=== lzc_arbiter ===
### Where the registers sit, lzc_arbiter

Scale bar: 20 um.
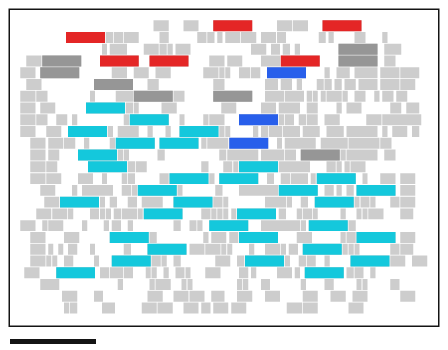
## config.mk

```make
export PLATFORM = sky130hd
export DESIGN_NAME = lzc_arbiter
export DESIGN_NICKNAME = d
export VERILOG_FILES = /design/src/rtl/lzc_arbiter.sv
export SDC_FILE = /design/constraint.sdc
export NUM_CORES = 1
export LEC_CHECK = 0
export CAP_MARGIN = 5
export CORE_AREA = 2 2 97 71
export CTS_BUF_LIST = sky130_fd_sc_hd__clkbuf_8
export CTS_CLUSTER_DIAMETER = 50
export CTS_CLUSTER_SIZE = 8
export DETAILED_ROUTE_END_ITERATION = 6
export DIE_AREA = 0 0 99 73
export PLACE_DENSITY_LB_ADDON = 0.08
export SLEW_MARGIN = 20
export SYNTH_ARGS = -nofsm -noshare
export SYNTH_HDL_FRONTEND = slang
export SYNTH_SLANG_ARGS = --single-unit
export TNS_END_PERCENT = 100
```

## constraint.sdc

```tcl
create_clock -name clk -period 1.8 [get_ports clk]
set_input_delay 0.27 -clock clk [delete_from_list [all_inputs] [get_ports clk]]
set_output_delay 0.27 -clock clk [all_outputs]
set_load 0.005 [all_outputs]
```

## src/rtl/lzc_arbiter.sv

```systemverilog
// lzc_arbiter: two-requester round-robin front end for a sliced
// leading-zero-count engine. A granted operand is streamed to the engine
// MSB slice first, and the engine's count is returned as a one-cycle response.
// Optional feature: define LZC_ARB_TIMEOUT_EN to give up on a silent engine
// after TIMEOUT cycles in WAIT and answer with zeros=W, err=1.
module lzc_arbiter #(
   parameter int width   = 8,
   parameter int word    = 4,
   parameter int TIMEOUT = 16,
   localparam int W  = width * word,
   localparam int ZW = $clog2(W) + 1
) (
   input  logic          clk,
   input  logic          rst_n,
   input  logic          req0,
   input  logic          req1,
   input  logic [W-1:0]  op0,
   input  logic [W-1:0]  op1,
   input  logic          mode0,
   input  logic          mode1,
   output logic          ack0,
   output logic          ack1,
   output logic          rsp_valid,
   output logic          rsp_id,
   output logic [ZW-1:0] rsp_zeros,
   output logic          rsp_err,
   output logic [width-1:0] eng_data,
   output logic          eng_ivalid,
   output logic          eng_mode,
   input  logic [ZW-1:0] eng_zeros,
   input  logic          eng_ovalid
);

   localparam int CW = $clog2(word + 1);

   generate
      if (width < 1 || word < 1 || TIMEOUT < 1) begin : g_bad_param
         $error("lzc_arbiter: width, word and TIMEOUT must all be >= 1");
      end
   endgenerate

   typedef enum logic [1:0] {IDLE, FEED, WAIT, RESP} state_t;

   typedef struct packed {
      logic id;
      logic mode;
   } req_t;

   state_t          state_q, state_d;
   logic [W-1:0]    buf_q;      // shifts left one slice per FEED cycle
   req_t            req_q;
   logic            pref_q;     // requester that wins a tie next
   logic [CW-1:0]   slice_q;
   logic            grant_en, grant_id;
   logic            cap_en;     // engine result accepted this cycle
   logic            tmo_fire;
   logic [ZW-1:0]   zeros_sat;

`ifdef LZC_ARB_TIMEOUT_EN
   localparam int TW = $clog2(TIMEOUT + 1);
   logic [TW-1:0]   tmo_q;
   logic            err_q;
`endif

   // Arbitration: a new grant can be issued from IDLE or from the RESP
   // cycle so back-to-back operations do not lose a cycle.
   always_comb begin
      grant_en = (state_q == IDLE || state_q == RESP) && (req0 || req1);
      grant_id = (req0 && req1) ? pref_q : req1;
   end

   // Engine counts above the operand width are clamped to W.
   always_comb begin
      zeros_sat = (eng_zeros > ZW'(W)) ? ZW'(W) : eng_zeros;
   end

   // State register.
   always_ff @(posedge clk or negedge rst_n) begin
      if (!rst_n) state_q <= IDLE;
      else        state_q <= state_d;
   end

   // Next-state logic; engine result capture and timeout decisions.
   always_comb begin
      state_d  = state_q;
      cap_en   = 1'b0;
      tmo_fire = 1'b0;
      case (state_q)
         IDLE: if (grant_en) state_d = FEED;
         FEED: begin
            if (eng_ovalid) begin
               cap_en  = 1'b1;
               state_d = RESP;
            end else if (slice_q == CW'(word - 1)) begin
               state_d = WAIT;
            end
         end
         WAIT: begin
            if (eng_ovalid) begin
               cap_en  = 1'b1;
               state_d = RESP;
            end
`ifdef LZC_ARB_TIMEOUT_EN
            else if (tmo_q == TW'(TIMEOUT - 1)) begin
               tmo_fire = 1'b1;
               state_d  = RESP;
            end
`endif
         end
         RESP: state_d = grant_en ? FEED : IDLE;
         default: state_d = IDLE;
      endcase
   end

   // Grant bookkeeping, ack pulses and operand slicing.
   always_ff @(posedge clk or negedge rst_n) begin
      if (!rst_n) begin
         ack0    <= 1'b0;
         ack1    <= 1'b0;
         buf_q   <= '0;
         req_q   <= '0;
         pref_q  <= 1'b0;
         slice_q <= '0;
      end else begin
         ack0 <= grant_en && !grant_id;
         ack1 <= grant_en &&  grant_id;
         if (grant_en) begin
            buf_q      <= grant_id ? op1 : op0;
            req_q.mode <= grant_id ? mode1 : mode0;
            req_q.id   <= grant_id;
            pref_q     <= ~grant_id;
            slice_q    <= '0;
         end else if (state_q == FEED) begin
            buf_q   <= buf_q << width;
            slice_q <= slice_q + 1'b1;
         end
      end
   end

   // Response registers, loaded when the engine answers or times out.
   always_ff @(posedge clk or negedge rst_n) begin
      if (!rst_n) begin
         rsp_id    <= 1'b0;
         rsp_zeros <= '0;
      end else if (cap_en) begin
         rsp_id    <= req_q.id;
         rsp_zeros <= zeros_sat;
      end else if (tmo_fire) begin
         rsp_id    <= req_q.id;
         rsp_zeros <= ZW'(W);
      end
   end

`ifdef LZC_ARB_TIMEOUT_EN
   // Timeout counter runs only while waiting; error flag follows the response.
   always_ff @(posedge clk or negedge rst_n) begin
      if (!rst_n) begin
         tmo_q <= '0;
         err_q <= 1'b0;
      end else begin
         tmo_q <= (state_q == WAIT) ? tmo_q + 1'b1 : '0;
         if (cap_en)        err_q <= 1'b0;
         else if (tmo_fire) err_q <= 1'b1;
      end
   end
   assign rsp_err = err_q;
`else
   assign rsp_err = 1'b0;
`endif

   // Outputs decoded from state so reset clears them immediately.
   always_comb begin
      rsp_valid  = (state_q == RESP);
      eng_ivalid = (state_q == FEED);
      eng_data   = (state_q == FEED) ? buf_q[W-1 -: width] : '0;
      eng_mode   = (state_q != IDLE) ? req_q.mode : 1'b0;
   end

endmodule

```

==> out/README.md <==
| Quantity | This run | Unit |
|:---|:---|:---|
| ClkCell Share | 0.0235 | - |
| Chip Area, Yosys | 0.00244 | sq mm |
| CTS-repair resized insts | 14 | - |
| End of the critical path | eng_data[5] | - |
| Post-detailed-routing wire length | 6.83 | mm |
| WS Path Type | reg2out | - |
| Crit path max-delay family | buffers and inverters | - |
| Synthesized area per cell | 8.76 | sq um |
| Final Hold Vio Count | 0 | - |
| Sequential fraction of the synthesis area | 0.503 | - |
| Count of endpoints failing setup in the final report | 0 | - |
| Final cell count without fillers | 468 | - |
| Leading cell type by number of instances after synthesis | sky130_fd_sc_hd__nand2_1 | - |
| Comb power | 3.87 | mW |
| Switching pwr | 2.59 | mW |
| Class of the most critical hold timing path | in2async | - |
| Combinational share of cell area | 0.293 | - |
| Sequential power | 1.94 | mW |
| Post-synth top flop | sky130_fd_sc_hd__dfrtp_1 | - |
| Setup repair after global routing missed its margin | true | - |
| Flip-flop count of the largest register after layout | 32 | - |
| Xor/xnor share of the synthesized area | 0.00360 | - |
| Routed met1 length | 3.32 | mm |
| Dominant class by area | non-clock buffers | - |
| Global placement routability congestion | 0.785 | - |
| Final core occ | 0.597 | - |
| Final sum of negative setup slack | 0 | ns |
| Status | finished clean | - |
| Number of logic inverters in the finished layout | 7 | - |
| Placed cell count | 450 | - |
| Synthesis-to-finish area growth | 57.1 | % |
| Pre-antenna DRT Iters | 4 | - |
| Tmin final | 1.80 | ns |
| Adder Share, Synth | 0.0360 | - |
| Vias in the first global route | 2196 | - |
| Critical register-to-register path startpoint | state_q[1]$_DFFE_PN0P_ | - |
| Fraction of layout cells with a size suffix above 1 | 0.119 | - |
| FF+latch count, synth | 49 | - |
| Yosys warnings | 0 | - |
| Largest registers | buf_q (32), rsp_zeros (6), slice_q (3) | - |
| Flip-flops with a built-in enable | 0 | - |
| Register cell area after layout | 0.00123 | sq mm |
| Most numerous logic cell after layout | sky130_fd_sc_hd__clkdlybuf4s50_1 | - |
| I/O pin count | 98 | - |
| Ratio of total power to cell area | 1690 | mW/mm^2 |
| Arrival time of data at the critical path endpoint | 1.53 | ns |
About 'Where the registers sit' of lzc_arbiter:
`buf_q` -> cyan  # placed flops 32
`slice_q` -> blue  # placed flops 3
`rsp_zeros` -> red  # placed flops 6


=== fetch_decode_ctrl ===
### Placed cells, one color a class, fetch_decode_ctrl

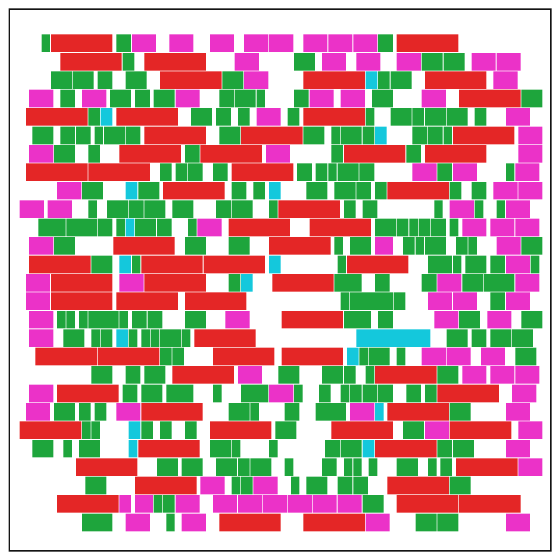
===== config.mk =====
export PLATFORM = sky130hd
export DESIGN_NAME = fetch_decode_ctrl
export DESIGN_NICKNAME = d
export VERILOG_FILES = /design/src/rtl/fetch_decode_ctrl.sv
export SDC_FILE = /design/constraint.sdc
export NUM_CORES = 1
export LEC_CHECK = 0
export ABC_CLOCK_PERIOD_IN_PS = 4560
export CAP_MARGIN = 5
export CORE_UTILIZATION = 53
export CTS_BUF_LIST = sky130_fd_sc_hd__clkbuf_2
export DETAILED_ROUTE_END_ITERATION = 8
export PLACE_DENSITY = 0.88
export SYNTH_ARGS = -nofsm -noshare
export SYNTH_HDL_FRONTEND = slang
export SYNTH_SLANG_ARGS = --single-unit

===== constraint.sdc =====
create_clock -name clk_i -period 4.56 [get_ports clk_i]
set_input_delay 0.456 -clock clk_i [delete_from_list [all_inputs] [get_ports clk_i]]
set_output_delay 0.456 -clock clk_i [all_outputs]
set_load 0.005 [all_outputs]

===== src/rtl/fetch_decode_ctrl.sv =====
// ----------------------------------------------------------------------------
// fetch_decode_ctrl
//
// Pipeline control for the PC and the IF/ID register. Each cycle it decides
// whether the front end advances, holds, or has IF/ID replaced by a NOP. It
// also decides whether a bubble enters ID/EX. It reacts to load-use hazards,
// to redirects resolved in execute, and to instruction-memory wait states.
// Two saturating counters record stall and flush cycles for performance work.
//
// Ports:
//   clk_i, rst_ni          clock (rising edge), asynchronous active-low reset
//   fd_rs1_i, fd_rs2_i     source register fields of the instruction in IF/ID
//   fd_uses_rs1_i/_rs2_i   the decode instruction actually reads rs1 / rs2
//   de_rd_i                destination register of the instruction in ID/EX
//   de_mem_read_i          the instruction in ID/EX is a load
//   ex_branch_taken_i      execute redirects the PC this cycle
//   imem_valid_i           the fetched instruction word is valid this cycle
//   pc_we_o                PC update enable
//   fd_we_o                IF/ID write enable
//   fd_flush_o             load a NOP into IF/ID (overrides fd_we_o)
//   de_bubble_o            load a bubble into ID/EX
//   state_o                registered state: 0=BOOT, 1=RUN, 2=FLUSH
//   stall_cnt_o            load-use stall cycles (saturating)
//   flush_cnt_o            cycles with fd_flush_o=1 in RUN/FLUSH (saturating)
// ----------------------------------------------------------------------------
module fetch_decode_ctrl #(
    parameter int unsigned FLUSH_CYCLES = 1,
    parameter int unsigned CNT_W        = 32
) (
    input  logic             clk_i,
    input  logic             rst_ni,
    input  logic [4:0]       fd_rs1_i,
    input  logic [4:0]       fd_rs2_i,
    input  logic             fd_uses_rs1_i,
    input  logic             fd_uses_rs2_i,
    input  logic [4:0]       de_rd_i,
    input  logic             de_mem_read_i,
    input  logic             ex_branch_taken_i,
    input  logic             imem_valid_i,
    output logic             pc_we_o,
    output logic             fd_we_o,
    output logic             fd_flush_o,
    output logic             de_bubble_o,
    output logic [1:0]       state_o,
    output logic [CNT_W-1:0] stall_cnt_o,
    output logic [CNT_W-1:0] flush_cnt_o
);

    typedef enum logic [1:0] {
        ST_BOOT    = 2'd0,
        ST_RUN     = 2'd1,
        ST_FLUSH   = 2'd2,
        ST_ILLEGAL = 2'd3
    } state_e;

    // Wrong-path words still to discard after a redirect, not counting the
    // one already sitting in IF/ID.
    localparam logic [3:0] FLUSH_RELOAD = 4'(FLUSH_CYCLES - 1);
    localparam bit         MULTI_FLUSH  = (FLUSH_CYCLES > 1);
    localparam logic [CNT_W-1:0] CNT_ONE = CNT_W'(1);

    state_e           state_q, state_d;
    logic [3:0]       flush_left_q, flush_left_d;
    logic [CNT_W-1:0] stall_cnt_q, flush_cnt_q;

    logic lu;
    logic stall_inc;
    logic flush_inc;

    // A load in ID/EX writing a register the decode instruction reads.
    // x0 is never a real dependency.
    assign lu = de_mem_read_i && (de_rd_i != 5'd0) &&
                ((fd_uses_rs1_i && (fd_rs1_i == de_rd_i)) ||
                 (fd_uses_rs2_i && (fd_rs2_i == de_rd_i)));

    always_comb begin
        state_d      = state_q;
        flush_left_d = flush_left_q;
        pc_we_o      = 1'b0;
        fd_we_o      = 1'b0;
        fd_flush_o   = 1'b1;
        de_bubble_o  = 1'b1;
        stall_inc    = 1'b0;

        case (state_q)
            ST_BOOT: begin
                state_d = ST_RUN;
            end

            ST_FLUSH: begin
                // Hazards are ignored here: everything in front of execute is
                // wrong-path and is being discarded anyway.
                de_bubble_o = 1'b0;
                pc_we_o     = imem_valid_i;
                if (ex_branch_taken_i) begin
                    pc_we_o     = 1'b1;
                    de_bubble_o = 1'b1;
                    if (MULTI_FLUSH) begin
                        flush_left_d = FLUSH_RELOAD;
                    end else begin
                        state_d      = ST_RUN;
                        flush_left_d = 4'd0;
                    end
                end else if (imem_valid_i) begin
                    // Only a delivered word counts as a discarded fetch. The
                    // <= also recovers from a corrupted zero count.
                    if (flush_left_q <= 4'd1) begin
                        state_d      = ST_RUN;
                        flush_left_d = 4'd0;
                    end else begin
                        flush_left_d = flush_left_q - 4'd1;
                    end
                end
            end

            // RUN, and the unused encoding, which behaves exactly like RUN.
            default: begin
                state_d = ST_RUN;
                if (ex_branch_taken_i) begin
                    pc_we_o = 1'b1;
                    if (MULTI_FLUSH) begin
                        state_d      = ST_FLUSH;
                        flush_left_d = FLUSH_RELOAD;
                    end
                end else if (lu) begin
                    fd_flush_o = 1'b0;
                    stall_inc  = 1'b1;
                end else if (!imem_valid_i) begin
                    // Decode proceeds; IF/ID becomes a NOP while fetch waits.
                    de_bubble_o = 1'b0;
                end else begin
                    pc_we_o     = 1'b1;
                    fd_we_o     = 1'b1;
                    fd_flush_o  = 1'b0;
                    de_bubble_o = 1'b0;
                end
            end
        endcase
    end

    assign flush_inc = fd_flush_o && (state_q != ST_BOOT);

    always_ff @(posedge clk_i or negedge rst_ni) begin
        if (!rst_ni) begin
            state_q      <= ST_BOOT;
            flush_left_q <= 4'd0;
            stall_cnt_q  <= '0;
            flush_cnt_q  <= '0;
        end else begin
            state_q      <= state_d;
            flush_left_q <= flush_left_d;
            if (stall_inc && (stall_cnt_q != '1)) begin
                stall_cnt_q <= stall_cnt_q + CNT_ONE;
            end
            if (flush_inc && (flush_cnt_q != '1)) begin
                flush_cnt_q <= flush_cnt_q + CNT_ONE;
            end
        end
    end

    assign state_o     = state_q;
    assign stall_cnt_o = stall_cnt_q;
    assign flush_cnt_o = flush_cnt_q;

endmodule

==> out/README.md <==
| Quantity | This run | Unit |
|:---|:---|:---|
| Async S/R FF share, synth | 1.00 | - |
| AND/OR/NAND/NOR Cells, Area Fraction | 0.239 | - |
| Logic gate share of total power | 0.150 | - |
| Terminus of the critical flop-to-flop path | stall_cnt_o[31]$_DFFE_PN0P_ | - |
| Setup repair after global routing missed its margin | false | - |
| Final cell count without fillers | 479 | - |
| Antenna diodes | 0 | - |
| Sequential power | 0.640 | mW |
| Post-CTS setup repair buffer count | 0 | - |
| Sw frac | 0.260 | - |
| Routed wl met3 | 440 | um |
| Clock tree from TritonCTS | done | - |
| Nets at Floorplan | 328 | - |
| Number of well-tap cells placed | 72 | - |
| Minimum setup slack after placement | 1.59 | ns |
| Flop count | 65 | - |
| Xor/xnor share of the synthesized area | 0.194 | - |
| Chip Area, Yosys | 0.00320 | sq mm |
| End of the critical path | pc_we_o | - |
| Status | finished clean | - |
| Critical path buffers and inverters | 2 | - |
| Number of logic inverters in the finished layout | 7 | - |
| Adder Share, Synth | 0.00782 | - |
| Number of max-cap violations | 0 | - |
| Critical Path Max Stage Delay | 0.56 | ns |
| Total number of multi-input combinational cells | 227 | - |
| Register cell area after layout | 0.00163 | sq mm |
| Total number of warnings across the stage logs | 26 | - |
| Htree depth | 3 | - |
| Peak ir drop on the vdd network | 0.237 | mV |
| Post-synth top flop | sky130_fd_sc_hd__dfrtp_1 | - |
| Compound Share, Synth | 0.0250 | - |
| Combinational family with the most area after synthesis | simple AND/OR/NAND/NOR gates | - |
| Peak clock frequency supported by timing | 337 | MHz |
| Logic area | 0.00152 | sq mm |
| Largest power group | registers | - |
| Power attributed to the clock group | 0.320 | mW |
| Die height | 79.7 | um |
| Met2 usage in global routing | 0.391 | - |
| Non-clock buffers | 92 | - |
| Class of the most critical hold timing path | in2async | - |
| Cell type with the highest occurrence count on the critical path | sky130_fd_sc_hd__clkdlybuf4s50_1 | - |
| Kind of end point of the critical path | output port | - |
| Synthesis-to-finish area growth | 33.7 | % |
| Per-cell routed wire length | 14.9 | um |
| Number of cells on the critical path | 8 | - |
| Sequential power share | 0.567 | - |
| Leading cell type by number of instances after synthesis | sky130_fd_sc_hd__dfrtp_1 | - |
| Longest Clk Path Bufs | 2 | - |
| Highest metal layer used by the detailed router | met4 | - |
| Final net count | 426 | - |
| Critical register-to-register path startpoint | stall_cnt_o[0]$_DFFE_PN0P_ | - |
| Chip area | 0.00635 | sq mm |
| Final worst path period share | 0.651 | - |
| Switching pwr | 0.293 | mW |
| Worst EP required | 4.10 | ns |
| Post-route cell area | 0.00428 | sq mm |
| Tmin final | 2.97 | ns |
| Post-cts hold-fix buffer tally | 0 | - |
| Ordered list of cells on the worst path | clkdlybuf4s50_1, xnor2_1, nand4_1, o22ai_2, nand3_1, a21oi_1, nor2b_1, clkdlybuf4s50_1 | - |
| Fraction of layout cells with a size suffix above 1 | 0.0688 | - |
About 'Placed cells, one color a class' of fetch_decode_ctrl:
remaining buffers and delay cells -> magenta  # cells 92
clock drivers and dummy loads -> cyan  # cells 16
combinational and other logic -> green  # cells 234
sequential cells -> red  # cells 65
site row count: 27
register fraction of the total cell area: 0.380


=== cpu8 ===
### Where the registers sit, cpu8

Scale bar: 200 um.
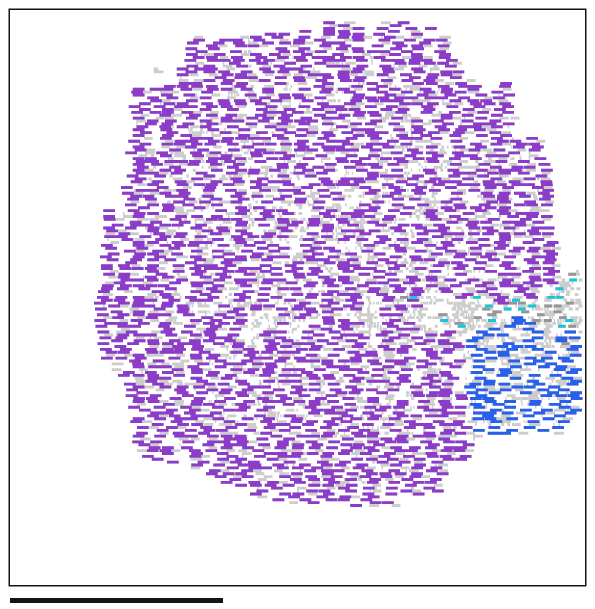
### Congestion heat map, cpu8

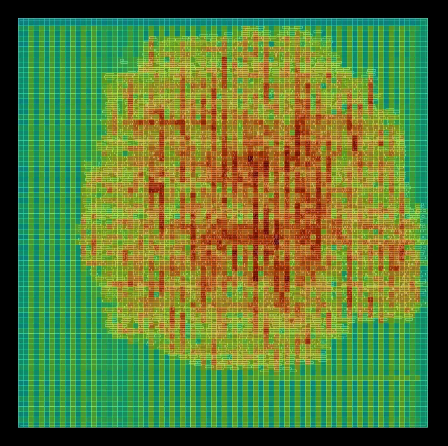
===== config.mk =====
export PLATFORM = sky130hd
export DESIGN_NAME = cpu8
export DESIGN_NICKNAME = d
export VERILOG_FILES = /design/src/rtl/cpu8_pkg.sv /design/src/rtl/cpu8_dmem.sv /design/src/rtl/cpu8.sv
export SDC_FILE = /design/constraint.sdc
export NUM_CORES = 2
export LEC_CHECK = 0
export CAP_MARGIN = 10
export CORE_MARGIN = 2
export CORE_UTILIZATION = 30
export DETAILED_ROUTE_END_ITERATION = 7
export HOLD_SLACK_MARGIN = 0.03
export PLACE_DENSITY = 0.54
export SYNTH_ARGS = -nofsm -noshare
export SYNTH_HDL_FRONTEND = slang
export SYNTH_SLANG_ARGS = --single-unit

===== constraint.sdc =====
create_clock -name clk -period 9.1 [get_ports clk]
set_clock_uncertainty 0.2 [all_clocks]
set_input_delay 0.91 -clock clk [delete_from_list [all_inputs] [get_ports clk]]
set_output_delay 0.91 -clock clk [all_outputs]
set_load 0.01 [all_outputs]

===== src/rtl/cpu8_pkg.sv =====
// Shared constants and types for the cpu8 core: field widths, opcodes and FSM states.
package cpu8_pkg;

    localparam int DATA_W = 8;
    localparam int REG_W  = 4;
    localparam int ADDR_W = 8;
    localparam int OP_W   = 4;
    localparam int NREGS  = 1 << REG_W;
    localparam int DEPTH  = 1 << ADDR_W;

    localparam logic [OP_W-1:0] OP_LDI  = 4'h0;
    localparam logic [OP_W-1:0] OP_ST   = 4'h1;
    localparam logic [OP_W-1:0] OP_LD   = 4'h2;
    localparam logic [OP_W-1:0] OP_ADDI = 4'h3;
    localparam logic [OP_W-1:0] OP_SUBI = 4'h4;
    localparam logic [OP_W-1:0] OP_ANDI = 4'h5;
    localparam logic [OP_W-1:0] OP_ORI  = 4'h6;
    localparam logic [OP_W-1:0] OP_XORI = 4'h7;

    typedef enum logic {
        S_FETCH = 1'b0,
        S_EXEC  = 1'b1
    } state_t;

endpackage


===== src/rtl/cpu8_dmem.sv =====
// 256x8 data memory: synchronous write, combinational read, contents survive reset.
module cpu8_dmem
    import cpu8_pkg::*;
(
    input  logic              clk,
    input  logic              we,
    input  logic [ADDR_W-1:0] addr,
    input  logic [DATA_W-1:0] wdata,
    output logic [DATA_W-1:0] rdata
);

    logic [DATA_W-1:0] mem_reg [DEPTH];

    always_ff @(posedge clk) begin
        if (we) begin
            mem_reg[addr] <= wdata;
        end
    end

    assign rdata = mem_reg[addr];

endmodule


===== src/rtl/cpu8.sv =====
// cpu8 top: two-cycle FETCH/EXECUTE core with 16x8 register file and 256x8 data memory.
// Defining CPU8_ALU_EXT_EN adds SUBI/ANDI/ORI/XORI (opcodes 0x4-0x7); otherwise they are NOPs.
module cpu8
    import cpu8_pkg::*;
(
    input  logic              clk,
    input  logic              reset,
    input  logic [15:0]       instr,
    output logic [DATA_W-1:0] result
);

    state_t            state_reg;
    logic [15:0]       ir_reg;
    logic [DATA_W-1:0] regs_reg [NREGS];
    logic [DATA_W-1:0] result_reg;

    logic [OP_W-1:0]   op;
    logic [REG_W-1:0]  rd;
    logic [ADDR_W-1:0] imm;
    logic [DATA_W-1:0] rd_val;
    logic [DATA_W-1:0] mem_rdata;
    logic [DATA_W-1:0] wr_val_next;
    logic              reg_we_next;
    logic              mem_op;
    logic              exec;

    assign op     = ir_reg[15:12];
    assign rd     = ir_reg[11:8];
    assign imm    = ir_reg[7:0];
    assign rd_val = regs_reg[rd];
    assign exec   = (state_reg == S_EXEC);

    always_comb begin
        reg_we_next = 1'b0;
        wr_val_next = '0;
        mem_op      = 1'b0;
        case (op)
            OP_LDI:  begin reg_we_next = 1'b1; wr_val_next = imm;          end
            OP_ST:   begin mem_op = 1'b1;                                  end
            OP_LD:   begin reg_we_next = 1'b1; wr_val_next = mem_rdata;    end
            OP_ADDI: begin reg_we_next = 1'b1; wr_val_next = rd_val + imm; end
`ifdef CPU8_ALU_EXT_EN
            OP_SUBI: begin reg_we_next = 1'b1; wr_val_next = rd_val - imm; end
            OP_ANDI: begin reg_we_next = 1'b1; wr_val_next = rd_val & imm; end
            OP_ORI:  begin reg_we_next = 1'b1; wr_val_next = rd_val | imm; end
            OP_XORI: begin reg_we_next = 1'b1; wr_val_next = rd_val ^ imm; end
`endif
            default: ;
        endcase
    end

    // Reset on the EXECUTE edge must suppress the store as well as the register write.
    cpu8_dmem u_dmem (
        .clk   (clk),
        .we    (exec && mem_op && !reset),
        .addr  (imm),
        .wdata (rd_val),
        .rdata (mem_rdata)
    );

    always_ff @(posedge clk) begin
        if (reset) begin
            state_reg  <= S_FETCH;
            ir_reg     <= '0;
            result_reg <= '0;
        end else begin
            case (state_reg)
                S_FETCH: begin
                    ir_reg    <= instr;
                    state_reg <= S_EXEC;
                end
                S_EXEC: begin
                    state_reg <= S_FETCH;
                    if (reg_we_next) begin
                        result_reg <= wr_val_next;
                    end else if (mem_op) begin
                        result_reg <= rd_val;
                    end
                end
                default: state_reg <= S_FETCH;
            endcase
        end
    end

    generate
        for (genvar gi = 0; gi < NREGS; gi++) begin : g_regs
            always_ff @(posedge clk) begin
                if (reset) begin
                    regs_reg[gi] <= '0;
                end else if (exec && reg_we_next && rd == REG_W'(gi)) begin
                    regs_reg[gi] <= wr_val_next;
                end
            end
        end
    endgenerate

    assign result = result_reg;

endmodule


==> out/README.md <==
| Quantity | This run | Unit |
|:---|:---|:---|
| Status | finished clean | - |
| Sequential power | 11.6 | mW |
| Number of CTS-inserted buffers | 225 | - |
| Chip Area, Yosys | 0.0865 | sq mm |
| Yosys warnings | 0 | - |
| Dominant class by area | flip-flops and latches | - |
| Combinational family with the most area after synthesis | multiplexers | - |
| AND/OR/NAND/NOR Cells, Area Fraction | 0.0349 | - |
| Logic area | 0.0192 | sq mm |
| Area contributors post-synth | sky130_fd_sc_hd__edfxtp_1, sky130_fd_sc_hd__mux4_2, sky130_fd_sc_hd__nor2_1 | - |
| Worst EP required | 9.48 | ns |
| Count of antenna-violating nets left after detailed routing | 0 | - |
| Post-layout total power | 22.3 | mW |
| Cell type with the highest aggregate area in the netlist | sky130_fd_sc_hd__edfxtp_1 | - |
| Compound Share, Synth | 0.0243 | - |
| Met2 usage in global routing | 0.263 | - |
| Crit path max-delay family | AND-OR/OR-AND gates | - |
| Sw frac | 0.233 | - |
| Kind of end point of the critical path | flip-flop | - |
| Total met2 wirelength after detailed routing | 117 | mm |
| Setup crit start kind | flip-flop | - |
| Min-Delay Path Depth | 2 | - |
| Chip width | 541 | um |
| First-pass GRT wire length | 346 | mm |
| GR Util met3 | 0.0356 | - |
| Global placement routability congestion | 0.846 | - |
| Flop count | 2213 | - |
| Most instantiated logic cells after routing | sky130_fd_sc_hd__edfxtp_1, sky130_fd_sc_hd__mux4_2, sky130_fd_sc_hd__nor2_1 | - |
| Worst-path clk slew | 0.06 | ns |
| Non-clock buffers | 128 | - |
| Share of final layout cell area taken by non-clock buffers | 0.0117 | - |
| Htree depth | 4 | - |
| Worst slew margin relative to its limit | 0.177 | - |
| Sequential power share | 0.522 | - |
| Synthesized area | 0.0865 | sq mm |
| Nets at Floorplan | 4173 | - |
| Tmin final | 5.60 | ns |
| Unique cell type count in the Yosys netlist | 73 | - |
| Largest power group | registers | - |
| Vias in the first global route | 43345 | - |
| Fraction of synthesized area in multiplexers | 0.160 | - |
| Critical Path Max Stage Delay | 0.81 | ns |
| Hold path startpoint | result[7]$_SDFFE_PP0P_ | - |
| Fin. max-slew vios | 0 | - |
| Final worst path period share | 0.615 | - |
| Smallest setup slack after layout | 3.50 | ns |
| Adder Share, Synth | 0.00124 | - |
| Reg2Reg Setup Slack | 3.50 | ns |
| Ratio of total power to cell area | 227 | mW/mm^2 |
| Clock tree from TritonCTS | done | - |
| Synth top area share | 0.755 | - |
| Final Hold Vio Count | 0 | - |
| HPWL Detailed | 150 | mm |
| Combinational share of cell area | 0.195 | - |
| Worst Path Max Fanout | 91 | - |
| Routed wl met3 | 20.2 | mm |
| Flip-flops with a built-in enable | 2176 | - |
About 'Where the registers sit' of cpu8:
`regs_reg` -> blue  # placed flops 128
`u_dmem.mem_reg` -> purple  # placed flops 2048
`ir_reg` -> cyan  # placed flops 16, where east
not colored = 21

About 'Congestion heat map' of cpu8:
final core occ: 0.342
layer with the highest usage: met2
global-route usage over all layers: 0.165
per-cell routed wire length: 29.9 um
met1 capacity usage during global routing: 0.226


=== input_debounce ===
==> src/rtl/input_debounce.sv <==
// ----------------------------------------------------------------------------
// input_debounce
//
// Debounces and synchronises raw board push-buttons and switches
// (button_next, button_run, button_hlt, sw_code_edit, sw_clk) before they reach
// the cpu top level. Each channel yields a clean level plus single-cycle
// press/release pulses, so a bouncing contact cannot double-step code_pointer
// or glitch flag_hlt_ext.
//
// Ports:
//   clock_50MHz    in   1     system clock, all state updates on its rising edge
//   button_rst     in   1     asynchronous active-low reset (release synchronised)
//   raw_in         in   N_IN  unsynchronised board inputs
//   clean_out      out  N_IN  debounced level, same polarity as raw_in
//   press_pulse    out  N_IN  1-cycle pulse when clean_out leaves IDLE_LEVEL
//   release_pulse  out  N_IN  1-cycle pulse when clean_out returns to IDLE_LEVEL
//
// Optional feature macro: DEBOUNCE_AUTO_REPEAT_EN
//   Defined   : a held channel emits extra press pulses, the first REPEAT_DELAY
//               cycles after the press, then every REPEAT_PERIOD cycles.
//   Undefined : exactly one press pulse per debounced press; no hold counters.
//
// Latency: a raw edge sampled at clock edge k changes clean_out (and pulses)
// at edge k+1+DEBOUNCE_CYCLES.
// ----------------------------------------------------------------------------
module input_debounce #(
    parameter int unsigned N_IN            = 5,
    parameter int unsigned DEBOUNCE_CYCLES = 1000000,
    parameter logic        IDLE_LEVEL      = 1'b1,
    parameter int unsigned REPEAT_DELAY    = 25000000,
    parameter int unsigned REPEAT_PERIOD   = 5000000
) (
    input  logic            clock_50MHz,
    input  logic            button_rst,
    input  logic [N_IN-1:0] raw_in,
    output logic [N_IN-1:0] clean_out,
    output logic [N_IN-1:0] press_pulse,
    output logic [N_IN-1:0] release_pulse
);

    // ------------------------------------------------------------------------
    // Elaboration-time parameter sanity
    // ------------------------------------------------------------------------
    if (DEBOUNCE_CYCLES < 1 || REPEAT_DELAY < 1 || REPEAT_PERIOD < 1) begin : g_bad_param
        $error("input_debounce: DEBOUNCE_CYCLES, REPEAT_DELAY and REPEAT_PERIOD must be >= 1");
    end

    localparam int unsigned     CNT_W    = $clog2(DEBOUNCE_CYCLES + 1);
    localparam logic [CNT_W-1:0] CNT_LAST = CNT_W'(DEBOUNCE_CYCLES - 1);
    localparam logic [CNT_W-1:0] CNT_MAX  = '1;
    localparam logic [CNT_W-1:0] CNT_ONE  = CNT_W'(1);

    typedef enum logic {
        StStable,
        StPending
    } state_e;

    // ------------------------------------------------------------------------
    // Reset synchroniser: asserts asynchronously, releases on a clock edge
    // ------------------------------------------------------------------------
    logic [1:0] rst_sync_q, rst_sync_d;
    logic       rst_n;

    always_comb begin
        rst_sync_d = {rst_sync_q[0], 1'b1};
    end

    always_ff @(posedge clock_50MHz or negedge button_rst) begin
        if (!button_rst) begin
            rst_sync_q <= 2'b00;
        end else begin
            rst_sync_q <= rst_sync_d;
        end
    end

    assign rst_n = rst_sync_q[1];

    // ------------------------------------------------------------------------
    // Signal declarations
    // ------------------------------------------------------------------------
    logic [N_IN-1:0]  s1_q, s1_d;
    logic [N_IN-1:0]  s2_q, s2_d;
    logic [N_IN-1:0]  clean_q, clean_d;
    logic [N_IN-1:0]  press_q, press_d;
    logic [N_IN-1:0]  release_q, release_d;
    state_e           state_q [N_IN];
    state_e           state_d [N_IN];
    logic [CNT_W-1:0] cnt_q   [N_IN];
    logic [CNT_W-1:0] cnt_d   [N_IN];
    logic [N_IN-1:0]  differ;
    logic [N_IN-1:0]  fire;
    logic [N_IN-1:0]  rep_fire;

    // 2-flop synchroniser; only s2 is used downstream.
    always_comb begin
        s1_d = raw_in;
        s2_d = s1_q;
    end

    assign differ = s2_q ^ clean_q;

    // ------------------------------------------------------------------------
    // Transition decode: the debounced level flips this cycle
    // ------------------------------------------------------------------------
    always_comb begin
        fire = '0;
        for (int i = 0; i < N_IN; i++) begin
            if (differ[i]) begin
                if (state_q[i] == StStable) begin
                    // Single-cycle debounce skips PENDING entirely.
                    fire[i] = (DEBOUNCE_CYCLES == 1);
                end else begin
                    fire[i] = (cnt_q[i] >= CNT_LAST);
                end
            end
        end
    end

    // ------------------------------------------------------------------------
    // FSM state register
    // ------------------------------------------------------------------------
    always_ff @(posedge clock_50MHz or negedge rst_n) begin
        if (!rst_n) begin
            for (int i = 0; i < N_IN; i++) begin
                state_q[i] <= StStable;
                cnt_q[i]   <= '0;
            end
        end else begin
            for (int i = 0; i < N_IN; i++) begin
                state_q[i] <= state_d[i];
                cnt_q[i]   <= cnt_d[i];
            end
        end
    end

    // ------------------------------------------------------------------------
    // FSM next-state logic
    // ------------------------------------------------------------------------
    always_comb begin
        for (int i = 0; i < N_IN; i++) begin
            state_d[i] = state_q[i];
            cnt_d[i]   = cnt_q[i];
            unique case (state_q[i])
                StStable: begin
                    if (differ[i] && !fire[i]) begin
                        state_d[i] = StPending;
                        cnt_d[i]   = CNT_ONE;
                    end else begin
                        cnt_d[i] = '0;
                    end
                end
                StPending: begin
                    if (!differ[i] || fire[i]) begin
                        // Bounce back to the old level, or debounce complete.
                        state_d[i] = StStable;
                        cnt_d[i]   = '0;
                    end else if (cnt_q[i] != CNT_MAX) begin
                        cnt_d[i] = cnt_q[i] + CNT_ONE;
                    end
                end
                default: begin
                    state_d[i] = StStable;
                    cnt_d[i]   = '0;
                end
            endcase
        end
    end

    // ------------------------------------------------------------------------
    // FSM outputs: new level and registered pulses
    // ------------------------------------------------------------------------
    always_comb begin
        clean_d   = clean_q;
        press_d   = '0;
        release_d = '0;
        for (int i = 0; i < N_IN; i++) begin
            if (fire[i]) begin
                clean_d[i]   = s2_q[i];
                press_d[i]   = (s2_q[i] != IDLE_LEVEL);
                release_d[i] = (s2_q[i] == IDLE_LEVEL);
            end else begin
                press_d[i] = rep_fire[i];
            end
        end
    end

    always_ff @(posedge clock_50MHz or negedge rst_n) begin
        if (!rst_n) begin
            s1_q      <= {N_IN{IDLE_LEVEL}};
            s2_q      <= {N_IN{IDLE_LEVEL}};
            clean_q   <= {N_IN{IDLE_LEVEL}};
            press_q   <= '0;
            release_q <= '0;
        end else begin
            s1_q      <= s1_d;
            s2_q      <= s2_d;
            clean_q   <= clean_d;
            press_q   <= press_d;
            release_q <= release_d;
        end
    end

    assign clean_out     = clean_q;
    assign press_pulse   = press_q;
    assign release_pulse = release_q;

    // ------------------------------------------------------------------------
    // Auto-repeat
    // ------------------------------------------------------------------------
`ifdef DEBOUNCE_AUTO_REPEAT_EN
    localparam int unsigned HOLD_SPAN = (REPEAT_DELAY > REPEAT_PERIOD) ? REPEAT_DELAY
                                                                       : REPEAT_PERIOD;
    localparam int unsigned       HOLD_W      = $clog2(HOLD_SPAN + 1);
    localparam logic [HOLD_W-1:0] DELAY_LAST  = HOLD_W'(REPEAT_DELAY - 1);
    localparam logic [HOLD_W-1:0] PERIOD_LAST = HOLD_W'(REPEAT_PERIOD - 1);
    localparam logic [HOLD_W-1:0] HOLD_MAX    = '1;
    localparam logic [HOLD_W-1:0] HOLD_ONE    = HOLD_W'(1);

    logic [HOLD_W-1:0] hold_cnt_q [N_IN];
    logic [HOLD_W-1:0] hold_cnt_d [N_IN];
    // 0: waiting out the initial delay, 1: repeating at the period rate.
    logic [N_IN-1:0]   rep_phase_q, rep_phase_d;

    always_comb begin
        rep_fire    = '0;
        rep_phase_d = rep_phase_q;
        for (int i = 0; i < N_IN; i++) begin
            hold_cnt_d[i] = hold_cnt_q[i];
            // A fresh press (or any release) restarts the hold timing.
            if (fire[i] || clean_q[i] == IDLE_LEVEL) begin
                hold_cnt_d[i]  = '0;
                rep_phase_d[i] = 1'b0;
            end else if (hold_cnt_q[i] >= (rep_phase_q[i] ? PERIOD_LAST : DELAY_LAST)) begin
                rep_fire[i]    = 1'b1;
                hold_cnt_d[i]  = '0;
                rep_phase_d[i] = 1'b1;
            end else if (hold_cnt_q[i] != HOLD_MAX) begin
                hold_cnt_d[i] = hold_cnt_q[i] + HOLD_ONE;
            end
        end
    end

    always_ff @(posedge clock_50MHz or negedge rst_n) begin
        if (!rst_n) begin
            rep_phase_q <= '0;
            for (int i = 0; i < N_IN; i++) begin
                hold_cnt_q[i] <= '0;
            end
        end else begin
            rep_phase_q <= rep_phase_d;
            for (int i = 0; i < N_IN; i++) begin
                hold_cnt_q[i] <= hold_cnt_d[i];
            end
        end
    end
`else
    assign rep_fire = '0;
`endif

endmodule

==> config.mk <==
export PLATFORM = sky130hd
export DESIGN_NAME = input_debounce
export DESIGN_NICKNAME = d
export VERILOG_FILES = /design/src/rtl/input_debounce.sv
export SDC_FILE = /design/constraint.sdc
export NUM_CORES = 1
export LEC_CHECK = 0
export CORE_MARGIN = 2
export CORE_UTILIZATION = 55
export DETAILED_ROUTE_END_ITERATION = 8
export MAX_ROUTING_LAYER = met4
export PLACE_DENSITY = 0.74
export SYNTH_ARGS = -nofsm -noshare
export SYNTH_HDL_FRONTEND = slang
export SYNTH_SLANG_ARGS = --single-unit
==> constraint.sdc <==
create_clock -name clock_50MHz -period 4.2 [get_ports clock_50MHz]
set_clock_uncertainty 0.05 [all_clocks]
set_input_delay 0.63 -clock clock_50MHz [delete_from_list [all_inputs] [get_ports clock_50MHz]]
set_output_delay 0.63 -clock clock_50MHz [all_outputs]
set_load 0.03 [all_outputs]
==> out/README.md <==
| Quantity | This run | Unit |
|:---|:---|:---|
| Status | finished clean | - |
| Number of remaining DRC errors | 0 | - |
| Final worst path period share | 0.599 | - |
| End of the critical path | cnt_q[47]$_DFFE_PN0P_ | - |
| Hold_ws | 0.304 | ns |
| I/O pin count | 22 | - |
| Dominant class by area | flip-flops and latches | - |
| Final cell count without fillers | 845 | - |
| Antenna diodes | 0 | - |
| Synthesis-to-finish area growth | 14.8 | % |
| Hold path startpoint | s1_q[2]$_DFF_PN1_ | - |
| Most numerous logic cell after layout | sky130_fd_sc_hd__dfrtp_1 | - |
| Die height | 113 | um |
| Logic area | 0.00307 | sq mm |
| Unique cell type count in the Yosys netlist | 54 | - |
| Met2 usage in global routing | 0.337 | - |
| CP Launch Point | cnt_q[40]$_DFFE_PN0P_ | - |
| Highest metal layer used by the detailed router | met4 | - |
| Slowest cell on crit path | sky130_fd_sc_hd__nor3_1 | - |
| Worst hold endpoint | s2_q[2]$_DFF_PN1_ | - |
| Vias in the first global route | 4807 | - |
| Fraction of the core area occupied by cells at floorplan | 0.567 | - |
| Count of antenna-violating nets left after detailed routing | 0 | - |
| Number of well-tap cells placed | 143 | - |
| Sequential power share | 0.457 | - |
| Peak ir drop on the vdd network | 0.480 | mV |
| Worst-path clk slew | 0.06 | ns |
| Worst Path Max Fanout | 12 | - |
| Later-pin clock latency in the skew report | 0.42 | ns |
| Htree depth | 4 | - |
| Synthesized area per cell | 9.81 | sq um |
| ClkCell Share | 0.0806 | - |
| Worst slew margin relative to its limit | 0.167 | - |
| Reg2Reg Depth | 6 | - |
| # clock sinks | 132 | - |
| Combinational share of cell area | 0.411 | - |
| Power attributed to the clock group | 1.50 | mW |
| Flop count | 132 | - |
| Area contributors post-synth | sky130_fd_sc_hd__dfrtp_1, sky130_fd_sc_hd__nor2_1, sky130_fd_sc_hd__dfstp_2 | - |
| Cell internal pwr | 2.26 | mW |
| Compound Share, Synth | 0.105 | - |
| Synthesized area | 0.00650 | sq mm |
| GR Overflow Total | 0 | - |
| Leading cell type by number of instances after synthesis | sky130_fd_sc_hd__dfrtp_1 | - |
| Count of vias placed by the detailed router | 4986 | - |
| Clock network fraction of total power | 0.519 | - |
| Cell type with the highest aggregate area in the netlist | sky130_fd_sc_hd__dfrtp_1 | - |
| Setup crit start kind | flip-flop | - |
### Placed cells, one color a class, input_debounce

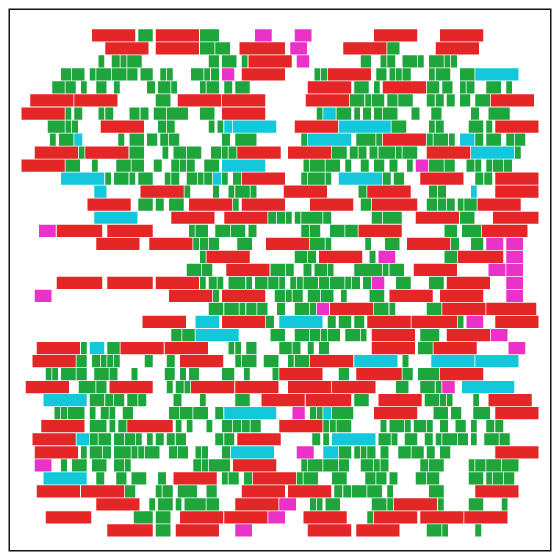
sequential cells -> red  # cells 132
clock drivers and dummy loads -> cyan  # cells 32
combinational and other logic -> green  # cells 510
remaining buffers and delay cells -> magenta  # cells 28
post-route cell area: 0.00747 sq mm
register fraction of the total cell area: 0.445
CORE AREA: 0.0115 sq mm
site row count: 39

### Where the registers sit, input_debounce

Scale bar: 20 um.
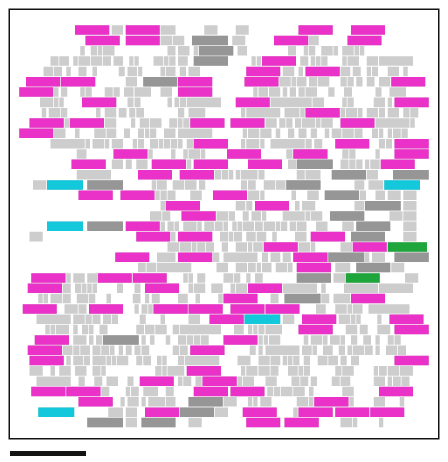
`s1_q` -> cyan  # placed flops 5
`rst_sync_q` -> green  # placed flops 2
`cnt_q` -> magenta  # placed flops 100, where widely spread
not colored = 25
sequential power: 1.32 mW
final core occ: 0.651
register cell area after layout: 0.00333 sq mm

### Congestion heat map, input_debounce

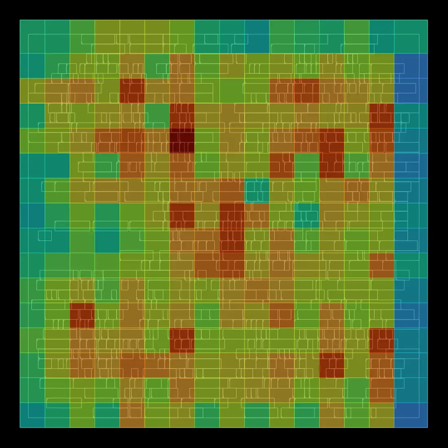
GR Util met3: 0.0691
per-cell routed wire length: 15.2 um
layer with the highest usage: met2


=== spi_reg_bridge ===
### Congestion heat map, spi_reg_bridge

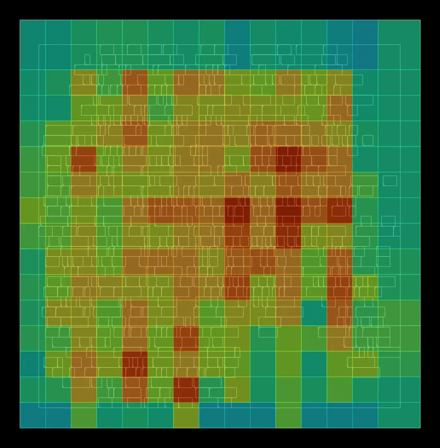
### src/rtl/spi_reg_bridge.sv
`default_nettype none
// ============================================================================
// Module      : spi_reg_bridge
// Description : SPI peripheral (mode 0, MSB first) acting as a register-bus
//               initiator. Frame: command byte {RW, INC, 6'bx}, ADDR_W
//               address bits, then DATA_W-bit words (writes) or 8 dummy bits
//               followed by DATA_W-bit words (reads). Bursts repeat words,
//               with optional address auto-increment. Strobes that are not
//               acknowledged within ACK_TO clocks are dropped and the sticky
//               err flag is set.
// Ports       : clk, rst            - system clock, sync active-high reset
//               sclk, cs, mosi      - SPI inputs (asynchronous to clk)
//               miso, miso_oe       - SPI output and its enable
//               reg_addr/wdat/wr/rd - register bus request
//               reg_rdat, reg_ack   - register bus response
//               err, busy           - sticky timeout flag, activity flag
// Revision    : 1.0 - initial release
// ============================================================================
module spi_reg_bridge #(
    parameter int ADDR_W = 8,
    parameter int DATA_W = 16,
    parameter int ACK_TO = 16
) (
    input  logic              clk,
    input  logic              rst,
    input  logic              sclk,
    input  logic              cs,
    input  logic              mosi,
    output logic              miso,
    output logic              miso_oe,
    output logic [ADDR_W-1:0] reg_addr,
    output logic [DATA_W-1:0] reg_wdat,
    output logic              reg_wr,
    output logic              reg_rd,
    input  logic [DATA_W-1:0] reg_rdat,
    input  logic              reg_ack,
    output logic              err,
    output logic              busy
);

    localparam int c_MAXW  = (ADDR_W > DATA_W) ? ADDR_W : DATA_W;
    localparam int c_CNT_W = $clog2(c_MAXW + 1);

    localparam logic [c_CNT_W-1:0] c_CNT_BYTE = c_CNT_W'(8);
    localparam logic [c_CNT_W-1:0] c_CNT_ADDR = c_CNT_W'(ADDR_W);
    localparam logic [c_CNT_W-1:0] c_CNT_DATA = c_CNT_W'(DATA_W);
    localparam logic [7:0]         c_TO_LAST  = 8'(ACK_TO - 1);

    localparam logic [2:0] c_S_IDLE  = 3'd0;
    localparam logic [2:0] c_S_CMD   = 3'd1;
    localparam logic [2:0] c_S_ADDR  = 3'd2;
    localparam logic [2:0] c_S_DUMMY = 3'd3;
    localparam logic [2:0] c_S_WDATA = 3'd4;
    localparam logic [2:0] c_S_RDATA = 3'd5;

    logic [2:0]         r_sclk_s;
    logic [2:0]         r_cs_s;
    logic [1:0]         r_mosi_s;
    logic [2:0]         r_state;
    logic [c_CNT_W-1:0] r_cnt;
    logic [c_MAXW-2:0]  r_shin;
    logic [DATA_W-2:0]  r_out;
    logic [DATA_W-1:0]  r_rbuf;
    logic [ADDR_W-1:0]  r_addr;
    logic               r_rw;
    logic               r_inc;
    logic [7:0]         r_to_cnt;

    logic               w_in_frame;
    logic               w_cs_fall;
    logic               w_cs_rise;
    logic               w_rise;
    logic               w_fall;
    logic               w_strobe;
    logic               w_exit;
    logic [c_MAXW-1:0]  w_shin;
    logic [c_CNT_W-1:0] w_cnt_nx;
    logic [ADDR_W-1:0]  w_addr_inc;
    logic [ADDR_W-1:0]  w_addr_nx;

    // Two synchroniser flops per input; the third sclk/cs flop is the edge
    // detector. mosi stage 1 lines up with sclk stage 1 at the detected edge.
    // cs resets to the "low" level so a cs already held low after reset
    // cannot fake a falling edge; a fresh high-to-low transition is needed.
    always_ff @(posedge clk) begin
        if (rst) begin
            r_sclk_s <= '0;
            r_cs_s   <= '0;
            r_mosi_s <= '0;
        end else begin
            r_sclk_s <= {r_sclk_s[1:0], sclk};
            r_cs_s   <= {r_cs_s[1:0], cs};
            r_mosi_s <= {r_mosi_s[0], mosi};
        end
    end

    assign w_cs_fall  = r_cs_s[2] & ~r_cs_s[1];
    assign w_cs_rise  = ~r_cs_s[2] & r_cs_s[1];
    // Gate on the older cs sample so an sclk edge coinciding with the cs rise
    // is still taken (completes a word finished right at the frame end).
    assign w_in_frame = ~r_cs_s[2] & (r_state != c_S_IDLE);
    assign w_rise     = w_in_frame & r_sclk_s[1] & ~r_sclk_s[2];
    assign w_fall     = w_in_frame & ~r_sclk_s[1] & r_sclk_s[2];
    assign w_shin     = {r_shin, r_mosi_s[1]};
    assign w_cnt_nx   = r_cnt + 1'b1;
    assign w_strobe   = reg_wr | reg_rd;
    assign w_addr_inc = r_addr + ADDR_W'(1);
    assign w_addr_nx  = r_inc ? w_addr_inc : r_addr;
    // Leave the frame only once cs is high and no strobe is in flight or
    // about to be launched this cycle.
    assign w_exit     = r_cs_s[1] & ~w_strobe & ~w_rise & ~w_fall;
    assign busy       = (r_state != c_S_IDLE) | w_strobe;

    always_ff @(posedge clk) begin
        if (rst) begin
            r_state  <= c_S_IDLE;
            r_cnt    <= '0;
            r_shin   <= '0;
            r_out    <= '0;
            r_rbuf   <= '0;
            r_addr   <= '0;
            r_rw     <= 1'b0;
            r_inc    <= 1'b0;
            r_to_cnt <= '0;
            miso     <= 1'b0;
            miso_oe  <= 1'b0;
            reg_addr <= '0;
            reg_wdat <= '0;
            reg_wr   <= 1'b0;
            reg_rd   <= 1'b0;
            err      <= 1'b0;
        end else begin
            // Bus strobe completion. Ack wins over a coincident timeout.
            if (w_strobe) begin
                if (reg_ack) begin
                    reg_wr <= 1'b0;
                    reg_rd <= 1'b0;
                    if (reg_rd) r_rbuf <= reg_rdat;
                    if (reg_wr && r_inc) r_addr <= w_addr_inc;
                end else if (r_to_cnt == c_TO_LAST) begin
                    reg_wr <= 1'b0;
                    reg_rd <= 1'b0;
                    err    <= 1'b1;
                    if (reg_rd) r_rbuf <= '0;
                    if (reg_wr && r_inc) r_addr <= w_addr_inc;
                end else begin
                    r_to_cnt <= r_to_cnt + 8'd1;
                end
            end

            // Frame start / end
            if (r_state == c_S_IDLE) begin
                if (w_cs_fall) begin
                    r_state <= c_S_CMD;
                    r_cnt   <= '0;
                    miso    <= 1'b0;
                    miso_oe <= 1'b1;
                end
            end else if (w_exit) begin
                r_state <= c_S_IDLE;
                miso    <= 1'b0;
            end
            if (w_cs_rise) miso_oe <= 1'b0;

            // Rising sclk: sample mosi, advance the frame
            if (w_rise) begin
                r_shin <= w_shin[c_MAXW-2:0];
                r_cnt  <= w_cnt_nx;
                case (r_state)
                    c_S_CMD: begin
                        if (w_cnt_nx == c_CNT_BYTE) begin
                            r_rw    <= w_shin[7];
                            r_inc   <= w_shin[6];
                            r_cnt   <= '0;
                            r_state <= c_S_ADDR;
                        end
                    end
                    c_S_ADDR: begin
                        if (w_cnt_nx == c_CNT_ADDR) begin
                            r_addr <= w_shin[ADDR_W-1:0];
                            r_cnt  <= '0;
                            if (r_rw) begin
                                r_state <= c_S_WDATA;
                            end else begin
                                // Prefetch the first read word during the dummy byte
                                r_state  <= c_S_DUMMY;
                                reg_addr <= w_shin[ADDR_W-1:0];
                                reg_rd   <= 1'b1;
                                r_to_cnt <= '0;
                            end
                        end
                    end
                    c_S_DUMMY: begin
                        if (w_cnt_nx == c_CNT_BYTE) begin
                            r_cnt   <= '0;
                            r_state <= c_S_RDATA;
                        end
                    end
                    c_S_WDATA: begin
                        if (w_cnt_nx == c_CNT_DATA) begin
                            r_cnt    <= '0;
                            reg_wdat <= w_shin[DATA_W-1:0];
                            reg_addr <= r_addr;
                            reg_wr   <= 1'b1;
                            r_to_cnt <= '0;
                        end
                    end
                    c_S_RDATA: begin
                        if (w_cnt_nx == c_CNT_DATA) r_cnt <= '0;
                    end
                    default: r_state <= c_S_IDLE;
                endcase
            end

            // Falling sclk in RDATA: load a new word at a word boundary
            // (and launch the next read), otherwise shift out the next bit.
            if (w_fall && (r_state == c_S_RDATA)) begin
                if (r_cnt == '0) begin
                    miso     <= r_rbuf[DATA_W-1];
                    r_out    <= r_rbuf[DATA_W-2:0];
                    r_addr   <= w_addr_nx;
                    reg_addr <= w_addr_nx;
                    reg_rd   <= 1'b1;
                    r_to_cnt <= '0;
                end else begin
                    miso  <= r_out[DATA_W-2];
                    r_out <= {r_out[DATA_W-3:0], 1'b0};
                end
            end
        end
    end

endmodule
`default_nettype wire
### config.mk
export PLATFORM = sky130hd
export DESIGN_NAME = spi_reg_bridge
export DESIGN_NICKNAME = d
export VERILOG_FILES = /design/src/rtl/spi_reg_bridge.sv
export SDC_FILE = /design/constraint.sdc
export NUM_CORES = 1
export LEC_CHECK = 0
export CORE_AREA = 5 5 103 105
export CTS_BUF_LIST = sky130_fd_sc_hd__clkbuf_4 sky130_fd_sc_hd__clkbuf_8
export CTS_CLUSTER_SIZE = 20
export DETAILED_ROUTE_END_ITERATION = 6
export DIE_AREA = 0 0 108 110
export PLACE_DENSITY = 0.79
export SLEW_MARGIN = 20
export SYNTH_ARGS = -nofsm -noshare
export SYNTH_HDL_FRONTEND = slang
export SYNTH_SLANG_ARGS = --single-unit
### constraint.sdc
create_clock -name clk -period 6.4 [get_ports clk]
set_clock_uncertainty 0.15 [all_clocks]
set_input_delay 0.64 -clock clk [delete_from_list [all_inputs] [get_ports clk]]
set_output_delay 0.64 -clock clk [all_outputs]
set_load 0.005 [all_outputs]
==> out/README.md <==
| Quantity | This run | Unit |
|:---|:---|:---|
| Final worst path period share | 0.423 | - |
| Slowest cell on crit path | sky130_fd_sc_hd__nor3_1 | - |
| Number of I/O port buffers | 51 | - |
| Initial antenna violation count | 0 | - |
| Number of cells on the critical path | 3 | - |
| # clock sinks | 109 | - |
| Number of instances in the synthesized netlist | 602 | - |
| Worst-path clk slew | 0.11 | ns |
| Smallest setup slack after layout | 3.69 | ns |
| Highest metal layer used by the detailed router | met4 | - |
| Sequential fraction of the synthesis area | 0.428 | - |
| Total placed instance area | 0.00553 | sq mm |
| Pin count of the biggest net entering global routing | 96 | - |
| Final net count | 649 | - |
| Status | finished clean | - |
| Final Hold Vio Count | 0 | - |
| HPWL Detailed | 7.93 | mm |
| Comb power | 0.0389 | mW |
| Adder Share, Synth | 0.00981 | - |
| Root buf cell | sky130_fd_sc_hd__clkbuf_8 | - |
| Non-clock buffers | 53 | - |
| Yosys cell count | 602 | - |
| Combinational share of cell area | 0.459 | - |
| Unique cell type count in the Yosys netlist | 68 | - |
| Pre-antenna DRT Iters | 6 | - |
| Filler Cell Count | 841 | - |
| ClkCell Share | 0.0360 | - |
| Clock network fraction of total power | 0.367 | - |
| Post-synth top flop | sky130_fd_sc_hd__dfxtp_1 | - |
| Min-Delay Path Depth | 1 | - |
| Fin. max-slew vios | 0 | - |
| Leading cell type by number of instances after synthesis | sky130_fd_sc_hd__dfxtp_1 | - |
| Cell internal pwr | 0.854 | mW |
| Logic gate share of total power | 0.034 | - |
| Logic area | 0.00263 | sq mm |
| Layer with the highest usage | met2 | - |
| Final sum of negative setup slack | 0 | ns |
| Async S/R FF share, synth | 0 | - |
| CP Launch Point | r_state[0]$_SDFF_PP0_ | - |
| Worst Max-Slew Pin Slew | 1.05 | ns |
| Synth top area share | 0.428 | - |
| Global placement routability congestion | 0.898 | - |
| I/O pin count | 52 | - |
| GR Overflow Total | 0 | - |
| Yosys warnings | 0 | - |
| Post-detailed-routing wire length | 11.6 | mm |
| Post-layout total power | 1.14 | mW |
| Number of well-tap cells placed | 133 | - |
| Reg2Reg Setup Slack | 3.73 | ns |
| Dominant class by area | logic gates | - |
| Flop count | 109 | - |
About 'Congestion heat map' of spi_reg_bridge:
met2 usage in global routing: 0.334
per-cell routed wire length: 15.3 um


=== multiply_controller_flat ===
**src/rtl/multiply_controller_if.sv**
```systemverilog
// Handshake and multiplier-side bus for multiply_controller.
// master: the controller (drives o_*); slave: the surrounding system (drives i_*).
//   i_valid/o_ready              operand pair handshake, i_multiplicand/i_multiplier (N)
//   o_valid/i_ready              result handshake, o_product (2N)
//   o_error                      sticky timeout flag
//   o_mul_start, o_mul_*         start pulse and operands to the multiplier (N)
//   i_mul_finished, i_mul_product finished strobe and product from the multiplier (2N)
interface multiply_controller_if #(
    parameter int unsigned N = 8
);
    logic               i_valid;
    logic               o_ready;
    logic [N-1:0]       i_multiplicand;
    logic [N-1:0]       i_multiplier;
    logic               o_valid;
    logic               i_ready;
    logic [2*N-1:0]     o_product;
    logic               o_error;
    logic               o_mul_start;
    logic [N-1:0]       o_mul_multiplicand;
    logic [N-1:0]       o_mul_multiplier;
    logic               i_mul_finished;
    logic [2*N-1:0]     i_mul_product;

    modport master (
        input  i_valid, i_multiplicand, i_multiplier, i_ready,
        input  i_mul_finished, i_mul_product,
        output o_ready, o_valid, o_product, o_error,
        output o_mul_start, o_mul_multiplicand, o_mul_multiplier
    );

    modport slave (
        output i_valid, i_multiplicand, i_multiplier, i_ready,
        output i_mul_finished, i_mul_product,
        input  o_ready, o_valid, o_product, o_error,
        input  o_mul_start, o_mul_multiplicand, o_mul_multiplier
    );
endinterface

```
**src/rtl/multiply_controller.sv**
```systemverilog
// Handshaking front end for the sequential shift-add multiplier: accepts an
// operand pair, pulses start, waits for the finished strobe (with timeout),
// then holds the 2N-bit product behind a valid/ready output.
// Ports:
//   i_clock  rising-edge clock
//   i_reset  asynchronous active-high reset
//   bus      multiply_controller_if.master (operand, result and multiplier buses)
// Build option: MULTIPLY_CONTROLLER_SIGNED_EN selects two's complement operands
// (magnitudes sent to the multiplier, product sign-corrected on capture).
module multiply_controller #(
    parameter int unsigned N = 8
) (
    input  logic                    i_clock,
    input  logic                    i_reset,
    multiply_controller_if.master   bus
);
    localparam int unsigned PW = 2 * N;
    localparam int unsigned CW = $clog2(N + 3);

    typedef enum logic [1:0] {
        ST_IDLE,
        ST_START,
        ST_WAIT,
        ST_DONE
    } state_t;

    state_t          state_q, state_d;
    logic [CW-1:0]   cnt_q, cnt_d;
    logic            ready_q, ready_d;
    logic            valid_q, valid_d;
    logic            error_q, error_d;
    logic            start_q, start_d;
    logic [PW-1:0]   product_q, product_d;
    logic [N-1:0]    mcand_q, mcand_d;
    logic [N-1:0]    mplier_q, mplier_d;
`ifdef MULTIPLY_CONTROLLER_SIGNED_EN
    logic            sign_q, sign_d;
`endif

    // State and output registers
    always_ff @(posedge i_clock or posedge i_reset) begin
        if (i_reset) begin
            state_q   <= ST_IDLE;
            cnt_q     <= '0;
            ready_q   <= 1'b1;
            valid_q   <= 1'b0;
            error_q   <= 1'b0;
            start_q   <= 1'b0;
            product_q <= '0;
            mcand_q   <= '0;
            mplier_q  <= '0;
`ifdef MULTIPLY_CONTROLLER_SIGNED_EN
            sign_q    <= 1'b0;
`endif
        end else begin
            state_q   <= state_d;
            cnt_q     <= cnt_d;
            ready_q   <= ready_d;
            valid_q   <= valid_d;
            error_q   <= error_d;
            start_q   <= start_d;
            product_q <= product_d;
            mcand_q   <= mcand_d;
            mplier_q  <= mplier_d;
`ifdef MULTIPLY_CONTROLLER_SIGNED_EN
            sign_q    <= sign_d;
`endif
        end
    end

    // Next-state and next-output logic
    always_comb begin
        state_d   = state_q;
        cnt_d     = cnt_q;
        error_d   = error_q;
        product_d = product_q;
        mcand_d   = mcand_q;
        mplier_d  = mplier_q;
`ifdef MULTIPLY_CONTROLLER_SIGNED_EN
        sign_d    = sign_q;
`endif

        case (state_q)
            ST_IDLE: begin
                if (bus.i_valid && ready_q) begin
`ifdef MULTIPLY_CONTROLLER_SIGNED_EN
                    // -2^(N-1) negates to itself, which reads correctly as unsigned
                    mcand_d  = bus.i_multiplicand[N-1] ? N'(-bus.i_multiplicand)
                                                       : bus.i_multiplicand;
                    mplier_d = bus.i_multiplier[N-1] ? N'(-bus.i_multiplier)
                                                     : bus.i_multiplier;
                    sign_d   = bus.i_multiplicand[N-1] ^ bus.i_multiplier[N-1];
`else
                    mcand_d  = bus.i_multiplicand;
                    mplier_d = bus.i_multiplier;
`endif
                    state_d  = ST_START;
                end
            end
            ST_START: begin
                cnt_d   = '0;
                state_d = ST_WAIT;
            end
            ST_WAIT: begin
                if (bus.i_mul_finished) begin
`ifdef MULTIPLY_CONTROLLER_SIGNED_EN
                    product_d = sign_q ? PW'(-bus.i_mul_product) : bus.i_mul_product;
`else
                    product_d = bus.i_mul_product;
`endif
                    state_d   = ST_DONE;
                end else if (cnt_q == CW'(N + 1)) begin
                    // Counter would reach N+2 on this edge: abandon the operation
                    error_d = 1'b1;
                    state_d = ST_IDLE;
                end else begin
                    cnt_d = cnt_q + CW'(1);
                end
            end
            ST_DONE: begin
                if (bus.i_ready) begin
                    state_d = ST_IDLE;
                end
            end
            default: begin
                state_d = ST_IDLE;
            end
        endcase

        // Handshake outputs are registered decodes of the next state
        ready_d = (state_d == ST_IDLE);
        start_d = (state_d == ST_START);
        valid_d = (state_d == ST_DONE);
    end

    assign bus.o_ready            = ready_q;
    assign bus.o_valid            = valid_q;
    assign bus.o_product          = product_q;
    assign bus.o_error            = error_q;
    assign bus.o_mul_start        = start_q;
    assign bus.o_mul_multiplicand = mcand_q;
    assign bus.o_mul_multiplier   = mplier_q;
endmodule

```
**src/flat_wrapper.sv**
```systemverilog
// flat-port wrapper written by rule: the top's interface ports become plain ports
module multiply_controller_flat 
#(
    parameter int unsigned N = 8
)
  (i_clock, i_reset, bus_i_valid, bus_i_multiplicand, bus_i_multiplier, bus_i_ready, bus_i_mul_finished, bus_i_mul_product, bus_o_ready, bus_o_valid, bus_o_product, bus_o_error, bus_o_mul_start, bus_o_mul_multiplicand, bus_o_mul_multiplier);
  multiply_controller_if #(.N(N)) bus_i ();
  input  logic i_clock;
  input  logic i_reset;
  input wire logic [$bits(bus_i.i_valid)-1:0] bus_i_valid;
  input wire logic [$bits(bus_i.i_multiplicand)-1:0] bus_i_multiplicand;
  input wire logic [$bits(bus_i.i_multiplier)-1:0] bus_i_multiplier;
  input wire logic [$bits(bus_i.i_ready)-1:0] bus_i_ready;
  input wire logic [$bits(bus_i.i_mul_finished)-1:0] bus_i_mul_finished;
  input wire logic [$bits(bus_i.i_mul_product)-1:0] bus_i_mul_product;
  output wire logic [$bits(bus_i.o_ready)-1:0] bus_o_ready;
  output wire logic [$bits(bus_i.o_valid)-1:0] bus_o_valid;
  output wire logic [$bits(bus_i.o_product)-1:0] bus_o_product;
  output wire logic [$bits(bus_i.o_error)-1:0] bus_o_error;
  output wire logic [$bits(bus_i.o_mul_start)-1:0] bus_o_mul_start;
  output wire logic [$bits(bus_i.o_mul_multiplicand)-1:0] bus_o_mul_multiplicand;
  output wire logic [$bits(bus_i.o_mul_multiplier)-1:0] bus_o_mul_multiplier;
  assign bus_i.i_valid = bus_i_valid;
  assign bus_i.i_multiplicand = bus_i_multiplicand;
  assign bus_i.i_multiplier = bus_i_multiplier;
  assign bus_i.i_ready = bus_i_ready;
  assign bus_i.i_mul_finished = bus_i_mul_finished;
  assign bus_i.i_mul_product = bus_i_mul_product;
  assign bus_o_ready = bus_i.o_ready;
  assign bus_o_valid = bus_i.o_valid;
  assign bus_o_product = bus_i.o_product;
  assign bus_o_error = bus_i.o_error;
  assign bus_o_mul_start = bus_i.o_mul_start;
  assign bus_o_mul_multiplicand = bus_i.o_mul_multiplicand;
  assign bus_o_mul_multiplier = bus_i.o_mul_multiplier;
  multiply_controller #(.N(N)) u_core (.i_clock(i_clock), .i_reset(i_reset), .bus(bus_i));
endmodule
```
**config.mk**
```make
export PLATFORM = sky130hd
export DESIGN_NAME = multiply_controller_flat
export DESIGN_NICKNAME = d
export VERILOG_FILES = /design/src/rtl/multiply_controller_if.sv /design/src/rtl/multiply_controller.sv /design/src/flat_wrapper.sv
export SDC_FILE = /design/constraint.sdc
export NUM_CORES = 1
export LEC_CHECK = 0
export ABC_AREA = 1
export CAP_MARGIN = 20
export CORE_ASPECT_RATIO = 0.5
export CORE_MARGIN = 4
export CORE_UTILIZATION = 40
export CTS_CLUSTER_SIZE = 8
export DETAILED_ROUTE_END_ITERATION = 10
export PLACE_DENSITY = 0.75
export SLEW_MARGIN = 40
export SYNTH_ARGS = -nofsm -noshare
export SYNTH_HDL_FRONTEND = slang
export SYNTH_SLANG_ARGS = --single-unit
export TNS_END_PERCENT = 20
```
**constraint.sdc**
```tcl
create_clock -name i_clock -period 1.4 [get_ports i_clock]
set_input_delay 0.21 -clock i_clock [delete_from_list [all_inputs] [get_ports i_clock]]
set_output_delay 0.21 -clock i_clock [all_outputs]
set_load 0.01 [all_outputs]
```
### Routed metal per tile, multiply_controller_flat

Scale bar: 20 um. 20 x 11 tiles, from dark blue (low) to red (high), scaled to the fullest tile. Values are wire area over tile area, all layers added.
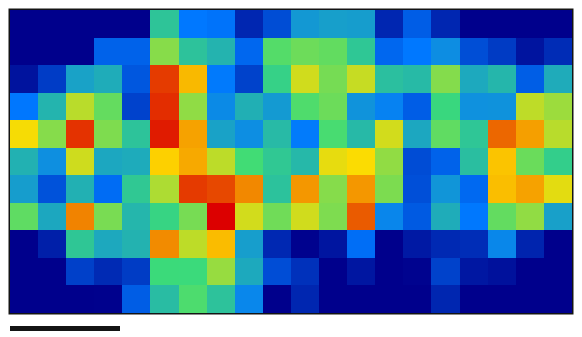
fullest tile = 0.33
nearly empty tiles = 16%
emptiest ninth of the die = south-east
mean over tiles = 0.12
post-detailed-routing wire length: 4.19 mm
per-cell routed wire length: 12.7 um

==> out/README.md <==
| Quantity | This run | Unit |
|:---|:---|:---|
| Async S/R FF share, synth | 1.00 | - |
| Worst Path Max Fanout | 2 | - |
| Post-synth top flop | sky130_fd_sc_hd__dfrtp_1 | - |
| Iteration-0 DRC Markers | 14 | - |
| Register cell area after layout | 0.00105 | sq mm |
| Number of I/O port buffers | 72 | - |
| Most numerous logic cell after layout | sky130_fd_sc_hd__nand2_1 | - |
| Routed vias/inst | 4.63 | - |
| Cell type with the highest aggregate area in the netlist | sky130_fd_sc_hd__dfrtp_1 | - |
| Setup repair after global routing missed its margin | false | - |
| Pin count of the biggest net entering global routing | 43 | - |
| Status | finished clean | - |
| Minimum setup slack after placement | 0.0910 | ns |
| Synthesis-to-finish area growth | 52.1 | % |
| Sequential fraction of the synthesis area | 0.596 | - |
| Count of antenna-violating nets left after detailed routing | 0 | - |
| Number of well-tap cells placed | 54 | - |
| Area contributors post-synth | sky130_fd_sc_hd__dfrtp_1, sky130_fd_sc_hd__nand2_1, sky130_fd_sc_hd__nand3_1 | - |
| First-pass GRT wire length | 6.70 | mm |
| # clock sinks | 42 | - |
| Met2 usage in global routing | 0.276 | - |
| Critical Path Max Stage Delay | 0.55 | ns |
| Number of logic inverters in the finished layout | 10 | - |
| Yosys warnings | 0 | - |
| Post-route cell area | 0.00269 | sq mm |
| Worst-path clk slew | 0.08 | ns |
| CP Launch Point | u_core.bus.o_ready$_DFF_PP1_ | - |
| Count of endpoints failing setup in the final report | 0 | - |
| Fraction of synthesized area in multiplexers | 0 | - |
| Die height | 55.0 | um |
| Htree depth | 2 | - |
| Chip area | 0.00561 | sq mm |
| Fraction of the core area occupied by cells at floorplan | 0.433 | - |
| Flop count | 42 | - |
| Total met2 wirelength after detailed routing | 2.03 | mm |
| Ordered list of cells on the worst path | dlygate4sd2_1 | - |
| Initial antenna violation count | 0 | - |
| Leak Pwr | 1.53 | nW |
| Arrival time of data at the critical path endpoint | 1.13 | ns |
| Fin. max-slew vios | 0 | - |
| Worst Max-Slew Pin Slew | 0.226 | ns |
| Final cell count without fillers | 329 | - |
| Number of instances in the synthesized netlist | 195 | - |
| Hold_ws | 0.250 | ns |
| Peak clock frequency supported by timing | 748 | MHz |
| HPWL Detailed | 3.18 | mm |
| Synthesized area | 0.00177 | sq mm |
| Nets at Floorplan | 234 | - |
| Number of remaining DRC errors | 0 | - |
| Clock tree from TritonCTS | done | - |
| Tmin final | 1.34 | ns |
| Worst slew margin relative to its limit | 0.849 | - |
| Most instantiated logic cells after routing | sky130_fd_sc_hd__nand2_1, sky130_fd_sc_hd__dfrtp_1, sky130_fd_sc_hd__clkdlybuf4s50_1 | - |
| # clk buffers | 5 | - |
| FF+latch count, synth | 42 | - |
| Final sum of negative setup slack | 0 | ns |
| Comb power | 2.17 | mW |
| Final worst path period share | 0.955 | - |
| Sequential power share | 0.397 | - |
| Logic gate share of total power | 0.423 | - |
| Final core occ | 0.658 | - |
| Switching pwr | 1.84 | mW |
| Worst EP required | 1.19 | ns |
| Adder Share, Synth | 0.0142 | - |
| Post-layout total power | 5.14 | mW |
| Total placed instance area | 0.00258 | sq mm |
| Class of the most critical hold timing path | in2async | - |
| WS Path Type | reg2out | - |
| Placed cell count | 321 | - |
### Where the registers sit, multiply_controller_flat

Scale bar: 20 um.
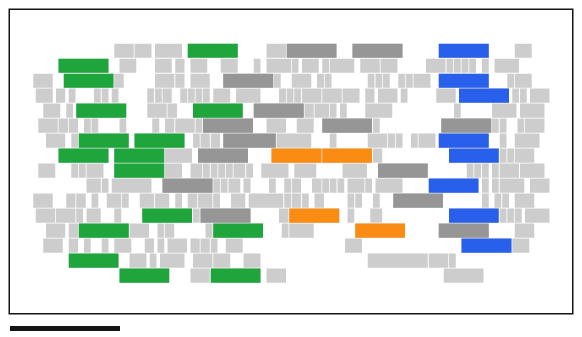
`u_core.bus.o_product` -> green  # placed flops 16
`u_core.bus.o_mul_multiplicand` -> blue  # placed flops 8
`u_core.cnt_q` -> orange  # placed flops 4, where center
not colored = 14


=== pipelined_shift_unit ===
### Routed metal per tile, pipelined_shift_unit

Scale bar: 50 um. 28 x 28 tiles, from dark blue (low) to red (high), scaled to the fullest tile. Values are wire area over tile area, all layers added.
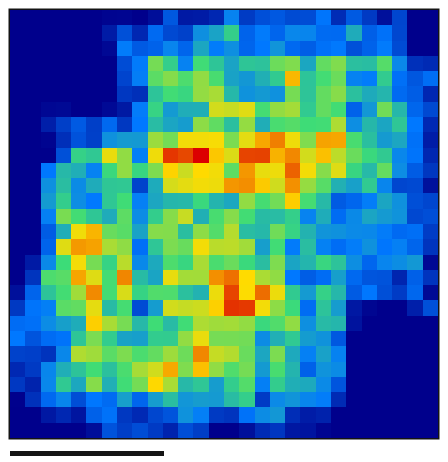
### Wiring by layer, pipelined_shift_unit

Scale bar: 50 um.
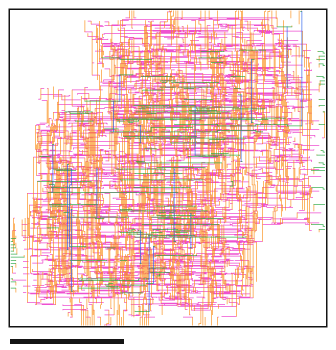
### Where the registers sit, pipelined_shift_unit

Scale bar: 50 um.
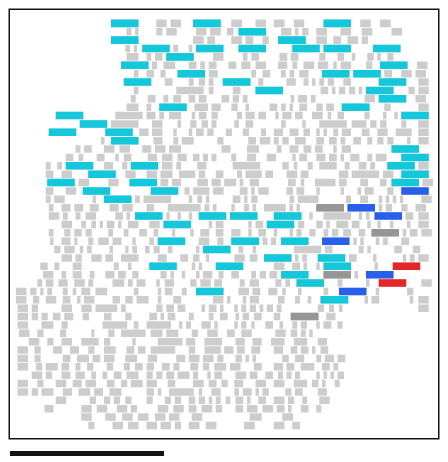
$ cat config.mk
export PLATFORM = sky130hd
export DESIGN_NAME = pipelined_shift_unit
export DESIGN_NICKNAME = d
export VERILOG_FILES = /design/src/rtl/shift_unit_pkg.sv /design/src/rtl/shift_stage.sv /design/src/rtl/pipelined_shift_unit.sv
export SDC_FILE = /design/constraint.sdc
export NUM_CORES = 1
export LEC_CHECK = 0
export CAP_MARGIN = 40
export CELL_PAD_IN_SITES_DETAIL_PLACEMENT = 1
export CELL_PAD_IN_SITES_GLOBAL_PLACEMENT = 2
export CORE_UTILIZATION = 38
export DETAILED_ROUTE_END_ITERATION = 8
export HOLD_SLACK_MARGIN = 0.05
export PLACE_DENSITY = 0.95
export SETUP_SLACK_MARGIN = 0.1
export SYNTH_ARGS = -nofsm -noshare
export SYNTH_HDL_FRONTEND = slang
export SYNTH_HIERARCHICAL = 1
export SYNTH_SLANG_ARGS = --single-unit
$ cat constraint.sdc
create_clock -name clk -period 5.29 [get_ports clk]
set_clock_uncertainty 0.15 [all_clocks]
set_input_delay 1.587 -clock clk [delete_from_list [all_inputs] [get_ports clk]]
set_output_delay 1.587 -clock clk [all_outputs]
set_load 0.01 [all_outputs]
$ cat src/rtl/shift_unit_pkg.sv
// Shared definitions for the pipelined shift unit.
//   OP_*          operation codes presented on in_op
//   lvl_range_t   first mux level and level count handled by one stage
//   stage_levels  splits the shift-amount mux levels across the register stages
package shift_unit_pkg;

    localparam logic [2:0] OP_SLA = 3'b000;
    localparam logic [2:0] OP_SRA = 3'b001;
    localparam logic [2:0] OP_SLL = 3'b010;
    localparam logic [2:0] OP_SRL = 3'b011;
    localparam logic [2:0] OP_ROL = 3'b100;
    localparam logic [2:0] OP_ROR = 3'b101;

    typedef struct packed {
        logic [7:0] lo;
        logic [7:0] cnt;
    } lvl_range_t;

    // Every stage gets shw/stages levels. The first (shw % stages) stages
    // each take one more level, so the levels stay contiguous and in order.
    function automatic lvl_range_t stage_levels(input int k, input int shw, input int stages);
        int base;
        int extra;
        lvl_range_t r;
        base  = shw / stages;
        extra = shw % stages;
        r.lo  = 8'(k * base + ((k < extra) ? k : extra));
        r.cnt = 8'(base + ((k < extra) ? 1 : 0));
        return r;
    endfunction

    function automatic logic op_is_illegal(input logic [2:0] op);
        return op[2] & op[1];
    endfunction

endpackage

$ cat src/rtl/shift_stage.sv
// One register stage of the shift pipeline. It applies mux levels LO..LO+CNT-1
// (level i shifts by 2^i when shamt bit i is set), accumulates SLA overflow
// and registers the result when the downstream side lets it advance.
//   clk, reset         clock, async active-high reset
//   adv_i              this stage may load this cycle
//   valid_i .. ovf_i   operation arriving from the previous stage (or the input port)
//   valid_o .. ovf_o   registered operation held by this stage
module shift_stage
    import shift_unit_pkg::*;
#(
    parameter int WIDTH = 32,
    parameter int SHW   = 5,
    parameter int LO    = 0,
    parameter int CNT   = 1
) (
    input  logic             clk,
    input  logic             reset,
    input  logic             adv_i,
    input  logic             valid_i,
    input  logic [WIDTH-1:0] data_i,
    input  logic [SHW-1:0]   shamt_i,
    input  logic [2:0]       op_i,
    input  logic             ovf_i,
    output logic             valid_o,
    output logic [WIDTH-1:0] data_o,
    output logic [SHW-1:0]   shamt_o,
    output logic [2:0]       op_o,
    output logic             ovf_o
);

    logic             valid_q;
    logic [WIDTH-1:0] data_q;
    logic [WIDTH-1:0] data_d;
    logic [SHW-1:0]   shamt_q;
    logic [2:0]       op_q;
    logic             ovf_q;
    logic             ovf_d;

    logic [WIDTH-1:0] top_mask;
    logic [SHW-1:0]   amt;
    int               step;

    always_comb begin
        data_d   = data_i;
        ovf_d    = ovf_i;
        top_mask = '0;
        step     = 0;
        amt      = shamt_i >> LO;
        for (int j = 0; j < CNT; j++) begin
            step = 1 << (LO + j);
            // Bits that leave the word plus the new sign bit must all match the
            // current sign; checking each partial shift this way is equivalent
            // to checking the whole a[WIDTH-1 : WIDTH-1-shamt] span at once.
            top_mask = ~({WIDTH{1'b1}} >> (step + 1));
            if (amt[0]) begin
                if (op_i == OP_SLA && (data_d & top_mask) != '0 && (data_d & top_mask) != top_mask) begin
                    ovf_d = 1'b1;
                end
                case (op_i)
                    OP_SLA, OP_SLL: data_d = data_d << step;
                    OP_SRA:         data_d = $signed(data_d) >>> step;
                    OP_SRL:         data_d = data_d >> step;
                    OP_ROL:         data_d = (data_d << step) | (data_d >> (WIDTH - step));
                    OP_ROR:         data_d = (data_d >> step) | (data_d << (WIDTH - step));
                    default:        data_d = '0;
                endcase
            end
            amt = amt >> 1;
        end
    end

    always_ff @(posedge clk or posedge reset) begin
        if (reset) begin
            valid_q <= 1'b0;
            data_q  <= '0;
            shamt_q <= '0;
            op_q    <= '0;
            ovf_q   <= 1'b0;
        end else if (adv_i) begin
            valid_q <= valid_i;
            // Payload only moves with a real operation so bubbles never disturb it.
            if (valid_i) begin
                data_q  <= data_d;
                shamt_q <= shamt_i;
                op_q    <= op_i;
                ovf_q   <= ovf_d;
            end
        end
    end

    assign valid_o = valid_q;
    assign data_o  = data_q;
    assign shamt_o = shamt_q;
    assign op_o    = op_q;
    assign ovf_o   = ovf_q;

endmodule

$ cat src/rtl/pipelined_shift_unit.sv
// Pipelined shift/rotate unit with valid/ready on both sides.
//   clk, reset                 clock, async active-high reset
//   in_valid/in_ready          operation handshake from issue
//   in_a, in_shamt, in_op      operand, shift amount, operation code
//   out_valid/out_ready        result handshake to writeback
//   out_c                      result
//   out_zero, out_neg          result flags
//   out_overflow, out_illegal  SLA significance loss, undefined opcode
module pipelined_shift_unit
    import shift_unit_pkg::*;
#(
    parameter int WIDTH  = 32,
    parameter int STAGES = 2
) (
    input  logic                     clk,
    input  logic                     reset,
    input  logic                     in_valid,
    output logic                     in_ready,
    input  logic [WIDTH-1:0]         in_a,
    input  logic [$clog2(WIDTH)-1:0] in_shamt,
    input  logic [2:0]               in_op,
    output logic                     out_valid,
    input  logic                     out_ready,
    output logic [WIDTH-1:0]         out_c,
    output logic                     out_zero,
    output logic                     out_neg,
    output logic                     out_overflow,
    output logic                     out_illegal
);

    localparam int SHW = $clog2(WIDTH);

    // Index 0 is the input port; index k+1 is the register of stage k.
    logic [STAGES:0]            valid_s;
    logic [STAGES:0][WIDTH-1:0] data_s;
    logic [STAGES:0][SHW-1:0]   shamt_s;
    logic [STAGES:0][2:0]       op_s;
    logic [STAGES:0]            ovf_s;
    logic [STAGES-1:0]          adv;

    assign valid_s[0] = in_valid;
    assign data_s[0]  = op_is_illegal(in_op) ? '0 : in_a;
    assign shamt_s[0] = in_shamt;
    assign op_s[0]    = in_op;
    assign ovf_s[0]   = 1'b0;

    // Stage k may load when it or any stage after it is empty, or when the
    // consumer takes the result. Written out flat so the ready chain is a
    // function of register state and out_ready only.
    always_comb begin
        adv = '0;
        for (int k = 0; k < STAGES; k++) begin
            adv[k] = out_ready;
            for (int j = k; j < STAGES; j++) begin
                if (!valid_s[j+1]) begin
                    adv[k] = 1'b1;
                end
            end
        end
    end

    for (genvar k = 0; k < STAGES; k++) begin : g_stage
        localparam lvl_range_t R = stage_levels(k, SHW, STAGES);
        shift_stage #(
            .WIDTH (WIDTH),
            .SHW   (SHW),
            .LO    (int'(R.lo)),
            .CNT   (int'(R.cnt))
        ) u_stage (
            .clk     (clk),
            .reset   (reset),
            .adv_i   (adv[k]),
            .valid_i (valid_s[k]),
            .data_i  (data_s[k]),
            .shamt_i (shamt_s[k]),
            .op_i    (op_s[k]),
            .ovf_i   (ovf_s[k]),
            .valid_o (valid_s[k+1]),
            .data_o  (data_s[k+1]),
            .shamt_o (shamt_s[k+1]),
            .op_o    (op_s[k+1]),
            .ovf_o   (ovf_s[k+1])
        );
    end

    logic unused_shamt;
    assign unused_shamt = ^shamt_s[STAGES];

    assign in_ready  = adv[0];
    assign out_valid = valid_s[STAGES];
    assign out_c     = data_s[STAGES];

    // Flags are qualified with out_valid so they read 0 out of reset.
    assign out_zero     = out_valid && (data_s[STAGES] == '0);
    assign out_neg      = out_valid && data_s[STAGES][WIDTH-1];
    assign out_overflow = out_valid && ovf_s[STAGES] && (op_s[STAGES] == OP_SLA);
    assign out_illegal  = out_valid && op_is_illegal(op_s[STAGES]);

endmodule
==> out/README.md <==
| Quantity | This run | Unit |
|:---|:---|:---|
| Most numerous logic cell after layout | sky130_fd_sc_hd__clkdlybuf4s50_1 | - |
| Peak ir drop on the vdd network | 0.188 | mV |
| Root buf cell | sky130_fd_sc_hd__clkbuf_16 | - |
| Met2 usage in global routing | 0.442 | - |
| Sequential power share | 0.347 | - |
| Routed wl met3 | 1.70 | mm |
| Clock tree from TritonCTS | done | - |
| # clk buffers | 10 | - |
| Synthesized area per cell | 8.35 | sq um |
| Site row count | 49 | - |
| Chip width | 139 | um |
| Register fraction of the total cell area | 0.228 | - |
| Ratio of total power to cell area | 314 | mW/mm^2 |
| Worst Path Max Fanout | 4 | - |
| Final Hold Vio Count | 0 | - |
| Total number of warnings across the stage logs | 26 | - |
| HPWL Detailed | 19.8 | mm |
| Number of cells on the critical path | 3 | - |
| Min-Delay Path Depth | 2 | - |
| Die height | 139 | um |
| Met1 capacity usage during global routing | 0.395 | - |
| Htree depth | 3 | - |
| Count of endpoints failing setup in the final report | 0 | - |
| First-pass GRT wire length | 42.8 | mm |
| Number of CTS-inserted buffers | 9 | - |
| Layer with the highest usage | met2 | - |
| Number of remaining DRC errors | 7 | - |
| Register cell area after layout | 0.00190 | sq mm |
| ClkCell Share | 0.0363 | - |
| Arrival time of data at the critical path endpoint | 2.78 | ns |
| Vias in the first global route | 7400 | - |
| Most instantiated logic cells after routing | sky130_fd_sc_hd__clkdlybuf4s50_1, sky130_fd_sc_hd__dfrtp_1, sky130_fd_sc_hd__nand2_1 | - |
| Iteration-0 DRC Markers | 677 | - |
| Final net count | 939 | - |
| Chip area | 0.0193 | sq mm |
| Number of logic inverters in the finished layout | 18 | - |
| Sw frac | 0.398 | - |
| Synthesized area | 0.00713 | sq mm |
| Highest metal layer used by the detailed router | met4 | - |
| Switching pwr | 1.04 | mW |
| Clock network fraction of total power | 0.239 | - |
| Status | finished with violations | - |
| Final sum of negative setup slack | 0 | ns |
| Count of antenna-violating nets left after detailed routing | 0 | - |
| Logic gate share of total power | 0.414 | - |
| Total number of multi-input combinational cells | 684 | - |
| Post-route cell area | 0.00835 | sq mm |
| Kind of end point of the critical path | output port | - |
| Failing checks | DRC | - |
| Share of final layout cell area taken by non-clock buffers | 0.121 | - |
| # clock sinks | 76 | - |
| Routed vias/inst | 6.63 | - |
| Comb power | 1.08 | mW |
| Terminus of the critical flop-to-flop path | g_stage[1].u_stage/ovf_o$_DFFE_PP0P_ | - |
| Tmin final | 4.51 | ns |
| Number of instances in the synthesized netlist | 854 | - |
| Critical register-to-register path startpoint | g_stage[0].u_stage/op_o[2]$_DFFE_PP0P_ | - |
| CORE AREA | 0.0181 | sq mm |
About 'Routed metal per tile' of pipelined_shift_unit:
mean over tiles = 0.22
densest ninth of the die = center
nearly empty tiles = 18%
fullest tile = 0.66
post-detailed-routing wire length: 26.8 mm
global-route usage over all layers: 0.280

About 'Wiring by layer' of pipelined_shift_unit:
metal 1 -> magenta  # wire length 12300 um
metal 2 -> orange  # wire length 12300 um
metal 4 -> blue  # wire length 450 um
metal 3 -> green  # wire length 1700 um

About 'Where the registers sit' of pipelined_shift_unit:
`g_stage.u_stage/op_o` -> blue  # placed flops 6, where east
`g_stage.u_stage/data_o` -> cyan  # placed flops 64
`g_stage.u_stage/valid_o` -> red  # placed flops 2
not colored = 4


=== gp2021_axil_master ===
### Placed cells, one color a class, gp2021_axil_master

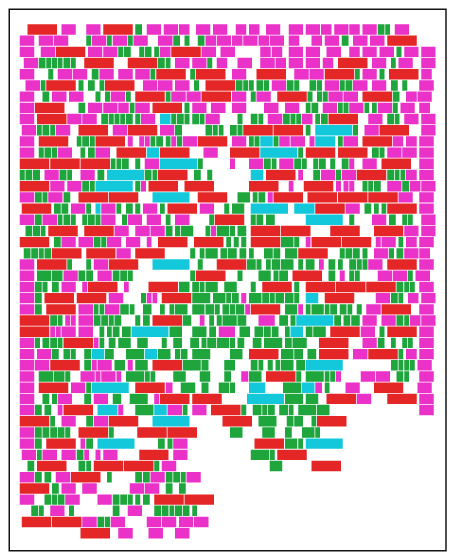
`src/rtl/gp2021_axil_master.sv`:
```
// Single-outstanding AXI4-Lite master: turns a cmd/rsp handshake into AXI4-Lite
// write/read transactions, with a sticky timeout flag for unresponsive slaves.
module gp2021_axil_master #(
    parameter int unsigned TIMEOUT_CYC = 1024
) (
    input  logic        axi_clk,
    input  logic        axi_rst,
    input  logic        cmd_valid,
    output logic        cmd_ready,
    input  logic        cmd_write,
    input  logic [31:0] cmd_addr,
    input  logic [31:0] cmd_wdata,
    input  logic [3:0]  cmd_wstrb,
    output logic        rsp_valid,
    input  logic        rsp_ready,
    output logic        rsp_write,
    output logic [31:0] rsp_rdata,
    output logic [1:0]  rsp_resp,
    output logic [31:0] m_axi_awaddr,
    output logic        m_axi_awvalid,
    input  logic        m_axi_awready,
    output logic [31:0] m_axi_wdata,
    output logic [3:0]  m_axi_wstrb,
    output logic        m_axi_wvalid,
    input  logic        m_axi_wready,
    input  logic [1:0]  m_axi_bresp,
    input  logic        m_axi_bvalid,
    output logic        m_axi_bready,
    output logic [31:0] m_axi_araddr,
    output logic        m_axi_arvalid,
    input  logic        m_axi_arready,
    input  logic [31:0] m_axi_rdata,
    input  logic [1:0]  m_axi_rresp,
    input  logic        m_axi_rvalid,
    output logic        m_axi_rready,
    output logic        busy,
    output logic        timeout_err,
    input  logic        timeout_clr
);

    typedef enum logic [1:0] {
        ST_IDLE = 2'd0,
        ST_WR   = 2'd1,
        ST_RD   = 2'd2,
        ST_RSP  = 2'd3
    } state_t;

    localparam logic [31:0] TMO = TIMEOUT_CYC[31:0];

    state_t      state_q, state_d;
    logic        awvalid_q, awvalid_d;
    logic        wvalid_q, wvalid_d;
    logic        arvalid_q, arvalid_d;
    logic [31:0] addr_q, addr_d;
    logic [31:0] wdata_q, wdata_d;
    logic [3:0]  wstrb_q, wstrb_d;
    logic        rsp_write_q, rsp_write_d;
    logic [31:0] rsp_rdata_q, rsp_rdata_d;
    logic [1:0]  rsp_resp_q, rsp_resp_d;
    logic [31:0] tcnt_q, tcnt_d;
    logic        terr_q, terr_d;
    logic        run_s;

    // Transaction FSM next-state and datapath capture
    always_comb begin
        state_d     = state_q;
        awvalid_d   = awvalid_q;
        wvalid_d    = wvalid_q;
        arvalid_d   = arvalid_q;
        addr_d      = addr_q;
        wdata_d     = wdata_q;
        wstrb_d     = wstrb_q;
        rsp_write_d = rsp_write_q;
        rsp_rdata_d = rsp_rdata_q;
        rsp_resp_d  = rsp_resp_q;
        case (state_q)
            ST_IDLE: begin
                if (cmd_valid) begin
                    addr_d  = cmd_addr;
                    wdata_d = cmd_wdata;
                    wstrb_d = cmd_wstrb;
                    if (cmd_write) begin
                        state_d   = ST_WR;
                        awvalid_d = 1'b1;
                        wvalid_d  = 1'b1;
                    end else begin
                        state_d   = ST_RD;
                        arvalid_d = 1'b1;
                    end
                end else begin
                    state_d = ST_IDLE;
                end
            end
            ST_WR: begin
                if (awvalid_q && m_axi_awready) awvalid_d = 1'b0;
                else                            awvalid_d = awvalid_q;
                if (wvalid_q && m_axi_wready)   wvalid_d = 1'b0;
                else                            wvalid_d = wvalid_q;
                if (m_axi_bvalid) begin
                    rsp_resp_d  = m_axi_bresp;
                    rsp_write_d = 1'b1;
                    rsp_rdata_d = 32'h0000_0000;
                    awvalid_d   = 1'b0;
                    wvalid_d    = 1'b0;
                    state_d     = ST_RSP;
                end else begin
                    state_d = ST_WR;
                end
            end
            ST_RD: begin
                if (arvalid_q && m_axi_arready) arvalid_d = 1'b0;
                else                            arvalid_d = arvalid_q;
                if (m_axi_rvalid) begin
                    rsp_resp_d  = m_axi_rresp;
                    rsp_write_d = 1'b0;
                    rsp_rdata_d = m_axi_rdata;
                    arvalid_d   = 1'b0;
                    state_d     = ST_RSP;
                end else begin
                    state_d = ST_RD;
                end
            end
            ST_RSP: begin
                if (rsp_ready) state_d = ST_IDLE;
                else           state_d = ST_RSP;
            end
            default: state_d = ST_IDLE;
        endcase
    end

    assign run_s = (state_q == ST_WR) || (state_q == ST_RD);

    // Timeout counter saturates at TMO; a fresh timeout beats a same-cycle clear
    always_comb begin
        tcnt_d = tcnt_q;
        terr_d = terr_q;
        if ((state_q == ST_IDLE) && cmd_valid) tcnt_d = 32'd0;
        else if (run_s && (tcnt_q != TMO))     tcnt_d = tcnt_q + 32'd1;
        else                                   tcnt_d = tcnt_q;
        if (run_s && (TMO != 32'd0) && (tcnt_q == TMO - 32'd1)) terr_d = 1'b1;
        else if (timeout_clr)                                   terr_d = 1'b0;
        else                                                    terr_d = terr_q;
    end

    // State and datapath registers
    always_ff @(posedge axi_clk) begin
        if (axi_rst) begin
            state_q     <= ST_IDLE;
            awvalid_q   <= 1'b0;
            wvalid_q    <= 1'b0;
            arvalid_q   <= 1'b0;
            addr_q      <= 32'h0000_0000;
            wdata_q     <= 32'h0000_0000;
            wstrb_q     <= 4'h0;
            rsp_write_q <= 1'b0;
            rsp_rdata_q <= 32'h0000_0000;
            rsp_resp_q  <= 2'b00;
            tcnt_q      <= 32'd0;
            terr_q      <= 1'b0;
        end else begin
            state_q     <= state_d;
            awvalid_q   <= awvalid_d;
            wvalid_q    <= wvalid_d;
            arvalid_q   <= arvalid_d;
            addr_q      <= addr_d;
            wdata_q     <= wdata_d;
            wstrb_q     <= wstrb_d;
            rsp_write_q <= rsp_write_d;
            rsp_rdata_q <= rsp_rdata_d;
            rsp_resp_q  <= rsp_resp_d;
            tcnt_q      <= tcnt_d;
            terr_q      <= terr_d;
        end
    end

    assign cmd_ready     = (state_q == ST_IDLE);
    assign busy          = (state_q != ST_IDLE);
    assign rsp_valid     = (state_q == ST_RSP);
    assign rsp_write     = rsp_write_q;
    assign rsp_rdata     = rsp_rdata_q;
    assign rsp_resp      = rsp_resp_q;
    assign m_axi_awaddr  = addr_q;
    assign m_axi_araddr  = addr_q;
    assign m_axi_awvalid = awvalid_q;
    assign m_axi_wdata   = wdata_q;
    assign m_axi_wstrb   = wstrb_q;
    assign m_axi_wvalid  = wvalid_q;
    assign m_axi_arvalid = arvalid_q;
    assign m_axi_bready  = (state_q == ST_WR);
    assign m_axi_rready  = (state_q == ST_RD);
    assign timeout_err   = terr_q;

endmodule

```
`config.mk`:
```
export PLATFORM = sky130hd
export DESIGN_NAME = gp2021_axil_master
export DESIGN_NICKNAME = d
export VERILOG_FILES = /design/src/rtl/gp2021_axil_master.sv
export SDC_FILE = /design/constraint.sdc
export NUM_CORES = 1
export LEC_CHECK = 0
export CAP_MARGIN = 20
export CORE_ASPECT_RATIO = 1.25
export CORE_MARGIN = 2
export CORE_UTILIZATION = 45
export CTS_CLUSTER_SIZE = 12
export DETAILED_ROUTE_END_ITERATION = 12
export GPL_ROUTABILITY_DRIVEN = 1
export GPL_TIMING_DRIVEN = 0
export HOLD_SLACK_MARGIN = 0.06
export PLACE_DENSITY = 0.95
export SYNTH_ARGS = -nofsm -noshare
export SYNTH_HDL_FRONTEND = slang
export SYNTH_SLANG_ARGS = --single-unit
```
`constraint.sdc`:
```
create_clock -name axi_clk -period 4.71 [get_ports axi_clk]
set_clock_uncertainty 0.1 [all_clocks]
set_input_delay 0.942 -clock axi_clk [delete_from_list [all_inputs] [get_ports axi_clk]]
set_output_delay 0.942 -clock axi_clk [all_outputs]
set_load 0.005 [all_outputs]
```
==> out/README.md <==
| Quantity | This run | Unit |
|:---|:---|:---|
| Unique cell type count in the Yosys netlist | 38 | - |
| Number of CTS-inserted buffers | 17 | - |
| Comb power | 1.02 | mW |
| Fin. max-slew vios | 0 | - |
| Dominant class by area | non-clock buffers | - |
| Peak clock frequency supported by timing | 341 | MHz |
| Synthesized area | 0.00583 | sq mm |
| Top cells by instance count after synthesis | sky130_fd_sc_hd__nand2_1, sky130_fd_sc_hd__dfxtp_1, sky130_fd_sc_hd__a21oi_1, sky130_fd_sc_hd__nor2_1, sky130_fd_sc_hd__nand3_1 | - |
| Hold_ws | 0.350 | ns |
| Chip area | 0.0139 | sq mm |
| Fraction of layout cells with a size suffix above 1 | 0.0835 | - |
| Status | finished clean | - |
| Number of remaining DRC errors | 0 | - |
| Worst-path clk slew | 0.07 | ns |
| Chip Area, Yosys | 0.00583 | sq mm |
| Minimum setup slack after placement | 1.52 | ns |
| Area contributors post-synth | sky130_fd_sc_hd__dfxtp_1, sky130_fd_sc_hd__nand2_1, sky130_fd_sc_hd__a21oi_1 | - |
Notes on 'Placed cells, one color a class' of gp2021_axil_master above:
sequential cells -> red  # cells 141
combinational and other logic -> green  # cells 506
remaining buffers and delay cells -> magenta  # cells 339
clock drivers and dummy loads -> cyan  # cells 32
register fraction of the total cell area: 0.307
post-route cell area: 0.00919 sq mm
CORE AREA: 0.0127 sq mm
final core occ: 0.725


=== uart_rx_core ===
==> config.mk <==
export PLATFORM = sky130hd
export DESIGN_NAME = uart_rx_core
export DESIGN_NICKNAME = d
export VERILOG_FILES = /design/src/rtl/uart_pkg.sv /design/src/rtl/uart_baud_tick.sv /design/src/rtl/uart_rx_core.sv
export SDC_FILE = /design/constraint.sdc
export NUM_CORES = 1
export LEC_CHECK = 0
export ABC_AREA = 1
export CORE_MARGIN = 5
export CORE_UTILIZATION = 60
export DETAILED_ROUTE_END_ITERATION = 10
export GPL_ROUTABILITY_DRIVEN = 0
export PLACE_DENSITY = 0.84
export SETUP_SLACK_MARGIN = 0.02
export SYNTH_ARGS = -nofsm -noshare
export SYNTH_HDL_FRONTEND = slang
export SYNTH_SLANG_ARGS = --single-unit
==> constraint.sdc <==
create_clock -name clk -period 3.3 [get_ports clk]
set_input_delay 0.33 -clock clk [delete_from_list [all_inputs] [get_ports clk]]
set_output_delay 0.33 -clock clk [all_outputs]
set_load 0.01 [all_outputs]
==> src/rtl/uart_pkg.sv <==
// uart_pkg: shared UART constants, rx FSM states and helpers.
// UART_RX_PARITY_EN adds the PARITY state to the rx FSM.
package uart_pkg;

  localparam int OVERSAMPLE = 16;
  localparam int DATA_BITS  = 8;
  localparam int SCNT_W     = $clog2(OVERSAMPLE);
  localparam int BCNT_W     = $clog2(DATA_BITS);

  typedef logic [SCNT_W-1:0] scnt_t;
  typedef logic [BCNT_W-1:0] bcnt_t;

  localparam scnt_t SAMPLE_LO   = scnt_t'(7);
  localparam scnt_t SAMPLE_MID  = scnt_t'(8);
  localparam scnt_t SAMPLE_HI   = scnt_t'(9);
  localparam scnt_t SAMPLE_LAST = scnt_t'(OVERSAMPLE - 1);
  localparam bcnt_t LAST_BIT    = bcnt_t'(DATA_BITS - 1);

  typedef enum logic [2:0] {
    RX_IDLE,
    RX_START,
    RX_DATA,
`ifdef UART_RX_PARITY_EN
    RX_PARITY,
`endif
    RX_STOP
  } rx_state_e;

  function automatic logic maj3(input logic [2:0] s);
    return (s[0] & s[1]) | (s[0] & s[2]) | (s[1] & s[2]);
  endfunction

endpackage

==> src/rtl/uart_baud_tick.sv <==
// uart_baud_tick: oversample tick every div_i+1 clocks while enabled.
// The divisor is latched at each wrap so changes never shorten a period.
module uart_baud_tick #(
  parameter int DIV_W = 16
) (
  input  logic             clk,
  input  logic             rst,
  input  logic             en_i,
  input  logic [DIV_W-1:0] div_i,
  output logic             tick_o
);

  logic [DIV_W-1:0] cnt_q, cnt_d;
  logic [DIV_W-1:0] div_q, div_d;
  logic             wrap;

  assign wrap   = en_i && (cnt_q == div_q);
  assign tick_o = wrap;

  always_comb begin
    cnt_d = cnt_q + 1'b1;
    div_d = div_q;
    if (!en_i || wrap) begin
      cnt_d = '0;
      div_d = div_i;
    end
  end

  always_ff @(posedge clk) begin
    if (rst) begin
      cnt_q <= '0;
      div_q <= div_i;
    end else begin
      cnt_q <= cnt_d;
      div_q <= div_d;
    end
  end

endmodule

==> src/rtl/uart_rx_core.sv <==
// uart_rx_core: 16x oversampling UART receiver, 3-sample majority vote.
// Define UART_RX_PARITY_EN for 8E1/8O1 frames (parity_odd port).
module uart_rx_core
  import uart_pkg::*;
#(
  parameter int DIV_W       = 16,
  parameter int SYNC_STAGES = 2
) (
  input  logic                 clk,
  input  logic                 rst,
  input  logic [DIV_W-1:0]     baud_div,
  input  logic                 rx_en,
  input  logic                 rx,
`ifdef UART_RX_PARITY_EN
  input  logic                 parity_odd,
`endif
  output logic [DATA_BITS-1:0] data,
  output logic                 valid,
  input  logic                 ready,
  output logic                 frame_err,
  output logic                 parity_err,
  output logic                 overrun,
  output logic                 busy
);

  logic [SYNC_STAGES-1:0] sync_q;
  logic                   rx_s;
  logic                   tick;

  always_ff @(posedge clk) begin
    if (rst) sync_q <= '1;
    else     sync_q <= {sync_q[SYNC_STAGES-2:0], rx};
  end

  assign rx_s = sync_q[SYNC_STAGES-1];

  uart_baud_tick #(
    .DIV_W (DIV_W)
  ) u_tick (
    .clk    (clk),
    .rst    (rst),
    .en_i   (rx_en),
    .div_i  (baud_div),
    .tick_o (tick)
  );

  rx_state_e            state_q, state_d;
  scnt_t                samp_q, samp_d;
  bcnt_t                bit_q, bit_d;
  logic [2:0]           smp_q, smp_d;
  logic [DATA_BITS-1:0] shr_q, shr_d;
  logic                 maj_win, maj_now;
  logic                 done, stop_s;
`ifdef UART_RX_PARITY_EN
  logic                 perr_q, perr_d;
`endif

  // Stop bit is decided at count 9 using the live third sample
  assign maj_win = maj3(smp_q);
  assign maj_now = maj3({smp_q[1:0], rx_s});

  always_comb begin
    state_d = state_q;
    samp_d  = samp_q;
    bit_d   = bit_q;
    smp_d   = smp_q;
    shr_d   = shr_q;
    done    = 1'b0;
    stop_s  = 1'b1;
`ifdef UART_RX_PARITY_EN
    perr_d  = perr_q;
`endif
    if (tick) begin
      samp_d = samp_q + 1'b1;
      if (samp_q == SAMPLE_LO || samp_q == SAMPLE_MID ||
          samp_q == SAMPLE_HI)
        smp_d = {smp_q[1:0], rx_s};
      unique case (state_q)
        RX_IDLE: begin
          samp_d = '0;
          if (!rx_s) state_d = RX_START;
        end
        RX_START: begin
          bit_d = '0;
          if (samp_q == SAMPLE_LAST)
            state_d = maj_win ? RX_IDLE : RX_DATA;
        end
        RX_DATA: begin
          if (samp_q == SAMPLE_LAST) begin
            shr_d = {maj_win, shr_q[DATA_BITS-1:1]};
            bit_d = bit_q + 1'b1;
            if (bit_q == LAST_BIT) begin
`ifdef UART_RX_PARITY_EN
              state_d = RX_PARITY;
`else
              state_d = RX_STOP;
`endif
            end
          end
        end
`ifdef UART_RX_PARITY_EN
        RX_PARITY: begin
          if (samp_q == SAMPLE_LAST) begin
            perr_d  = maj_win ^ (^shr_q) ^ parity_odd;
            state_d = RX_STOP;
          end
        end
`endif
        RX_STOP: begin
          if (samp_q == SAMPLE_HI) begin
            done    = 1'b1;
            stop_s  = maj_now;
            samp_d  = '0;
            state_d = RX_IDLE;
          end
        end
        default: state_d = RX_IDLE;
      endcase
    end
    if (!rx_en) begin
      state_d = RX_IDLE;
      samp_d  = '0;
      bit_d   = '0;
    end
  end

  always_ff @(posedge clk) begin
    if (rst) begin
      state_q <= RX_IDLE;
      samp_q  <= '0;
      bit_q   <= '0;
      smp_q   <= '0;
      shr_q   <= '0;
`ifdef UART_RX_PARITY_EN
      perr_q  <= 1'b0;
`endif
    end else begin
      state_q <= state_d;
      samp_q  <= samp_d;
      bit_q   <= bit_d;
      smp_q   <= smp_d;
      shr_q   <= shr_d;
`ifdef UART_RX_PARITY_EN
      perr_q  <= perr_d;
`endif
    end
  end

  logic [DATA_BITS-1:0] data_q, data_d;
  logic                 valid_q, valid_d;
  logic                 ferr_q, ferr_d;
  logic                 ovr_q, ovr_d;
`ifdef UART_RX_PARITY_EN
  logic                 phold_q, phold_d;
`endif

  // A completing frame may replace a byte being accepted this cycle
  always_comb begin
    data_d  = data_q;
    valid_d = valid_q;
    ferr_d  = ferr_q;
    ovr_d   = 1'b0;
`ifdef UART_RX_PARITY_EN
    phold_d = phold_q;
`endif
    if (valid_q && ready) valid_d = 1'b0;
    if (done) begin
      if (!valid_q || ready) begin
        data_d  = shr_q;
        ferr_d  = ~stop_s;
        valid_d = 1'b1;
`ifdef UART_RX_PARITY_EN
        phold_d = perr_q;
`endif
      end else begin
        ovr_d = 1'b1;
      end
    end
  end

  always_ff @(posedge clk) begin
    if (rst) begin
      data_q  <= '0;
      valid_q <= 1'b0;
      ferr_q  <= 1'b0;
      ovr_q   <= 1'b0;
`ifdef UART_RX_PARITY_EN
      phold_q <= 1'b0;
`endif
    end else begin
      data_q  <= data_d;
      valid_q <= valid_d;
      ferr_q  <= ferr_d;
      ovr_q   <= ovr_d;
`ifdef UART_RX_PARITY_EN
      phold_q <= phold_d;
`endif
    end
  end

  assign data      = data_q;
  assign valid     = valid_q;
  assign frame_err = ferr_q;
  assign overrun   = ovr_q;
  assign busy      = (state_q != RX_IDLE);
`ifdef UART_RX_PARITY_EN
  assign parity_err = phold_q;
`else
  assign parity_err = 1'b0;
`endif

endmodule

### Where the registers sit, uart_rx_core

Scale bar: 20 um.
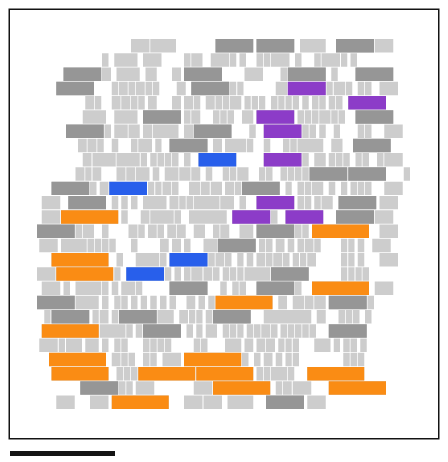
`samp_q` -> blue  # placed flops 4
`shr_q` -> purple  # placed flops 8
`u_tick.div_q` -> orange  # placed flops 16
not colored = 37

### Wiring by layer, uart_rx_core

Scale bar: 20 um.
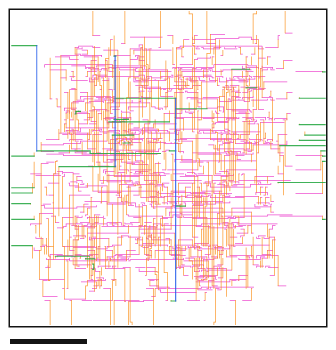
metal 2 -> orange  # wire length 2940 um
metal 1 -> magenta  # wire length 2680 um
metal 4 -> blue  # wire length 108 um
metal 3 -> green  # wire length 218 um
global-route usage over all layers: 0.199
count of vias placed by the detailed router: 2632

### Routed metal per tile, uart_rx_core

Scale bar: 20 um. 16 x 16 tiles, from dark blue (low) to red (high), scaled to the fullest tile. Values are wire area over tile area, all layers added.
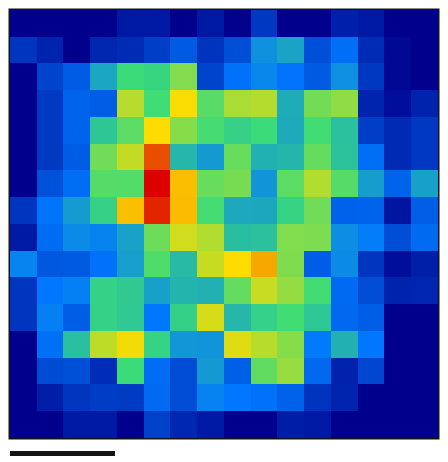
tiles over half the peak = 22%
mean over tiles = 0.14
emptiest ninth of the die = south-east
post-detailed-routing wire length: 5.94 mm
per-cell routed wire length: 11.3 um

==> out/README.md <==
| Quantity | This run | Unit |
|:---|:---|:---|
| Total met2 wirelength after detailed routing | 2.94 | mm |
| Fin. max-slew vios | 0 | - |
| Cell type with the highest occurrence count on the critical path | sky130_fd_sc_hd__inv_1 | - |
| # clock sinks | 65 | - |
| Combinational share of cell area | 0.368 | - |
| Number of instances in the synthesized netlist | 414 | - |
| Non-clock buffers | 33 | - |
| Setup crit start kind | flip-flop | - |
| Setup repair after global routing missed its margin | false | - |
| Logic area | 0.00134 | sq mm |
| AND/OR/NAND/NOR Cells, Area Fraction | 0.325 | - |
| Count of antenna-violating nets left after detailed routing | 0 | - |
| Kind of end point of the critical path | output port | - |
| Comb power | 0.0703 | mW |
| Fraction of layout cells with a size suffix above 1 | 0.0636 | - |
| Number of logic inverters in the finished layout | 61 | - |
| Clock tree from TritonCTS | done | - |
| CP Launch Point | state_q[0]$_SDFFE_PP0P_ | - |
| Number of cells on the critical path | 4 | - |
| Adder Share, Synth | 0.0407 | - |
| Status | finished clean | - |
| Critical Path Max Stage Delay | 0.53 | ns |
| Class of the most critical hold timing path | reg2reg | - |
| GR Overflow Total | 0 | - |
| Routed wl met3 | 217 | um |
| Dominant class by area | flip-flops and latches | - |
| Largest registers | u_tick.cnt_q (16), u_tick.div_q (16) | - |

=== gpio_in_debounce ===
File: config.mk
export PLATFORM = sky130hd
export DESIGN_NAME = gpio_in_debounce
export DESIGN_NICKNAME = d
export VERILOG_FILES = /design/src/rtl/gpio_in_debounce.sv
export SDC_FILE = /design/constraint.sdc
export NUM_CORES = 1
export LEC_CHECK = 0
export CAP_MARGIN = 15
export CELL_PAD_IN_SITES_DETAIL_PLACEMENT = 2
export CELL_PAD_IN_SITES_GLOBAL_PLACEMENT = 2
export CORE_MARGIN = 3
export CORE_UTILIZATION = 37
export DETAILED_ROUTE_END_ITERATION = 10
export HOLD_SLACK_MARGIN = 0.15
export PLACE_DENSITY_LB_ADDON = 0.08
export SLEW_MARGIN = 20
export SYNTH_ARGS = -nofsm -noshare
export SYNTH_HDL_FRONTEND = slang
export SYNTH_SLANG_ARGS = --single-unit
File: constraint.sdc
create_clock -name clk -period 2.3 [get_ports clk]
set_clock_uncertainty 0.05 [all_clocks]
set_input_delay 0.575 -clock clk [delete_from_list [all_inputs] [get_ports clk]]
set_output_delay 0.575 -clock clk [all_outputs]
set_load 0.005 [all_outputs]
File: src/rtl/gpio_in_debounce.sv
// gpio_in_debounce: conditions raw push-button/switch pads for the MCU high
// GPIO inputs. Each channel is synchronised, debounced by a stability
// counter and reported as a clean level plus one-cycle rise/fall pulses.
// Rejected glitches from all channels feed one shared saturating counter.
module gpio_in_debounce #(
    parameter int   NUM_CH          = 4,
    parameter int   CNT_W           = 16,
    parameter int   DEBOUNCE_CYCLES = 50000,
    parameter int   SYNC_STAGES     = 2,
    parameter logic IDLE_LEVEL      = 1'b1
) (
    input  logic              clk,
    input  logic              rst,
    input  logic [NUM_CH-1:0] pad_in,
    output logic [NUM_CH-1:0] gpio_h_in,
    output logic [NUM_CH-1:0] rise_pulse,
    output logic [NUM_CH-1:0] fall_pulse,
    input  logic              glitch_clr,
    output logic [7:0]        glitch_cnt
);

    typedef enum logic {
        STABLE   = 1'b0,
        COUNTING = 1'b1
    } state_e;

    // Counter value on the cycle the new level is accepted.
    localparam logic [CNT_W-1:0] CNT_LAST = CNT_W'(DEBOUNCE_CYCLES - 1);

    logic [NUM_CH-1:0] sync_q [SYNC_STAGES];
    logic [NUM_CH-1:0] sync_s;

    state_e            state_q [NUM_CH];
    state_e            state_d [NUM_CH];
    logic [CNT_W-1:0]  cnt_q   [NUM_CH];
    logic [CNT_W-1:0]  cnt_d   [NUM_CH];

    logic [NUM_CH-1:0] level_q, level_d;
    logic [NUM_CH-1:0] rise_q, rise_d;
    logic [NUM_CH-1:0] fall_q, fall_d;
    logic [NUM_CH-1:0] glitch_flag;

    logic [7:0]        glitch_cnt_q, glitch_cnt_d;

    assign sync_s = sync_q[SYNC_STAGES-1];

    // Synchroniser chain; stage 0 samples the asynchronous pads.
    always_ff @(posedge clk) begin
        if (rst) begin
            for (int i = 0; i < SYNC_STAGES; i++) begin
                sync_q[i] <= {NUM_CH{IDLE_LEVEL}};
            end
        end else begin
            sync_q[0] <= pad_in;
            for (int i = 1; i < SYNC_STAGES; i++) begin
                sync_q[i] <= sync_q[i-1];
            end
        end
    end

    // Per-channel debounce FSM: count consecutive cycles where the
    // synchronised pad differs from the accepted level, accept after a full
    // run, and flag a glitch if the pad returns before the run completes.
    always_comb begin
        level_d     = level_q;
        rise_d      = '0;
        fall_d      = '0;
        glitch_flag = '0;
        for (int ch = 0; ch < NUM_CH; ch++) begin
            state_d[ch] = state_q[ch];
            cnt_d[ch]   = cnt_q[ch];
            case (state_q[ch])
                STABLE: begin
                    if (sync_s[ch] != level_q[ch]) begin
                        state_d[ch] = COUNTING;
                        cnt_d[ch]   = CNT_W'(1);
                    end else begin
                        cnt_d[ch]   = '0;
                    end
                end
                COUNTING: begin
                    if (sync_s[ch] == level_q[ch]) begin
                        state_d[ch]     = STABLE;
                        cnt_d[ch]       = '0;
                        glitch_flag[ch] = 1'b1;
                    end else if (cnt_q[ch] == CNT_LAST) begin
                        level_d[ch] = sync_s[ch];
                        rise_d[ch]  = sync_s[ch];
                        fall_d[ch]  = ~sync_s[ch];
                        state_d[ch] = STABLE;
                        cnt_d[ch]   = '0;
                    end else begin
                        cnt_d[ch]   = cnt_q[ch] + CNT_W'(1);
                    end
                end
                default: begin
                    state_d[ch] = STABLE;
                    cnt_d[ch]   = '0;
                end
            endcase
        end
    end

    // Shared glitch counter: one step per cycle with any glitch, saturating
    // at 255; a clear request overrides a simultaneous glitch.
    always_comb begin
        glitch_cnt_d = glitch_cnt_q;
        if (glitch_clr) begin
            glitch_cnt_d = '0;
        end else if ((|glitch_flag) && (glitch_cnt_q != 8'hFF)) begin
            glitch_cnt_d = glitch_cnt_q + 8'd1;
        end
    end

    // State registers; reset returns every channel to the idle level
    // without producing any pulse.
    always_ff @(posedge clk) begin
        if (rst) begin
            for (int ch = 0; ch < NUM_CH; ch++) begin
                state_q[ch] <= STABLE;
                cnt_q[ch]   <= '0;
            end
            level_q      <= {NUM_CH{IDLE_LEVEL}};
            rise_q       <= '0;
            fall_q       <= '0;
            glitch_cnt_q <= '0;
        end else begin
            for (int ch = 0; ch < NUM_CH; ch++) begin
                state_q[ch] <= state_d[ch];
                cnt_q[ch]   <= cnt_d[ch];
            end
            level_q      <= level_d;
            rise_q       <= rise_d;
            fall_q       <= fall_d;
            glitch_cnt_q <= glitch_cnt_d;
        end
    end

    assign gpio_h_in  = level_q;
    assign rise_pulse = rise_q;
    assign fall_pulse = fall_q;
    assign glitch_cnt = glitch_cnt_q;

endmodule

### Wiring by layer, gpio_in_debounce

Scale bar: 20 um.
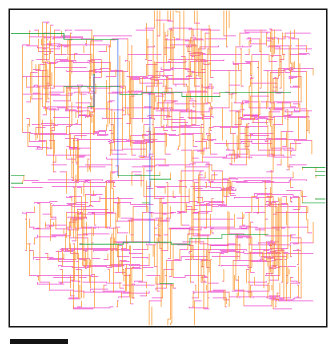
metal 3 -> green  # wire length 254 um
metal 4 -> blue  # wire length 110 um
metal 1 -> magenta  # wire length 4110 um
metal 2 -> orange  # wire length 4670 um

==> out/README.md <==
| Quantity | This run | Unit |
|:---|:---|:---|
| Switching pwr | 0.648 | mW |
| Final worst path period share | 0.879 | - |
| Most numerous logic cell after layout | sky130_fd_sc_hd__dfxtp_1 | - |
| Adder Share, Synth | 0.0159 | - |
| Synthesis-to-finish area growth | 17.4 | % |
| Number of CTS-inserted buffers | 9 | - |
| Post-route cell area | 0.00462 | sq mm |
| Sequential power share | 0.529 | - |
| Ratio of total power to cell area | 688 | mW/mm^2 |
| Leak Pwr | 1.50 | nW |
| HPWL Detailed | 6.50 | mm |
| Clock tree from TritonCTS | done | - |
| Compound Share, Synth | 0.0360 | - |
| Hold_ws | 0.369 | ns |
| Initial antenna violation count | 0 | - |
| Flip-flops with a built-in enable | 0 | - |
| Synth top area share | 0.489 | - |
| Cell type with the highest aggregate area in the netlist | sky130_fd_sc_hd__dfxtp_1 | - |
| Worst Max-Slew Pin Slew | 0.615 | ns |
| Final core occ | 0.447 | - |
| Peak clock frequency supported by timing | 494 | MHz |
| Biggest register | cnt_q | - |
| Synthesized area per cell | 9.19 | sq um |
| CP Launch Point | glitch_cnt[2]$_SDFFE_PP0P_ | - |
| Global placement routability congestion | 0.704 | - |
| Min-Delay Path Depth | 1 | - |
| Placed cell count | 585 | - |
| Flop count | 96 | - |
| Post-synth top flop | sky130_fd_sc_hd__dfxtp_1 | - |
| Area contributors post-synth | sky130_fd_sc_hd__dfxtp_1, sky130_fd_sc_hd__nor2_1, sky130_fd_sc_hd__xnor2_1 | - |
| Fin. max-slew vios | 0 | - |
| Non-clock buffers | 30 | - |
| Later-pin clock latency in the skew report | 0.37 | ns |
| Chip area | 0.0119 | sq mm |
| Per-cell routed wire length | 15.2 | um |
| Class of the most critical hold timing path | reg2reg | - |
| Yosys cell count | 428 | - |
| Iteration-0 DRC Markers | 98 | - |
| Fraction of synthesized area in multiplexers | 0 | - |
| Post-detailed-routing wire length | 9.14 | mm |
| Routed wl met3 | 253 | um |
| Worst EP required | 1.67 | ns |
| AND/OR/NAND/NOR Cells, Area Fraction | 0.299 | - |
| Register cell area after layout | 0.00192 | sq mm |
| Combinational family with the most area after synthesis | simple AND/OR/NAND/NOR gates | - |
| Count of endpoints failing setup in the final report | 0 | - |
| Status | finished clean | - |
| Pin count of the biggest net entering global routing | 17 | - |
| Worst hold endpoint | sync_q[0][6]$_SDFF_PP1_ | - |
| Htree depth | 3 | - |
| Top cells by instance count after synthesis | sky130_fd_sc_hd__dfxtp_1, sky130_fd_sc_hd__nor2_1, sky130_fd_sc_hd__xnor2_1, sky130_fd_sc_hd__nand3_1, sky130_fd_sc_hd__xor2_1 | - |
| Number of remaining DRC errors | 0 | - |
| Sequential power | 1.68 | mW |
| Antenna diodes | 0 | - |
| Yosys warnings | 0 | - |
| First-pass GRT wire length | 16.0 | mm |
| Post-cts hold-fix buffer tally | 0 | - |
| Met1 capacity usage during global routing | 0.198 | - |
| Number of max-cap violations | 0 | - |
| Setup crit start kind | flip-flop | - |
| Power attributed to the clock group | 1.44 | mW |
| Vias in the first global route | 3310 | - |
| Chip width | 109 | um |
| # clock sinks | 96 | - |
| Ordered list of cells on the worst path | clkdlybuf4s50_1 | - |
| Final Hold Vio Count | 0 | - |
| Combinational share of cell area | 0.420 | - |
| ClkCell Share | 0.0580 | - |
| Reg2Reg Depth | 6 | - |

=== addsub_operand_loader ===
## src/rtl/addsub_pkg.sv

```systemverilog
// rtl/addsub_pkg.sv - shared types and constants for the add/sub operand loader
package addsub_pkg;

    typedef enum logic [2:0] {
        CMD   = 3'd0,
        GET_A = 3'd1,
        GET_B = 3'd2,
        ISSUE = 3'd3,
        RESP  = 3'd4
    } state_t;

    localparam int CMD_SUB_BIT     = 0;
    localparam int CMD_CHAIN_BIT   = 1;
    localparam int DEFAULT_WIDTH   = 8;
    localparam int DEFAULT_TIMEOUT = 255;

endpackage

```

## src/rtl/addsub_flag_calc.sv

```systemverilog
// rtl/addsub_flag_calc.sv - carry (add) or borrow (sub) flag from the latched operands
module addsub_flag_calc
    import addsub_pkg::*;
#(
    parameter int WIDTH = DEFAULT_WIDTH
) (
    input  logic [WIDTH-1:0] op_a_i,
    input  logic [WIDTH-1:0] op_b_i,
    input  logic             op_sub_i,
    output logic             flag_o
);

    logic             carry;
    logic [WIDTH-1:0] unused_sum;

    // Add: carry out of the widened sum. Sub (op_b - op_a): borrow when op_a > op_b.
    always_comb begin
        {carry, unused_sum} = {1'b0, op_a_i} + {1'b0, op_b_i};
        flag_o              = op_sub_i ? (op_a_i > op_b_i) : carry;
    end

endmodule

```

## src/rtl/addsub_operand_loader.sv

```systemverilog
// rtl/addsub_operand_loader.sv - frame collector and sequencer for the add/sub stage (optional ADDSUB_LOADER_CHAIN_EN)
module addsub_operand_loader
    import addsub_pkg::*;
#(
    parameter int WIDTH   = DEFAULT_WIDTH,
    parameter int TIMEOUT = DEFAULT_TIMEOUT
) (
    input  logic             clk,
    input  logic             rst,
    input  logic             in_valid,
    input  logic [WIDTH-1:0] in_data,
    output logic             in_ready,
    output logic [WIDTH-1:0] op_a,
    output logic [WIDTH-1:0] op_b,
    output logic             op_sub,
    output logic             op_valid,
    input  logic             op_ready,
    input  logic [WIDTH-1:0] res_in,
    output logic             out_valid,
    output logic [WIDTH-1:0] out_data,
    output logic             out_flag,
    input  logic             out_ready,
    output logic             err
);

    localparam int CW = $clog2(TIMEOUT + 1);

    state_t           state_q, state_d;
    logic [WIDTH-1:0] op_a_q, op_a_d;
    logic [WIDTH-1:0] op_b_q, op_b_d;
    logic             op_sub_q, op_sub_d;
    logic [WIDTH-1:0] out_data_q, out_data_d;
    logic             out_flag_q, out_flag_d;
    logic             err_q, err_d;
    logic [CW-1:0]    cnt_q, cnt_d;
    logic             xfer;
    logic             flag;

    addsub_flag_calc #(.WIDTH(WIDTH)) u_flag (
        .op_a_i   (op_a_q),
        .op_b_i   (op_b_q),
        .op_sub_i (op_sub_q),
        .flag_o   (flag)
    );

    // State and datapath registers; reset discards any partial frame or pending result.
    always_ff @(posedge clk) begin
        if (rst) begin
            state_q    <= CMD;
            op_a_q     <= '0;
            op_b_q     <= '0;
            op_sub_q   <= 1'b0;
            out_data_q <= '0;
            out_flag_q <= 1'b0;
            err_q      <= 1'b0;
            cnt_q      <= '0;
        end else begin
            state_q    <= state_d;
            op_a_q     <= op_a_d;
            op_b_q     <= op_b_d;
            op_sub_q   <= op_sub_d;
            out_data_q <= out_data_d;
            out_flag_q <= out_flag_d;
            err_q      <= err_d;
            cnt_q      <= cnt_d;
        end
    end

    // Next state, operand latching, result capture and inter-byte timeout.
    always_comb begin
        state_d    = state_q;
        op_a_d     = op_a_q;
        op_b_d     = op_b_q;
        op_sub_d   = op_sub_q;
        out_data_d = out_data_q;
        out_flag_d = out_flag_q;
        err_d      = err_q;
        cnt_d      = '0;
        xfer       = in_valid & in_ready;
        case (state_q)
            CMD: begin
                if (xfer) begin
                    op_sub_d = in_data[CMD_SUB_BIT];
                    err_d    = 1'b0;
`ifdef ADDSUB_LOADER_CHAIN_EN
                    if (in_data[CMD_CHAIN_BIT]) begin
                        op_a_d  = out_data_q;
                        state_d = GET_B;
                    end else begin
                        state_d = GET_A;
                    end
`else
                    state_d  = GET_A;
`endif
                end
            end
            GET_A, GET_B: begin
                if (xfer) begin
                    if (state_q == GET_A) begin
                        op_a_d  = in_data;
                        state_d = GET_B;
                    end else begin
                        op_b_d  = in_data;
                        state_d = ISSUE;
                    end
                end else if (cnt_q == CW'(TIMEOUT - 1)) begin
                    // This idle cycle brings the count to TIMEOUT: abort the frame.
                    err_d   = 1'b1;
                    state_d = CMD;
                end else begin
                    cnt_d = cnt_q + CW'(1);
                end
            end
            ISSUE: begin
                if (op_ready) begin
                    out_data_d = res_in;
                    out_flag_d = flag;
                    state_d    = RESP;
                end
            end
            RESP: begin
                if (out_ready) begin
                    state_d = CMD;
                end
            end
            default: state_d = CMD;
        endcase
    end

    // Handshake outputs decoded from the current state only.
    always_comb begin
        in_ready  = (state_q == CMD) || (state_q == GET_A) || (state_q == GET_B);
        op_valid  = (state_q == ISSUE);
        out_valid = (state_q == RESP);
    end

    assign op_a     = op_a_q;
    assign op_b     = op_b_q;
    assign op_sub   = op_sub_q;
    assign out_data = out_data_q;
    assign out_flag = out_flag_q;
    assign err      = err_q;

endmodule

```

## config.mk

```make
export PLATFORM = sky130hd
export DESIGN_NAME = addsub_operand_loader
export DESIGN_NICKNAME = d
export VERILOG_FILES = /design/src/rtl/addsub_pkg.sv /design/src/rtl/addsub_flag_calc.sv /design/src/rtl/addsub_operand_loader.sv
export SDC_FILE = /design/constraint.sdc
export NUM_CORES = 1
export LEC_CHECK = 0
export CAP_MARGIN = 20
export CORE_AREA = 2 2 69 71
export DETAILED_ROUTE_END_ITERATION = 10
export DIE_AREA = 0 0 71 73
export PLACE_DENSITY = 0.76
export SLEW_MARGIN = 20
export SYNTH_ARGS = -nofsm -noshare
export SYNTH_HDL_FRONTEND = slang
export SYNTH_SLANG_ARGS = --single-unit
```

## constraint.sdc

```tcl
create_clock -name clk -period 1.5 [get_ports clk]
set_input_delay 0.15 -clock clk [delete_from_list [all_inputs] [get_ports clk]]
set_output_delay 0.15 -clock clk [all_outputs]
set_load 0.01 [all_outputs]
```

### Placed cells, one color a class, addsub_operand_loader

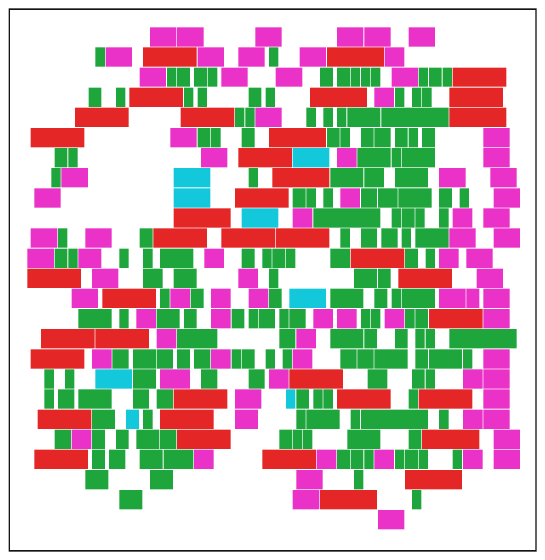
sequential cells -> red  # cells 38
remaining buffers and delay cells -> magenta  # cells 81
clock drivers and dummy loads -> cyan  # cells 8
combinational and other logic -> green  # cells 180

==> out/README.md <==
| Quantity | This run | Unit |
|:---|:---|:---|
| Fraction of the core area occupied by cells at floorplan | 0.409 | - |
| Total number of warnings across the stage logs | 36 | - |
| # clk buffers | 7 | - |
| Min-Delay Path Depth | 3 | - |
| Number of cells on the critical path | 7 | - |
| Dominant class by area | logic gates | - |
| Htree depth | 2 | - |
| Synth top area share | 0.410 | - |
| Logic gate share of total power | 0.147 | - |
| Met1 capacity usage during global routing | 0.228 | - |
| Most instantiated logic cells after routing | sky130_fd_sc_hd__nand2_1, sky130_fd_sc_hd__clkdlybuf4s50_1, sky130_fd_sc_hd__a21oi_1 | - |
| CP Launch Point | op_b[6]$_SDFFE_PP0P_ | - |
| End of the critical path | out_flag$_SDFFE_PP0P_ | - |
| Global placement routability congestion | 0.754 | - |
| Flip-flops with a built-in enable | 0 | - |
| Iteration-0 DRC Markers | 93 | - |
| Status | finished clean | - |
| Critical register-to-register path startpoint | op_b[6]$_SDFFE_PP0P_ | - |
| Worst Max-Slew Pin Slew | 0.310 | ns |
| WS Path Type | reg2reg | - |
| Sw frac | 0.242 | - |

=== dm_arbiter ===
### Congestion heat map, dm_arbiter

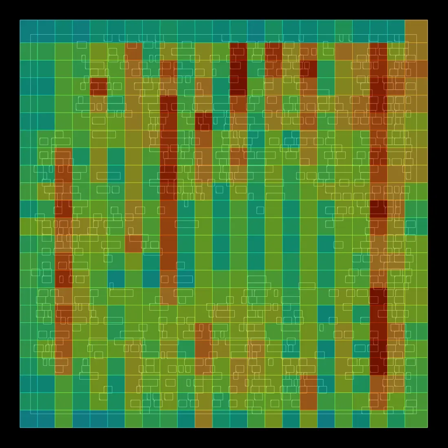
[config.mk]
export PLATFORM = sky130hd
export DESIGN_NAME = dm_arbiter
export DESIGN_NICKNAME = d
export VERILOG_FILES = /design/src/rtl/dm_arb_pkg.sv /design/src/rtl/dm_arb_rr2.sv /design/src/rtl/dm_arbiter.sv
export SDC_FILE = /design/constraint.sdc
export NUM_CORES = 1
export LEC_CHECK = 0
export CELL_PAD_IN_SITES_DETAIL_PLACEMENT = 1
export CELL_PAD_IN_SITES_GLOBAL_PLACEMENT = 2
export CORE_MARGIN = 4
export CORE_UTILIZATION = 14
export CTS_CLUSTER_SIZE = 40
export DETAILED_ROUTE_END_ITERATION = 10
export PLACE_DENSITY_LB_ADDON = 0.15
export SLEW_MARGIN = 10
export SYNTH_ARGS = -nofsm -noshare
export SYNTH_HDL_FRONTEND = slang
export SYNTH_SLANG_ARGS = --single-unit
[constraint.sdc]
create_clock -name clock -period 1.5 [get_ports clock]
set_input_delay 0.3 -clock clock [delete_from_list [all_inputs] [get_ports clock]]
set_output_delay 0.3 -clock clock [all_outputs]
set_load 0.01 [all_outputs]
[src/rtl/dm_arb_pkg.sv]
// Shared types and constants for the dm_arbiter two-port data-memory arbiter.
package dm_arb_pkg;

    localparam int ADDR_W_DEF = 32;
    localparam int DATA_W_DEF = 32;

    localparam logic REQ_CPU = 1'b0;
    localparam logic REQ_DMA = 1'b1;

    typedef enum logic [1:0] {
        ARB   = 2'd0,
        LOCK0 = 2'd1,
        LOCK1 = 2'd2
    } arb_state_e;

endpackage

[src/rtl/dm_arb_rr2.sv]
// Two-way round-robin picker: on a tie the port that did not win last time wins.
module dm_arb_rr2
    import dm_arb_pkg::*;
(
    input  logic [1:0] req,
    input  logic       last_gnt,
    output logic [1:0] gnt
);

    always_comb begin
        gnt = 2'b00;
        case (req)
            2'b01:   gnt = 2'b01;
            2'b10:   gnt = 2'b10;
            2'b11:   gnt = (last_gnt == REQ_CPU) ? 2'b10 : 2'b01;
            default: gnt = 2'b00;
        endcase
    end

endmodule

[src/rtl/dm_arbiter.sv]
// Shares the single-port data memory between the CPU (port 0) and DMA/debug (port 1).
// Ownership locking is built only when DM_ARB_LOCK_EN is defined.
module dm_arbiter
    import dm_arb_pkg::*;
#(
    parameter int ADDR_W = ADDR_W_DEF,
    parameter int DATA_W = DATA_W_DEF
) (
    input  logic              clock,
    input  logic              reset,
    input  logic              r0_req,
    input  logic              r0_we,
    input  logic [ADDR_W-1:0] r0_addr,
    input  logic [DATA_W-1:0] r0_wdata,
    input  logic              r1_req,
    input  logic              r1_we,
    input  logic [ADDR_W-1:0] r1_addr,
    input  logic [DATA_W-1:0] r1_wdata,
`ifdef DM_ARB_LOCK_EN
    input  logic              r0_lock,
    input  logic              r1_lock,
`endif
    output logic              r0_gnt,
    output logic              r1_gnt,
    output logic [DATA_W-1:0] r0_rdata,
    output logic [DATA_W-1:0] r1_rdata,
    output logic              r0_rvalid,
    output logic              r1_rvalid,
    output logic              mem_write,
    output logic [ADDR_W-1:0] mem_address,
    output logic [DATA_W-1:0] mem_data_in,
    input  logic [DATA_W-1:0] mem_data_out,
    output logic              busy
);

    // Word-aligns the address: the low two byte-offset bits never reach the memory.
    localparam logic [ADDR_W-1:0] WORD_MASK = ~ADDR_W'(3);

    arb_state_e        r_state;
    arb_state_e        w_state_nxt;
    logic              r_last_gnt;
    logic [1:0]        w_lock;
    logic [1:0]        w_rr_gnt;
    logic [1:0]        w_gnt;
    logic              r_rvalid0;
    logic              r_rvalid1;
    logic [DATA_W-1:0] r_rdata0;
    logic [DATA_W-1:0] r_rdata1;

`ifdef DM_ARB_LOCK_EN
    assign w_lock = {r1_lock, r0_lock};
`else
    assign w_lock = 2'b00;
`endif

    dm_arb_rr2 u_rr2 (
        .req      ({r1_req, r0_req}),
        .last_gnt (r_last_gnt),
        .gnt      (w_rr_gnt)
    );

    always_comb begin
        w_gnt       = 2'b00;
        w_state_nxt = r_state;
        case (r_state)
            LOCK0: begin
                w_gnt = {1'b0, r0_req};
                if (!w_lock[0]) w_state_nxt = ARB;
            end
            LOCK1: begin
                w_gnt = {r1_req, 1'b0};
                if (!w_lock[1]) w_state_nxt = ARB;
            end
            default: begin
                w_gnt = w_rr_gnt;
                if (w_rr_gnt[0] && w_lock[0])      w_state_nxt = LOCK0;
                else if (w_rr_gnt[1] && w_lock[1]) w_state_nxt = LOCK1;
            end
        endcase
        // Reset wins over everything, so a coinciding write never reaches the memory.
        if (reset) begin
            w_gnt       = 2'b00;
            w_state_nxt = ARB;
        end
    end

    always_comb begin
        mem_write   = 1'b0;
        mem_address = '0;
        mem_data_in = '0;
        if (w_gnt[0]) begin
            mem_write   = r0_we;
            mem_address = r0_addr & WORD_MASK;
            mem_data_in = r0_wdata;
        end else if (w_gnt[1]) begin
            mem_write   = r1_we;
            mem_address = r1_addr & WORD_MASK;
            mem_data_in = r1_wdata;
        end
    end

    always_ff @(posedge clock) begin
        if (reset) begin
            r_state    <= ARB;
            r_last_gnt <= REQ_DMA;
            r_rvalid0  <= 1'b0;
            r_rvalid1  <= 1'b0;
            r_rdata0   <= '0;
            r_rdata1   <= '0;
        end else begin
            r_state   <= w_state_nxt;
            if (|w_gnt) r_last_gnt <= w_gnt[1];
            r_rvalid0 <= w_gnt[0] & ~r0_we;
            r_rvalid1 <= w_gnt[1] & ~r1_we;
            if (w_gnt[0] && !r0_we) r_rdata0 <= mem_data_out;
            if (w_gnt[1] && !r1_we) r_rdata1 <= mem_data_out;
        end
    end

    assign r0_gnt    = w_gnt[0];
    assign r1_gnt    = w_gnt[1];
    assign r0_rvalid = r_rvalid0;
    assign r1_rvalid = r_rvalid1;
    assign r0_rdata  = r_rdata0;
    assign r1_rdata  = r_rdata1;
    assign busy      = (|w_gnt) | ((r_state != ARB) & ~reset);

endmodule

==> out/README.md <==
| Quantity | This run | Unit |
|:---|:---|:---|
| Status | finished with violations | - |
| Failing checks | setup timing | - |
| Count of endpoints failing setup in the final report | 66 | - |
| Unique cell type count in the Yosys netlist | 21 | - |
| Site row count | 55 | - |
| Sequential power share | 0.337 | - |
| Register fraction of the total cell area | 0.189 | - |
| Number of instances in the synthesized netlist | 357 | - |
| Sequential power | 1.91 | mW |
| Die height | 161 | um |
| Cell type with the highest occurrence count on the critical path | sky130_fd_sc_hd__buf_12 | - |
| Setup repair after global routing missed its margin | true | - |
| Chip Area, Yosys | 0.00327 | sq mm |
| # clk buffers | 14 | - |
| Logic gate share of total power | 0.267 | - |
| Post-cts hold-fix buffer tally | 0 | - |
| Worst EP required | 1.20 | ns |
| Number of remaining DRC errors | 0 | - |
| Minimum setup slack after placement | -1.06 | ns |
| Longest Clk Path Bufs | 2 | - |
| Met2 usage in global routing | 0.303 | - |
| Ratio of total power to cell area | 794 | mW/mm^2 |
| Smallest setup slack after layout | -0.562 | ns |
| Adder Share, Synth | 0 | - |
| I/O pin count | 300 | - |
Notes on 'Congestion heat map' of dm_arbiter above:
final core occ: 0.312
per-cell routed wire length: 22.9 um
GR Util met3: 0.0493


=== four_channel_rr_arbiter_flat ===
<file path="src/rtl/four_channel_rr_arbiter_if.sv">
// rtl/four_channel_rr_arbiter_if.sv - producer/consumer bus of the four-channel round-robin arbiter
// Ports (signals):
//   a, b, c, d  WIDTH  channel 0..3 data (producer -> arbiter)
//   v           4      per-channel valid, v[0]=a .. v[3]=d
//   r           4      per-channel ready, same bit order as v
//   s           2      registered select: channel whose word is in y
//   y           WIDTH  registered output data
//   y_valid     1      y holds a word
//   y_ready     1      consumer accepts y this cycle
// Modports: master = producers + consumer (environment), slave = arbiter.
interface four_channel_rr_arbiter_if #(
  parameter int WIDTH = 8
);
  logic [WIDTH-1:0] a;
  logic [WIDTH-1:0] b;
  logic [WIDTH-1:0] c;
  logic [WIDTH-1:0] d;
  logic [3:0]       v;
  logic [3:0]       r;
  logic [1:0]       s;
  logic [WIDTH-1:0] y;
  logic             y_valid;
  logic             y_ready;

  modport master (
    output a, b, c, d, v, y_ready,
    input  r, s, y, y_valid
  );

  modport slave (
    input  a, b, c, d, v, y_ready,
    output r, s, y, y_valid
  );
endinterface

</file>
<file path="src/rtl/four_channel_rr_arbiter.sv">
// rtl/four_channel_rr_arbiter.sv - 4:1 round-robin arbiter with a single registered output stage
// Ports:
//   clk  in  rising-edge clock
//   rst  in  asynchronous active-high reset
//   bus  slave modport of four_channel_rr_arbiter_if (a..d, v, r, s, y, y_valid, y_ready)
// One output register: a new word may load whenever the register is empty or is
// being drained this cycle, giving one word per cycle in steady state.
module four_channel_rr_arbiter #(
  parameter int WIDTH = 8
) (
  input logic                   clk,
  input logic                   rst,
  four_channel_rr_arbiter_if.slave bus
);

  typedef enum logic {
    EMPTY = 1'b0,
    FULL  = 1'b1
  } state_t;

  state_t           state_q;
  logic [1:0]       last_q;
  logic [1:0]       s_q;
  logic [WIDTH-1:0] y_q;

  logic             load;
  logic             grant_found;
  logic [1:0]       grant_idx;
  logic [WIDTH-1:0] grant_data;

  assign bus.y_valid = (state_q == FULL);
  assign bus.y       = y_q;
  assign bus.s       = s_q;

  assign load = (state_q == EMPTY) | (bus.y_valid & bus.y_ready);

  // Scan last+1 .. last+4 (mod 4); the channel granted last has lowest priority.
  always_comb begin
    grant_found = 1'b0;
    grant_idx   = last_q;
    for (int k = 1; k <= 4; k++) begin
      if (!grant_found && bus.v[last_q + 2'(k)]) begin
        grant_found = 1'b1;
        grant_idx   = last_q + 2'(k);
      end
    end
  end

  always_comb begin
    grant_data = bus.a;
    case (grant_idx)
      2'd0: grant_data = bus.a;
      2'd1: grant_data = bus.b;
      2'd2: grant_data = bus.c;
      2'd3: grant_data = bus.d;
      default: grant_data = bus.a;
    endcase
  end

  // Ready is one-hot on the granted channel; forced low during reset so no
  // producer believes it handed over a word that the reset is about to clear.
  always_comb begin
    bus.r = 4'b0000;
    if (!rst && load && grant_found) begin
      bus.r[grant_idx] = 1'b1;
    end
  end

  always_ff @(posedge clk or posedge rst) begin
    if (rst) begin
      state_q <= EMPTY;
      last_q  <= 2'b11;
      s_q     <= 2'b00;
      y_q     <= '0;
    end else if (load) begin
      if (grant_found) begin
        // Transfer (possibly pop and push on the same edge).
        state_q <= FULL;
        y_q     <= grant_data;
        s_q     <= grant_idx;
        last_q  <= grant_idx;
      end else begin
        // Drained with nothing to refill, or idle: y and s keep their values.
        state_q <= EMPTY;
      end
    end
  end

endmodule
</file>
<file path="src/flat_wrapper.sv">
// flat-port wrapper written by rule: the top's interface ports become plain ports
module four_channel_rr_arbiter_flat 
#(
  parameter int WIDTH = 8
)
  (clk, rst, bus_a, bus_b, bus_c, bus_d, bus_v, bus_y_ready, bus_r, bus_s, bus_y, bus_y_valid);
  four_channel_rr_arbiter_if #(.WIDTH(WIDTH)) bus_i ();
  input logic clk;
  input logic rst;
  input wire logic [$bits(bus_i.a)-1:0] bus_a;
  input wire logic [$bits(bus_i.b)-1:0] bus_b;
  input wire logic [$bits(bus_i.c)-1:0] bus_c;
  input wire logic [$bits(bus_i.d)-1:0] bus_d;
  input wire logic [$bits(bus_i.v)-1:0] bus_v;
  input wire logic [$bits(bus_i.y_ready)-1:0] bus_y_ready;
  output wire logic [$bits(bus_i.r)-1:0] bus_r;
  output wire logic [$bits(bus_i.s)-1:0] bus_s;
  output wire logic [$bits(bus_i.y)-1:0] bus_y;
  output wire logic [$bits(bus_i.y_valid)-1:0] bus_y_valid;
  assign bus_i.a = bus_a;
  assign bus_i.b = bus_b;
  assign bus_i.c = bus_c;
  assign bus_i.d = bus_d;
  assign bus_i.v = bus_v;
  assign bus_i.y_ready = bus_y_ready;
  assign bus_r = bus_i.r;
  assign bus_s = bus_i.s;
  assign bus_y = bus_i.y;
  assign bus_y_valid = bus_i.y_valid;
  four_channel_rr_arbiter #(.WIDTH(WIDTH)) u_core (.clk(clk), .rst(rst), .bus(bus_i));
endmodule
</file>
<file path="config.mk">
export PLATFORM = sky130hd
export DESIGN_NAME = four_channel_rr_arbiter_flat
export DESIGN_NICKNAME = d
export VERILOG_FILES = /design/src/rtl/four_channel_rr_arbiter_if.sv /design/src/rtl/four_channel_rr_arbiter.sv /design/src/flat_wrapper.sv
export SDC_FILE = /design/constraint.sdc
export NUM_CORES = 1
export LEC_CHECK = 0
export CAP_MARGIN = 0
export CELL_PAD_IN_SITES_DETAIL_PLACEMENT = 1
export CELL_PAD_IN_SITES_GLOBAL_PLACEMENT = 1
export CORE_MARGIN = 1.5
export CORE_UTILIZATION = 27
export CTS_CLUSTER_SIZE = 20
export DETAILED_ROUTE_END_ITERATION = 7
export GPL_TIMING_DRIVEN = 0
export PLACE_DENSITY = 0.94
export SKIP_LAST_GASP = 1
export SYNTH_ARGS = -nofsm -noshare
export SYNTH_HDL_FRONTEND = slang
export SYNTH_SLANG_ARGS = --single-unit
export TNS_END_PERCENT = 1
</file>
<file path="constraint.sdc">
create_clock -name clk -period 5.65 [get_ports clk]
set_clock_uncertainty 0.2 [all_clocks]
set_input_delay 0.565 -clock clk [delete_from_list [all_inputs] [get_ports clk]]
set_output_delay 0.565 -clock clk [all_outputs]
set_load 0.02 [all_outputs]
</file>
==> out/README.md <==
| Quantity | This run | Unit |
|:---|:---|:---|
| Compound Share, Synth | 0.192 | - |
| WS Path Type | in2out | - |
| Number of well-tap cells placed | 31 | - |
| Highest metal layer used by the detailed router | met4 | - |
| Logic gate share of total power | 0.551 | - |
| Filler Cell Count | 333 | - |
| Clock network fraction of total power | 0.125 | - |
| Critical Path Max Stage Delay | 0.65 | ns |
| Failing checks | DRC | - |
| Flip-flop count of the largest register after layout | 8 | - |
| Share of final layout cell area taken by non-clock buffers | 0.399 | - |
| Ratio of total power to cell area | 320 | mW/mm^2 |
| Per-cell routed wire length | 16.5 | um |
| Routed wl met3 | 102 | um |
| Number of remaining DRC errors | 3 | - |
| Adder Share, Synth | 0 | - |
| Pre-antenna DRT Iters | 8 | - |
| Sequential power | 0.147 | mW |
| Worst hold endpoint | u_core.bus.y[2]$_DFFE_PP0P_ | - |
| Setup crit start kind | input port | - |
| Global placement routability congestion | 0.709 | - |
| Status | finished with violations | - |
| Longest Clk Path Bufs | 2 | - |
| Total number of multi-input combinational cells | 60 | - |
### Routed metal per tile, four_channel_rr_arbiter_flat

Scale bar: 20 um. 12 x 12 tiles, from dark blue (low) to red (high), scaled to the fullest tile. Values are wire area over tile area, all layers added.
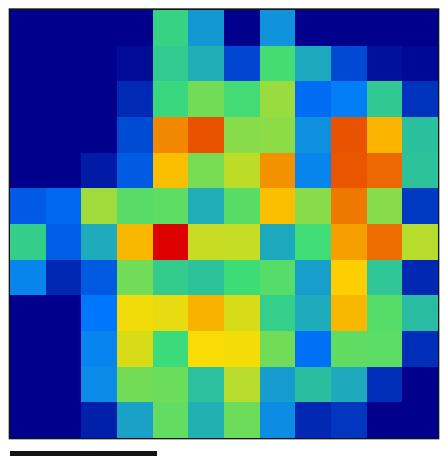
nearly empty tiles = 22%
fullest tile = 0.35
tiles over half the peak = 37%
emptiest ninth of the die = north-west
post-detailed-routing wire length: 2.79 mm
global-route usage over all layers: 0.183

### Congestion heat map, four_channel_rr_arbiter_flat

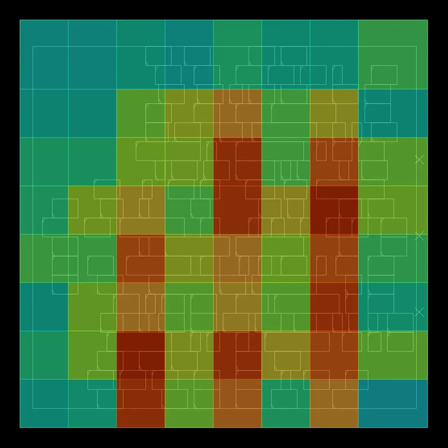
final core occ: 0.502
GR Util met3: 0.0156

### Wiring by layer, four_channel_rr_arbiter_flat

Scale bar: 20 um.
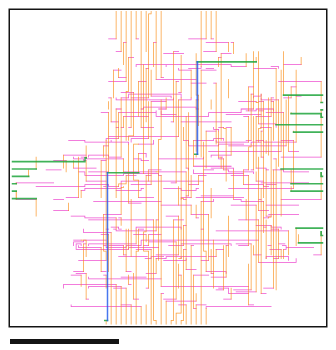
metal 1 -> magenta  # wire length 1060 um
metal 4 -> blue  # wire length 44.2 um
metal 2 -> orange  # wire length 1590 um
metal 3 -> green  # wire length 102 um


=== strobe_out_ctrl_flat ===
### Routed metal per tile, strobe_out_ctrl_flat

Scale bar: 50 um. 27 x 27 tiles, from dark blue (low) to red (high), scaled to the fullest tile. Values are wire area over tile area, all layers added.
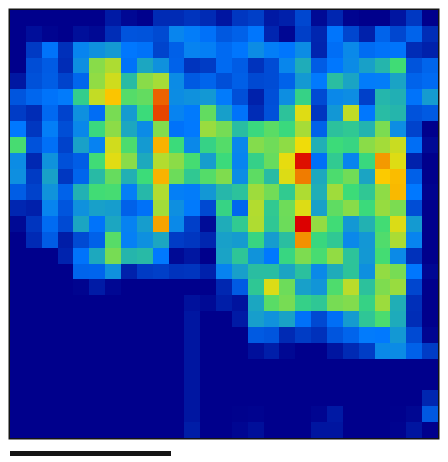
### Placed cells, one color a class, strobe_out_ctrl_flat

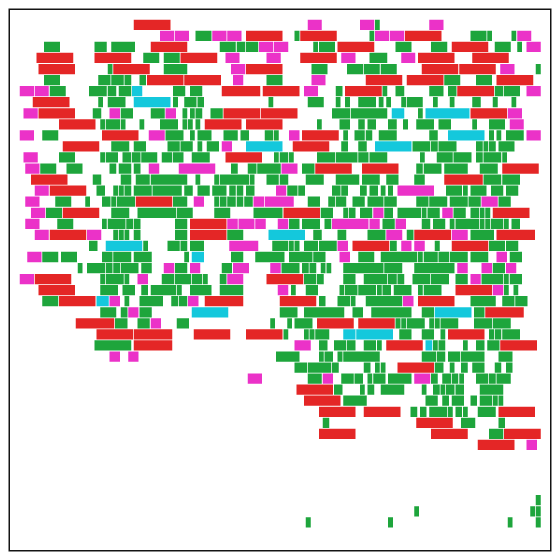
$ cat src/rtl/strobe_out_ctrl_if.sv
// Control, configuration and status bundle for strobe_out_ctrl.
// master drives the controls, slave is the strobe controller.
interface strobe_out_ctrl_if #(
  parameter int unsigned CNT_W = 16
);
  logic             i_acquisition_start;
  logic             i_stream_enable;
  logic             i_fval;
  logic             i_strobe_filter;
  logic [CNT_W-1:0] iv_strobe_delay;
  logic [CNT_W-1:0] iv_strobe_width;
  logic             i_strobe_mode;
  logic             i_strobe_polarity;
  logic             o_strobe;
  logic             o_busy;
  logic [15:0]      ov_strobe_miss_cnt;

  modport master (
    output i_acquisition_start, i_stream_enable, i_fval, i_strobe_filter,
    output iv_strobe_delay, iv_strobe_width, i_strobe_mode, i_strobe_polarity,
    input  o_strobe, o_busy, ov_strobe_miss_cnt
  );

  modport slave (
    input  i_acquisition_start, i_stream_enable, i_fval, i_strobe_filter,
    input  iv_strobe_delay, iv_strobe_width, i_strobe_mode, i_strobe_polarity,
    output o_strobe, o_busy, ov_strobe_miss_cnt
  );
endinterface

$ cat src/rtl/strobe_out_ctrl.sv
// Delayed flash/strobe pulse generator (fixed-width or follow-input length).
// Define STROBE_MISS_CNT_EN to build the dropped-strobe counter.
module strobe_out_ctrl #(
  parameter int unsigned CNT_W = 16
) (
  input  logic            clk,
  input  logic            reset_n,
  strobe_out_ctrl_if.slave bus
);

  typedef enum logic [1:0] {StIdle, StDelay, StActive} state_e;

  state_e           state_q, state_d;
  logic             en_q, strb_q, strobe_q;
  logic [CNT_W-1:0] dly_sh_q, wid_sh_q;
  logic             mode_sh_q, pol_sh_q;
  logic [CNT_W-1:0] dly_cnt_q, act_cnt_q, len_cnt_q;
  logic             len_run_q;

  logic             rise, start, fallen, dly_done, act_done;
  logic [CNT_W-1:0] wid_eff;
  logic [CNT_W:0]   dly_cnt_inc, act_cnt_inc;

  assign rise        = bus.i_strobe_filter & ~strb_q;
  assign start       = rise & en_q & (state_q == StIdle);
  assign fallen      = ~len_run_q | ~bus.i_strobe_filter;
  assign wid_eff     = (wid_sh_q == '0) ? CNT_W'(1) : wid_sh_q;
  assign dly_cnt_inc = {1'b0, dly_cnt_q} + (CNT_W+1)'(1);
  assign act_cnt_inc = {1'b0, act_cnt_q} + (CNT_W+1)'(1);
  assign dly_done    = dly_cnt_inc >= {1'b0, dly_sh_q};
  // Follow mode may only stop once the input pulse is over and its length is matched.
  assign act_done    = mode_sh_q ? (act_cnt_inc >= {1'b0, wid_eff})
                                 : (fallen && (act_cnt_inc >= {1'b0, len_cnt_q}));

  always_comb begin
    state_d = state_q;
    unique case (state_q)
      StIdle:   if (start) state_d = (dly_sh_q != '0) ? StDelay : StActive;
      StDelay:  if (dly_done) state_d = StActive;
      StActive: if (act_done) state_d = StIdle;
      default:  state_d = StIdle;
    endcase
    if (!en_q) state_d = StIdle;
  end

  always_ff @(posedge clk or negedge reset_n) begin
    if (!reset_n) begin
      state_q   <= StIdle;
      en_q      <= 1'b0;
      strb_q    <= 1'b0;
      strobe_q  <= 1'b0;
      dly_sh_q  <= '0;
      wid_sh_q  <= '0;
      mode_sh_q <= 1'b0;
      pol_sh_q  <= 1'b1;
      dly_cnt_q <= '0;
      act_cnt_q <= '0;
      len_cnt_q <= '0;
      len_run_q <= 1'b0;
    end else begin
      en_q     <= bus.i_acquisition_start & bus.i_stream_enable;
      strb_q   <= bus.i_strobe_filter;
      state_q  <= state_d;
      strobe_q <= (state_d == StActive) ? pol_sh_q : ~pol_sh_q;
      // A pulse being launched keeps the settings it was decided with.
      if ((state_q == StIdle) && !bus.i_fval && !start) begin
        dly_sh_q  <= bus.iv_strobe_delay;
        wid_sh_q  <= bus.iv_strobe_width;
        mode_sh_q <= bus.i_strobe_mode;
        pol_sh_q  <= bus.i_strobe_polarity;
      end
      if (state_d == StIdle) begin
        dly_cnt_q <= '0;
        act_cnt_q <= '0;
        len_cnt_q <= '0;
        len_run_q <= 1'b0;
      end else begin
        if (start) begin
          len_cnt_q <= CNT_W'(1);
          len_run_q <= 1'b1;
        end else if (len_run_q) begin
          if (!bus.i_strobe_filter) len_run_q <= 1'b0;
          else if (len_cnt_q != '1) len_cnt_q <= len_cnt_q + CNT_W'(1);
        end
        if ((state_q == StDelay) && (state_d == StDelay)) dly_cnt_q <= dly_cnt_q + CNT_W'(1);
        if ((state_q == StActive) && (act_cnt_q != '1)) act_cnt_q <= act_cnt_q + CNT_W'(1);
      end
    end
  end

  assign bus.o_strobe = strobe_q;
  assign bus.o_busy   = (state_q != StIdle);

`ifdef STROBE_MISS_CNT_EN
  logic [15:0] miss_q;

  always_ff @(posedge clk or negedge reset_n) begin
    if (!reset_n) begin
      miss_q <= 16'h0000;
    end else if (rise && (state_q != StIdle) && (miss_q != 16'hffff)) begin
      miss_q <= miss_q + 16'h0001;
    end
  end

  assign bus.ov_strobe_miss_cnt = miss_q;
`else
  assign bus.ov_strobe_miss_cnt = 16'h0000;
`endif

endmodule

$ cat src/flat_wrapper.sv
// flat-port wrapper written by rule: the top's interface ports become plain ports
module strobe_out_ctrl_flat 
#(
  parameter int unsigned CNT_W = 16
)
  (clk, reset_n, bus_i_acquisition_start, bus_i_stream_enable, bus_i_fval, bus_i_strobe_filter, bus_iv_strobe_delay, bus_iv_strobe_width, bus_i_strobe_mode, bus_i_strobe_polarity, bus_o_strobe, bus_o_busy, bus_ov_strobe_miss_cnt);
  strobe_out_ctrl_if #(.CNT_W(CNT_W)) bus_i ();
  input  logic clk;
  input  logic reset_n;
  input wire logic [$bits(bus_i.i_acquisition_start)-1:0] bus_i_acquisition_start;
  input wire logic [$bits(bus_i.i_stream_enable)-1:0] bus_i_stream_enable;
  input wire logic [$bits(bus_i.i_fval)-1:0] bus_i_fval;
  input wire logic [$bits(bus_i.i_strobe_filter)-1:0] bus_i_strobe_filter;
  input wire logic [$bits(bus_i.iv_strobe_delay)-1:0] bus_iv_strobe_delay;
  input wire logic [$bits(bus_i.iv_strobe_width)-1:0] bus_iv_strobe_width;
  input wire logic [$bits(bus_i.i_strobe_mode)-1:0] bus_i_strobe_mode;
  input wire logic [$bits(bus_i.i_strobe_polarity)-1:0] bus_i_strobe_polarity;
  output wire logic [$bits(bus_i.o_strobe)-1:0] bus_o_strobe;
  output wire logic [$bits(bus_i.o_busy)-1:0] bus_o_busy;
  output wire logic [$bits(bus_i.ov_strobe_miss_cnt)-1:0] bus_ov_strobe_miss_cnt;
  assign bus_i.i_acquisition_start = bus_i_acquisition_start;
  assign bus_i.i_stream_enable = bus_i_stream_enable;
  assign bus_i.i_fval = bus_i_fval;
  assign bus_i.i_strobe_filter = bus_i_strobe_filter;
  assign bus_i.iv_strobe_delay = bus_iv_strobe_delay;
  assign bus_i.iv_strobe_width = bus_iv_strobe_width;
  assign bus_i.i_strobe_mode = bus_i_strobe_mode;
  assign bus_i.i_strobe_polarity = bus_i_strobe_polarity;
  assign bus_o_strobe = bus_i.o_strobe;
  assign bus_o_busy = bus_i.o_busy;
  assign bus_ov_strobe_miss_cnt = bus_i.ov_strobe_miss_cnt;
  strobe_out_ctrl #(.CNT_W(CNT_W)) u_core (.clk(clk), .reset_n(reset_n), .bus(bus_i));
endmodule
$ cat config.mk
export PLATFORM = sky130hd
export DESIGN_NAME = strobe_out_ctrl_flat
export DESIGN_NICKNAME = d
export VERILOG_FILES = /design/src/rtl/strobe_out_ctrl_if.sv /design/src/rtl/strobe_out_ctrl.sv /design/src/flat_wrapper.sv
export SDC_FILE = /design/constraint.sdc
export NUM_CORES = 1
export LEC_CHECK = 0
export ABC_CLOCK_PERIOD_IN_PS = 3900
export CORE_MARGIN = 2
export CORE_UTILIZATION = 35
export DETAILED_ROUTE_END_ITERATION = 6
export SETUP_SLACK_MARGIN = 0.5
export SLEW_MARGIN = 30
export SYNTH_ARGS = -nofsm -noshare
export SYNTH_HDL_FRONTEND = slang
export SYNTH_SLANG_ARGS = --single-unit
$ cat constraint.sdc
create_clock -name clk -period 3.9 [get_ports clk]
set_input_delay 0.975 -clock clk [delete_from_list [all_inputs] [get_ports clk]]
set_output_delay 0.975 -clock clk [all_outputs]
set_load 0.005 [all_outputs]
==> out/README.md <==
| Quantity | This run | Unit |
|:---|:---|:---|
| Layer with the highest usage | met2 | - |
| Critical register-to-register path startpoint | u_core.act_cnt_q[0]$_DFFE_PN0P_ | - |
| FF+latch count, synth | 88 | - |
| Chip area | 0.0176 | sq mm |
| Routed met1 length | 6.49 | mm |
| Fraction of layout cells with a size suffix above 1 | 0.304 | - |
| Status | finished clean | - |
| Htree depth | 3 | - |
| Reg2Reg Setup Slack | 0.46 | ns |
| Worst EP required | 4.11 | ns |
| Worst Skew | 0.00519 | ns |
| Antenna diodes | 0 | - |
| Kind of end point of the critical path | flip-flop | - |
| Routed wl met3 | 465 | um |
| Min-Delay Path Depth | 1 | - |
| Sequential power | 1.01 | mW |
| Longest Clk Path Bufs | 2 | - |
| Leak Pwr | 3.42 | nW |
| Total placed instance area | 0.00659 | sq mm |
| Number of max-cap violations | 0 | - |
| Unique cell type count in the Yosys netlist | 54 | - |
| Clock tree from TritonCTS | done | - |
| Top cells by instance count after synthesis | sky130_fd_sc_hd__dfrtp_1, sky130_fd_sc_hd__inv_1, sky130_fd_sc_hd__ha_1, sky130_fd_sc_hd__nand2_1 | - |
| Total met2 wirelength after detailed routing | 8.22 | mm |
| AND/OR/NAND/NOR Cells, Area Fraction | 0.146 | - |
| Slowest cell on crit path | sky130_fd_sc_hd__dfrtp_1 | - |
| Ratio of total power to cell area | 280 | mW/mm^2 |
| Post-detailed-routing wire length | 15.6 | mm |
| GR Util met3 | 0.0387 | - |
| Global placement routability congestion | 0.850 | - |
| Sequential power share | 0.461 | - |
| Minimum setup slack after placement | 0.0378 | ns |
| Yosys cell count | 601 | - |
| Hold_ws | 0.525 | ns |
| Peak clock frequency supported by timing | 291 | MHz |
| First-pass GRT wire length | 24.1 | mm |
| CP Launch Point | u_core.act_cnt_q[0]$_DFFE_PN0P_ | - |
| Peak ir drop on the vdd network | 0.226 | mV |
| Logic area | 0.00384 | sq mm |
| Sequential fraction of the synthesis area | 0.379 | - |
| Die height | 133 | um |
| Total number of warnings across the stage logs | 27 | - |
| Count of endpoints failing setup in the final report | 0 | - |
| Final cell count without fillers | 910 | - |
| Worst hold endpoint | u_core.bus.o_strobe$_DFF_PN0_ | - |
| Arrival time of data at the critical path endpoint | 3.65 | ns |
| Initial antenna violation count | 0 | - |
| Met2 usage in global routing | 0.298 | - |
| Vias in the first global route | 4875 | - |
| Synthesized area per cell | 9.67 | sq um |
| Global-route usage over all layers | 0.169 | - |
| WS Path Type | reg2reg | - |
| End of the critical path | u_core.act_cnt_q[11]$_DFFE_PN0P_ | - |
| Later-pin clock latency in the skew report | 0.36 | ns |
| Post-cts hold-fix buffer tally | 0 | - |
| I/O pin count | 58 | - |
| Most instantiated logic cells after routing | sky130_fd_sc_hd__dfrtp_1, sky130_fd_sc_hd__inv_1, sky130_fd_sc_hd__ha_1 | - |
| Total number of multi-input combinational cells | 434 | - |
| Flip-flops with a built-in enable | 0 | - |
| Critical path buffers and inverters | 4 | - |
| Synthesis-to-finish area growth | 33.8 | % |
| Final worst path period share | 0.882 | - |
| Crit path max-delay family | simple AND/OR/NAND/NOR gates | - |
| Class of the most critical hold timing path | reg2reg | - |
| Tmin final | 3.44 | ns |
## Picture notes: 'Routed metal per tile' of strobe_out_ctrl_flat
fullest tile = 0.61
nearly empty tiles = 32%
tiles over half the peak = 15%

## Picture notes: 'Placed cells, one color a class' of strobe_out_ctrl_flat
clock drivers and dummy loads -> cyan  # cells 16
sequential cells -> red  # cells 88
remaining buffers and delay cells -> magenta  # cells 95
combinational and other logic -> green  # cells 491
register fraction of the total cell area: 0.285
post-route cell area: 0.00777 sq mm
final core occ: 0.474
CORE AREA: 0.0164 sq mm
site row count: 47


=== mmio_fabric_flat ===
### Where the registers sit, mmio_fabric_flat

Scale bar: 50 um.
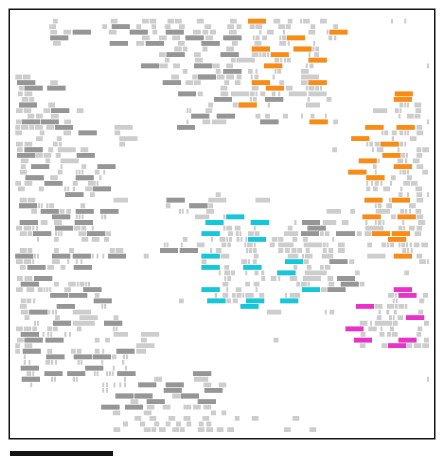
## config.mk

```make
export PLATFORM = sky130hd
export DESIGN_NAME = mmio_fabric_flat
export DESIGN_NICKNAME = d
export VERILOG_FILES = /design/src/rtl/mmio_fabric_pkg.sv /design/src/rtl/mmio_fabric_if.sv /design/src/rtl/mmio_fabric_region_match.sv /design/src/rtl/mmio_fabric.sv /design/src/flat_wrapper.sv
export SDC_FILE = /design/constraint.sdc
export NUM_CORES = 1
export LEC_CHECK = 0
export CAP_MARGIN = 20
export CORE_AREA = 2 2 204 206
export CTS_CLUSTER_SIZE = 24
export DETAILED_ROUTE_END_ITERATION = 8
export DIE_AREA = 0 0 206 208
export GPL_TIMING_DRIVEN = 1
export PLACE_DENSITY_LB_ADDON = 0.25
export SLEW_MARGIN = 20
export SYNTH_ARGS = -nofsm -noshare
export SYNTH_HDL_FRONTEND = slang
export SYNTH_SLANG_ARGS = --single-unit
export TNS_END_PERCENT = 20
```

## constraint.sdc

```tcl
create_clock -name clk -period 2 [get_ports clk]
set_input_delay 0.5 -clock clk [delete_from_list [all_inputs] [get_ports clk]]
set_output_delay 0.5 -clock clk [all_outputs]
set_load 0.05 [all_outputs]
```

## src/rtl/mmio_fabric_pkg.sv

```systemverilog
// Shared definitions for the MMIO fabric: FSM encoding, bus widths,
// the SoC default region map and a small index-to-one-hot helper.
package mmio_fabric_pkg;

    typedef enum logic [1:0] {
        ST_IDLE   = 2'd0,
        ST_ACCESS = 2'd1,
        ST_RESP   = 2'd2
    } fab_state_t;

    localparam int ADDR_W   = 32;
    localparam int DATA_W   = 32;
    localparam int STRB_W   = 4;
    localparam int REGION_W = 4;
    localparam int IDX_W    = 4;
    localparam int TMO_W    = 16;

    // SoC slave indices
    localparam int SLV_RAM    = 0;
    localparam int SLV_RNG    = 1;
    localparam int SLV_VTATTR = 2;
    localparam int SLV_VTDATA = 3;
    localparam int SLV_JOYPAD = 4;
    localparam int SLV_VPAL   = 5;
    localparam int SLV_VCTRL  = 6;
    localparam int SLV_LCD    = 7;
    localparam int SLV_AUDIO  = 8;
    localparam int SOC_N_SLAVES = 9;

    // Region map on addr[31:28], slave 8 leftmost, slave 0 rightmost.
    // RAM 0x0-0x1, RNG 0x2, VTATTR 0x4-0x5 (shadows VTDATA at 0x4),
    // JOYPAD 0x6, VPAL 0x8, VCTRL 0xA, LCD 0xC-0xD, AUDIO 0xE; 0xF unmapped.
    localparam logic [SOC_N_SLAVES*REGION_W-1:0] SOC_REGION_BASE =
        {4'hE, 4'hC, 4'hA, 4'h8, 4'h6, 4'h4, 4'h4, 4'h2, 4'h0};
    localparam logic [SOC_N_SLAVES*REGION_W-1:0] SOC_REGION_MASK =
        {4'hF, 4'hE, 4'hF, 4'hF, 4'hF, 4'hF, 4'hE, 4'hF, 4'hE};

    function automatic logic [15:0] idx_to_onehot(input logic [IDX_W-1:0] idx);
        return 16'h0001 << idx;
    endfunction

endpackage

```

## src/rtl/mmio_fabric_if.sv

```systemverilog
// CPU-side request/response and peripheral-side select/data signals of the fabric.
interface mmio_fabric_if #(parameter int N_SLAVES = 9);
    logic                   req_valid;
    logic                   req_ready;
    logic [31:0]            req_addr;
    logic [31:0]            req_wdata;
    logic [3:0]             req_wstrb;
    logic                   resp_valid;
    logic [31:0]            resp_rdata;
    logic                   resp_err;
    logic [N_SLAVES-1:0]    slv_sel;
    logic [31:0]            slv_addr;
    logic [31:0]            slv_wdata;
    logic [3:0]             slv_wstrb;
    logic [N_SLAVES-1:0]    slv_ready;
    logic [N_SLAVES*32-1:0] slv_rdata;

    // Fabric side
    modport slave (
        input  req_valid, req_addr, req_wdata, req_wstrb, slv_ready, slv_rdata,
        output req_ready, resp_valid, resp_rdata, resp_err,
               slv_sel, slv_addr, slv_wdata, slv_wstrb
    );

    // CPU plus peripherals side
    modport master (
        output req_valid, req_addr, req_wdata, req_wstrb, slv_ready, slv_rdata,
        input  req_ready, resp_valid, resp_rdata, resp_err,
               slv_sel, slv_addr, slv_wdata, slv_wstrb
    );
endinterface

```

## src/rtl/mmio_fabric_region_match.sv

```systemverilog
// Address region decoder: per-slave masked compare on addr[31:28] with a
// priority encoder so the lowest-index matching slave wins.
module mmio_region_match
    import mmio_fabric_pkg::*;
#(
    parameter int                         N_SLAVES    = 9,
    parameter logic [N_SLAVES*4-1:0]      REGION_BASE = {N_SLAVES{4'h0}},
    parameter logic [N_SLAVES*4-1:0]      REGION_MASK = {N_SLAVES{4'hE}}
) (
    input  logic [REGION_W-1:0] region,
    output logic                hit,
    output logic [IDX_W-1:0]    idx
);

    // Scan high to low so the last (lowest) matching index is what remains
    always_comb begin
        logic match;
        hit   = 1'b0;
        idx   = 4'h0;
        match = 1'b0;
        for (int i = N_SLAVES - 1; i >= 0; i--) begin
            match = ((region & REGION_MASK[4*i +: 4]) == REGION_BASE[4*i +: 4]);
            hit   = hit | match;
            idx   = match ? 4'(i) : idx;
        end
    end

endmodule

```

## src/rtl/mmio_fabric.sv

```systemverilog
// MMIO interconnect: decodes CPU accesses onto N slaves, waits for the
// selected slave's ready, and turns unmapped or timed-out accesses into bus
// errors with a recorded fault address, saturating count and irq pulse.
module mmio_fabric
    import mmio_fabric_pkg::*;
#(
    parameter int                         N_SLAVES    = 9,
    parameter logic [N_SLAVES*4-1:0]      REGION_BASE = {N_SLAVES{4'h0}},
    parameter logic [N_SLAVES*4-1:0]      REGION_MASK = {N_SLAVES{4'hE}},
    parameter int                         TIMEOUT     = 16,
    parameter int                         CNT_W       = 8
) (
    input  logic              clk,
    input  logic              rst_n,
    mmio_fabric_if.slave      bus,
    output logic [31:0]       fault_addr,
    output logic [CNT_W-1:0]  fault_count,
    output logic              fault_irq
);

    localparam logic [TMO_W-1:0] TMO_LAST = TMO_W'(TIMEOUT - 1);

    fab_state_t          state_r, state_nxt_s;
    logic                err_nxt_s;
    logic                hit_s;
    logic [IDX_W-1:0]    hit_idx_s;
    logic [15:0]         onehot_wide_s;
    logic [N_SLAVES-1:0] onehot_s;
    logic                slv_done_s;
    logic                tmo_s;
    logic [31:0]         sel_rdata_s;
    logic                accept_s;

    logic                req_ready_r;
    logic                resp_valid_r;
    logic [31:0]         resp_rdata_r;
    logic                resp_err_r;
    logic [N_SLAVES-1:0] slv_sel_r;
    logic [31:0]         slv_addr_r;
    logic [31:0]         slv_wdata_r;
    logic [3:0]          slv_wstrb_r;
    logic [TMO_W-1:0]    tmo_cnt_r;
    logic [31:0]         fault_addr_r;
    logic [CNT_W-1:0]    fault_count_r;
    logic                fault_irq_r;

    mmio_region_match #(
        .N_SLAVES    (N_SLAVES),
        .REGION_BASE (REGION_BASE),
        .REGION_MASK (REGION_MASK)
    ) u_region_match (
        .region (bus.req_addr[31:28]),
        .hit    (hit_s),
        .idx    (hit_idx_s)
    );

    assign onehot_wide_s = idx_to_onehot(hit_idx_s);
    assign onehot_s      = onehot_wide_s[N_SLAVES-1:0];
    assign accept_s      = (state_r == ST_IDLE) && bus.req_valid;
    assign slv_done_s    = |(bus.slv_ready & slv_sel_r);
    assign tmo_s         = (TIMEOUT != 0) && (tmo_cnt_r == TMO_LAST);

    // Read data of the currently selected slave (select is one-hot)
    always_comb begin
        sel_rdata_s = 32'h0;
        for (int i = 0; i < N_SLAVES; i++) begin
            sel_rdata_s = sel_rdata_s | (bus.slv_rdata[32*i +: 32] & {32{slv_sel_r[i]}});
        end
    end

    // FSM state register
    always_ff @(posedge clk or negedge rst_n) begin
        if (!rst_n) begin
            state_r <= ST_IDLE;
        end else begin
            state_r <= state_nxt_s;
        end
    end

    // FSM next state and error decision for the upcoming response
    always_comb begin
        state_nxt_s = state_r;
        err_nxt_s   = 1'b0;
        case (state_r)
            ST_IDLE: begin
                if (bus.req_valid) begin
                    if (hit_s) begin
                        state_nxt_s = ST_ACCESS;
                    end else begin
                        state_nxt_s = ST_RESP;
                        err_nxt_s   = 1'b1;
                    end
                end else begin
                    state_nxt_s = ST_IDLE;
                end
            end
            ST_ACCESS: begin
                if (slv_done_s) begin
                    state_nxt_s = ST_RESP;
                end else if (tmo_s) begin
                    state_nxt_s = ST_RESP;
                    err_nxt_s   = 1'b1;
                end else begin
                    state_nxt_s = ST_ACCESS;
                end
            end
            ST_RESP: begin
                state_nxt_s = ST_IDLE;
            end
            default: begin
                state_nxt_s = ST_IDLE;
            end
        endcase
    end

    // Request latch, slave drive, response and fault registers
    always_ff @(posedge clk or negedge rst_n) begin
        if (!rst_n) begin
            req_ready_r   <= 1'b1;
            resp_valid_r  <= 1'b0;
            resp_rdata_r  <= 32'h0;
            resp_err_r    <= 1'b0;
            slv_sel_r     <= '0;
            slv_addr_r    <= 32'h0;
            slv_wdata_r   <= 32'h0;
            slv_wstrb_r   <= 4'h0;
            tmo_cnt_r     <= '0;
            fault_addr_r  <= 32'h0;
            fault_count_r <= '0;
            fault_irq_r   <= 1'b0;
        end else begin
            req_ready_r  <= (state_nxt_s == ST_IDLE);
            resp_valid_r <= (state_nxt_s == ST_RESP);
            fault_irq_r  <= (state_nxt_s == ST_RESP) && err_nxt_s;

            if (accept_s) begin
                slv_addr_r  <= bus.req_addr;
                slv_wdata_r <= bus.req_wdata;
            end

            // Select and strobes only live in ACCESS; errored writes never get here
            if (state_nxt_s == ST_ACCESS) begin
                slv_sel_r   <= accept_s ? onehot_s : slv_sel_r;
                slv_wstrb_r <= accept_s ? bus.req_wstrb : slv_wstrb_r;
            end else begin
                slv_sel_r   <= '0;
                slv_wstrb_r <= 4'h0;
            end

            if ((state_r == ST_ACCESS) && (state_nxt_s == ST_ACCESS)) begin
                tmo_cnt_r <= tmo_cnt_r + TMO_W'(1);
            end else begin
                tmo_cnt_r <= '0;
            end

            if (state_nxt_s == ST_RESP) begin
                resp_err_r   <= err_nxt_s;
                resp_rdata_r <= err_nxt_s ? 32'h0 : sel_rdata_s;
            end

            // Unmapped errors come straight from IDLE, before slv_addr_r is loaded
            if ((state_nxt_s == ST_RESP) && err_nxt_s) begin
                fault_addr_r <= accept_s ? bus.req_addr : slv_addr_r;
                if (fault_count_r != {CNT_W{1'b1}}) begin
                    fault_count_r <= fault_count_r + CNT_W'(1);
                end
            end
        end
    end

    assign bus.req_ready  = req_ready_r;
    assign bus.resp_valid = resp_valid_r;
    assign bus.resp_rdata = resp_rdata_r;
    assign bus.resp_err   = resp_err_r;
    assign bus.slv_sel    = slv_sel_r;
    assign bus.slv_addr   = slv_addr_r;
    assign bus.slv_wdata  = slv_wdata_r;
    assign bus.slv_wstrb  = slv_wstrb_r;
    assign fault_addr     = fault_addr_r;
    assign fault_count    = fault_count_r;
    assign fault_irq      = fault_irq_r;

endmodule

```

## src/flat_wrapper.sv

```systemverilog
// flat-port wrapper written by rule: the top's interface ports become plain ports
module mmio_fabric_flat import mmio_fabric_pkg::*;
#(
    parameter int                         N_SLAVES    = 9,
    parameter logic [N_SLAVES*4-1:0]      REGION_BASE = {N_SLAVES{4'h0}},
    parameter logic [N_SLAVES*4-1:0]      REGION_MASK = {N_SLAVES{4'hE}},
    parameter int                         TIMEOUT     = 16,
    parameter int                         CNT_W       = 8
)
  (clk, rst_n, fault_addr, fault_count, fault_irq, bus_req_valid, bus_req_addr, bus_req_wdata, bus_req_wstrb, bus_slv_ready, bus_slv_rdata, bus_req_ready, bus_resp_valid, bus_resp_rdata, bus_resp_err, bus_slv_sel, bus_slv_addr, bus_slv_wdata, bus_slv_wstrb);
  mmio_fabric_if #(.N_SLAVES(N_SLAVES)) bus_i ();
  input  logic clk;
  input  logic rst_n;
  output logic [31:0] fault_addr;
  output logic [CNT_W-1:0] fault_count;
  output logic fault_irq;
  input wire logic [$bits(bus_i.req_valid)-1:0] bus_req_valid;
  input wire logic [$bits(bus_i.req_addr)-1:0] bus_req_addr;
  input wire logic [$bits(bus_i.req_wdata)-1:0] bus_req_wdata;
  input wire logic [$bits(bus_i.req_wstrb)-1:0] bus_req_wstrb;
  input wire logic [$bits(bus_i.slv_ready)-1:0] bus_slv_ready;
  input wire logic [$bits(bus_i.slv_rdata)-1:0] bus_slv_rdata;
  output wire logic [$bits(bus_i.req_ready)-1:0] bus_req_ready;
  output wire logic [$bits(bus_i.resp_valid)-1:0] bus_resp_valid;
  output wire logic [$bits(bus_i.resp_rdata)-1:0] bus_resp_rdata;
  output wire logic [$bits(bus_i.resp_err)-1:0] bus_resp_err;
  output wire logic [$bits(bus_i.slv_sel)-1:0] bus_slv_sel;
  output wire logic [$bits(bus_i.slv_addr)-1:0] bus_slv_addr;
  output wire logic [$bits(bus_i.slv_wdata)-1:0] bus_slv_wdata;
  output wire logic [$bits(bus_i.slv_wstrb)-1:0] bus_slv_wstrb;
  assign bus_i.req_valid = bus_req_valid;
  assign bus_i.req_addr = bus_req_addr;
  assign bus_i.req_wdata = bus_req_wdata;
  assign bus_i.req_wstrb = bus_req_wstrb;
  assign bus_i.slv_ready = bus_slv_ready;
  assign bus_i.slv_rdata = bus_slv_rdata;
  assign bus_req_ready = bus_i.req_ready;
  assign bus_resp_valid = bus_i.resp_valid;
  assign bus_resp_rdata = bus_i.resp_rdata;
  assign bus_resp_err = bus_i.resp_err;
  assign bus_slv_sel = bus_i.slv_sel;
  assign bus_slv_addr = bus_i.slv_addr;
  assign bus_slv_wdata = bus_i.slv_wdata;
  assign bus_slv_wstrb = bus_i.slv_wstrb;
  mmio_fabric #(.N_SLAVES(N_SLAVES), .REGION_BASE(REGION_BASE), .REGION_MASK(REGION_MASK), .TIMEOUT(TIMEOUT), .CNT_W(CNT_W)) u_core (.clk(clk), .rst_n(rst_n), .bus(bus_i), .fault_addr(fault_addr), .fault_count(fault_count), .fault_irq(fault_irq));
endmodule
```

==> out/README.md <==
| Quantity | This run | Unit |
|:---|:---|:---|
| Sequential power | 4.40 | mW |
| Initial antenna violation count | 0 | - |
| Slowest cell on crit path | sky130_fd_sc_hd__clkdlybuf4s50_1 | - |
| Count of endpoints failing setup in the final report | 0 | - |
| Longest Clk Path Bufs | 2 | - |
| Kind of end point of the critical path | flip-flop | - |
| Compound Share, Synth | 0.0487 | - |
| FF+latch count, synth | 163 | - |
| Terminus of the critical flop-to-flop path | u_core.fault_count[7]$_DFFE_PN0P_ | - |
| Top cells by instance count after synthesis | sky130_fd_sc_hd__dfrtp_1, sky130_fd_sc_hd__nor2_1, sky130_fd_sc_hd__nand2_1, sky130_fd_sc_hd__mux2_2, sky130_fd_sc_hd__o22ai_1 | - |
| Critical register-to-register path startpoint | u_core.tmo_cnt_r[0]$_DFF_PN0_ | - |
| Leak Pwr | 4.50 | nW |
| Sequential fraction of the synthesis area | 0.625 | - |
| I/O pin count | 521 | - |
| Critical Path Max Stage Delay | 0.49 | ns |
| Post-route cell area | 0.0103 | sq mm |
| Routed met1 length | 9.31 | mm |
| Minimum setup slack after placement | -0.423 | ns |
| CP Launch Point | bus_req_valid | - |
| Non-clock buffers | 299 | - |
| Yosys cell count | 565 | - |
| Number of max-cap violations | 0 | - |
| Later-pin clock latency in the skew report | 0.44 | ns |
| Share of final layout cell area taken by non-clock buffers | 0.262 | - |
| Chip area | 0.0428 | sq mm |
| Fraction of the core area occupied by cells at floorplan | 0.161 | - |
| Antenna diodes | 0 | - |
| Chip Area, Yosys | 0.00653 | sq mm |
| Tmin final | 1.91 | ns |
| Combinational family with the most area after synthesis | simple AND/OR/NAND/NOR gates | - |
| Power attributed to the clock group | 3.40 | mW |
| CTS-repair resized insts | 25 | - |
| Smallest setup slack after layout | 0.0870 | ns |
| Register fraction of the total cell area | 0.395 | - |
| Class of the most critical hold timing path | reg2reg | - |
| Critical path buffers and inverters | 4 | - |
| Status | finished clean | - |
| Peak ir drop on the vdd network | 0.705 | mV |
| Final sum of negative setup slack | 0 | ns |
| Clock network fraction of total power | 0.261 | - |
| Synthesized area | 0.00653 | sq mm |
| Htree depth | 4 | - |
| Number of well-tap cells placed | 532 | - |
| Synthesized area per cell | 11.6 | sq um |
| Sw frac | 0.420 | - |
| Hold path startpoint | u_core.tmo_cnt_r[0]$_DFF_PN0_ | - |
| Pre-antenna DRT Iters | 4 | - |
| Cell type with the highest occurrence count on the critical path | sky130_fd_sc_hd__buf_4 | - |
| Final Hold Vio Count | 0 | - |
| Routed vias/inst | 3.64 | - |
| Leading cell type by number of instances after synthesis | sky130_fd_sc_hd__dfrtp_1 | - |
| Final core occ | 0.255 | - |
| Fraction of layout cells with a size suffix above 1 | 0.324 | - |
| GR Overflow Total | 0 | - |
| Arrival time of data at the critical path endpoint | 2.29 | ns |
| First-pass GRT wire length | 31.4 | mm |
| Routed wl met3 | 2.19 | mm |
| Async S/R FF share, synth | 1.00 | - |
## Picture notes: 'Where the registers sit' of mmio_fabric_flat
`u_core.fault_count` -> magenta  # placed flops 8, where south-east
`u_core.tmo_cnt_r` -> cyan  # placed flops 16, where center
`u_core.bus.resp_rdata` -> orange  # placed flops 32
not colored = 107


=== wb_stage_flat ===
### src/rtl/wb_pkg.sv
// Shared encodings for the write-back stage: result-source select and load funct3 codes.
package wb_pkg;

  // Result source for the register-file write.
  typedef enum logic [1:0] {
    WbAlu = 2'd0,
    WbMem = 2'd1,
    WbPc4 = 2'd2,
    WbImm = 2'd3
  } wb_sel_e;

  // Load width/sign codes carried in funct3.
  localparam logic [2:0] F3Lb  = 3'd0;
  localparam logic [2:0] F3Lh  = 3'd1;
  localparam logic [2:0] F3Lw  = 3'd2;
  localparam logic [2:0] F3Lbu = 3'd4;
  localparam logic [2:0] F3Lhu = 3'd5;

  // Halfwords must be 2-byte aligned and words 4-byte aligned; other codes never trap.
  function automatic logic is_misaligned(wb_sel_e sel, logic [2:0] funct3, logic [1:0] addr_lo);
    logic mis;
    mis = 1'b0;
    if (sel == WbMem) begin
      if ((funct3 == F3Lh || funct3 == F3Lhu) && addr_lo[0]) mis = 1'b1;
      if (funct3 == F3Lw && addr_lo != 2'b00) mis = 1'b1;
    end
    return mis;
  endfunction

endpackage

### src/rtl/wb_stage_if.sv
// MEM/WB slot inputs, pipeline control and register-file/retire outputs of the write-back stage.
interface wb_stage_if #(
  parameter int unsigned XLEN  = 32,
  parameter int unsigned RA_W  = 5,
  parameter int unsigned CNT_W = 64
);
  logic              in_valid;
  logic              in_reg_write;
  logic [1:0]        in_wb_sel;
  logic [2:0]        in_funct3;
  logic [1:0]        in_addr_lo;
  logic [RA_W-1:0]   in_rd;
  logic [XLEN-1:0]   in_alu_data;
  logic [XLEN-1:0]   in_mem_data;
  logic [XLEN-1:0]   in_pc4;
  logic [XLEN-1:0]   in_imm;
  logic              stall;
  logic              flush;
  logic              rf_we;
  logic [RA_W-1:0]   rf_rd;
  logic [XLEN-1:0]   rf_wdata;
  logic              misalign_exc;
  logic [CNT_W-1:0]  retire_cnt;

  modport master (
    output in_valid, in_reg_write, in_wb_sel, in_funct3, in_addr_lo, in_rd,
    output in_alu_data, in_mem_data, in_pc4, in_imm, stall, flush,
    input  rf_we, rf_rd, rf_wdata, misalign_exc, retire_cnt
  );

  modport slave (
    input  in_valid, in_reg_write, in_wb_sel, in_funct3, in_addr_lo, in_rd,
    input  in_alu_data, in_mem_data, in_pc4, in_imm, stall, flush,
    output rf_we, rf_rd, rf_wdata, misalign_exc, retire_cnt
  );
endinterface

### src/rtl/load_align.sv
// Combinational load alignment: extracts and extends the byte/halfword selected by addr_lo.
module load_align
  import wb_pkg::*;
#(
  parameter int unsigned XLEN = 32
) (
  input  logic [2:0]      funct3,
  input  logic [1:0]      addr_lo,
  input  logic [XLEN-1:0] word,
  output logic [XLEN-1:0] data
);

  logic [7:0]  byte_sel;
  logic [15:0] half_sel;

  // Pick the lane, then extend according to the load code; unknown codes pass the raw word.
  always_comb begin
    byte_sel = word[{addr_lo, 3'b000} +: 8];
    half_sel = word[{addr_lo[1], 4'b0000} +: 16];
    data     = word;
    case (funct3)
      F3Lb:    data = {{(XLEN-8){byte_sel[7]}}, byte_sel};
      F3Lbu:   data = {{(XLEN-8){1'b0}}, byte_sel};
      F3Lh:    data = {{(XLEN-16){half_sel[15]}}, half_sel};
      F3Lhu:   data = {{(XLEN-16){1'b0}}, half_sel};
      default: data = word;
    endcase
  end

endmodule

### src/rtl/wb_stage.sv
// Write-back stage: registers the MEM/WB slot, selects the result, raises misaligned-load
// pulses and counts retired instructions.
module wb_stage
  import wb_pkg::*;
#(
  parameter int unsigned XLEN  = 32,
  parameter int unsigned RA_W  = 5,
  parameter int unsigned CNT_W = 64
) (
  input  logic       clk,
  input  logic       rst_n,
  wb_stage_if.slave  bus
);

  logic             valid_q;
  logic             reg_write_q;
  wb_sel_e          wb_sel_q;
  logic [2:0]       funct3_q;
  logic [1:0]       addr_lo_q;
  logic [RA_W-1:0]  rd_q;
  logic [XLEN-1:0]  alu_q;
  logic [XLEN-1:0]  mem_q;
  logic [XLEN-1:0]  pc4_q;
  logic [XLEN-1:0]  imm_q;
  logic [CNT_W-1:0] cnt_q;
  logic [CNT_W-1:0] cnt_d;

  logic [XLEN-1:0]  load_data;
  logic             misaligned;
  logic             retire;

  // Stage register: flush only kills valid; the payload follows the normal stall rule.
  always_ff @(posedge clk or negedge rst_n) begin
    if (!rst_n) begin
      valid_q     <= 1'b0;
      reg_write_q <= 1'b0;
      wb_sel_q    <= WbAlu;
      funct3_q    <= '0;
      addr_lo_q   <= '0;
      rd_q        <= '0;
      alu_q       <= '0;
      mem_q       <= '0;
      pc4_q       <= '0;
      imm_q       <= '0;
      cnt_q       <= '0;
    end else begin
      cnt_q <= cnt_d;
      if (bus.flush) begin
        valid_q <= 1'b0;
      end else if (!bus.stall) begin
        valid_q <= bus.in_valid;
      end
      if (!bus.stall) begin
        reg_write_q <= bus.in_reg_write;
        wb_sel_q    <= wb_sel_e'(bus.in_wb_sel);
        funct3_q    <= bus.in_funct3;
        addr_lo_q   <= bus.in_addr_lo;
        rd_q        <= bus.in_rd;
        alu_q       <= bus.in_alu_data;
        mem_q       <= bus.in_mem_data;
        pc4_q       <= bus.in_pc4;
        imm_q       <= bus.in_imm;
      end
    end
  end

  load_align #(
    .XLEN (XLEN)
  ) u_load_align (
    .funct3  (funct3_q),
    .addr_lo (addr_lo_q),
    .word    (mem_q),
    .data    (load_data)
  );

  // Result select, write enable, exception pulse and retire count next-state.
  always_comb begin
    misaligned = is_misaligned(wb_sel_q, funct3_q, addr_lo_q);
    retire     = valid_q & ~bus.stall & ~misaligned;
    cnt_d      = retire ? cnt_q + 1'b1 : cnt_q;

    bus.rf_wdata = alu_q;
    unique case (wb_sel_q)
      WbAlu: bus.rf_wdata = alu_q;
      WbMem: bus.rf_wdata = load_data;
      WbPc4: bus.rf_wdata = pc4_q;
      WbImm: bus.rf_wdata = imm_q;
      default: bus.rf_wdata = alu_q;
    endcase

    bus.rf_we        = retire & reg_write_q & (rd_q != '0);
    bus.rf_rd        = rd_q;
    bus.misalign_exc = valid_q & misaligned & ~bus.stall;
    bus.retire_cnt   = cnt_q;
  end

endmodule

### src/flat_wrapper.sv
// flat-port wrapper written by rule: the top's interface ports become plain ports
module wb_stage_flat import wb_pkg::*;
#(
  parameter int unsigned XLEN  = 32,
  parameter int unsigned RA_W  = 5,
  parameter int unsigned CNT_W = 64
)
  (clk, rst_n, bus_in_valid, bus_in_reg_write, bus_in_wb_sel, bus_in_funct3, bus_in_addr_lo, bus_in_rd, bus_in_alu_data, bus_in_mem_data, bus_in_pc4, bus_in_imm, bus_stall, bus_flush, bus_rf_we, bus_rf_rd, bus_rf_wdata, bus_misalign_exc, bus_retire_cnt);
  wb_stage_if #(.XLEN(XLEN), .RA_W(RA_W), .CNT_W(CNT_W)) bus_i ();
  input  logic clk;
  input  logic rst_n;
  input wire logic [$bits(bus_i.in_valid)-1:0] bus_in_valid;
  input wire logic [$bits(bus_i.in_reg_write)-1:0] bus_in_reg_write;
  input wire logic [$bits(bus_i.in_wb_sel)-1:0] bus_in_wb_sel;
  input wire logic [$bits(bus_i.in_funct3)-1:0] bus_in_funct3;
  input wire logic [$bits(bus_i.in_addr_lo)-1:0] bus_in_addr_lo;
  input wire logic [$bits(bus_i.in_rd)-1:0] bus_in_rd;
  input wire logic [$bits(bus_i.in_alu_data)-1:0] bus_in_alu_data;
  input wire logic [$bits(bus_i.in_mem_data)-1:0] bus_in_mem_data;
  input wire logic [$bits(bus_i.in_pc4)-1:0] bus_in_pc4;
  input wire logic [$bits(bus_i.in_imm)-1:0] bus_in_imm;
  input wire logic [$bits(bus_i.stall)-1:0] bus_stall;
  input wire logic [$bits(bus_i.flush)-1:0] bus_flush;
  output wire logic [$bits(bus_i.rf_we)-1:0] bus_rf_we;
  output wire logic [$bits(bus_i.rf_rd)-1:0] bus_rf_rd;
  output wire logic [$bits(bus_i.rf_wdata)-1:0] bus_rf_wdata;
  output wire logic [$bits(bus_i.misalign_exc)-1:0] bus_misalign_exc;
  output wire logic [$bits(bus_i.retire_cnt)-1:0] bus_retire_cnt;
  assign bus_i.in_valid = bus_in_valid;
  assign bus_i.in_reg_write = bus_in_reg_write;
  assign bus_i.in_wb_sel = bus_in_wb_sel;
  assign bus_i.in_funct3 = bus_in_funct3;
  assign bus_i.in_addr_lo = bus_in_addr_lo;
  assign bus_i.in_rd = bus_in_rd;
  assign bus_i.in_alu_data = bus_in_alu_data;
  assign bus_i.in_mem_data = bus_in_mem_data;
  assign bus_i.in_pc4 = bus_in_pc4;
  assign bus_i.in_imm = bus_in_imm;
  assign bus_i.stall = bus_stall;
  assign bus_i.flush = bus_flush;
  assign bus_rf_we = bus_i.rf_we;
  assign bus_rf_rd = bus_i.rf_rd;
  assign bus_rf_wdata = bus_i.rf_wdata;
  assign bus_misalign_exc = bus_i.misalign_exc;
  assign bus_retire_cnt = bus_i.retire_cnt;
  wb_stage #(.XLEN(XLEN), .RA_W(RA_W), .CNT_W(CNT_W)) u_core (.clk(clk), .rst_n(rst_n), .bus(bus_i));
endmodule
### config.mk
export PLATFORM = sky130hd
export DESIGN_NAME = wb_stage_flat
export DESIGN_NICKNAME = d
export VERILOG_FILES = /design/src/rtl/wb_pkg.sv /design/src/rtl/wb_stage_if.sv /design/src/rtl/load_align.sv /design/src/rtl/wb_stage.sv /design/src/flat_wrapper.sv
export SDC_FILE = /design/constraint.sdc
export NUM_CORES = 1
export LEC_CHECK = 0
export ABC_AREA = 1
export CAP_MARGIN = 5
export CORE_MARGIN = 8
export CORE_UTILIZATION = 60
export DETAILED_ROUTE_END_ITERATION = 8
export DONT_BUFFER_PORTS = 1
export PLACE_DENSITY = 0.75
export SLEW_MARGIN = 20
export SYNTH_ARGS = -nofsm -noshare
export SYNTH_HDL_FRONTEND = slang
export SYNTH_HIERARCHICAL = 1
export SYNTH_SLANG_ARGS = --single-unit
### constraint.sdc
create_clock -name clk -period 2.71 [get_ports clk]
set_input_delay 0.271 -clock clk [delete_from_list [all_inputs] [get_ports clk]]
set_output_delay 0.271 -clock clk [all_outputs]
set_load 0.005 [all_outputs]
### Congestion heat map, wb_stage_flat

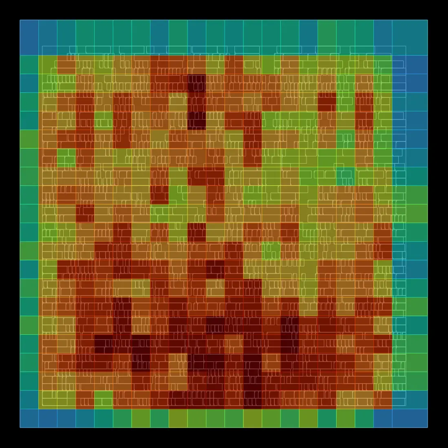
GR Util met3: 0.0941
layer with the highest usage: met2
per-cell routed wire length: 20.6 um
global-route usage over all layers: 0.362
met2 usage in global routing: 0.580

### Routed metal per tile, wb_stage_flat

Scale bar: 50 um. 30 x 30 tiles, from dark blue (low) to red (high), scaled to the fullest tile. Values are wire area over tile area, all layers added.
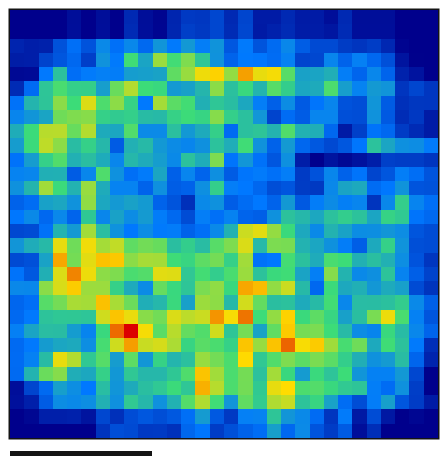
tiles over half the peak = 22%
nearly empty tiles = 5.1%
emptiest ninth of the die = north-east
fullest tile = 0.94
post-detailed-routing wire length: 41.6 mm
count of vias placed by the detailed router: 11975

==> out/README.md <==
| Quantity | This run | Unit |
|:---|:---|:---|
| Final core occ | 0.814 | - |
| HPWL Detailed | 22.9 | mm |
| Sequential power share | 0.441 | - |
| Status | finished with violations | - |
| Routed wl met3 | 4.90 | mm |
| Critical path buffers and inverters | 3 | - |
| Cell type with the highest aggregate area in the netlist | sky130_fd_sc_hd__dfrtp_1 | - |
| Post-synth top flop | sky130_fd_sc_hd__dfrtp_1 | - |
| Cell type with the highest occurrence count on the critical path | sky130_fd_sc_hd__nand2_1 | - |
| Number of logic inverters in the finished layout | 79 | - |
| Number of CTS-inserted buffers | 23 | - |
| Count of endpoints failing setup in the final report | 0 | - |
| Longest Clk Path Bufs | 3 | - |
| Switching pwr | 2.24 | mW |
| Yosys cell count | 1512 | - |
| Post-route cell area | 0.0146 | sq mm |
| CP Launch Point | u_core/funct3_q[1]$_DFFE_PN0N_ | - |
| Chip area | 0.0228 | sq mm |
| Smallest setup slack after layout | 0.159 | ns |
| Antenna diodes | 4 | - |
| Final net count | 1917 | - |
| Clock network fraction of total power | 0.392 | - |
| Worst Skew | 0.0106 | ns |
| Failing checks | hold timing | - |
| Flop count | 206 | - |
| Setup repair after global routing missed its margin | false | - |
| Fraction of synthesized area in multiplexers | 0 | - |
| Total placed instance area | 0.0111 | sq mm |
| Leading cell type by number of instances after synthesis | sky130_fd_sc_hd__nand2_1 | - |
| Routed met1 length | 15.1 | mm |
| Final Hold Vio Count | 206 | - |
| Hold_ws | -0.545 | ns |
| Fin. max-slew vios | 0 | - |
| Pre-antenna DRT Iters | 9 | - |
| Reg2Reg Setup Slack | 0.68 | ns |
| Final cell count without fillers | 2018 | - |
| Number of I/O port buffers | 0 | - |
| Flip-flop count of the largest register after layout | 64 | - |
| Fraction of layout cells with a size suffix above 1 | 0.0706 | - |
| Synth top area share | 0.471 | - |
| Comb power | 1.33 | mW |
| Top cells by instance count after synthesis | sky130_fd_sc_hd__nand2_1, sky130_fd_sc_hd__dfrtp_1, sky130_fd_sc_hd__nor2_1, sky130_fd_sc_hd__inv_1, sky130_fd_sc_hd__nand3_1 | - |
| Later-pin clock latency in the skew report | 0.51 | ns |
| Synthesized area per cell | 7.24 | sq um |
| Fraction of the core area occupied by cells at floorplan | 0.610 | - |
| Number of cells on the critical path | 9 | - |
| Count of antenna-violating nets left after detailed routing | 0 | - |
| Critical Path Max Stage Delay | 0.48 | ns |
| Number of remaining DRC errors | 0 | - |
| Root buf cell | sky130_fd_sc_hd__clkbuf_16 | - |
| Crit path max-delay family | simple AND/OR/NAND/NOR gates | - |
| Logic area | 0.00524 | sq mm |
| Area contributors post-synth | sky130_fd_sc_hd__dfrtp_1, sky130_fd_sc_hd__nand2_1, sky130_fd_sc_hd__nor2_1 | - |
| Yosys warnings | 6 | - |
| Synthesized area | 0.0110 | sq mm |
| Compound Share, Synth | 0.00754 | - |
| Initial antenna violation count | 3 | - |
| Number of well-tap cells placed | 229 | - |
| Post-CTS setup repair buffer count | 0 | - |
| Largest power group | registers | - |
### Placed cells, one color a class, wb_stage_flat

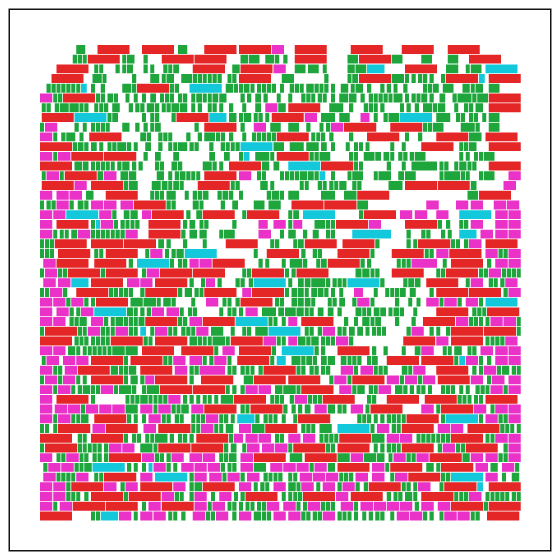
combinational and other logic -> green  # cells 1249
clock drivers and dummy loads -> cyan  # cells 40
sequential cells -> red  # cells 206
remaining buffers and delay cells -> magenta  # cells 290


=== fetch_unit ===
### Wiring by layer, fetch_unit

Scale bar: 50 um.
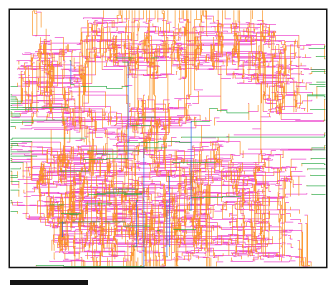
### Routed metal per tile, fetch_unit

Scale bar: 50 um. 20 x 16 tiles, from dark blue (low) to red (high), scaled to the fullest tile. Values are wire area over tile area, all layers added.
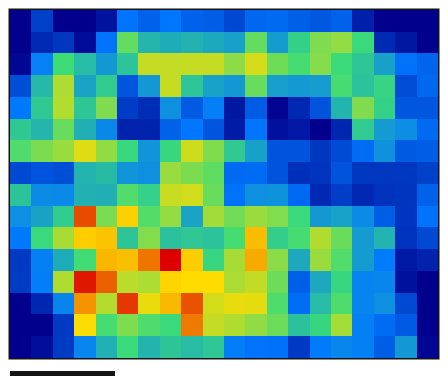
[src/rtl/fetch_unit.sv]
// Instruction fetch front end: issues word addresses to a 1-cycle synchronous ROM
// and buffers responses in a 2-entry FIFO whose head registers drive the out_* port.
module fetch_unit #(
  parameter logic [29:0] RESET_PC = 30'h0
) (
  input  logic        clk,
  input  logic        rst,
  output logic [29:0] imem_pc,
  input  logic [31:0] imem_inst,
  input  logic        redirect_valid,
  input  logic [29:0] redirect_pc,
  output logic        out_valid,
  output logic [31:0] out_inst,
  output logic [29:0] out_pc,
  input  logic        out_ready
);

  logic [29:0] pc_q;
  logic        inflight;
  logic [29:0] infl_pc;

  // Entry 0 is always the head, so out_* come straight from flops.
  logic [29:0] pc0, pc1;
  logic [31:0] inst0, inst1;
  logic [1:0]  count;

  logic        pop;
  logic        push;
  logic        issue;
  logic [2:0]  occ;

  assign imem_pc   = pc_q;
  assign out_valid = (count != 2'd0);
  assign out_pc    = pc0;
  assign out_inst  = inst0;

  assign pop   = out_valid & out_ready;
  assign push  = inflight & ~redirect_valid;
  assign occ   = {1'b0, count} + {2'b00, inflight} - {2'b00, pop};
  assign issue = ~redirect_valid & (occ < 3'd2);

  always_ff @(posedge clk) begin
    if (rst) begin
      pc_q     <= RESET_PC;
      inflight <= 1'b0;
      infl_pc  <= 30'h0;
      count    <= 2'd0;
      pc0      <= 30'h0;
      pc1      <= 30'h0;
      inst0    <= 32'h0;
      inst1    <= 32'h0;
    end else if (redirect_valid) begin
      // A pop this cycle completes simply by dropping everything afterwards.
      pc_q     <= redirect_pc;
      inflight <= 1'b0;
      count    <= 2'd0;
    end else begin
      inflight <= issue;
      if (issue) begin
        pc_q    <= pc_q + 30'd1;
        infl_pc <= pc_q;
      end
      case ({push, pop})
        2'b11: begin
          if (count == 2'd2) begin
            pc0   <= pc1;
            inst0 <= inst1;
            pc1   <= infl_pc;
            inst1 <= imem_inst;
          end else begin
            pc0   <= infl_pc;
            inst0 <= imem_inst;
          end
        end
        2'b01: begin
          pc0   <= pc1;
          inst0 <= inst1;
          count <= count - 2'd1;
        end
        2'b10: begin
          if (count == 2'd0) begin
            pc0   <= infl_pc;
            inst0 <= imem_inst;
          end else begin
            pc1   <= infl_pc;
            inst1 <= imem_inst;
          end
          count <= count + 2'd1;
        end
        default: ;
      endcase
    end
  end

endmodule

[config.mk]
export PLATFORM = sky130hd
export DESIGN_NAME = fetch_unit
export DESIGN_NICKNAME = d
export VERILOG_FILES = /design/src/rtl/fetch_unit.sv
export SDC_FILE = /design/constraint.sdc
export NUM_CORES = 1
export LEC_CHECK = 0
export ABC_CLOCK_PERIOD_IN_PS = 2700
export CELL_PAD_IN_SITES_DETAIL_PLACEMENT = 1
export CELL_PAD_IN_SITES_GLOBAL_PLACEMENT = 2
export CORE_AREA = 2 2 201 163
export CTS_CLUSTER_DIAMETER = 200
export DETAILED_ROUTE_END_ITERATION = 10
export DIE_AREA = 0 0 203 165
export PLACE_DENSITY = 0.82
export SYNTH_ARGS = -nofsm -noshare
export SYNTH_HDL_FRONTEND = slang
export SYNTH_SLANG_ARGS = --single-unit
[constraint.sdc]
create_clock -name clk -period 2.7 [get_ports clk]
set_input_delay 0.27 -clock clk [delete_from_list [all_inputs] [get_ports clk]]
set_output_delay 0.27 -clock clk [all_outputs]
set_load 0.02 [all_outputs]
==> out/README.md <==
| Quantity | This run | Unit |
|:---|:---|:---|
| Met1 capacity usage during global routing | 0.256 | - |
| Number of cells on the critical path | 8 | - |
| FF+latch count, synth | 187 | - |
| Smallest setup slack after layout | 0.0848 | ns |
| Leading cell type by number of instances after synthesis | sky130_fd_sc_hd__nand2_1 | - |
| Dominant class by area | logic gates | - |
| First-pass GRT wire length | 48.2 | mm |
| Total number of warnings across the stage logs | 30 | - |
| Number of logic inverters in the finished layout | 12 | - |
| Area contributors post-synth | sky130_fd_sc_hd__dfxtp_1, sky130_fd_sc_hd__nand2_1, sky130_fd_sc_hd__a21oi_1 | - |
| HPWL Detailed | 20.3 | mm |
| Most instantiated logic cells after routing | sky130_fd_sc_hd__nand2_1, sky130_fd_sc_hd__dfxtp_1, sky130_fd_sc_hd__clkdlybuf4s50_1 | - |
| Flip-flops with a built-in enable | 0 | - |
| Setup crit start kind | flip-flop | - |
| Site row count | 58 | - |
| Number of CTS-inserted buffers | 17 | - |
| # clock sinks | 187 | - |
| Iteration-0 DRC Markers | 481 | - |
| Fraction of synthesized area in multiplexers | 0.0478 | - |
| ClkCell Share | 0.0493 | - |
| Slowest cell on crit path | sky130_fd_sc_hd__fa_2 | - |
| Kind of end point of the critical path | flip-flop | - |
| Sw frac | 0.306 | - |
| Filler Cell Count | 3724 | - |
| End of the critical path | imem_pc[16]$_SDFFE_PP0P_ | - |
| Fraction of the core area occupied by cells at floorplan | 0.279 | - |
| Status | finished clean | - |
| Peak clock frequency supported by timing | 382 | MHz |
| Largest power group | registers | - |
| Post-detailed-routing wire length | 30.1 | mm |
| Chip Area, Yosys | 0.00872 | sq mm |
| Fin. max-slew vios | 0 | - |
| Total placed instance area | 0.0110 | sq mm |
| Number of instances in the synthesized netlist | 1089 | - |
| Routed wl met3 | 1.16 | mm |
| Hold path startpoint | rst | - |
| Hold_ws | 0.371 | ns |
| Comb power | 1.25 | mW |
| Final core occ | 0.371 | - |
| Highest metal layer used by the detailed router | met4 | - |
| Min-Delay Path Depth | 2 | - |
| Met2 usage in global routing | 0.283 | - |
| Count of antenna-violating nets left after detailed routing | 0 | - |
| Later-pin clock latency in the skew report | 0.44 | ns |
| Chip area | 0.0335 | sq mm |
| Post-cts hold-fix buffer tally | 0 | - |
| Count of endpoints failing setup in the final report | 0 | - |
| Terminus of the critical flop-to-flop path | imem_pc[16]$_SDFFE_PP0P_ | - |
| Post-layout total power | 6.80 | mW |
| Arrival time of data at the critical path endpoint | 2.96 | ns |
| Xor/xnor share of the synthesized area | 0.0168 | - |
| Leak Pwr | 3.74 | nW |
| Routed vias/inst | 5.10 | - |
| Sequential fraction of the synthesis area | 0.429 | - |
| # clk buffers | 19 | - |
| Final net count | 1291 | - |
| Crit path max-delay family | simple AND/OR/NAND/NOR gates | - |
| Root buf cell | sky130_fd_sc_hd__clkbuf_16 | - |
| Critical register-to-register path startpoint | count[0]$_SDFFE_PP0N_ | - |
| Critical path buffers and inverters | 0 | - |
| Combinational family with the most area after synthesis | simple AND/OR/NAND/NOR gates | - |
| Longest Clk Path Bufs | 2 | - |
| Worst EP required | 3.05 | ns |
| Synthesized area | 0.00872 | sq mm |
| Reg2Reg Depth | 8 | - |
| Worst Skew | 0.0118 | ns |
| Die height | 165 | um |
| Class of the most critical hold timing path | in2reg | - |
| AND/OR/NAND/NOR Cells, Area Fraction | 0.232 | - |
About 'Wiring by layer' of fetch_unit:
metal 2 -> orange  # wire length 13500 um
metal 4 -> blue  # wire length 329 um
metal 1 -> magenta  # wire length 15100 um
metal 3 -> green  # wire length 1160 um

About 'Routed metal per tile' of fetch_unit:
mean over tiles = 0.14
densest ninth of the die = south
nearly empty tiles = 5.9%
emptiest ninth of the die = east
tiles over half the peak = 30%


=== rr_packet_arbiter ===
### Where the registers sit, rr_packet_arbiter

Scale bar: 20 um.
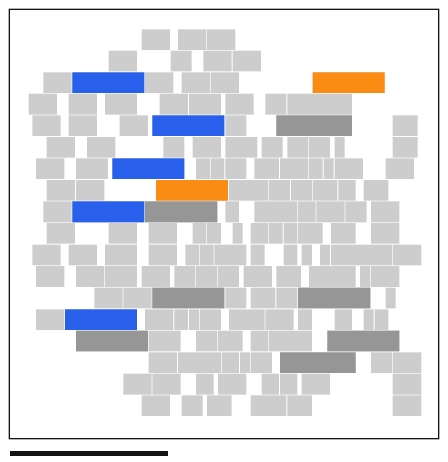
### Routed metal per tile, rr_packet_arbiter

Scale bar: 20 um. 11 x 11 tiles, from dark blue (low) to red (high), scaled to the fullest tile. Values are wire area over tile area, all layers added.
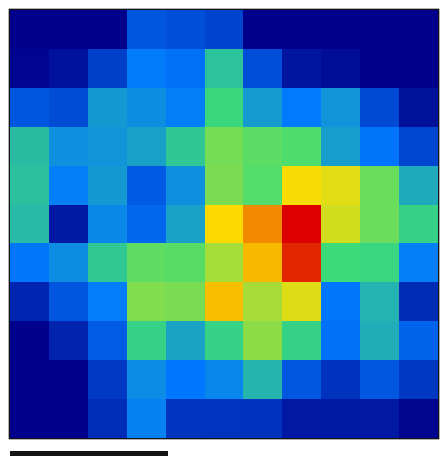
### Wiring by layer, rr_packet_arbiter

Scale bar: 20 um.
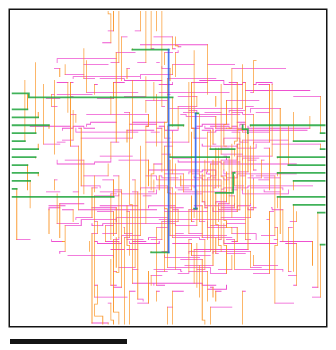
File: config.mk
export PLATFORM = sky130hd
export DESIGN_NAME = rr_packet_arbiter
export DESIGN_NICKNAME = d
export VERILOG_FILES = /design/src/rtl/rr_arb_pkg.sv /design/src/rtl/rr_priority_pick.sv /design/src/rtl/rr_packet_arbiter.sv
export SDC_FILE = /design/constraint.sdc
export NUM_CORES = 1
export LEC_CHECK = 0
export CORE_MARGIN = 2
export CORE_UTILIZATION = 42
export CTS_CLUSTER_SIZE = 20
export DETAILED_ROUTE_END_ITERATION = 6
export HOLD_SLACK_MARGIN = 0.06
export PLACE_DENSITY = 0.89
export SLEW_MARGIN = 30
export SYNTH_ARGS = -nofsm -noshare
export SYNTH_HDL_FRONTEND = slang
export SYNTH_SLANG_ARGS = --single-unit
File: constraint.sdc
create_clock -name clk -period 2.4 [get_ports clk]
set_clock_uncertainty 0.05 [all_clocks]
set_input_delay 0.24 -clock clk [delete_from_list [all_inputs] [get_ports clk]]
set_output_delay 0.24 -clock clk [all_outputs]
set_load 0.01 [all_outputs]
File: src/rtl/rr_arb_pkg.sv
// rr_arb_pkg: shared defaults and pointer-width helper for the round-robin packet arbiter
package rr_arb_pkg;
  localparam int DEF_NUM_REQ = 4;
  localparam int DEF_DATA_W  = 5;
  function automatic int ptr_w(input int n);
    return (n > 1) ? $clog2(n) : 1;
  endfunction
endpackage

File: src/rtl/rr_priority_pick.sv
// rr_priority_pick: combinational round-robin pick starting at ptr, one-hot grant plus index
module rr_priority_pick #(
  parameter int NUM_REQ = 4,
  parameter int PTR_W   = 2
) (
  input  logic [NUM_REQ-1:0] req,
  input  logic [PTR_W-1:0]   ptr,
  output logic [NUM_REQ-1:0] gnt,
  output logic [PTR_W-1:0]   idx,
  output logic               any
);
  logic [2*NUM_REQ-1:0] dbl;
  int pos;
  always_comb begin
    dbl = {req, req} >> ptr;
    any = 1'b0;
    idx = '0;
    pos = 0;
    // descending scan leaves the lowest rotated hit, i.e. the first at or after ptr
    for (int i = NUM_REQ - 1; i >= 0; i--) begin
      if (dbl[i]) begin
        any = 1'b1;
        pos = int'(ptr) + i;
        pos = (pos >= NUM_REQ) ? pos - NUM_REQ : pos;
        idx = PTR_W'(pos);
      end
    end
    gnt = any ? (NUM_REQ'(1) << idx) : '0;
  end
endmodule

File: src/rtl/rr_packet_arbiter.sv
// rr_packet_arbiter: round-robin flit arbiter with packet locking and a registered output stage
module rr_packet_arbiter
  import rr_arb_pkg::*;
#(
  parameter int  NUM_REQ = DEF_NUM_REQ,
  parameter int  DATA_W  = DEF_DATA_W,
  localparam int PTR_W   = ptr_w(NUM_REQ)
) (
  input  logic                      clk,
  input  logic                      rst,
  input  logic [NUM_REQ-1:0]        req_valid,
  input  logic [NUM_REQ*DATA_W-1:0] req_data,
  input  logic [NUM_REQ-1:0]        req_last,
  output logic [NUM_REQ-1:0]        req_ready,
  output logic                      out_valid,
  output logic [DATA_W-1:0]         out_data,
  output logic                      out_last,
  output logic [PTR_W-1:0]          out_src,
  input  logic                      out_ready
);
  logic [PTR_W-1:0]   ptr_q, ptr_d, lock_idx_q, lock_idx_d, out_src_q, out_src_d;
  logic [PTR_W-1:0]   pick_idx, sel_idx;
  logic [NUM_REQ-1:0] pick_gnt;
  logic [DATA_W-1:0]  out_data_q, out_data_d, sel_data;
  logic               locked_q, locked_d, out_valid_q, out_valid_d, out_last_q, out_last_d;
  logic               pick_any, can_load, xfer, sel_last;

  rr_priority_pick #(.NUM_REQ(NUM_REQ), .PTR_W(PTR_W)) u_pick (
    .req (req_valid),
    .ptr (ptr_q),
    .gnt (pick_gnt),
    .idx (pick_idx),
    .any (pick_any)
  );

  always_comb begin
    can_load    = !out_valid_q || out_ready;
    sel_idx     = locked_q ? lock_idx_q : pick_idx;
    // a locked packet blocks every other channel until its last flit
    xfer        = !rst && can_load && (locked_q ? req_valid[lock_idx_q] : pick_any);
    req_ready   = xfer ? (NUM_REQ'(1) << sel_idx) : '0;
    sel_data    = req_data[sel_idx*DATA_W +: DATA_W];
    sel_last    = req_last[sel_idx];
    out_valid_d = xfer ? 1'b1 : (out_ready ? 1'b0 : out_valid_q);
    out_data_d  = xfer ? sel_data : out_data_q;
    out_last_d  = xfer ? sel_last : out_last_q;
    out_src_d   = xfer ? sel_idx : out_src_q;
    locked_d    = xfer ? !sel_last : locked_q;
    lock_idx_d  = (xfer && !sel_last) ? sel_idx : lock_idx_q;
    ptr_d       = (xfer && sel_last) ?
                  ((sel_idx == PTR_W'(NUM_REQ - 1)) ? '0 : sel_idx + PTR_W'(1)) : ptr_q;
  end

  always_ff @(posedge clk or posedge rst) begin
    if (rst) begin
      ptr_q       <= '0;
      locked_q    <= 1'b0;
      lock_idx_q  <= '0;
      out_valid_q <= 1'b0;
      out_data_q  <= '0;
      out_last_q  <= 1'b0;
      out_src_q   <= '0;
    end else begin
      ptr_q       <= ptr_d;
      locked_q    <= locked_d;
      lock_idx_q  <= lock_idx_d;
      out_valid_q <= out_valid_d;
      out_data_q  <= out_data_d;
      out_last_q  <= out_last_d;
      out_src_q   <= out_src_d;
    end
  end

  assign out_valid = out_valid_q;
  assign out_data  = out_data_q;
  assign out_last  = out_last_q;
  assign out_src   = out_src_q;
endmodule

==> out/README.md <==
| Quantity | This run | Unit |
|:---|:---|:---|
| Async S/R FF share, synth | 1.00 | - |
| Longest Clk Path Bufs | 2 | - |
| Routed wl met3 | 180 | um |
| Dominant class by area | logic gates | - |
| WS Path Type | reg2out | - |
| Post-layout total power | 1.93 | mW |
| Combinational share of cell area | 0.399 | - |
| Iteration-0 DRC Markers | 19 | - |
| Number of well-tap cells placed | 30 | - |
| Compound Share, Synth | 0.152 | - |
| Fraction of synthesized area in multiplexers | 0.272 | - |
| # clock sinks | 14 | - |
| Htree depth | 1 | - |
| Critical register-to-register path startpoint | ptr_q[1]$_DFFE_PP0P_ | - |
| Logic gate share of total power | 0.671 | - |
| Cell type with the highest aggregate area in the netlist | sky130_fd_sc_hd__dfrtp_1 | - |
| Status | finished clean | - |
| Reg2Reg Setup Slack | 0.19 | ns |
| Post-route cell area | 0.00162 | sq mm |
| Vias in the first global route | 979 | - |
| Routed vias/inst | 5.28 | - |
| Leak Pwr | 0.732 | nW |
| Number of CTS-inserted buffers | 3 | - |
| First-pass GRT wire length | 4.22 | mm |
| Number of I/O port buffers | 43 | - |
| Area contributors post-synth | sky130_fd_sc_hd__dfrtp_1, sky130_fd_sc_hd__mux2i_1, sky130_fd_sc_hd__buf_6 | - |
| Setup crit start kind | flip-flop | - |
| Xor/xnor share of the synthesized area | 0 | - |
| Worst EP required | 2.11 | ns |
| CTS-repair resized insts | 11 | - |
| Number of remaining DRC errors | 0 | - |
| Yosys warnings | 0 | - |
| Final Hold Vio Count | 0 | - |
| Largest power group | combinational cells | - |
| Number of instances in the synthesized netlist | 99 | - |
| Synthesized area | 0.00105 | sq mm |
| GR Util met3 | 0.0611 | - |
| Top cells by instance count after synthesis | sky130_fd_sc_hd__mux2i_1, sky130_fd_sc_hd__dfrtp_1 | - |
| Die height | 54.1 | um |
About 'Where the registers sit' of rr_packet_arbiter:
`lock_idx_q` -> orange  # placed flops 2
`out_data` -> blue  # placed flops 5

About 'Routed metal per tile' of rr_packet_arbiter:
mean over tiles = 0.15
fullest tile = 0.51
emptiest ninth of the die = north-east
densest ninth of the die = center
nearly empty tiles = 14%
global-route usage over all layers: 0.208
post-detailed-routing wire length: 2.75 mm
count of vias placed by the detailed router: 972
per-cell routed wire length: 15.0 um

About 'Wiring by layer' of rr_packet_arbiter:
metal 2 -> orange  # wire length 1390 um
metal 1 -> magenta  # wire length 1130 um
metal 4 -> blue  # wire length 51.0 um
metal 3 -> green  # wire length 181 um


=== branch_update_ctrl ===
===== src/rtl/branch_ctrl_pkg.sv =====
// Shared types and constants for the branch update controller and its in-flight FIFO.
package branch_ctrl_pkg;

  typedef enum logic {
    ST_RUN   = 1'b0,
    ST_FLUSH = 1'b1
  } state_e;

  // Entries carry a full 32-bit PC; narrower PC_W builds zero-extend into it.
  localparam int unsigned ENTRY_PC_W = 32;

  typedef struct packed {
    logic [ENTRY_PC_W-1:0] pc;
    logic                  pred_take;
  } entry_t;

  localparam int unsigned ENTRY_W = ENTRY_PC_W + 1;

  localparam logic [ENTRY_PC_W-1:0] PC_INC = 32'd4;

endpackage


===== src/rtl/branch_inflight_fifo.sv =====
// In-flight branch FIFO: head is combinational, clear has priority over push/pop.
module branch_inflight_fifo
  import branch_ctrl_pkg::*;
#(
  parameter int DEPTH = 4
) (
  input  logic   clk,
  input  logic   reset,
  input  logic   push_i,
  input  entry_t wdata_i,
  input  logic   pop_i,
  input  logic   clr_i,
  output entry_t head_o,
  output logic   full_o,
  output logic   empty_o
);

  localparam int PTR_W = $clog2(DEPTH);
  localparam int CNT_W = PTR_W + 1;

  entry_t             mem_q [DEPTH];
  logic [PTR_W-1:0]   wr_ptr_q, wr_ptr_d;
  logic [PTR_W-1:0]   rd_ptr_q, rd_ptr_d;
  logic [CNT_W-1:0]   count_q, count_d;

  always_comb begin
    wr_ptr_d = wr_ptr_q;
    rd_ptr_d = rd_ptr_q;
    count_d  = count_q;
    if (clr_i) begin
      wr_ptr_d = '0;
      rd_ptr_d = '0;
      count_d  = '0;
    end else begin
      if (push_i) wr_ptr_d = wr_ptr_q + 1'b1;
      if (pop_i)  rd_ptr_d = rd_ptr_q + 1'b1;
      case ({push_i, pop_i})
        2'b10:   count_d = count_q + 1'b1;
        2'b01:   count_d = count_q - 1'b1;
        default: count_d = count_q;
      endcase
    end
  end

  always_ff @(posedge clk) begin
    if (reset) begin
      wr_ptr_q <= '0;
      rd_ptr_q <= '0;
      count_q  <= '0;
    end else begin
      wr_ptr_q <= wr_ptr_d;
      rd_ptr_q <= rd_ptr_d;
      count_q  <= count_d;
    end
  end

  always_ff @(posedge clk) begin
    if (push_i && !clr_i) mem_q[wr_ptr_q] <= wdata_i;
  end

  assign head_o  = mem_q[rd_ptr_q];
  assign full_o  = (count_q == CNT_W'(DEPTH));
  assign empty_o = (count_q == '0);

endmodule


===== src/rtl/branch_update_ctrl.sv =====
// Branch predictor training / redirect / flush sequencer between IF and EX.
// Optional statistics counters enabled with `define BRANCH_STATS_EN.
module branch_update_ctrl
  import branch_ctrl_pkg::*;
#(
  parameter int DEPTH        = 4,
  parameter int FLUSH_CYCLES = 2,
  parameter int PC_W         = 32
) (
  input  logic            clk,
  input  logic            reset,
  input  logic            if_branch_valid,
  input  logic [PC_W-1:0] if_branch_pc,
  input  logic            if_pred_take,
  input  logic            ex_resolve_valid,
  input  logic            ex_taken,
  input  logic [PC_W-1:0] ex_target,
  output logic            if_stall,
  output logic            pc_jmp_feedback,
  output logic            pc_jmp_take,
  output logic [PC_W-1:0] pc_stash_base,
  output logic            redirect_valid,
  output logic [PC_W-1:0] redirect_pc,
  output logic            flush,
  output logic [31:0]     resolved_count,
  output logic [31:0]     mispredict_count
);

  localparam int FC_W = $clog2(FLUSH_CYCLES + 1);

  state_e            state_q, state_d;
  logic [FC_W-1:0]   fcnt_q, fcnt_d;
  entry_t            head, wentry;
  logic              full, empty, run, push, pop, mispredict;
  logic [PC_W-1:0]   head_pc;
  logic              fb_q, take_q, redir_q;
  logic [PC_W-1:0]   stash_q, redir_pc_q;

  assign run            = (state_q == ST_RUN);
  assign head_pc        = PC_W'(head.pc);
  assign wentry.pc      = ENTRY_PC_W'(if_branch_pc);
  assign wentry.pred_take = if_pred_take;

  branch_inflight_fifo #(.DEPTH(DEPTH)) u_fifo (
    .clk     (clk),
    .reset   (reset),
    .push_i  (push),
    .wdata_i (wentry),
    .pop_i   (pop),
    .clr_i   (mispredict),
    .head_o  (head),
    .full_o  (full),
    .empty_o (empty)
  );

  always_comb begin
    push       = run && if_branch_valid && !full;
    pop        = run && ex_resolve_valid && !empty;
    mispredict = pop && (head.pred_take != ex_taken);
    state_d    = state_q;
    fcnt_d     = fcnt_q;
    case (state_q)
      ST_RUN: begin
        if (mispredict) begin
          state_d = ST_FLUSH;
          fcnt_d  = FC_W'(FLUSH_CYCLES - 1);
        end
      end
      ST_FLUSH: begin
        if (fcnt_q == '0) state_d = ST_RUN;
        else              fcnt_d  = fcnt_q - 1'b1;
      end
      default: state_d = ST_RUN;
    endcase
  end

  always_ff @(posedge clk) begin
    if (reset) begin
      state_q <= ST_RUN;
      fcnt_q  <= '0;
    end else begin
      state_q <= state_d;
      fcnt_q  <= fcnt_d;
    end
  end

  // Training and redirect registers: one cycle behind the resolve.
  always_ff @(posedge clk) begin
    if (reset) begin
      fb_q       <= 1'b0;
      take_q     <= 1'b0;
      stash_q    <= '0;
      redir_q    <= 1'b0;
      redir_pc_q <= '0;
    end else begin
      fb_q    <= pop;
      redir_q <= mispredict;
      if (pop) begin
        take_q  <= ex_taken;
        stash_q <= head_pc;
      end
      if (mispredict)
        redir_pc_q <= ex_taken ? ex_target : head_pc + PC_W'(PC_INC);
    end
  end

  assign if_stall        = run && full;
  assign flush           = (state_q == ST_FLUSH);
  assign pc_jmp_feedback = fb_q;
  assign pc_jmp_take     = take_q;
  assign pc_stash_base   = stash_q;
  assign redirect_valid  = redir_q;
  assign redirect_pc     = redir_pc_q;

`ifdef BRANCH_STATS_EN
  logic [31:0] res_cnt_q, mis_cnt_q;

  always_ff @(posedge clk) begin
    if (reset) begin
      res_cnt_q <= '0;
      mis_cnt_q <= '0;
    end else begin
      if (pop && (res_cnt_q != 32'hFFFF_FFFF))        res_cnt_q <= res_cnt_q + 1'b1;
      if (mispredict && (mis_cnt_q != 32'hFFFF_FFFF)) mis_cnt_q <= mis_cnt_q + 1'b1;
    end
  end

  assign resolved_count   = res_cnt_q;
  assign mispredict_count = mis_cnt_q;
`else
  assign resolved_count   = 32'd0;
  assign mispredict_count = 32'd0;
`endif

endmodule


===== config.mk =====
export PLATFORM = sky130hd
export DESIGN_NAME = branch_update_ctrl
export DESIGN_NICKNAME = d
export VERILOG_FILES = /design/src/rtl/branch_ctrl_pkg.sv /design/src/rtl/branch_inflight_fifo.sv /design/src/rtl/branch_update_ctrl.sv
export SDC_FILE = /design/constraint.sdc
export NUM_CORES = 1
export LEC_CHECK = 0
export ABC_AREA = 1
export CORE_ASPECT_RATIO = 1.2
export CORE_MARGIN = 8
export CORE_UTILIZATION = 29
export CTS_CLUSTER_DIAMETER = 30
export DETAILED_ROUTE_END_ITERATION = 16
export HOLD_SLACK_MARGIN = 0.03
export PLACE_DENSITY_LB_ADDON = 0.2
export SYNTH_ARGS = -nofsm -noshare
export SYNTH_HDL_FRONTEND = slang
export SYNTH_SLANG_ARGS = --single-unit

===== constraint.sdc =====
create_clock -name clk -period 4.1 [get_ports clk]
set_clock_uncertainty 0.1 [all_clocks]
set_input_delay 0.82 -clock clk [delete_from_list [all_inputs] [get_ports clk]]
set_output_delay 0.82 -clock clk [all_outputs]
set_load 0.01 [all_outputs]

### Wiring by layer, branch_update_ctrl

Scale bar: 50 um.
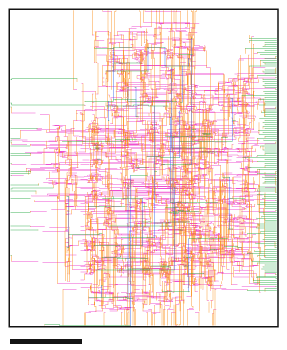
metal 1 -> magenta  # wire length 13300 um
metal 4 -> blue  # wire length 936 um
metal 3 -> green  # wire length 2720 um
metal 2 -> orange  # wire length 14500 um
per-cell routed wire length: 17.0 um
count of vias placed by the detailed router: 8273
post-detailed-routing wire length: 31.4 mm

### Congestion heat map, branch_update_ctrl

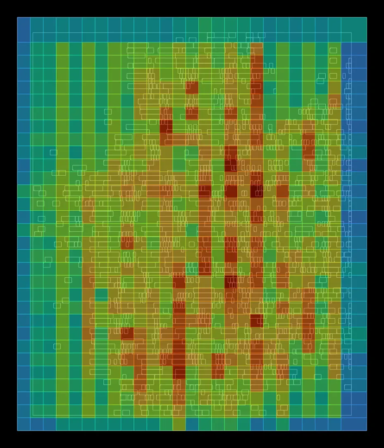
met1 capacity usage during global routing: 0.186
met2 usage in global routing: 0.246

==> out/README.md <==
| Quantity | This run | Unit |
|:---|:---|:---|
| Status | finished clean | - |
| Sequential fraction of the synthesis area | 0.550 | - |
| Biggest register | u_fifo.mem_q | - |
| Layer with the highest usage | met2 | - |
| Sequential power share | 0.299 | - |
| Sequential power | 2.96 | mW |
| Total number of warnings across the stage logs | 29 | - |
| Flip-flop count of the largest register after layout | 132 | - |
| Routed met1 length | 13.3 | mm |
| Post-layout total power | 9.91 | mW |
| Async S/R FF share, synth | 0 | - |
| WS Path Type | reg2reg | - |
| Total placed instance area | 0.0117 | sq mm |
| Total met2 wirelength after detailed routing | 14.5 | mm |
| Peak ir drop on the vdd network | 0.324 | mV |
| AND/OR/NAND/NOR Cells, Area Fraction | 0.276 | - |
| Number of max-cap violations | 0 | - |
| Number of remaining DRC errors | 0 | - |
| Fraction of the core area occupied by cells at floorplan | 0.291 | - |
| CTS-repair resized insts | 0 | - |
| Cell type with the highest occurrence count on the critical path | sky130_fd_sc_hd__nand2_1 | - |

=== dallanma_cozucu ===
**src/rtl/dallanma_cozucu.sv**
```systemverilog
// Branch resolution unit: queues in-flight predictions, checks them at execute, redirects fetch on mispredict.
// Define DALLANMA_SAYAC_EN to build the saturating resolve/mispredict counters.
module dallanma_cozucu #(
    parameter int unsigned DERINLIK = 4,
    parameter int unsigned SAYAC_W  = 16
) (
    input  logic               clk_i,
    input  logic               rst_i,
    input  logic               ddb_durdur_i,
    input  logic               tahmin_gecerli_i,
    input  logic [18:1]        tahmin_ps_i,
    input  logic [18:1]        tahmin_sonraki_i,
    output logic               tahmin_hazir_o,
    input  logic               cozum_gecerli_i,
    input  logic               cozum_atladi_i,
    input  logic [18:1]        cozum_hedef_i,
    input  logic               cozum_ctipi_i,
    output logic [31:1]        atlanan_ps_o,
    output logic               atlanan_ps_gecerli_o,
    output logic               yanlis_tahmin_o,
    output logic [18:1]        duzeltilmis_ps_o,
    input  logic               getir_kabul_i,
    output logic               sira_hatasi_o,
    output logic [SAYAC_W-1:0] cozum_sayisi_o,
    output logic [SAYAC_W-1:0] hata_sayisi_o
);

    localparam int unsigned PW = $clog2(DERINLIK);
    localparam int unsigned CW = PW + 1;

    typedef enum logic [1:0] {
        CALIS     = 2'd0,
        BOSALT    = 2'd1,
        YONLENDIR = 2'd2
    } durum_t;

    durum_t        durum;
    logic [18:1]   kuyruk_ps      [DERINLIK];
    logic [18:1]   kuyruk_sonraki [DERINLIK];
    logic [PW-1:0] oku_ptr;
    logic [PW-1:0] yaz_ptr;
    logic [CW-1:0] sayi;
    logic [18:1]   bekleyen_ps;
    logic [18:1]   bas_ps;
    logic [18:1]   bas_sonraki;
    logic [18:1]   gercek_sonraki;
    logic          cozum_kabul;
    logic          cek;
    logic          yanlis;
    logic          yaz;

    assign tahmin_hazir_o = rst_i && (durum == CALIS) && (sayi < CW'(DERINLIK));

    always_comb begin
        bas_ps         = kuyruk_ps[oku_ptr];
        bas_sonraki    = kuyruk_sonraki[oku_ptr];
        gercek_sonraki = cozum_atladi_i ? cozum_hedef_i
                                        : bas_ps + (cozum_ctipi_i ? 18'd1 : 18'd2);
        cozum_kabul    = (durum == CALIS) && cozum_gecerli_i && !ddb_durdur_i;
        cek            = cozum_kabul && (sayi != '0);
        yanlis         = cek && (gercek_sonraki != bas_sonraki);
        // an enqueue in the mispredict cycle is wrong-path and must not land
        yaz            = tahmin_gecerli_i && tahmin_hazir_o && !ddb_durdur_i && !yanlis;
    end

    always_ff @(posedge clk_i) begin
        if (yaz) begin
            kuyruk_ps[yaz_ptr]      <= tahmin_ps_i;
            kuyruk_sonraki[yaz_ptr] <= tahmin_sonraki_i;
        end
    end

    always_ff @(posedge clk_i or negedge rst_i) begin
        if (!rst_i) begin
            durum                <= CALIS;
            oku_ptr              <= '0;
            yaz_ptr              <= '0;
            sayi                 <= '0;
            bekleyen_ps          <= '0;
            atlanan_ps_o         <= '0;
            atlanan_ps_gecerli_o <= 1'b0;
            yanlis_tahmin_o      <= 1'b0;
            duzeltilmis_ps_o     <= '0;
            sira_hatasi_o        <= 1'b0;
        end else if (ddb_durdur_i) begin
            atlanan_ps_gecerli_o <= 1'b0;
        end else begin
            atlanan_ps_gecerli_o <= 1'b0;
            case (durum)
                CALIS: begin
                    if (cek) begin
                        oku_ptr              <= oku_ptr + PW'(1);
                        atlanan_ps_gecerli_o <= cozum_atladi_i;
                        atlanan_ps_o         <= {13'b0, bas_ps};
                    end
                    if (cozum_kabul && (sayi == '0)) sira_hatasi_o <= 1'b1;
                    if (yaz) yaz_ptr <= yaz_ptr + PW'(1);
                    sayi <= sayi + CW'(yaz) - CW'(cek);
                    if (yanlis) begin
                        bekleyen_ps <= gercek_sonraki;
                        durum       <= BOSALT;
                    end
                end
                BOSALT: begin
                    // every entry still queued is younger than the mispredicted branch
                    oku_ptr          <= '0;
                    yaz_ptr          <= '0;
                    sayi             <= '0;
                    duzeltilmis_ps_o <= bekleyen_ps;
                    yanlis_tahmin_o  <= 1'b1;
                    durum            <= YONLENDIR;
                end
                YONLENDIR: begin
                    if (getir_kabul_i) begin
                        yanlis_tahmin_o <= 1'b0;
                        durum           <= CALIS;
                    end
                end
                default: durum <= CALIS;
            endcase
        end
    end

`ifdef DALLANMA_SAYAC_EN
    always_ff @(posedge clk_i or negedge rst_i) begin
        if (!rst_i) begin
            cozum_sayisi_o <= '0;
            hata_sayisi_o  <= '0;
        end else begin
            if (cek && (cozum_sayisi_o != '1)) cozum_sayisi_o <= cozum_sayisi_o + SAYAC_W'(1);
            if (yanlis && (hata_sayisi_o != '1)) hata_sayisi_o <= hata_sayisi_o + SAYAC_W'(1);
        end
    end
`else
    assign cozum_sayisi_o = '0;
    assign hata_sayisi_o  = '0;
`endif

endmodule

```
**config.mk**
```make
export PLATFORM = sky130hd
export DESIGN_NAME = dallanma_cozucu
export DESIGN_NICKNAME = d
export VERILOG_FILES = /design/src/rtl/dallanma_cozucu.sv
export SDC_FILE = /design/constraint.sdc
export NUM_CORES = 1
export LEC_CHECK = 0
export CAP_MARGIN = 20
export CORE_MARGIN = 2
export CORE_UTILIZATION = 49
export CTS_CLUSTER_DIAMETER = 120
export CTS_CLUSTER_SIZE = 20
export DETAILED_ROUTE_END_ITERATION = 8
export PLACE_DENSITY = 0.73
export SLEW_MARGIN = 20
export SYNTH_ARGS = -nofsm -noshare
export SYNTH_HDL_FRONTEND = slang
export SYNTH_SLANG_ARGS = --single-unit
```
**constraint.sdc**
```tcl
create_clock -name clk_i -period 7.3 [get_ports clk_i]
set_clock_uncertainty 0.15 [all_clocks]
set_input_delay 0.73 -clock clk_i [delete_from_list [all_inputs] [get_ports clk_i]]
set_output_delay 0.73 -clock clk_i [all_outputs]
set_load 0.01 [all_outputs]
```
### Placed cells, one color a class, dallanma_cozucu

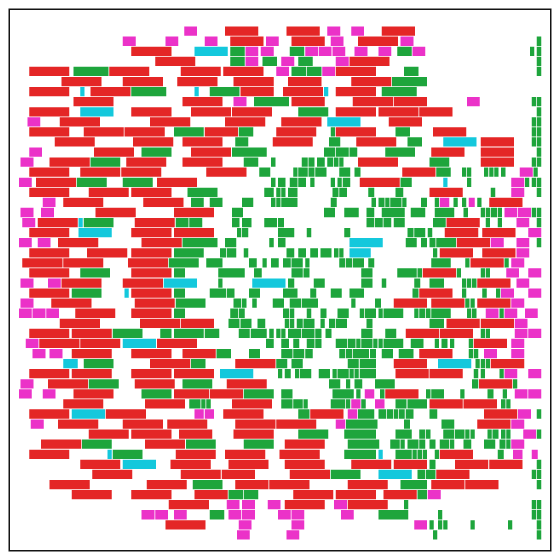
sequential cells -> red  # cells 210
remaining buffers and delay cells -> magenta  # cells 110
clock drivers and dummy loads -> cyan  # cells 24
combinational and other logic -> green  # cells 442

### Where the registers sit, dallanma_cozucu

Scale bar: 50 um.
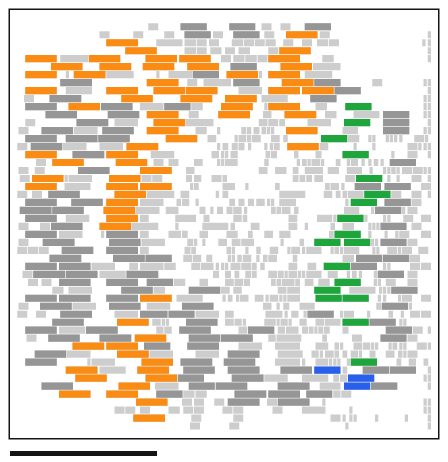
`kuyruk_ps` -> orange  # placed flops 72
`bekleyen_ps` -> green  # placed flops 18, where east
`sayi` -> blue  # placed flops 3
not colored = 117
register fraction of the total cell area: 0.529
register cell area after layout: 0.00598 sq mm

==> out/README.md <==
| Quantity | This run | Unit |
|:---|:---|:---|
| Status | finished clean | - |
| Terminus of the critical flop-to-flop path | sayi[2]$_DFFE_PN0P_ | - |
| # clk buffers | 22 | - |
| Final Hold Vio Count | 0 | - |
| Class of the most critical hold timing path | in2async | - |
| Count of vias placed by the detailed router | 5711 | - |
| Hold_ws | 0.313 | ns |
| Crit path max-delay family | simple AND/OR/NAND/NOR gates | - |
| Setup crit start kind | flip-flop | - |
| Combinational share of cell area | 0.306 | - |
| End of the critical path | sayi[2]$_DFFE_PN0P_ | - |
| Cell internal pwr | 2.58 | mW |
| CORE AREA | 0.0196 | sq mm |
| Most numerous logic cell after layout | sky130_fd_sc_hd__edfxtp_1 | - |
| Final net count | 850 | - |
| Tmin final | 5.86 | ns |
| I/O pin count | 147 | - |
| Worst slew margin relative to its limit | 0.317 | - |
| Non-clock buffers | 110 | - |
| Number of remaining DRC errors | 0 | - |
| Count of antenna-violating nets left after detailed routing | 0 | - |
| Sequential power | 1.59 | mW |
| Final cell count without fillers | 1051 | - |
| Chip width | 146 | um |
| Per-cell routed wire length | 20.0 | um |
| Worst EP required | 7.47 | ns |
| Arrival time of data at the critical path endpoint | 6.03 | ns |
| Later-pin clock latency in the skew report | 0.48 | ns |
| Most instantiated logic cells after routing | sky130_fd_sc_hd__edfxtp_1, sky130_fd_sc_hd__clkdlybuf4s50_1, sky130_fd_sc_hd__nand2_1 | - |
| Largest registers | kuyruk_ps (72), kuyruk_sonraki (72) | - |
| Number of I/O port buffers | 101 | - |
| Clock network fraction of total power | 0.192 | - |
| Synth top area share | 0.439 | - |
| Kind of end point of the critical path | flip-flop | - |
| Layer with the highest usage | met2 | - |
| Switching pwr | 1.32 | mW |
| Number of logic inverters in the finished layout | 18 | - |
| Sw frac | 0.338 | - |
| Smallest setup slack after layout | 1.44 | ns |
| Clock tree from TritonCTS | done | - |
| Logic gate share of total power | 0.399 | - |
| Slowest cell on crit path | sky130_fd_sc_hd__mux4_1 | - |
| Iteration-0 DRC Markers | 372 | - |
| Synthesized area per cell | 14.4 | sq um |
| First-pass GRT wire length | 32.9 | mm |
| Total number of multi-input combinational cells | 424 | - |
| Yosys warnings | 0 | - |
| Flip-flops with a built-in enable | 144 | - |
| ClkCell Share | 0.0361 | - |
| Total number of warnings across the stage logs | 29 | - |
| Root buf cell | sky130_fd_sc_hd__clkbuf_16 | - |
| Worst-path clk slew | 0.08 | ns |
| Site row count | 51 | - |
| Number of CTS-inserted buffers | 14 | - |
| Logic area | 0.00346 | sq mm |
| Unique cell type count in the Yosys netlist | 63 | - |
| Minimum setup slack after placement | 1.14 | ns |
| Post-layout total power | 3.90 | mW |
| GR Util met3 | 0.0276 | - |
| Post-detailed-routing wire length | 21.0 | mm |
| Final worst path period share | 0.803 | - |
| Routed met1 length | 9.21 | mm |
| Critical register-to-register path startpoint | oku_ptr[0]$_DFFE_PN0P_ | - |
| HPWL Detailed | 14.4 | mm |
| Combinational family with the most area after synthesis | multiplexers | - |
| Global placement routability congestion | 0.874 | - |
| Htree depth | 1 | - |
| Sequential power share | 0.409 | - |
### Routed metal per tile, dallanma_cozucu

Scale bar: 50 um. 29 x 29 tiles, from dark blue (low) to red (high), scaled to the fullest tile. Values are wire area over tile area, all layers added.
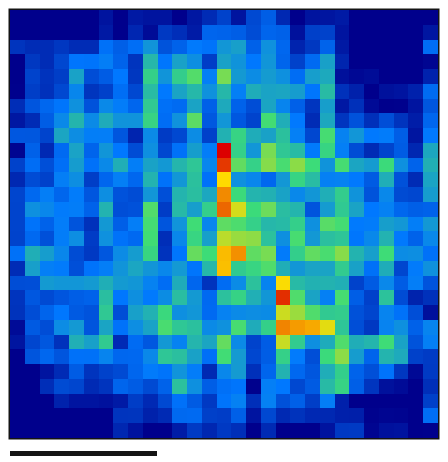
mean over tiles = 0.16
fullest tile = 0.65
densest ninth of the die = center
nearly empty tiles = 11%
emptiest ninth of the die = north-east
tiles over half the peak = 7.3%


=== rx_pixel_framer ===
### Where the registers sit, rx_pixel_framer

Scale bar: 20 um.
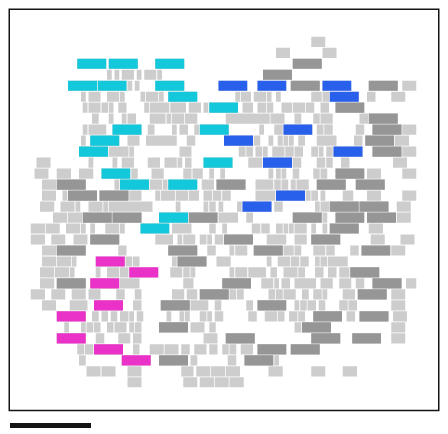
### Wiring by layer, rx_pixel_framer

Scale bar: 20 um.
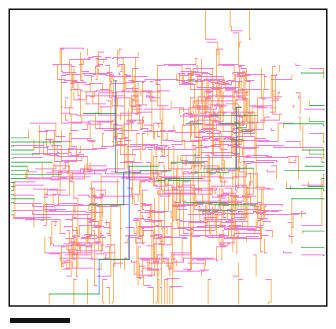
### Routed metal per tile, rx_pixel_framer

Scale bar: 20 um. 21 x 20 tiles, from dark blue (low) to red (high), scaled to the fullest tile. Values are wire area over tile area, all layers added.
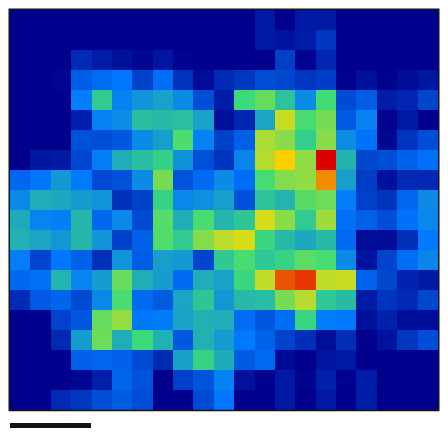
`src/rtl/edge_pkg.sv`:
```
// Shared definitions for the edge-detection pipeline: framer FSM states, grey
// coefficients and default frame geometry so the Sobel line buffers agree.
package edge_pkg;

    typedef enum logic [0:0] {
        IDLE   = 1'b0,
        ACTIVE = 1'b1
    } fsm_state_e;

    localparam logic [15:0] GRAY_KR = 16'd77;
    localparam logic [15:0] GRAY_KG = 16'd150;
    localparam logic [15:0] GRAY_KB = 16'd29;

    localparam int IMG_W_DEF = 100;
    localparam int IMG_H_DEF = 100;

endpackage

```
`src/rtl/rgb332_to_gray.sv`:
```
// Combinational RGB332 to 8-bit luminance: channels widened by bit replication,
// then Y = (77*R + 150*G + 29*B) >> 8. Coefficients sum to 256, so no clipping.
module rgb332_to_gray
    import edge_pkg::*;
(
    input  logic [7:0] rgb_in,
    output logic [7:0] gray_out
);

    logic [7:0]  r8, g8, b8;
    logic [15:0] y_sum;

    always_comb begin
        r8       = {rgb_in[7:5], rgb_in[7:5], rgb_in[7:6]};
        g8       = {rgb_in[4:2], rgb_in[4:2], rgb_in[4:3]};
        b8       = {rgb_in[1:0], rgb_in[1:0], rgb_in[1:0], rgb_in[1:0]};
        y_sum    = GRAY_KR * {8'd0, r8} + GRAY_KG * {8'd0, g8} + GRAY_KB * {8'd0, b8};
        gray_out = y_sum[15:8];
    end

endmodule

```
`src/rtl/rx_pixel_framer.sv`:
```
// Assigns each received byte a column/row inside an IMG_W x IMG_H frame and
// aborts stalled frames. Define RX_PIXEL_FRAMER_GRAY_EN to convert RGB332 to grey.
module rx_pixel_framer
    import edge_pkg::*;
#(
    parameter int IMG_W       = IMG_W_DEF,
    parameter int IMG_H       = IMG_H_DEF,
    parameter int TIMEOUT_CYC = 200000
) (
    input  logic       sys_clk,
    input  logic       sys_rst,
    input  logic [7:0] data_in,
    input  logic       in_flag,
    output logic [7:0] data_out,
    output logic       out_flag,
    output logic [9:0] pix_col,
    output logic [9:0] pix_row,
    output logic       sof,
    output logic       eol,
    output logic       eof,
    output logic       timeout_err,
    output logic [7:0] frame_cnt,
    output logic [7:0] err_cnt
);

    localparam int               GAP_W    = $clog2(TIMEOUT_CYC + 1);
    localparam logic [9:0]       LAST_COL = 10'(IMG_W - 1);
    localparam logic [9:0]       LAST_ROW = 10'(IMG_H - 1);
    localparam logic [GAP_W-1:0] GAP_LAST = GAP_W'(TIMEOUT_CYC - 1);

    logic [7:0] pix_byte;

`ifdef RX_PIXEL_FRAMER_GRAY_EN
    rgb332_to_gray u_gray (
        .rgb_in   (data_in),
        .gray_out (pix_byte)
    );
`else
    assign pix_byte = data_in;
`endif

    fsm_state_e       state_q, state_d;
    logic [9:0]       col_cnt_q, col_cnt_d, row_cnt_q, row_cnt_d;
    logic [GAP_W-1:0] gap_q, gap_d;
    logic [7:0]       data_out_q, data_out_d;
    logic             out_flag_q, out_flag_d;
    logic [9:0]       pix_col_q, pix_col_d, pix_row_q, pix_row_d;
    logic             sof_q, sof_d, eol_q, eol_d, eof_q, eof_d;
    logic             timeout_err_q, timeout_err_d;
    logic [7:0]       frame_cnt_q, frame_cnt_d, err_cnt_q, err_cnt_d;
    logic             at_eol, at_eof;

    always_comb begin
        // NOTE: every signal gets a default first, so no path can infer a latch.
        state_d       = state_q;
        col_cnt_d     = col_cnt_q;
        row_cnt_d     = row_cnt_q;
        gap_d         = gap_q;
        data_out_d    = data_out_q;
        out_flag_d    = 1'b0;
        pix_col_d     = 10'd0;
        pix_row_d     = 10'd0;
        sof_d         = 1'b0;
        eol_d         = 1'b0;
        eof_d         = 1'b0;
        timeout_err_d = 1'b0;
        frame_cnt_d   = frame_cnt_q;
        err_cnt_d     = err_cnt_q;
        at_eol        = (col_cnt_q == LAST_COL);
        at_eof        = at_eol && (row_cnt_q == LAST_ROW);

        // A byte always wins over a timeout landing on the same cycle.
        if (in_flag) begin
            out_flag_d = 1'b1;
            data_out_d = pix_byte;
            pix_col_d  = col_cnt_q;
            pix_row_d  = row_cnt_q;
            sof_d      = (state_q == IDLE);
            eol_d      = at_eol;
            eof_d      = at_eof;
            gap_d      = '0;
            if (at_eof) begin
                state_d     = IDLE;
                col_cnt_d   = 10'd0;
                row_cnt_d   = 10'd0;
                frame_cnt_d = frame_cnt_q + 8'd1;
            end else begin
                state_d = ACTIVE;
                if (at_eol) begin
                    col_cnt_d = 10'd0;
                    row_cnt_d = row_cnt_q + 10'd1;
                end else begin
                    col_cnt_d = col_cnt_q + 10'd1;
                end
            end
        end else if (state_q == ACTIVE) begin
            if (gap_q == GAP_LAST) begin
                timeout_err_d = 1'b1;
                err_cnt_d     = (err_cnt_q == 8'hFF) ? err_cnt_q : err_cnt_q + 8'd1;
                col_cnt_d     = 10'd0;
                row_cnt_d     = 10'd0;
                gap_d         = '0;
                state_d       = IDLE;
            end else begin
                gap_d = gap_q + GAP_W'(1);
            end
        end else begin
            gap_d = '0;
        end
    end

    // NOTE: sequential state uses non-blocking assignments only, so every flop
    // samples the pre-edge value of its inputs regardless of statement order.
    always_ff @(posedge sys_clk) begin
        if (sys_rst) begin
            state_q       <= IDLE;
            col_cnt_q     <= 10'd0;
            row_cnt_q     <= 10'd0;
            gap_q         <= '0;
            data_out_q    <= 8'd0;
            out_flag_q    <= 1'b0;
            pix_col_q     <= 10'd0;
            pix_row_q     <= 10'd0;
            sof_q         <= 1'b0;
            eol_q         <= 1'b0;
            eof_q         <= 1'b0;
            timeout_err_q <= 1'b0;
            frame_cnt_q   <= 8'd0;
            err_cnt_q     <= 8'd0;
        end else begin
            state_q       <= state_d;
            col_cnt_q     <= col_cnt_d;
            row_cnt_q     <= row_cnt_d;
            gap_q         <= gap_d;
            data_out_q    <= data_out_d;
            out_flag_q    <= out_flag_d;
            pix_col_q     <= pix_col_d;
            pix_row_q     <= pix_row_d;
            sof_q         <= sof_d;
            eol_q         <= eol_d;
            eof_q         <= eof_d;
            timeout_err_q <= timeout_err_d;
            frame_cnt_q   <= frame_cnt_d;
            err_cnt_q     <= err_cnt_d;
        end
    end

    assign data_out    = data_out_q;
    assign out_flag    = out_flag_q;
    assign pix_col     = pix_col_q;
    assign pix_row     = pix_row_q;
    assign sof         = sof_q;
    assign eol         = eol_q;
    assign eof         = eof_q;
    assign timeout_err = timeout_err_q;
    assign frame_cnt   = frame_cnt_q;
    assign err_cnt     = err_cnt_q;

endmodule
```
`config.mk`:
```
export PLATFORM = sky130hd
export DESIGN_NAME = rx_pixel_framer
export DESIGN_NICKNAME = d
export VERILOG_FILES = /design/src/rtl/edge_pkg.sv /design/src/rtl/rgb332_to_gray.sv /design/src/rtl/rx_pixel_framer.sv
export SDC_FILE = /design/constraint.sdc
export NUM_CORES = 1
export LEC_CHECK = 0
export CAP_MARGIN = 25
export CORE_AREA = 5 5 101 94
export CTS_CLUSTER_SIZE = 25
export DETAILED_ROUTE_END_ITERATION = 6
export DIE_AREA = 0 0 106 99
export GPL_ROUTABILITY_DRIVEN = 0
export PLACE_DENSITY = 0.67
export SLEW_MARGIN = 20
export SYNTH_ARGS = -nofsm -noshare
export SYNTH_HDL_FRONTEND = slang
export SYNTH_SLANG_ARGS = --single-unit
```
`constraint.sdc`:
```
create_clock -name sys_clk -period 5 [get_ports sys_clk]
set_clock_uncertainty 0.05 [all_clocks]
set_input_delay 1 -clock sys_clk [delete_from_list [all_inputs] [get_ports sys_clk]]
set_output_delay 1 -clock sys_clk [all_outputs]
set_load 0.05 [all_outputs]
```
==> out/README.md <==
| Quantity | This run | Unit |
|:---|:---|:---|
| Status | finished clean | - |
| Total placed instance area | 0.00422 | sq mm |
| Combinational share of cell area | 0.379 | - |
| Terminus of the critical flop-to-flop path | frame_cnt[3]$_SDFFE_PP0P_ | - |
| Sequential power share | 0.536 | - |
| Setup repair after global routing missed its margin | false | - |
| Number of instances in the synthesized netlist | 383 | - |
| Routed wl met3 | 441 | um |
| Compound Share, Synth | 0.0894 | - |
| Flop count | 88 | - |
| Nets at Floorplan | 399 | - |
| Met2 usage in global routing | 0.232 | - |
| Iteration-0 DRC Markers | 120 | - |
| Hold path startpoint | gap_q[0]$_SDFF_PP0_ | - |
| Final worst path period share | 0.616 | - |
| Worst-path clk slew | 0.09 | ns |
| Flip-flops with a built-in enable | 0 | - |
| CP Launch Point | in_flag | - |
| Chip Area, Yosys | 0.00356 | sq mm |
| Final core occ | 0.534 | - |
| Total number of warnings across the stage logs | 26 | - |
| Chip width | 106 | um |
| Routed vias/inst | 5.28 | - |
| CTS-repair resized insts | 0 | - |
| Critical register-to-register path startpoint | row_cnt_q[0]$_SDFFE_PP0P_ | - |
| Kind of end point of the critical path | flip-flop | - |
About 'Where the registers sit' of rx_pixel_framer:
`err_cnt` -> magenta  # placed flops 8, where south-west
`gap_q` -> cyan  # placed flops 18
`row_cnt_q` -> blue  # placed flops 10
not colored = 52

About 'Wiring by layer' of rx_pixel_framer:
metal 2 -> orange  # wire length 3390 um
metal 1 -> magenta  # wire length 3440 um
metal 4 -> blue  # wire length 105 um
metal 3 -> green  # wire length 441 um
per-cell routed wire length: 13.4 um
global-route usage over all layers: 0.144

About 'Routed metal per tile' of rx_pixel_framer:
fullest tile = 0.53
emptiest ninth of the die = north-west
nearly empty tiles = 25%
mean over tiles = 0.11
tiles over half the peak = 11%
densest ninth of the die = center
count of vias placed by the detailed router: 2902
post-detailed-routing wire length: 7.38 mm


=== scan_chain_loader ===
[src/rtl/scan_chain_loader.sv]
// Scan-chain master: streams host bytes into the chain LSB-first and returns captured tail bytes; CRC-8 of captured bits when SCAN_CHAIN_LOADER_CRC_EN is defined.
// Latency: one chain bit per cycle while a byte is buffered; done pulses the cycle after the final out_data is taken.
// Backpressure: shifting stalls (scan_enable low) while the input buffer is empty or out_data is still unconsumed.
module scan_chain_loader #(
    parameter int CHAIN_LEN = 152
) (
    input  logic       clk,
    input  logic       rst,
    input  logic       start,
    input  logic       run_after,
    output logic       busy,
    output logic       done,
    input  logic [7:0] in_data,
    input  logic       in_valid,
    output logic       in_ready,
    output logic [7:0] out_data,
    output logic       out_valid,
    input  logic       out_ready,
    output logic       scan_enable,
    output logic       scan_in,
    input  logic       scan_out,
    output logic       processor_enable,
    output logic [7:0] crc
);

    localparam int NBYTES = (CHAIN_LEN + 7) / 8;
    localparam int BW     = $clog2(CHAIN_LEN + 1);
    localparam int YW     = $clog2(NBYTES + 1);

    typedef enum logic [1:0] {IDLE, SHIFT, FLUSH} state_t;

    state_t          state_q;
    logic            run_q;
    logic            pen_q;
    logic            busy_q;
    logic            done_q;
    logic [7:0]      buf_q;
    logic            buf_vld_q;
    logic [YW-1:0]   nbytes_q;
    logic [BW-1:0]   nbits_q;
    logic [7:0]      coll_q;
    logic [7:0]      coll_d;
    logic [7:0]      odat_q;
    logic            ovld_q;

    logic [2:0]      bit_idx;
    logic            shift_en;
    logic            last_bit;
    logic            accept;

    // Byte boundaries coincide with multiples of 8 in the global bit count.
    assign bit_idx  = nbits_q[2:0];
    assign last_bit = (nbits_q == BW'(CHAIN_LEN - 1));
    assign shift_en = (state_q == SHIFT) && buf_vld_q && !ovld_q;
    assign in_ready = (state_q == SHIFT) && !buf_vld_q && (nbytes_q < YW'(NBYTES));
    assign accept   = in_valid && in_ready;

    assign scan_enable      = shift_en;
    assign scan_in          = shift_en & buf_q[bit_idx];
    assign busy             = busy_q;
    assign done             = done_q;
    assign out_data         = odat_q;
    assign out_valid        = ovld_q;
    assign processor_enable = pen_q;

    always_comb begin
        coll_d          = coll_q;
        coll_d[bit_idx] = scan_out;
    end

    always_ff @(posedge clk) begin
        if (!rst) begin
            state_q   <= IDLE;
            run_q     <= 1'b0;
            pen_q     <= 1'b0;
            busy_q    <= 1'b0;
            done_q    <= 1'b0;
            buf_q     <= 8'h00;
            buf_vld_q <= 1'b0;
            nbytes_q  <= '0;
            nbits_q   <= '0;
            coll_q    <= 8'h00;
            odat_q    <= 8'h00;
            ovld_q    <= 1'b0;
        end else begin
            done_q <= 1'b0;
            if (ovld_q && out_ready) begin
                ovld_q <= 1'b0;
            end
            if (accept) begin
                buf_q     <= in_data;
                buf_vld_q <= 1'b1;
                nbytes_q  <= nbytes_q + YW'(1);
            end
            case (state_q)
                IDLE: begin
                    if (start) begin
                        state_q  <= SHIFT;
                        run_q    <= run_after;
                        pen_q    <= 1'b0;
                        busy_q   <= 1'b1;
                        nbytes_q <= '0;
                        nbits_q  <= '0;
                        coll_q   <= 8'h00;
                    end else if (done_q) begin
                        pen_q <= run_q;
                    end
                end
                SHIFT: begin
                    if (shift_en) begin
                        nbits_q <= nbits_q + BW'(1);
                        if (bit_idx == 3'd7 || last_bit) begin
                            // Collector is cleared per byte, so a short last byte has zero high bits.
                            buf_vld_q <= 1'b0;
                            odat_q    <= coll_d;
                            ovld_q    <= 1'b1;
                            coll_q    <= 8'h00;
                        end else begin
                            coll_q <= coll_d;
                        end
                        if (last_bit) begin
                            state_q <= FLUSH;
                        end
                    end
                end
                FLUSH: begin
                    if (!ovld_q || out_ready) begin
                        state_q <= IDLE;
                        done_q  <= 1'b1;
                        busy_q  <= 1'b0;
                    end
                end
                default: state_q <= IDLE;
            endcase
        end
    end

`ifdef SCAN_CHAIN_LOADER_CRC_EN
    logic [7:0] crc_q;
    logic [7:0] crc_d;
    logic       crc_fb;

    always_comb begin
        crc_fb = crc_q[7] ^ scan_out;
        crc_d  = {crc_q[6:0], 1'b0} ^ (crc_fb ? 8'h07 : 8'h00);
    end

    always_ff @(posedge clk) begin
        if (!rst) begin
            crc_q <= 8'h00;
        end else if (state_q == IDLE && start) begin
            crc_q <= 8'h00;
        end else if (shift_en) begin
            crc_q <= crc_d;
        end
    end

    assign crc = crc_q;
`else
    assign crc = 8'h00;
`endif

endmodule
[config.mk]
export PLATFORM = sky130hd
export DESIGN_NAME = scan_chain_loader
export DESIGN_NICKNAME = d
export VERILOG_FILES = /design/src/rtl/scan_chain_loader.sv
export SDC_FILE = /design/constraint.sdc
export NUM_CORES = 1
export LEC_CHECK = 0
export CORE_AREA = 2 2 80 82
export CTS_CLUSTER_SIZE = 25
export DETAILED_ROUTE_END_ITERATION = 6
export DIE_AREA = 0 0 82 84
export PLACE_DENSITY = 0.65
export SYNTH_ARGS = -nofsm -noshare
export SYNTH_HDL_FRONTEND = slang
export SYNTH_SLANG_ARGS = --single-unit
[constraint.sdc]
create_clock -name clk -period 1.6 [get_ports clk]
set_input_delay 0.48 -clock clk [delete_from_list [all_inputs] [get_ports clk]]
set_output_delay 0.48 -clock clk [all_outputs]
set_load 0.02 [all_outputs]
==> out/README.md <==
| Quantity | This run | Unit |
|:---|:---|:---|
| Root buf cell | sky130_fd_sc_hd__clkbuf_8 | - |
| Arrival time of data at the critical path endpoint | 1.55 | ns |
| Worst Skew | 0.00381 | ns |
| Post-detailed-routing wire length | 5.16 | mm |
| Smallest setup slack after layout | -0.434 | ns |
| Post-CTS setup repair buffer count | 7 | - |
| Crit path max-delay family | multiplexers | - |
| Fin. max-slew vios | 0 | - |
| Final Hold Vio Count | 0 | - |
| Cell internal pwr | 1.58 | mW |
| Most instantiated logic cells after routing | sky130_fd_sc_hd__buf_4, sky130_fd_sc_hd__dfxtp_1, sky130_fd_sc_hd__nor2_1 | - |
| Total number of warnings across the stage logs | 29 | - |
| Critical path buffers and inverters | 1 | - |
| Number of I/O port buffers | 29 | - |
| End of the critical path | scan_in | - |
| Synthesis-to-finish area growth | 45.1 | % |
| Final worst path period share | 1.27 | - |
| Count of endpoints failing setup in the final report | 13 | - |
| Routed vias/inst | 4.93 | - |
| Worst-path clk slew | 0.08 | ns |
| Status | finished with violations | - |
| Failing checks | setup timing | - |
| Final sum of negative setup slack | -1.23 | ns |
| Largest power group | registers | - |
| Dominant class by area | logic gates | - |
| Share of final layout cell area taken by non-clock buffers | 0.235 | - |
### Routed metal per tile, scan_chain_loader

Scale bar: 20 um. 16 x 17 tiles, from dark blue (low) to red (high), scaled to the fullest tile. Values are wire area over tile area, all layers added.
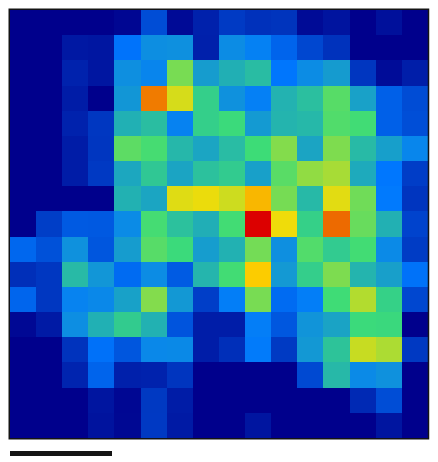
fullest tile = 0.47
nearly empty tiles = 22%
tiles over half the peak = 15%

### Where the registers sit, scan_chain_loader

Scale bar: 20 um.
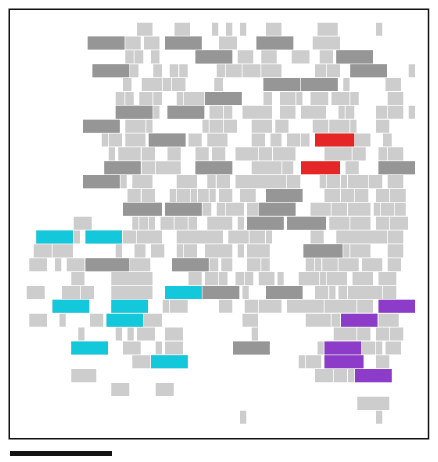
`state_q` -> red  # placed flops 2
`buf_q` -> cyan  # placed flops 8
`nbytes_q` -> purple  # placed flops 5, where south-east
not colored = 30

### Wiring by layer, scan_chain_loader

Scale bar: 20 um.
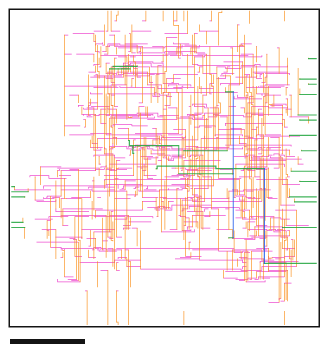
metal 3 -> green  # wire length 186 um
metal 1 -> magenta  # wire length 2330 um
metal 4 -> blue  # wire length 63.9 um
metal 2 -> orange  # wire length 2580 um


=== fifo_sync_core ===
### config.mk
export PLATFORM = sky130hd
export DESIGN_NAME = fifo_sync_core
export DESIGN_NICKNAME = d
export VERILOG_FILES = /design/src/rtl/fifo_pkg.sv /design/src/rtl/fifo_mem.sv /design/src/rtl/fifo_sync_core.sv
export SDC_FILE = /design/constraint.sdc
export NUM_CORES = 1
export LEC_CHECK = 0
export ABC_AREA = 0
export CORE_MARGIN = 1
export CORE_UTILIZATION = 52
export CTS_BUF_LIST = sky130_fd_sc_hd__clkbuf_2 sky130_fd_sc_hd__clkbuf_4 sky130_fd_sc_hd__clkbuf_8
export DETAILED_ROUTE_END_ITERATION = 6
export PLACE_DENSITY_LB_ADDON = 0.2
export SYNTH_ARGS = -nofsm -noshare
export SYNTH_HDL_FRONTEND = slang
export SYNTH_SLANG_ARGS = --single-unit
### constraint.sdc
create_clock -name sys_clk -period 3.25 [get_ports sys_clk]
set_clock_uncertainty 0.15 [all_clocks]
set_input_delay 0.975 -clock sys_clk [delete_from_list [all_inputs] [get_ports sys_clk]]
set_output_delay 0.975 -clock sys_clk [all_outputs]
set_load 0.02 [all_outputs]
### src/rtl/fifo_pkg.sv
// fifo_pkg: shared helpers for the synchronous FIFO core.
//   ptr_next(ptr, len) - increments a len-bit pointer held in the low bits
//                        of a 32-bit word, wrapping modulo 2^len.
// Widths depend on the FIFO parameters, so the helper works on a wide
// word and callers cast the result back to their pointer width.
package fifo_pkg;

  function automatic logic [31:0] ptr_next(input logic [31:0] ptr,
                                           input int unsigned len);
    logic [31:0] mask;
    mask = (32'd1 << len) - 32'd1;
    return (ptr + 32'd1) & mask;
  endfunction

endpackage

### src/rtl/fifo_mem.sv
// fifo_mem: WIDTH x SIZE register-file storage for the FIFO core.
// Ports:
//   sys_clk - clock, all updates on rising edge
//   srst    - synchronous active-high reset (clears rdata only)
//   we      - write enable; wdata stored at waddr
//   waddr   - write address
//   wdata   - write data
//   re      - read enable; rdata loads mem[raddr]
//   raddr   - read address
//   rdata   - registered read data, holds when re is low
module fifo_mem #(
  parameter int SIZE    = 8,
  parameter int WIDTH   = 8,
  parameter int PTR_LEN = $clog2(SIZE)
) (
  input  logic               sys_clk,
  input  logic               srst,
  input  logic               we,
  input  logic [PTR_LEN-1:0] waddr,
  input  logic [WIDTH-1:0]   wdata,
  input  logic               re,
  input  logic [PTR_LEN-1:0] raddr,
  output logic [WIDTH-1:0]   rdata
);

  logic [WIDTH-1:0] mem_q [SIZE];
  logic [WIDTH-1:0] mem_d [SIZE];
  logic [WIDTH-1:0] rdata_q;
  logic [WIDTH-1:0] rdata_d;

  always_comb begin
    mem_d = mem_q;
    if (we) mem_d[waddr] = wdata;
  end

  always_comb begin
    rdata_d = rdata_q;
    if (re) rdata_d = mem_q[raddr];
  end

  // Storage is deliberately not reset; only the output register is.
  always_ff @(posedge sys_clk) begin
    mem_q <= mem_d;
  end

  always_ff @(posedge sys_clk) begin
    if (srst) rdata_q <= '0;
    else      rdata_q <= rdata_d;
  end

  assign rdata = rdata_q;

endmodule

### src/rtl/fifo_sync_core.sv
// fifo_sync_core: single-clock FIFO, buffering stage of the MAC
// encapsulation path.
// Ports:
//   sys_clk  - clock
//   srst     - synchronous active-high reset; clears pointers and data_out
//   w_en     - write request, accepted when not full
//   data_in  - write data
//   r_en     - read request, accepted when not empty
//   data_out - registered read data, valid the cycle after an accepted read
//   full     - combinational full flag (registered pointers only)
//   empty    - combinational empty flag (registered pointers only)
module fifo_sync_core
  import fifo_pkg::*;
#(
  parameter int SIZE    = 8,
  parameter int WIDTH   = 8,
  parameter int PTR_LEN = $clog2(SIZE)
) (
  input  logic             sys_clk,
  input  logic             srst,
  input  logic             w_en,
  input  logic [WIDTH-1:0] data_in,
  input  logic             r_en,
  output logic [WIDTH-1:0] data_out,
  output logic             full,
  output logic             empty
);

  localparam int PTR_W = PTR_LEN + 1;

  logic [PTR_LEN:0] wr_ptr_q, wr_ptr_d;
  logic [PTR_LEN:0] rd_ptr_q, rd_ptr_d;
  logic             wr_acc;
  logic             rd_acc;

  // Extra MSB distinguishes a full buffer from an empty one when the
  // address bits coincide.
  assign empty = (rd_ptr_q == wr_ptr_q);
  assign full  = (rd_ptr_q[PTR_LEN] != wr_ptr_q[PTR_LEN]) &&
                 (rd_ptr_q[PTR_LEN-1:0] == wr_ptr_q[PTR_LEN-1:0]);

  assign wr_acc = w_en && !full;
  assign rd_acc = r_en && !empty;

  always_comb begin
    wr_ptr_d = wr_ptr_q;
    rd_ptr_d = rd_ptr_q;
    if (wr_acc) wr_ptr_d = PTR_W'(ptr_next(32'(wr_ptr_q), PTR_W));
    if (rd_acc) rd_ptr_d = PTR_W'(ptr_next(32'(rd_ptr_q), PTR_W));
  end

  always_ff @(posedge sys_clk) begin
    if (srst) begin
      wr_ptr_q <= '0;
      rd_ptr_q <= '0;
    end else begin
      wr_ptr_q <= wr_ptr_d;
      rd_ptr_q <= rd_ptr_d;
    end
  end

  // Reset suppresses writes too so that a reset cycle never leaves a stale
  // word behind an address the pointers no longer cover.
  fifo_mem #(
    .SIZE    (SIZE),
    .WIDTH   (WIDTH),
    .PTR_LEN (PTR_LEN)
  ) u_mem (
    .sys_clk (sys_clk),
    .srst    (srst),
    .we      (wr_acc && !srst),
    .waddr   (wr_ptr_q[PTR_LEN-1:0]),
    .wdata   (data_in),
    .re      (rd_acc),
    .raddr   (rd_ptr_q[PTR_LEN-1:0]),
    .rdata   (data_out)
  );

endmodule

### Where the registers sit, fifo_sync_core

Scale bar: 20 um.
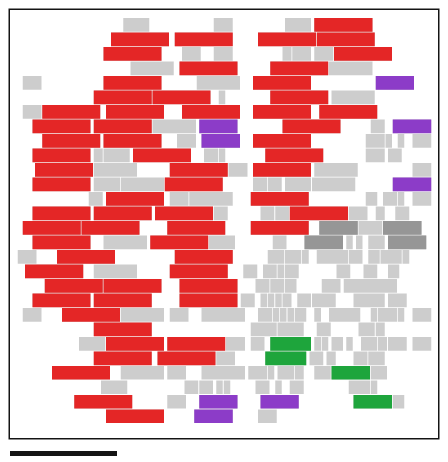
`wr_ptr_q` -> green  # placed flops 4, where south-east
`u_mem.rdata` -> purple  # placed flops 8
`u_mem.mem_q` -> red  # placed flops 64
register fraction of the total cell area: 0.596
register cell area after layout: 0.00224 sq mm
sequential power: 1.17 mW
final core occ: 0.636

==> out/README.md <==
| Quantity | This run | Unit |
|:---|:---|:---|
| Critical register-to-register path startpoint | rd_ptr_q[2]$_SDFFE_PP0P_ | - |
| Flip-flop count of the largest register after layout | 64 | - |
| Worst slew margin relative to its limit | 0.721 | - |
| Number of logic inverters in the finished layout | 2 | - |
| GR Overflow Total | 0 | - |
| Terminus of the critical flop-to-flop path | u_mem.mem_q[56]$_DFFE_PP_ | - |
| Chip area | 0.00645 | sq mm |
| Worst Max-Slew Pin Slew | 0.419 | ns |
| I/O pin count | 22 | - |
| Power attributed to the clock group | 0.652 | mW |
| Peak clock frequency supported by timing | 325 | MHz |
| Met2 usage in global routing | 0.320 | - |
| Number of cells on the critical path | 4 | - |
| Post-route cell area | 0.00377 | sq mm |
| Final cell count without fillers | 302 | - |
| Hold path startpoint | u_mem.rdata[5]$_SDFFE_PP0P_ | - |
| First-pass GRT wire length | 8.73 | mm |
| Initial antenna violation count | 0 | - |
| FF+latch count, synth | 80 | - |
| Fraction of the core area occupied by cells at floorplan | 0.539 | - |
| Sw frac | 0.255 | - |
| Flop count | 80 | - |
| ClkCell Share | 0.0475 | - |
| Count of vias placed by the detailed router | 1655 | - |
| Status | finished clean | - |
| Post-synth top flop | sky130_fd_sc_hd__edfxtp_1 | - |
| Global-route usage over all layers | 0.199 | - |
| Fraction of layout cells with a size suffix above 1 | 0.260 | - |
| Fin. max-slew vios | 0 | - |
| # clock sinks | 80 | - |
| Post-cts hold-fix buffer tally | 0 | - |
| Number of max-cap violations | 0 | - |
| Unique cell type count in the Yosys netlist | 28 | - |
| Dominant class by area | flip-flops and latches | - |
| Sequential fraction of the synthesis area | 0.703 | - |
| GR Util met3 | 0.0682 | - |
| Yosys warnings | 0 | - |
| AND/OR/NAND/NOR Cells, Area Fraction | 0.0541 | - |
| # clk buffers | 11 | - |
| Most numerous logic cell after layout | sky130_fd_sc_hd__edfxtp_1 | - |
| Slowest cell on crit path | sky130_fd_sc_hd__clkdlybuf4s50_1 | - |
| Leak Pwr | 1.24 | nW |
| Die height | 80.3 | um |
| Ordered list of cells on the worst path | xnor2_2, nand2_1, nor3_1, clkdlybuf4s50_1 | - |
| Switching pwr | 0.555 | mW |
| Fraction of synthesized area in multiplexers | 0.151 | - |
| Post-CTS setup repair buffer count | 0 | - |
| CORE AREA | 0.00592 | sq mm |
| Minimum setup slack after placement | 0.375 | ns |
| Crit path max-delay family | buffers and inverters | - |
| Longest Clk Path Bufs | 2 | - |
| Worst EP required | 2.12 | ns |
| Synth top area share | 0.603 | - |
| Worst hold endpoint | u_mem.rdata[5]$_SDFFE_PP0P_ | - |
### Wiring by layer, fifo_sync_core

Scale bar: 20 um.
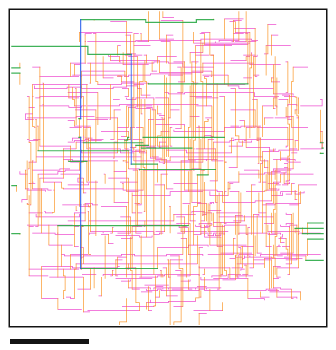
metal 4 -> blue  # wire length 86.4 um
metal 2 -> orange  # wire length 2740 um
metal 1 -> magenta  # wire length 2280 um
metal 3 -> green  # wire length 290 um



==> notes/layouts.md <==
Pictures saved along the way, in no particular order.

Placed cells, one color a class.
(a)
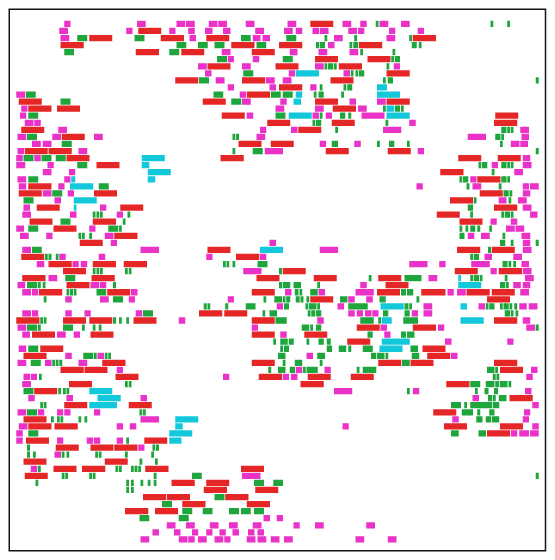
(b)
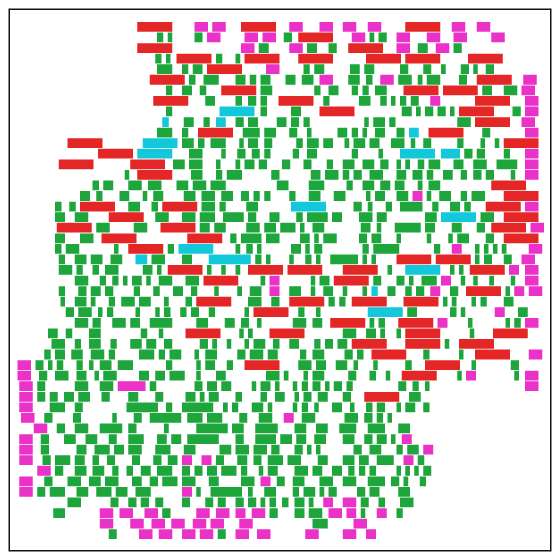
(c)
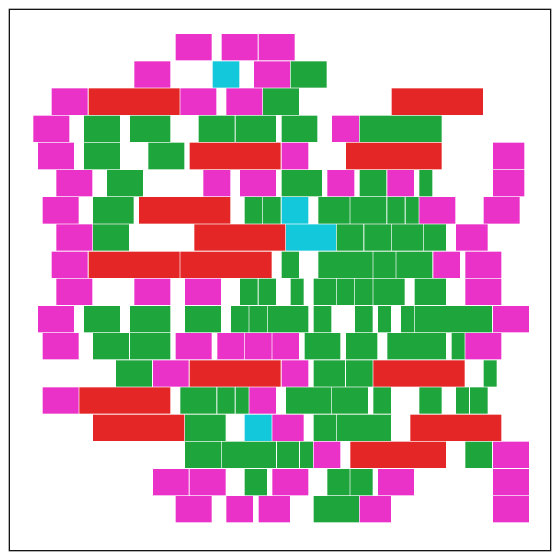
(d)
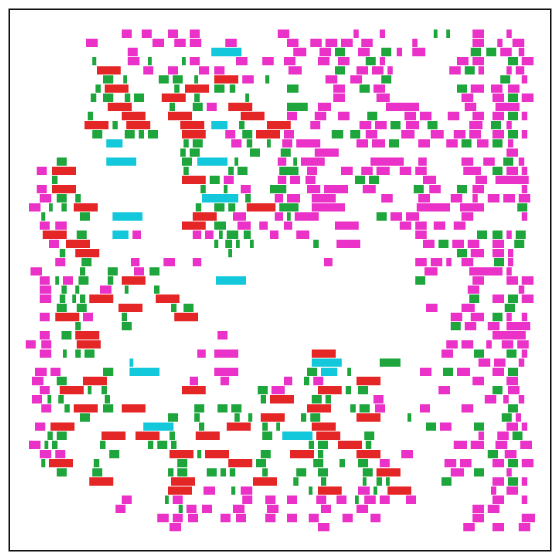
(e)
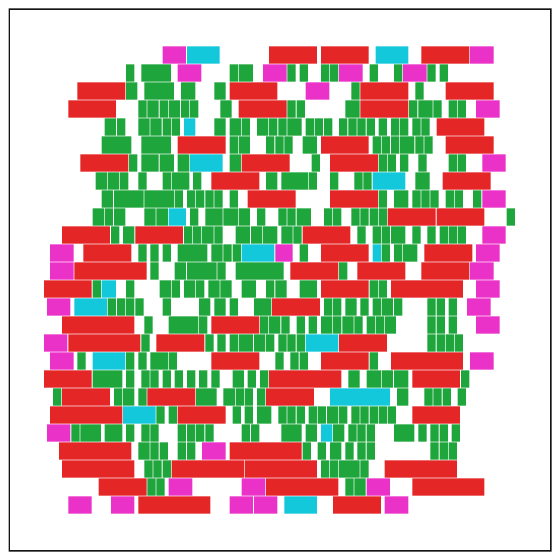
(f)
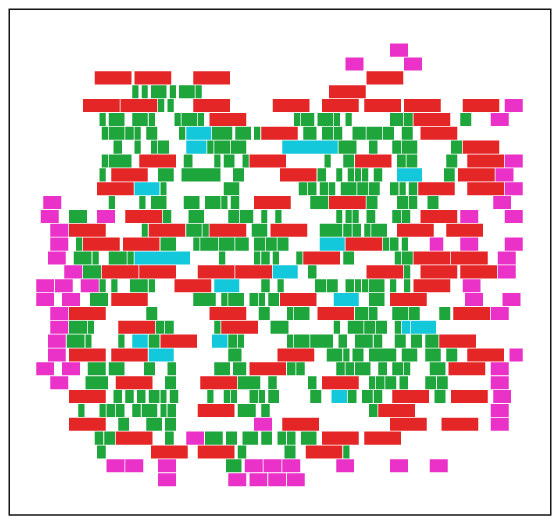
| picture | from |
|---|---|
| (e) | uart_rx_core |
| (b) | pipelined_shift_unit |
| (a) | mmio_fabric_flat |
| (d) | dm_arbiter |
| (f) | rx_pixel_framer |
| (c) | rr_packet_arbiter |

Key to (e):
clock drivers and dummy loads -> cyan  # cells 16
combinational and other logic -> green  # cells 342
remaining buffers and delay cells -> magenta  # cells 33
sequential cells -> red  # cells 65


==> layout pictures side by side <==
Where the registers sit.
picture 1
Scale bar: 50 um.
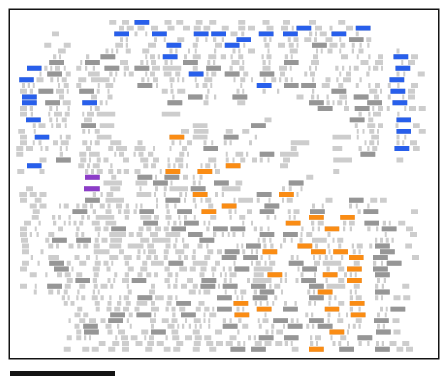
picture 2
Scale bar: 20 um.
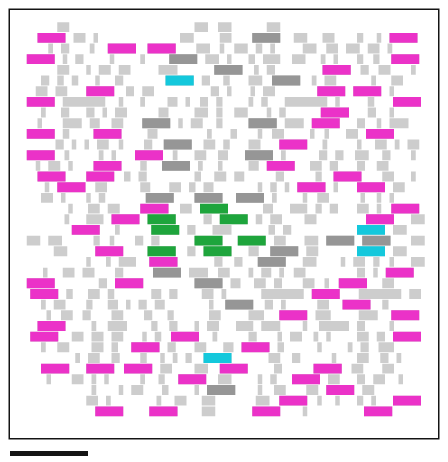
picture 3
Scale bar: 20 um.
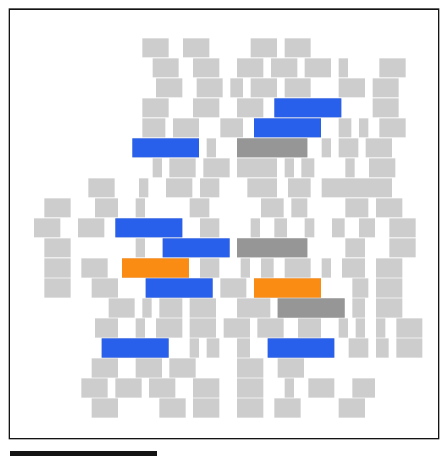
picture 4
Scale bar: 20 um.
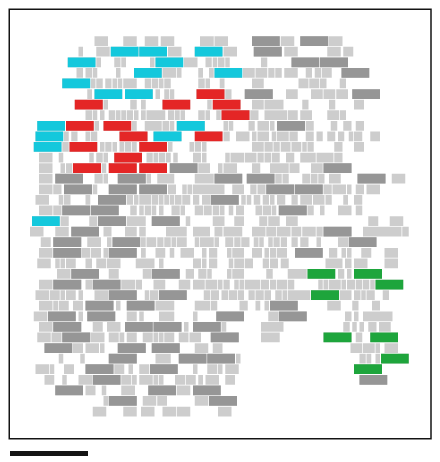
Of these, most cells: picture 1
Of these, largest die: picture 1
picture 2 -> gpio_in_debounce
picture 3 -> four_channel_rr_arbiter_flat
picture 4 -> spi_reg_bridge
picture 1 -> fetch_unit

Power is estimated from default activity; no workload was simulated.
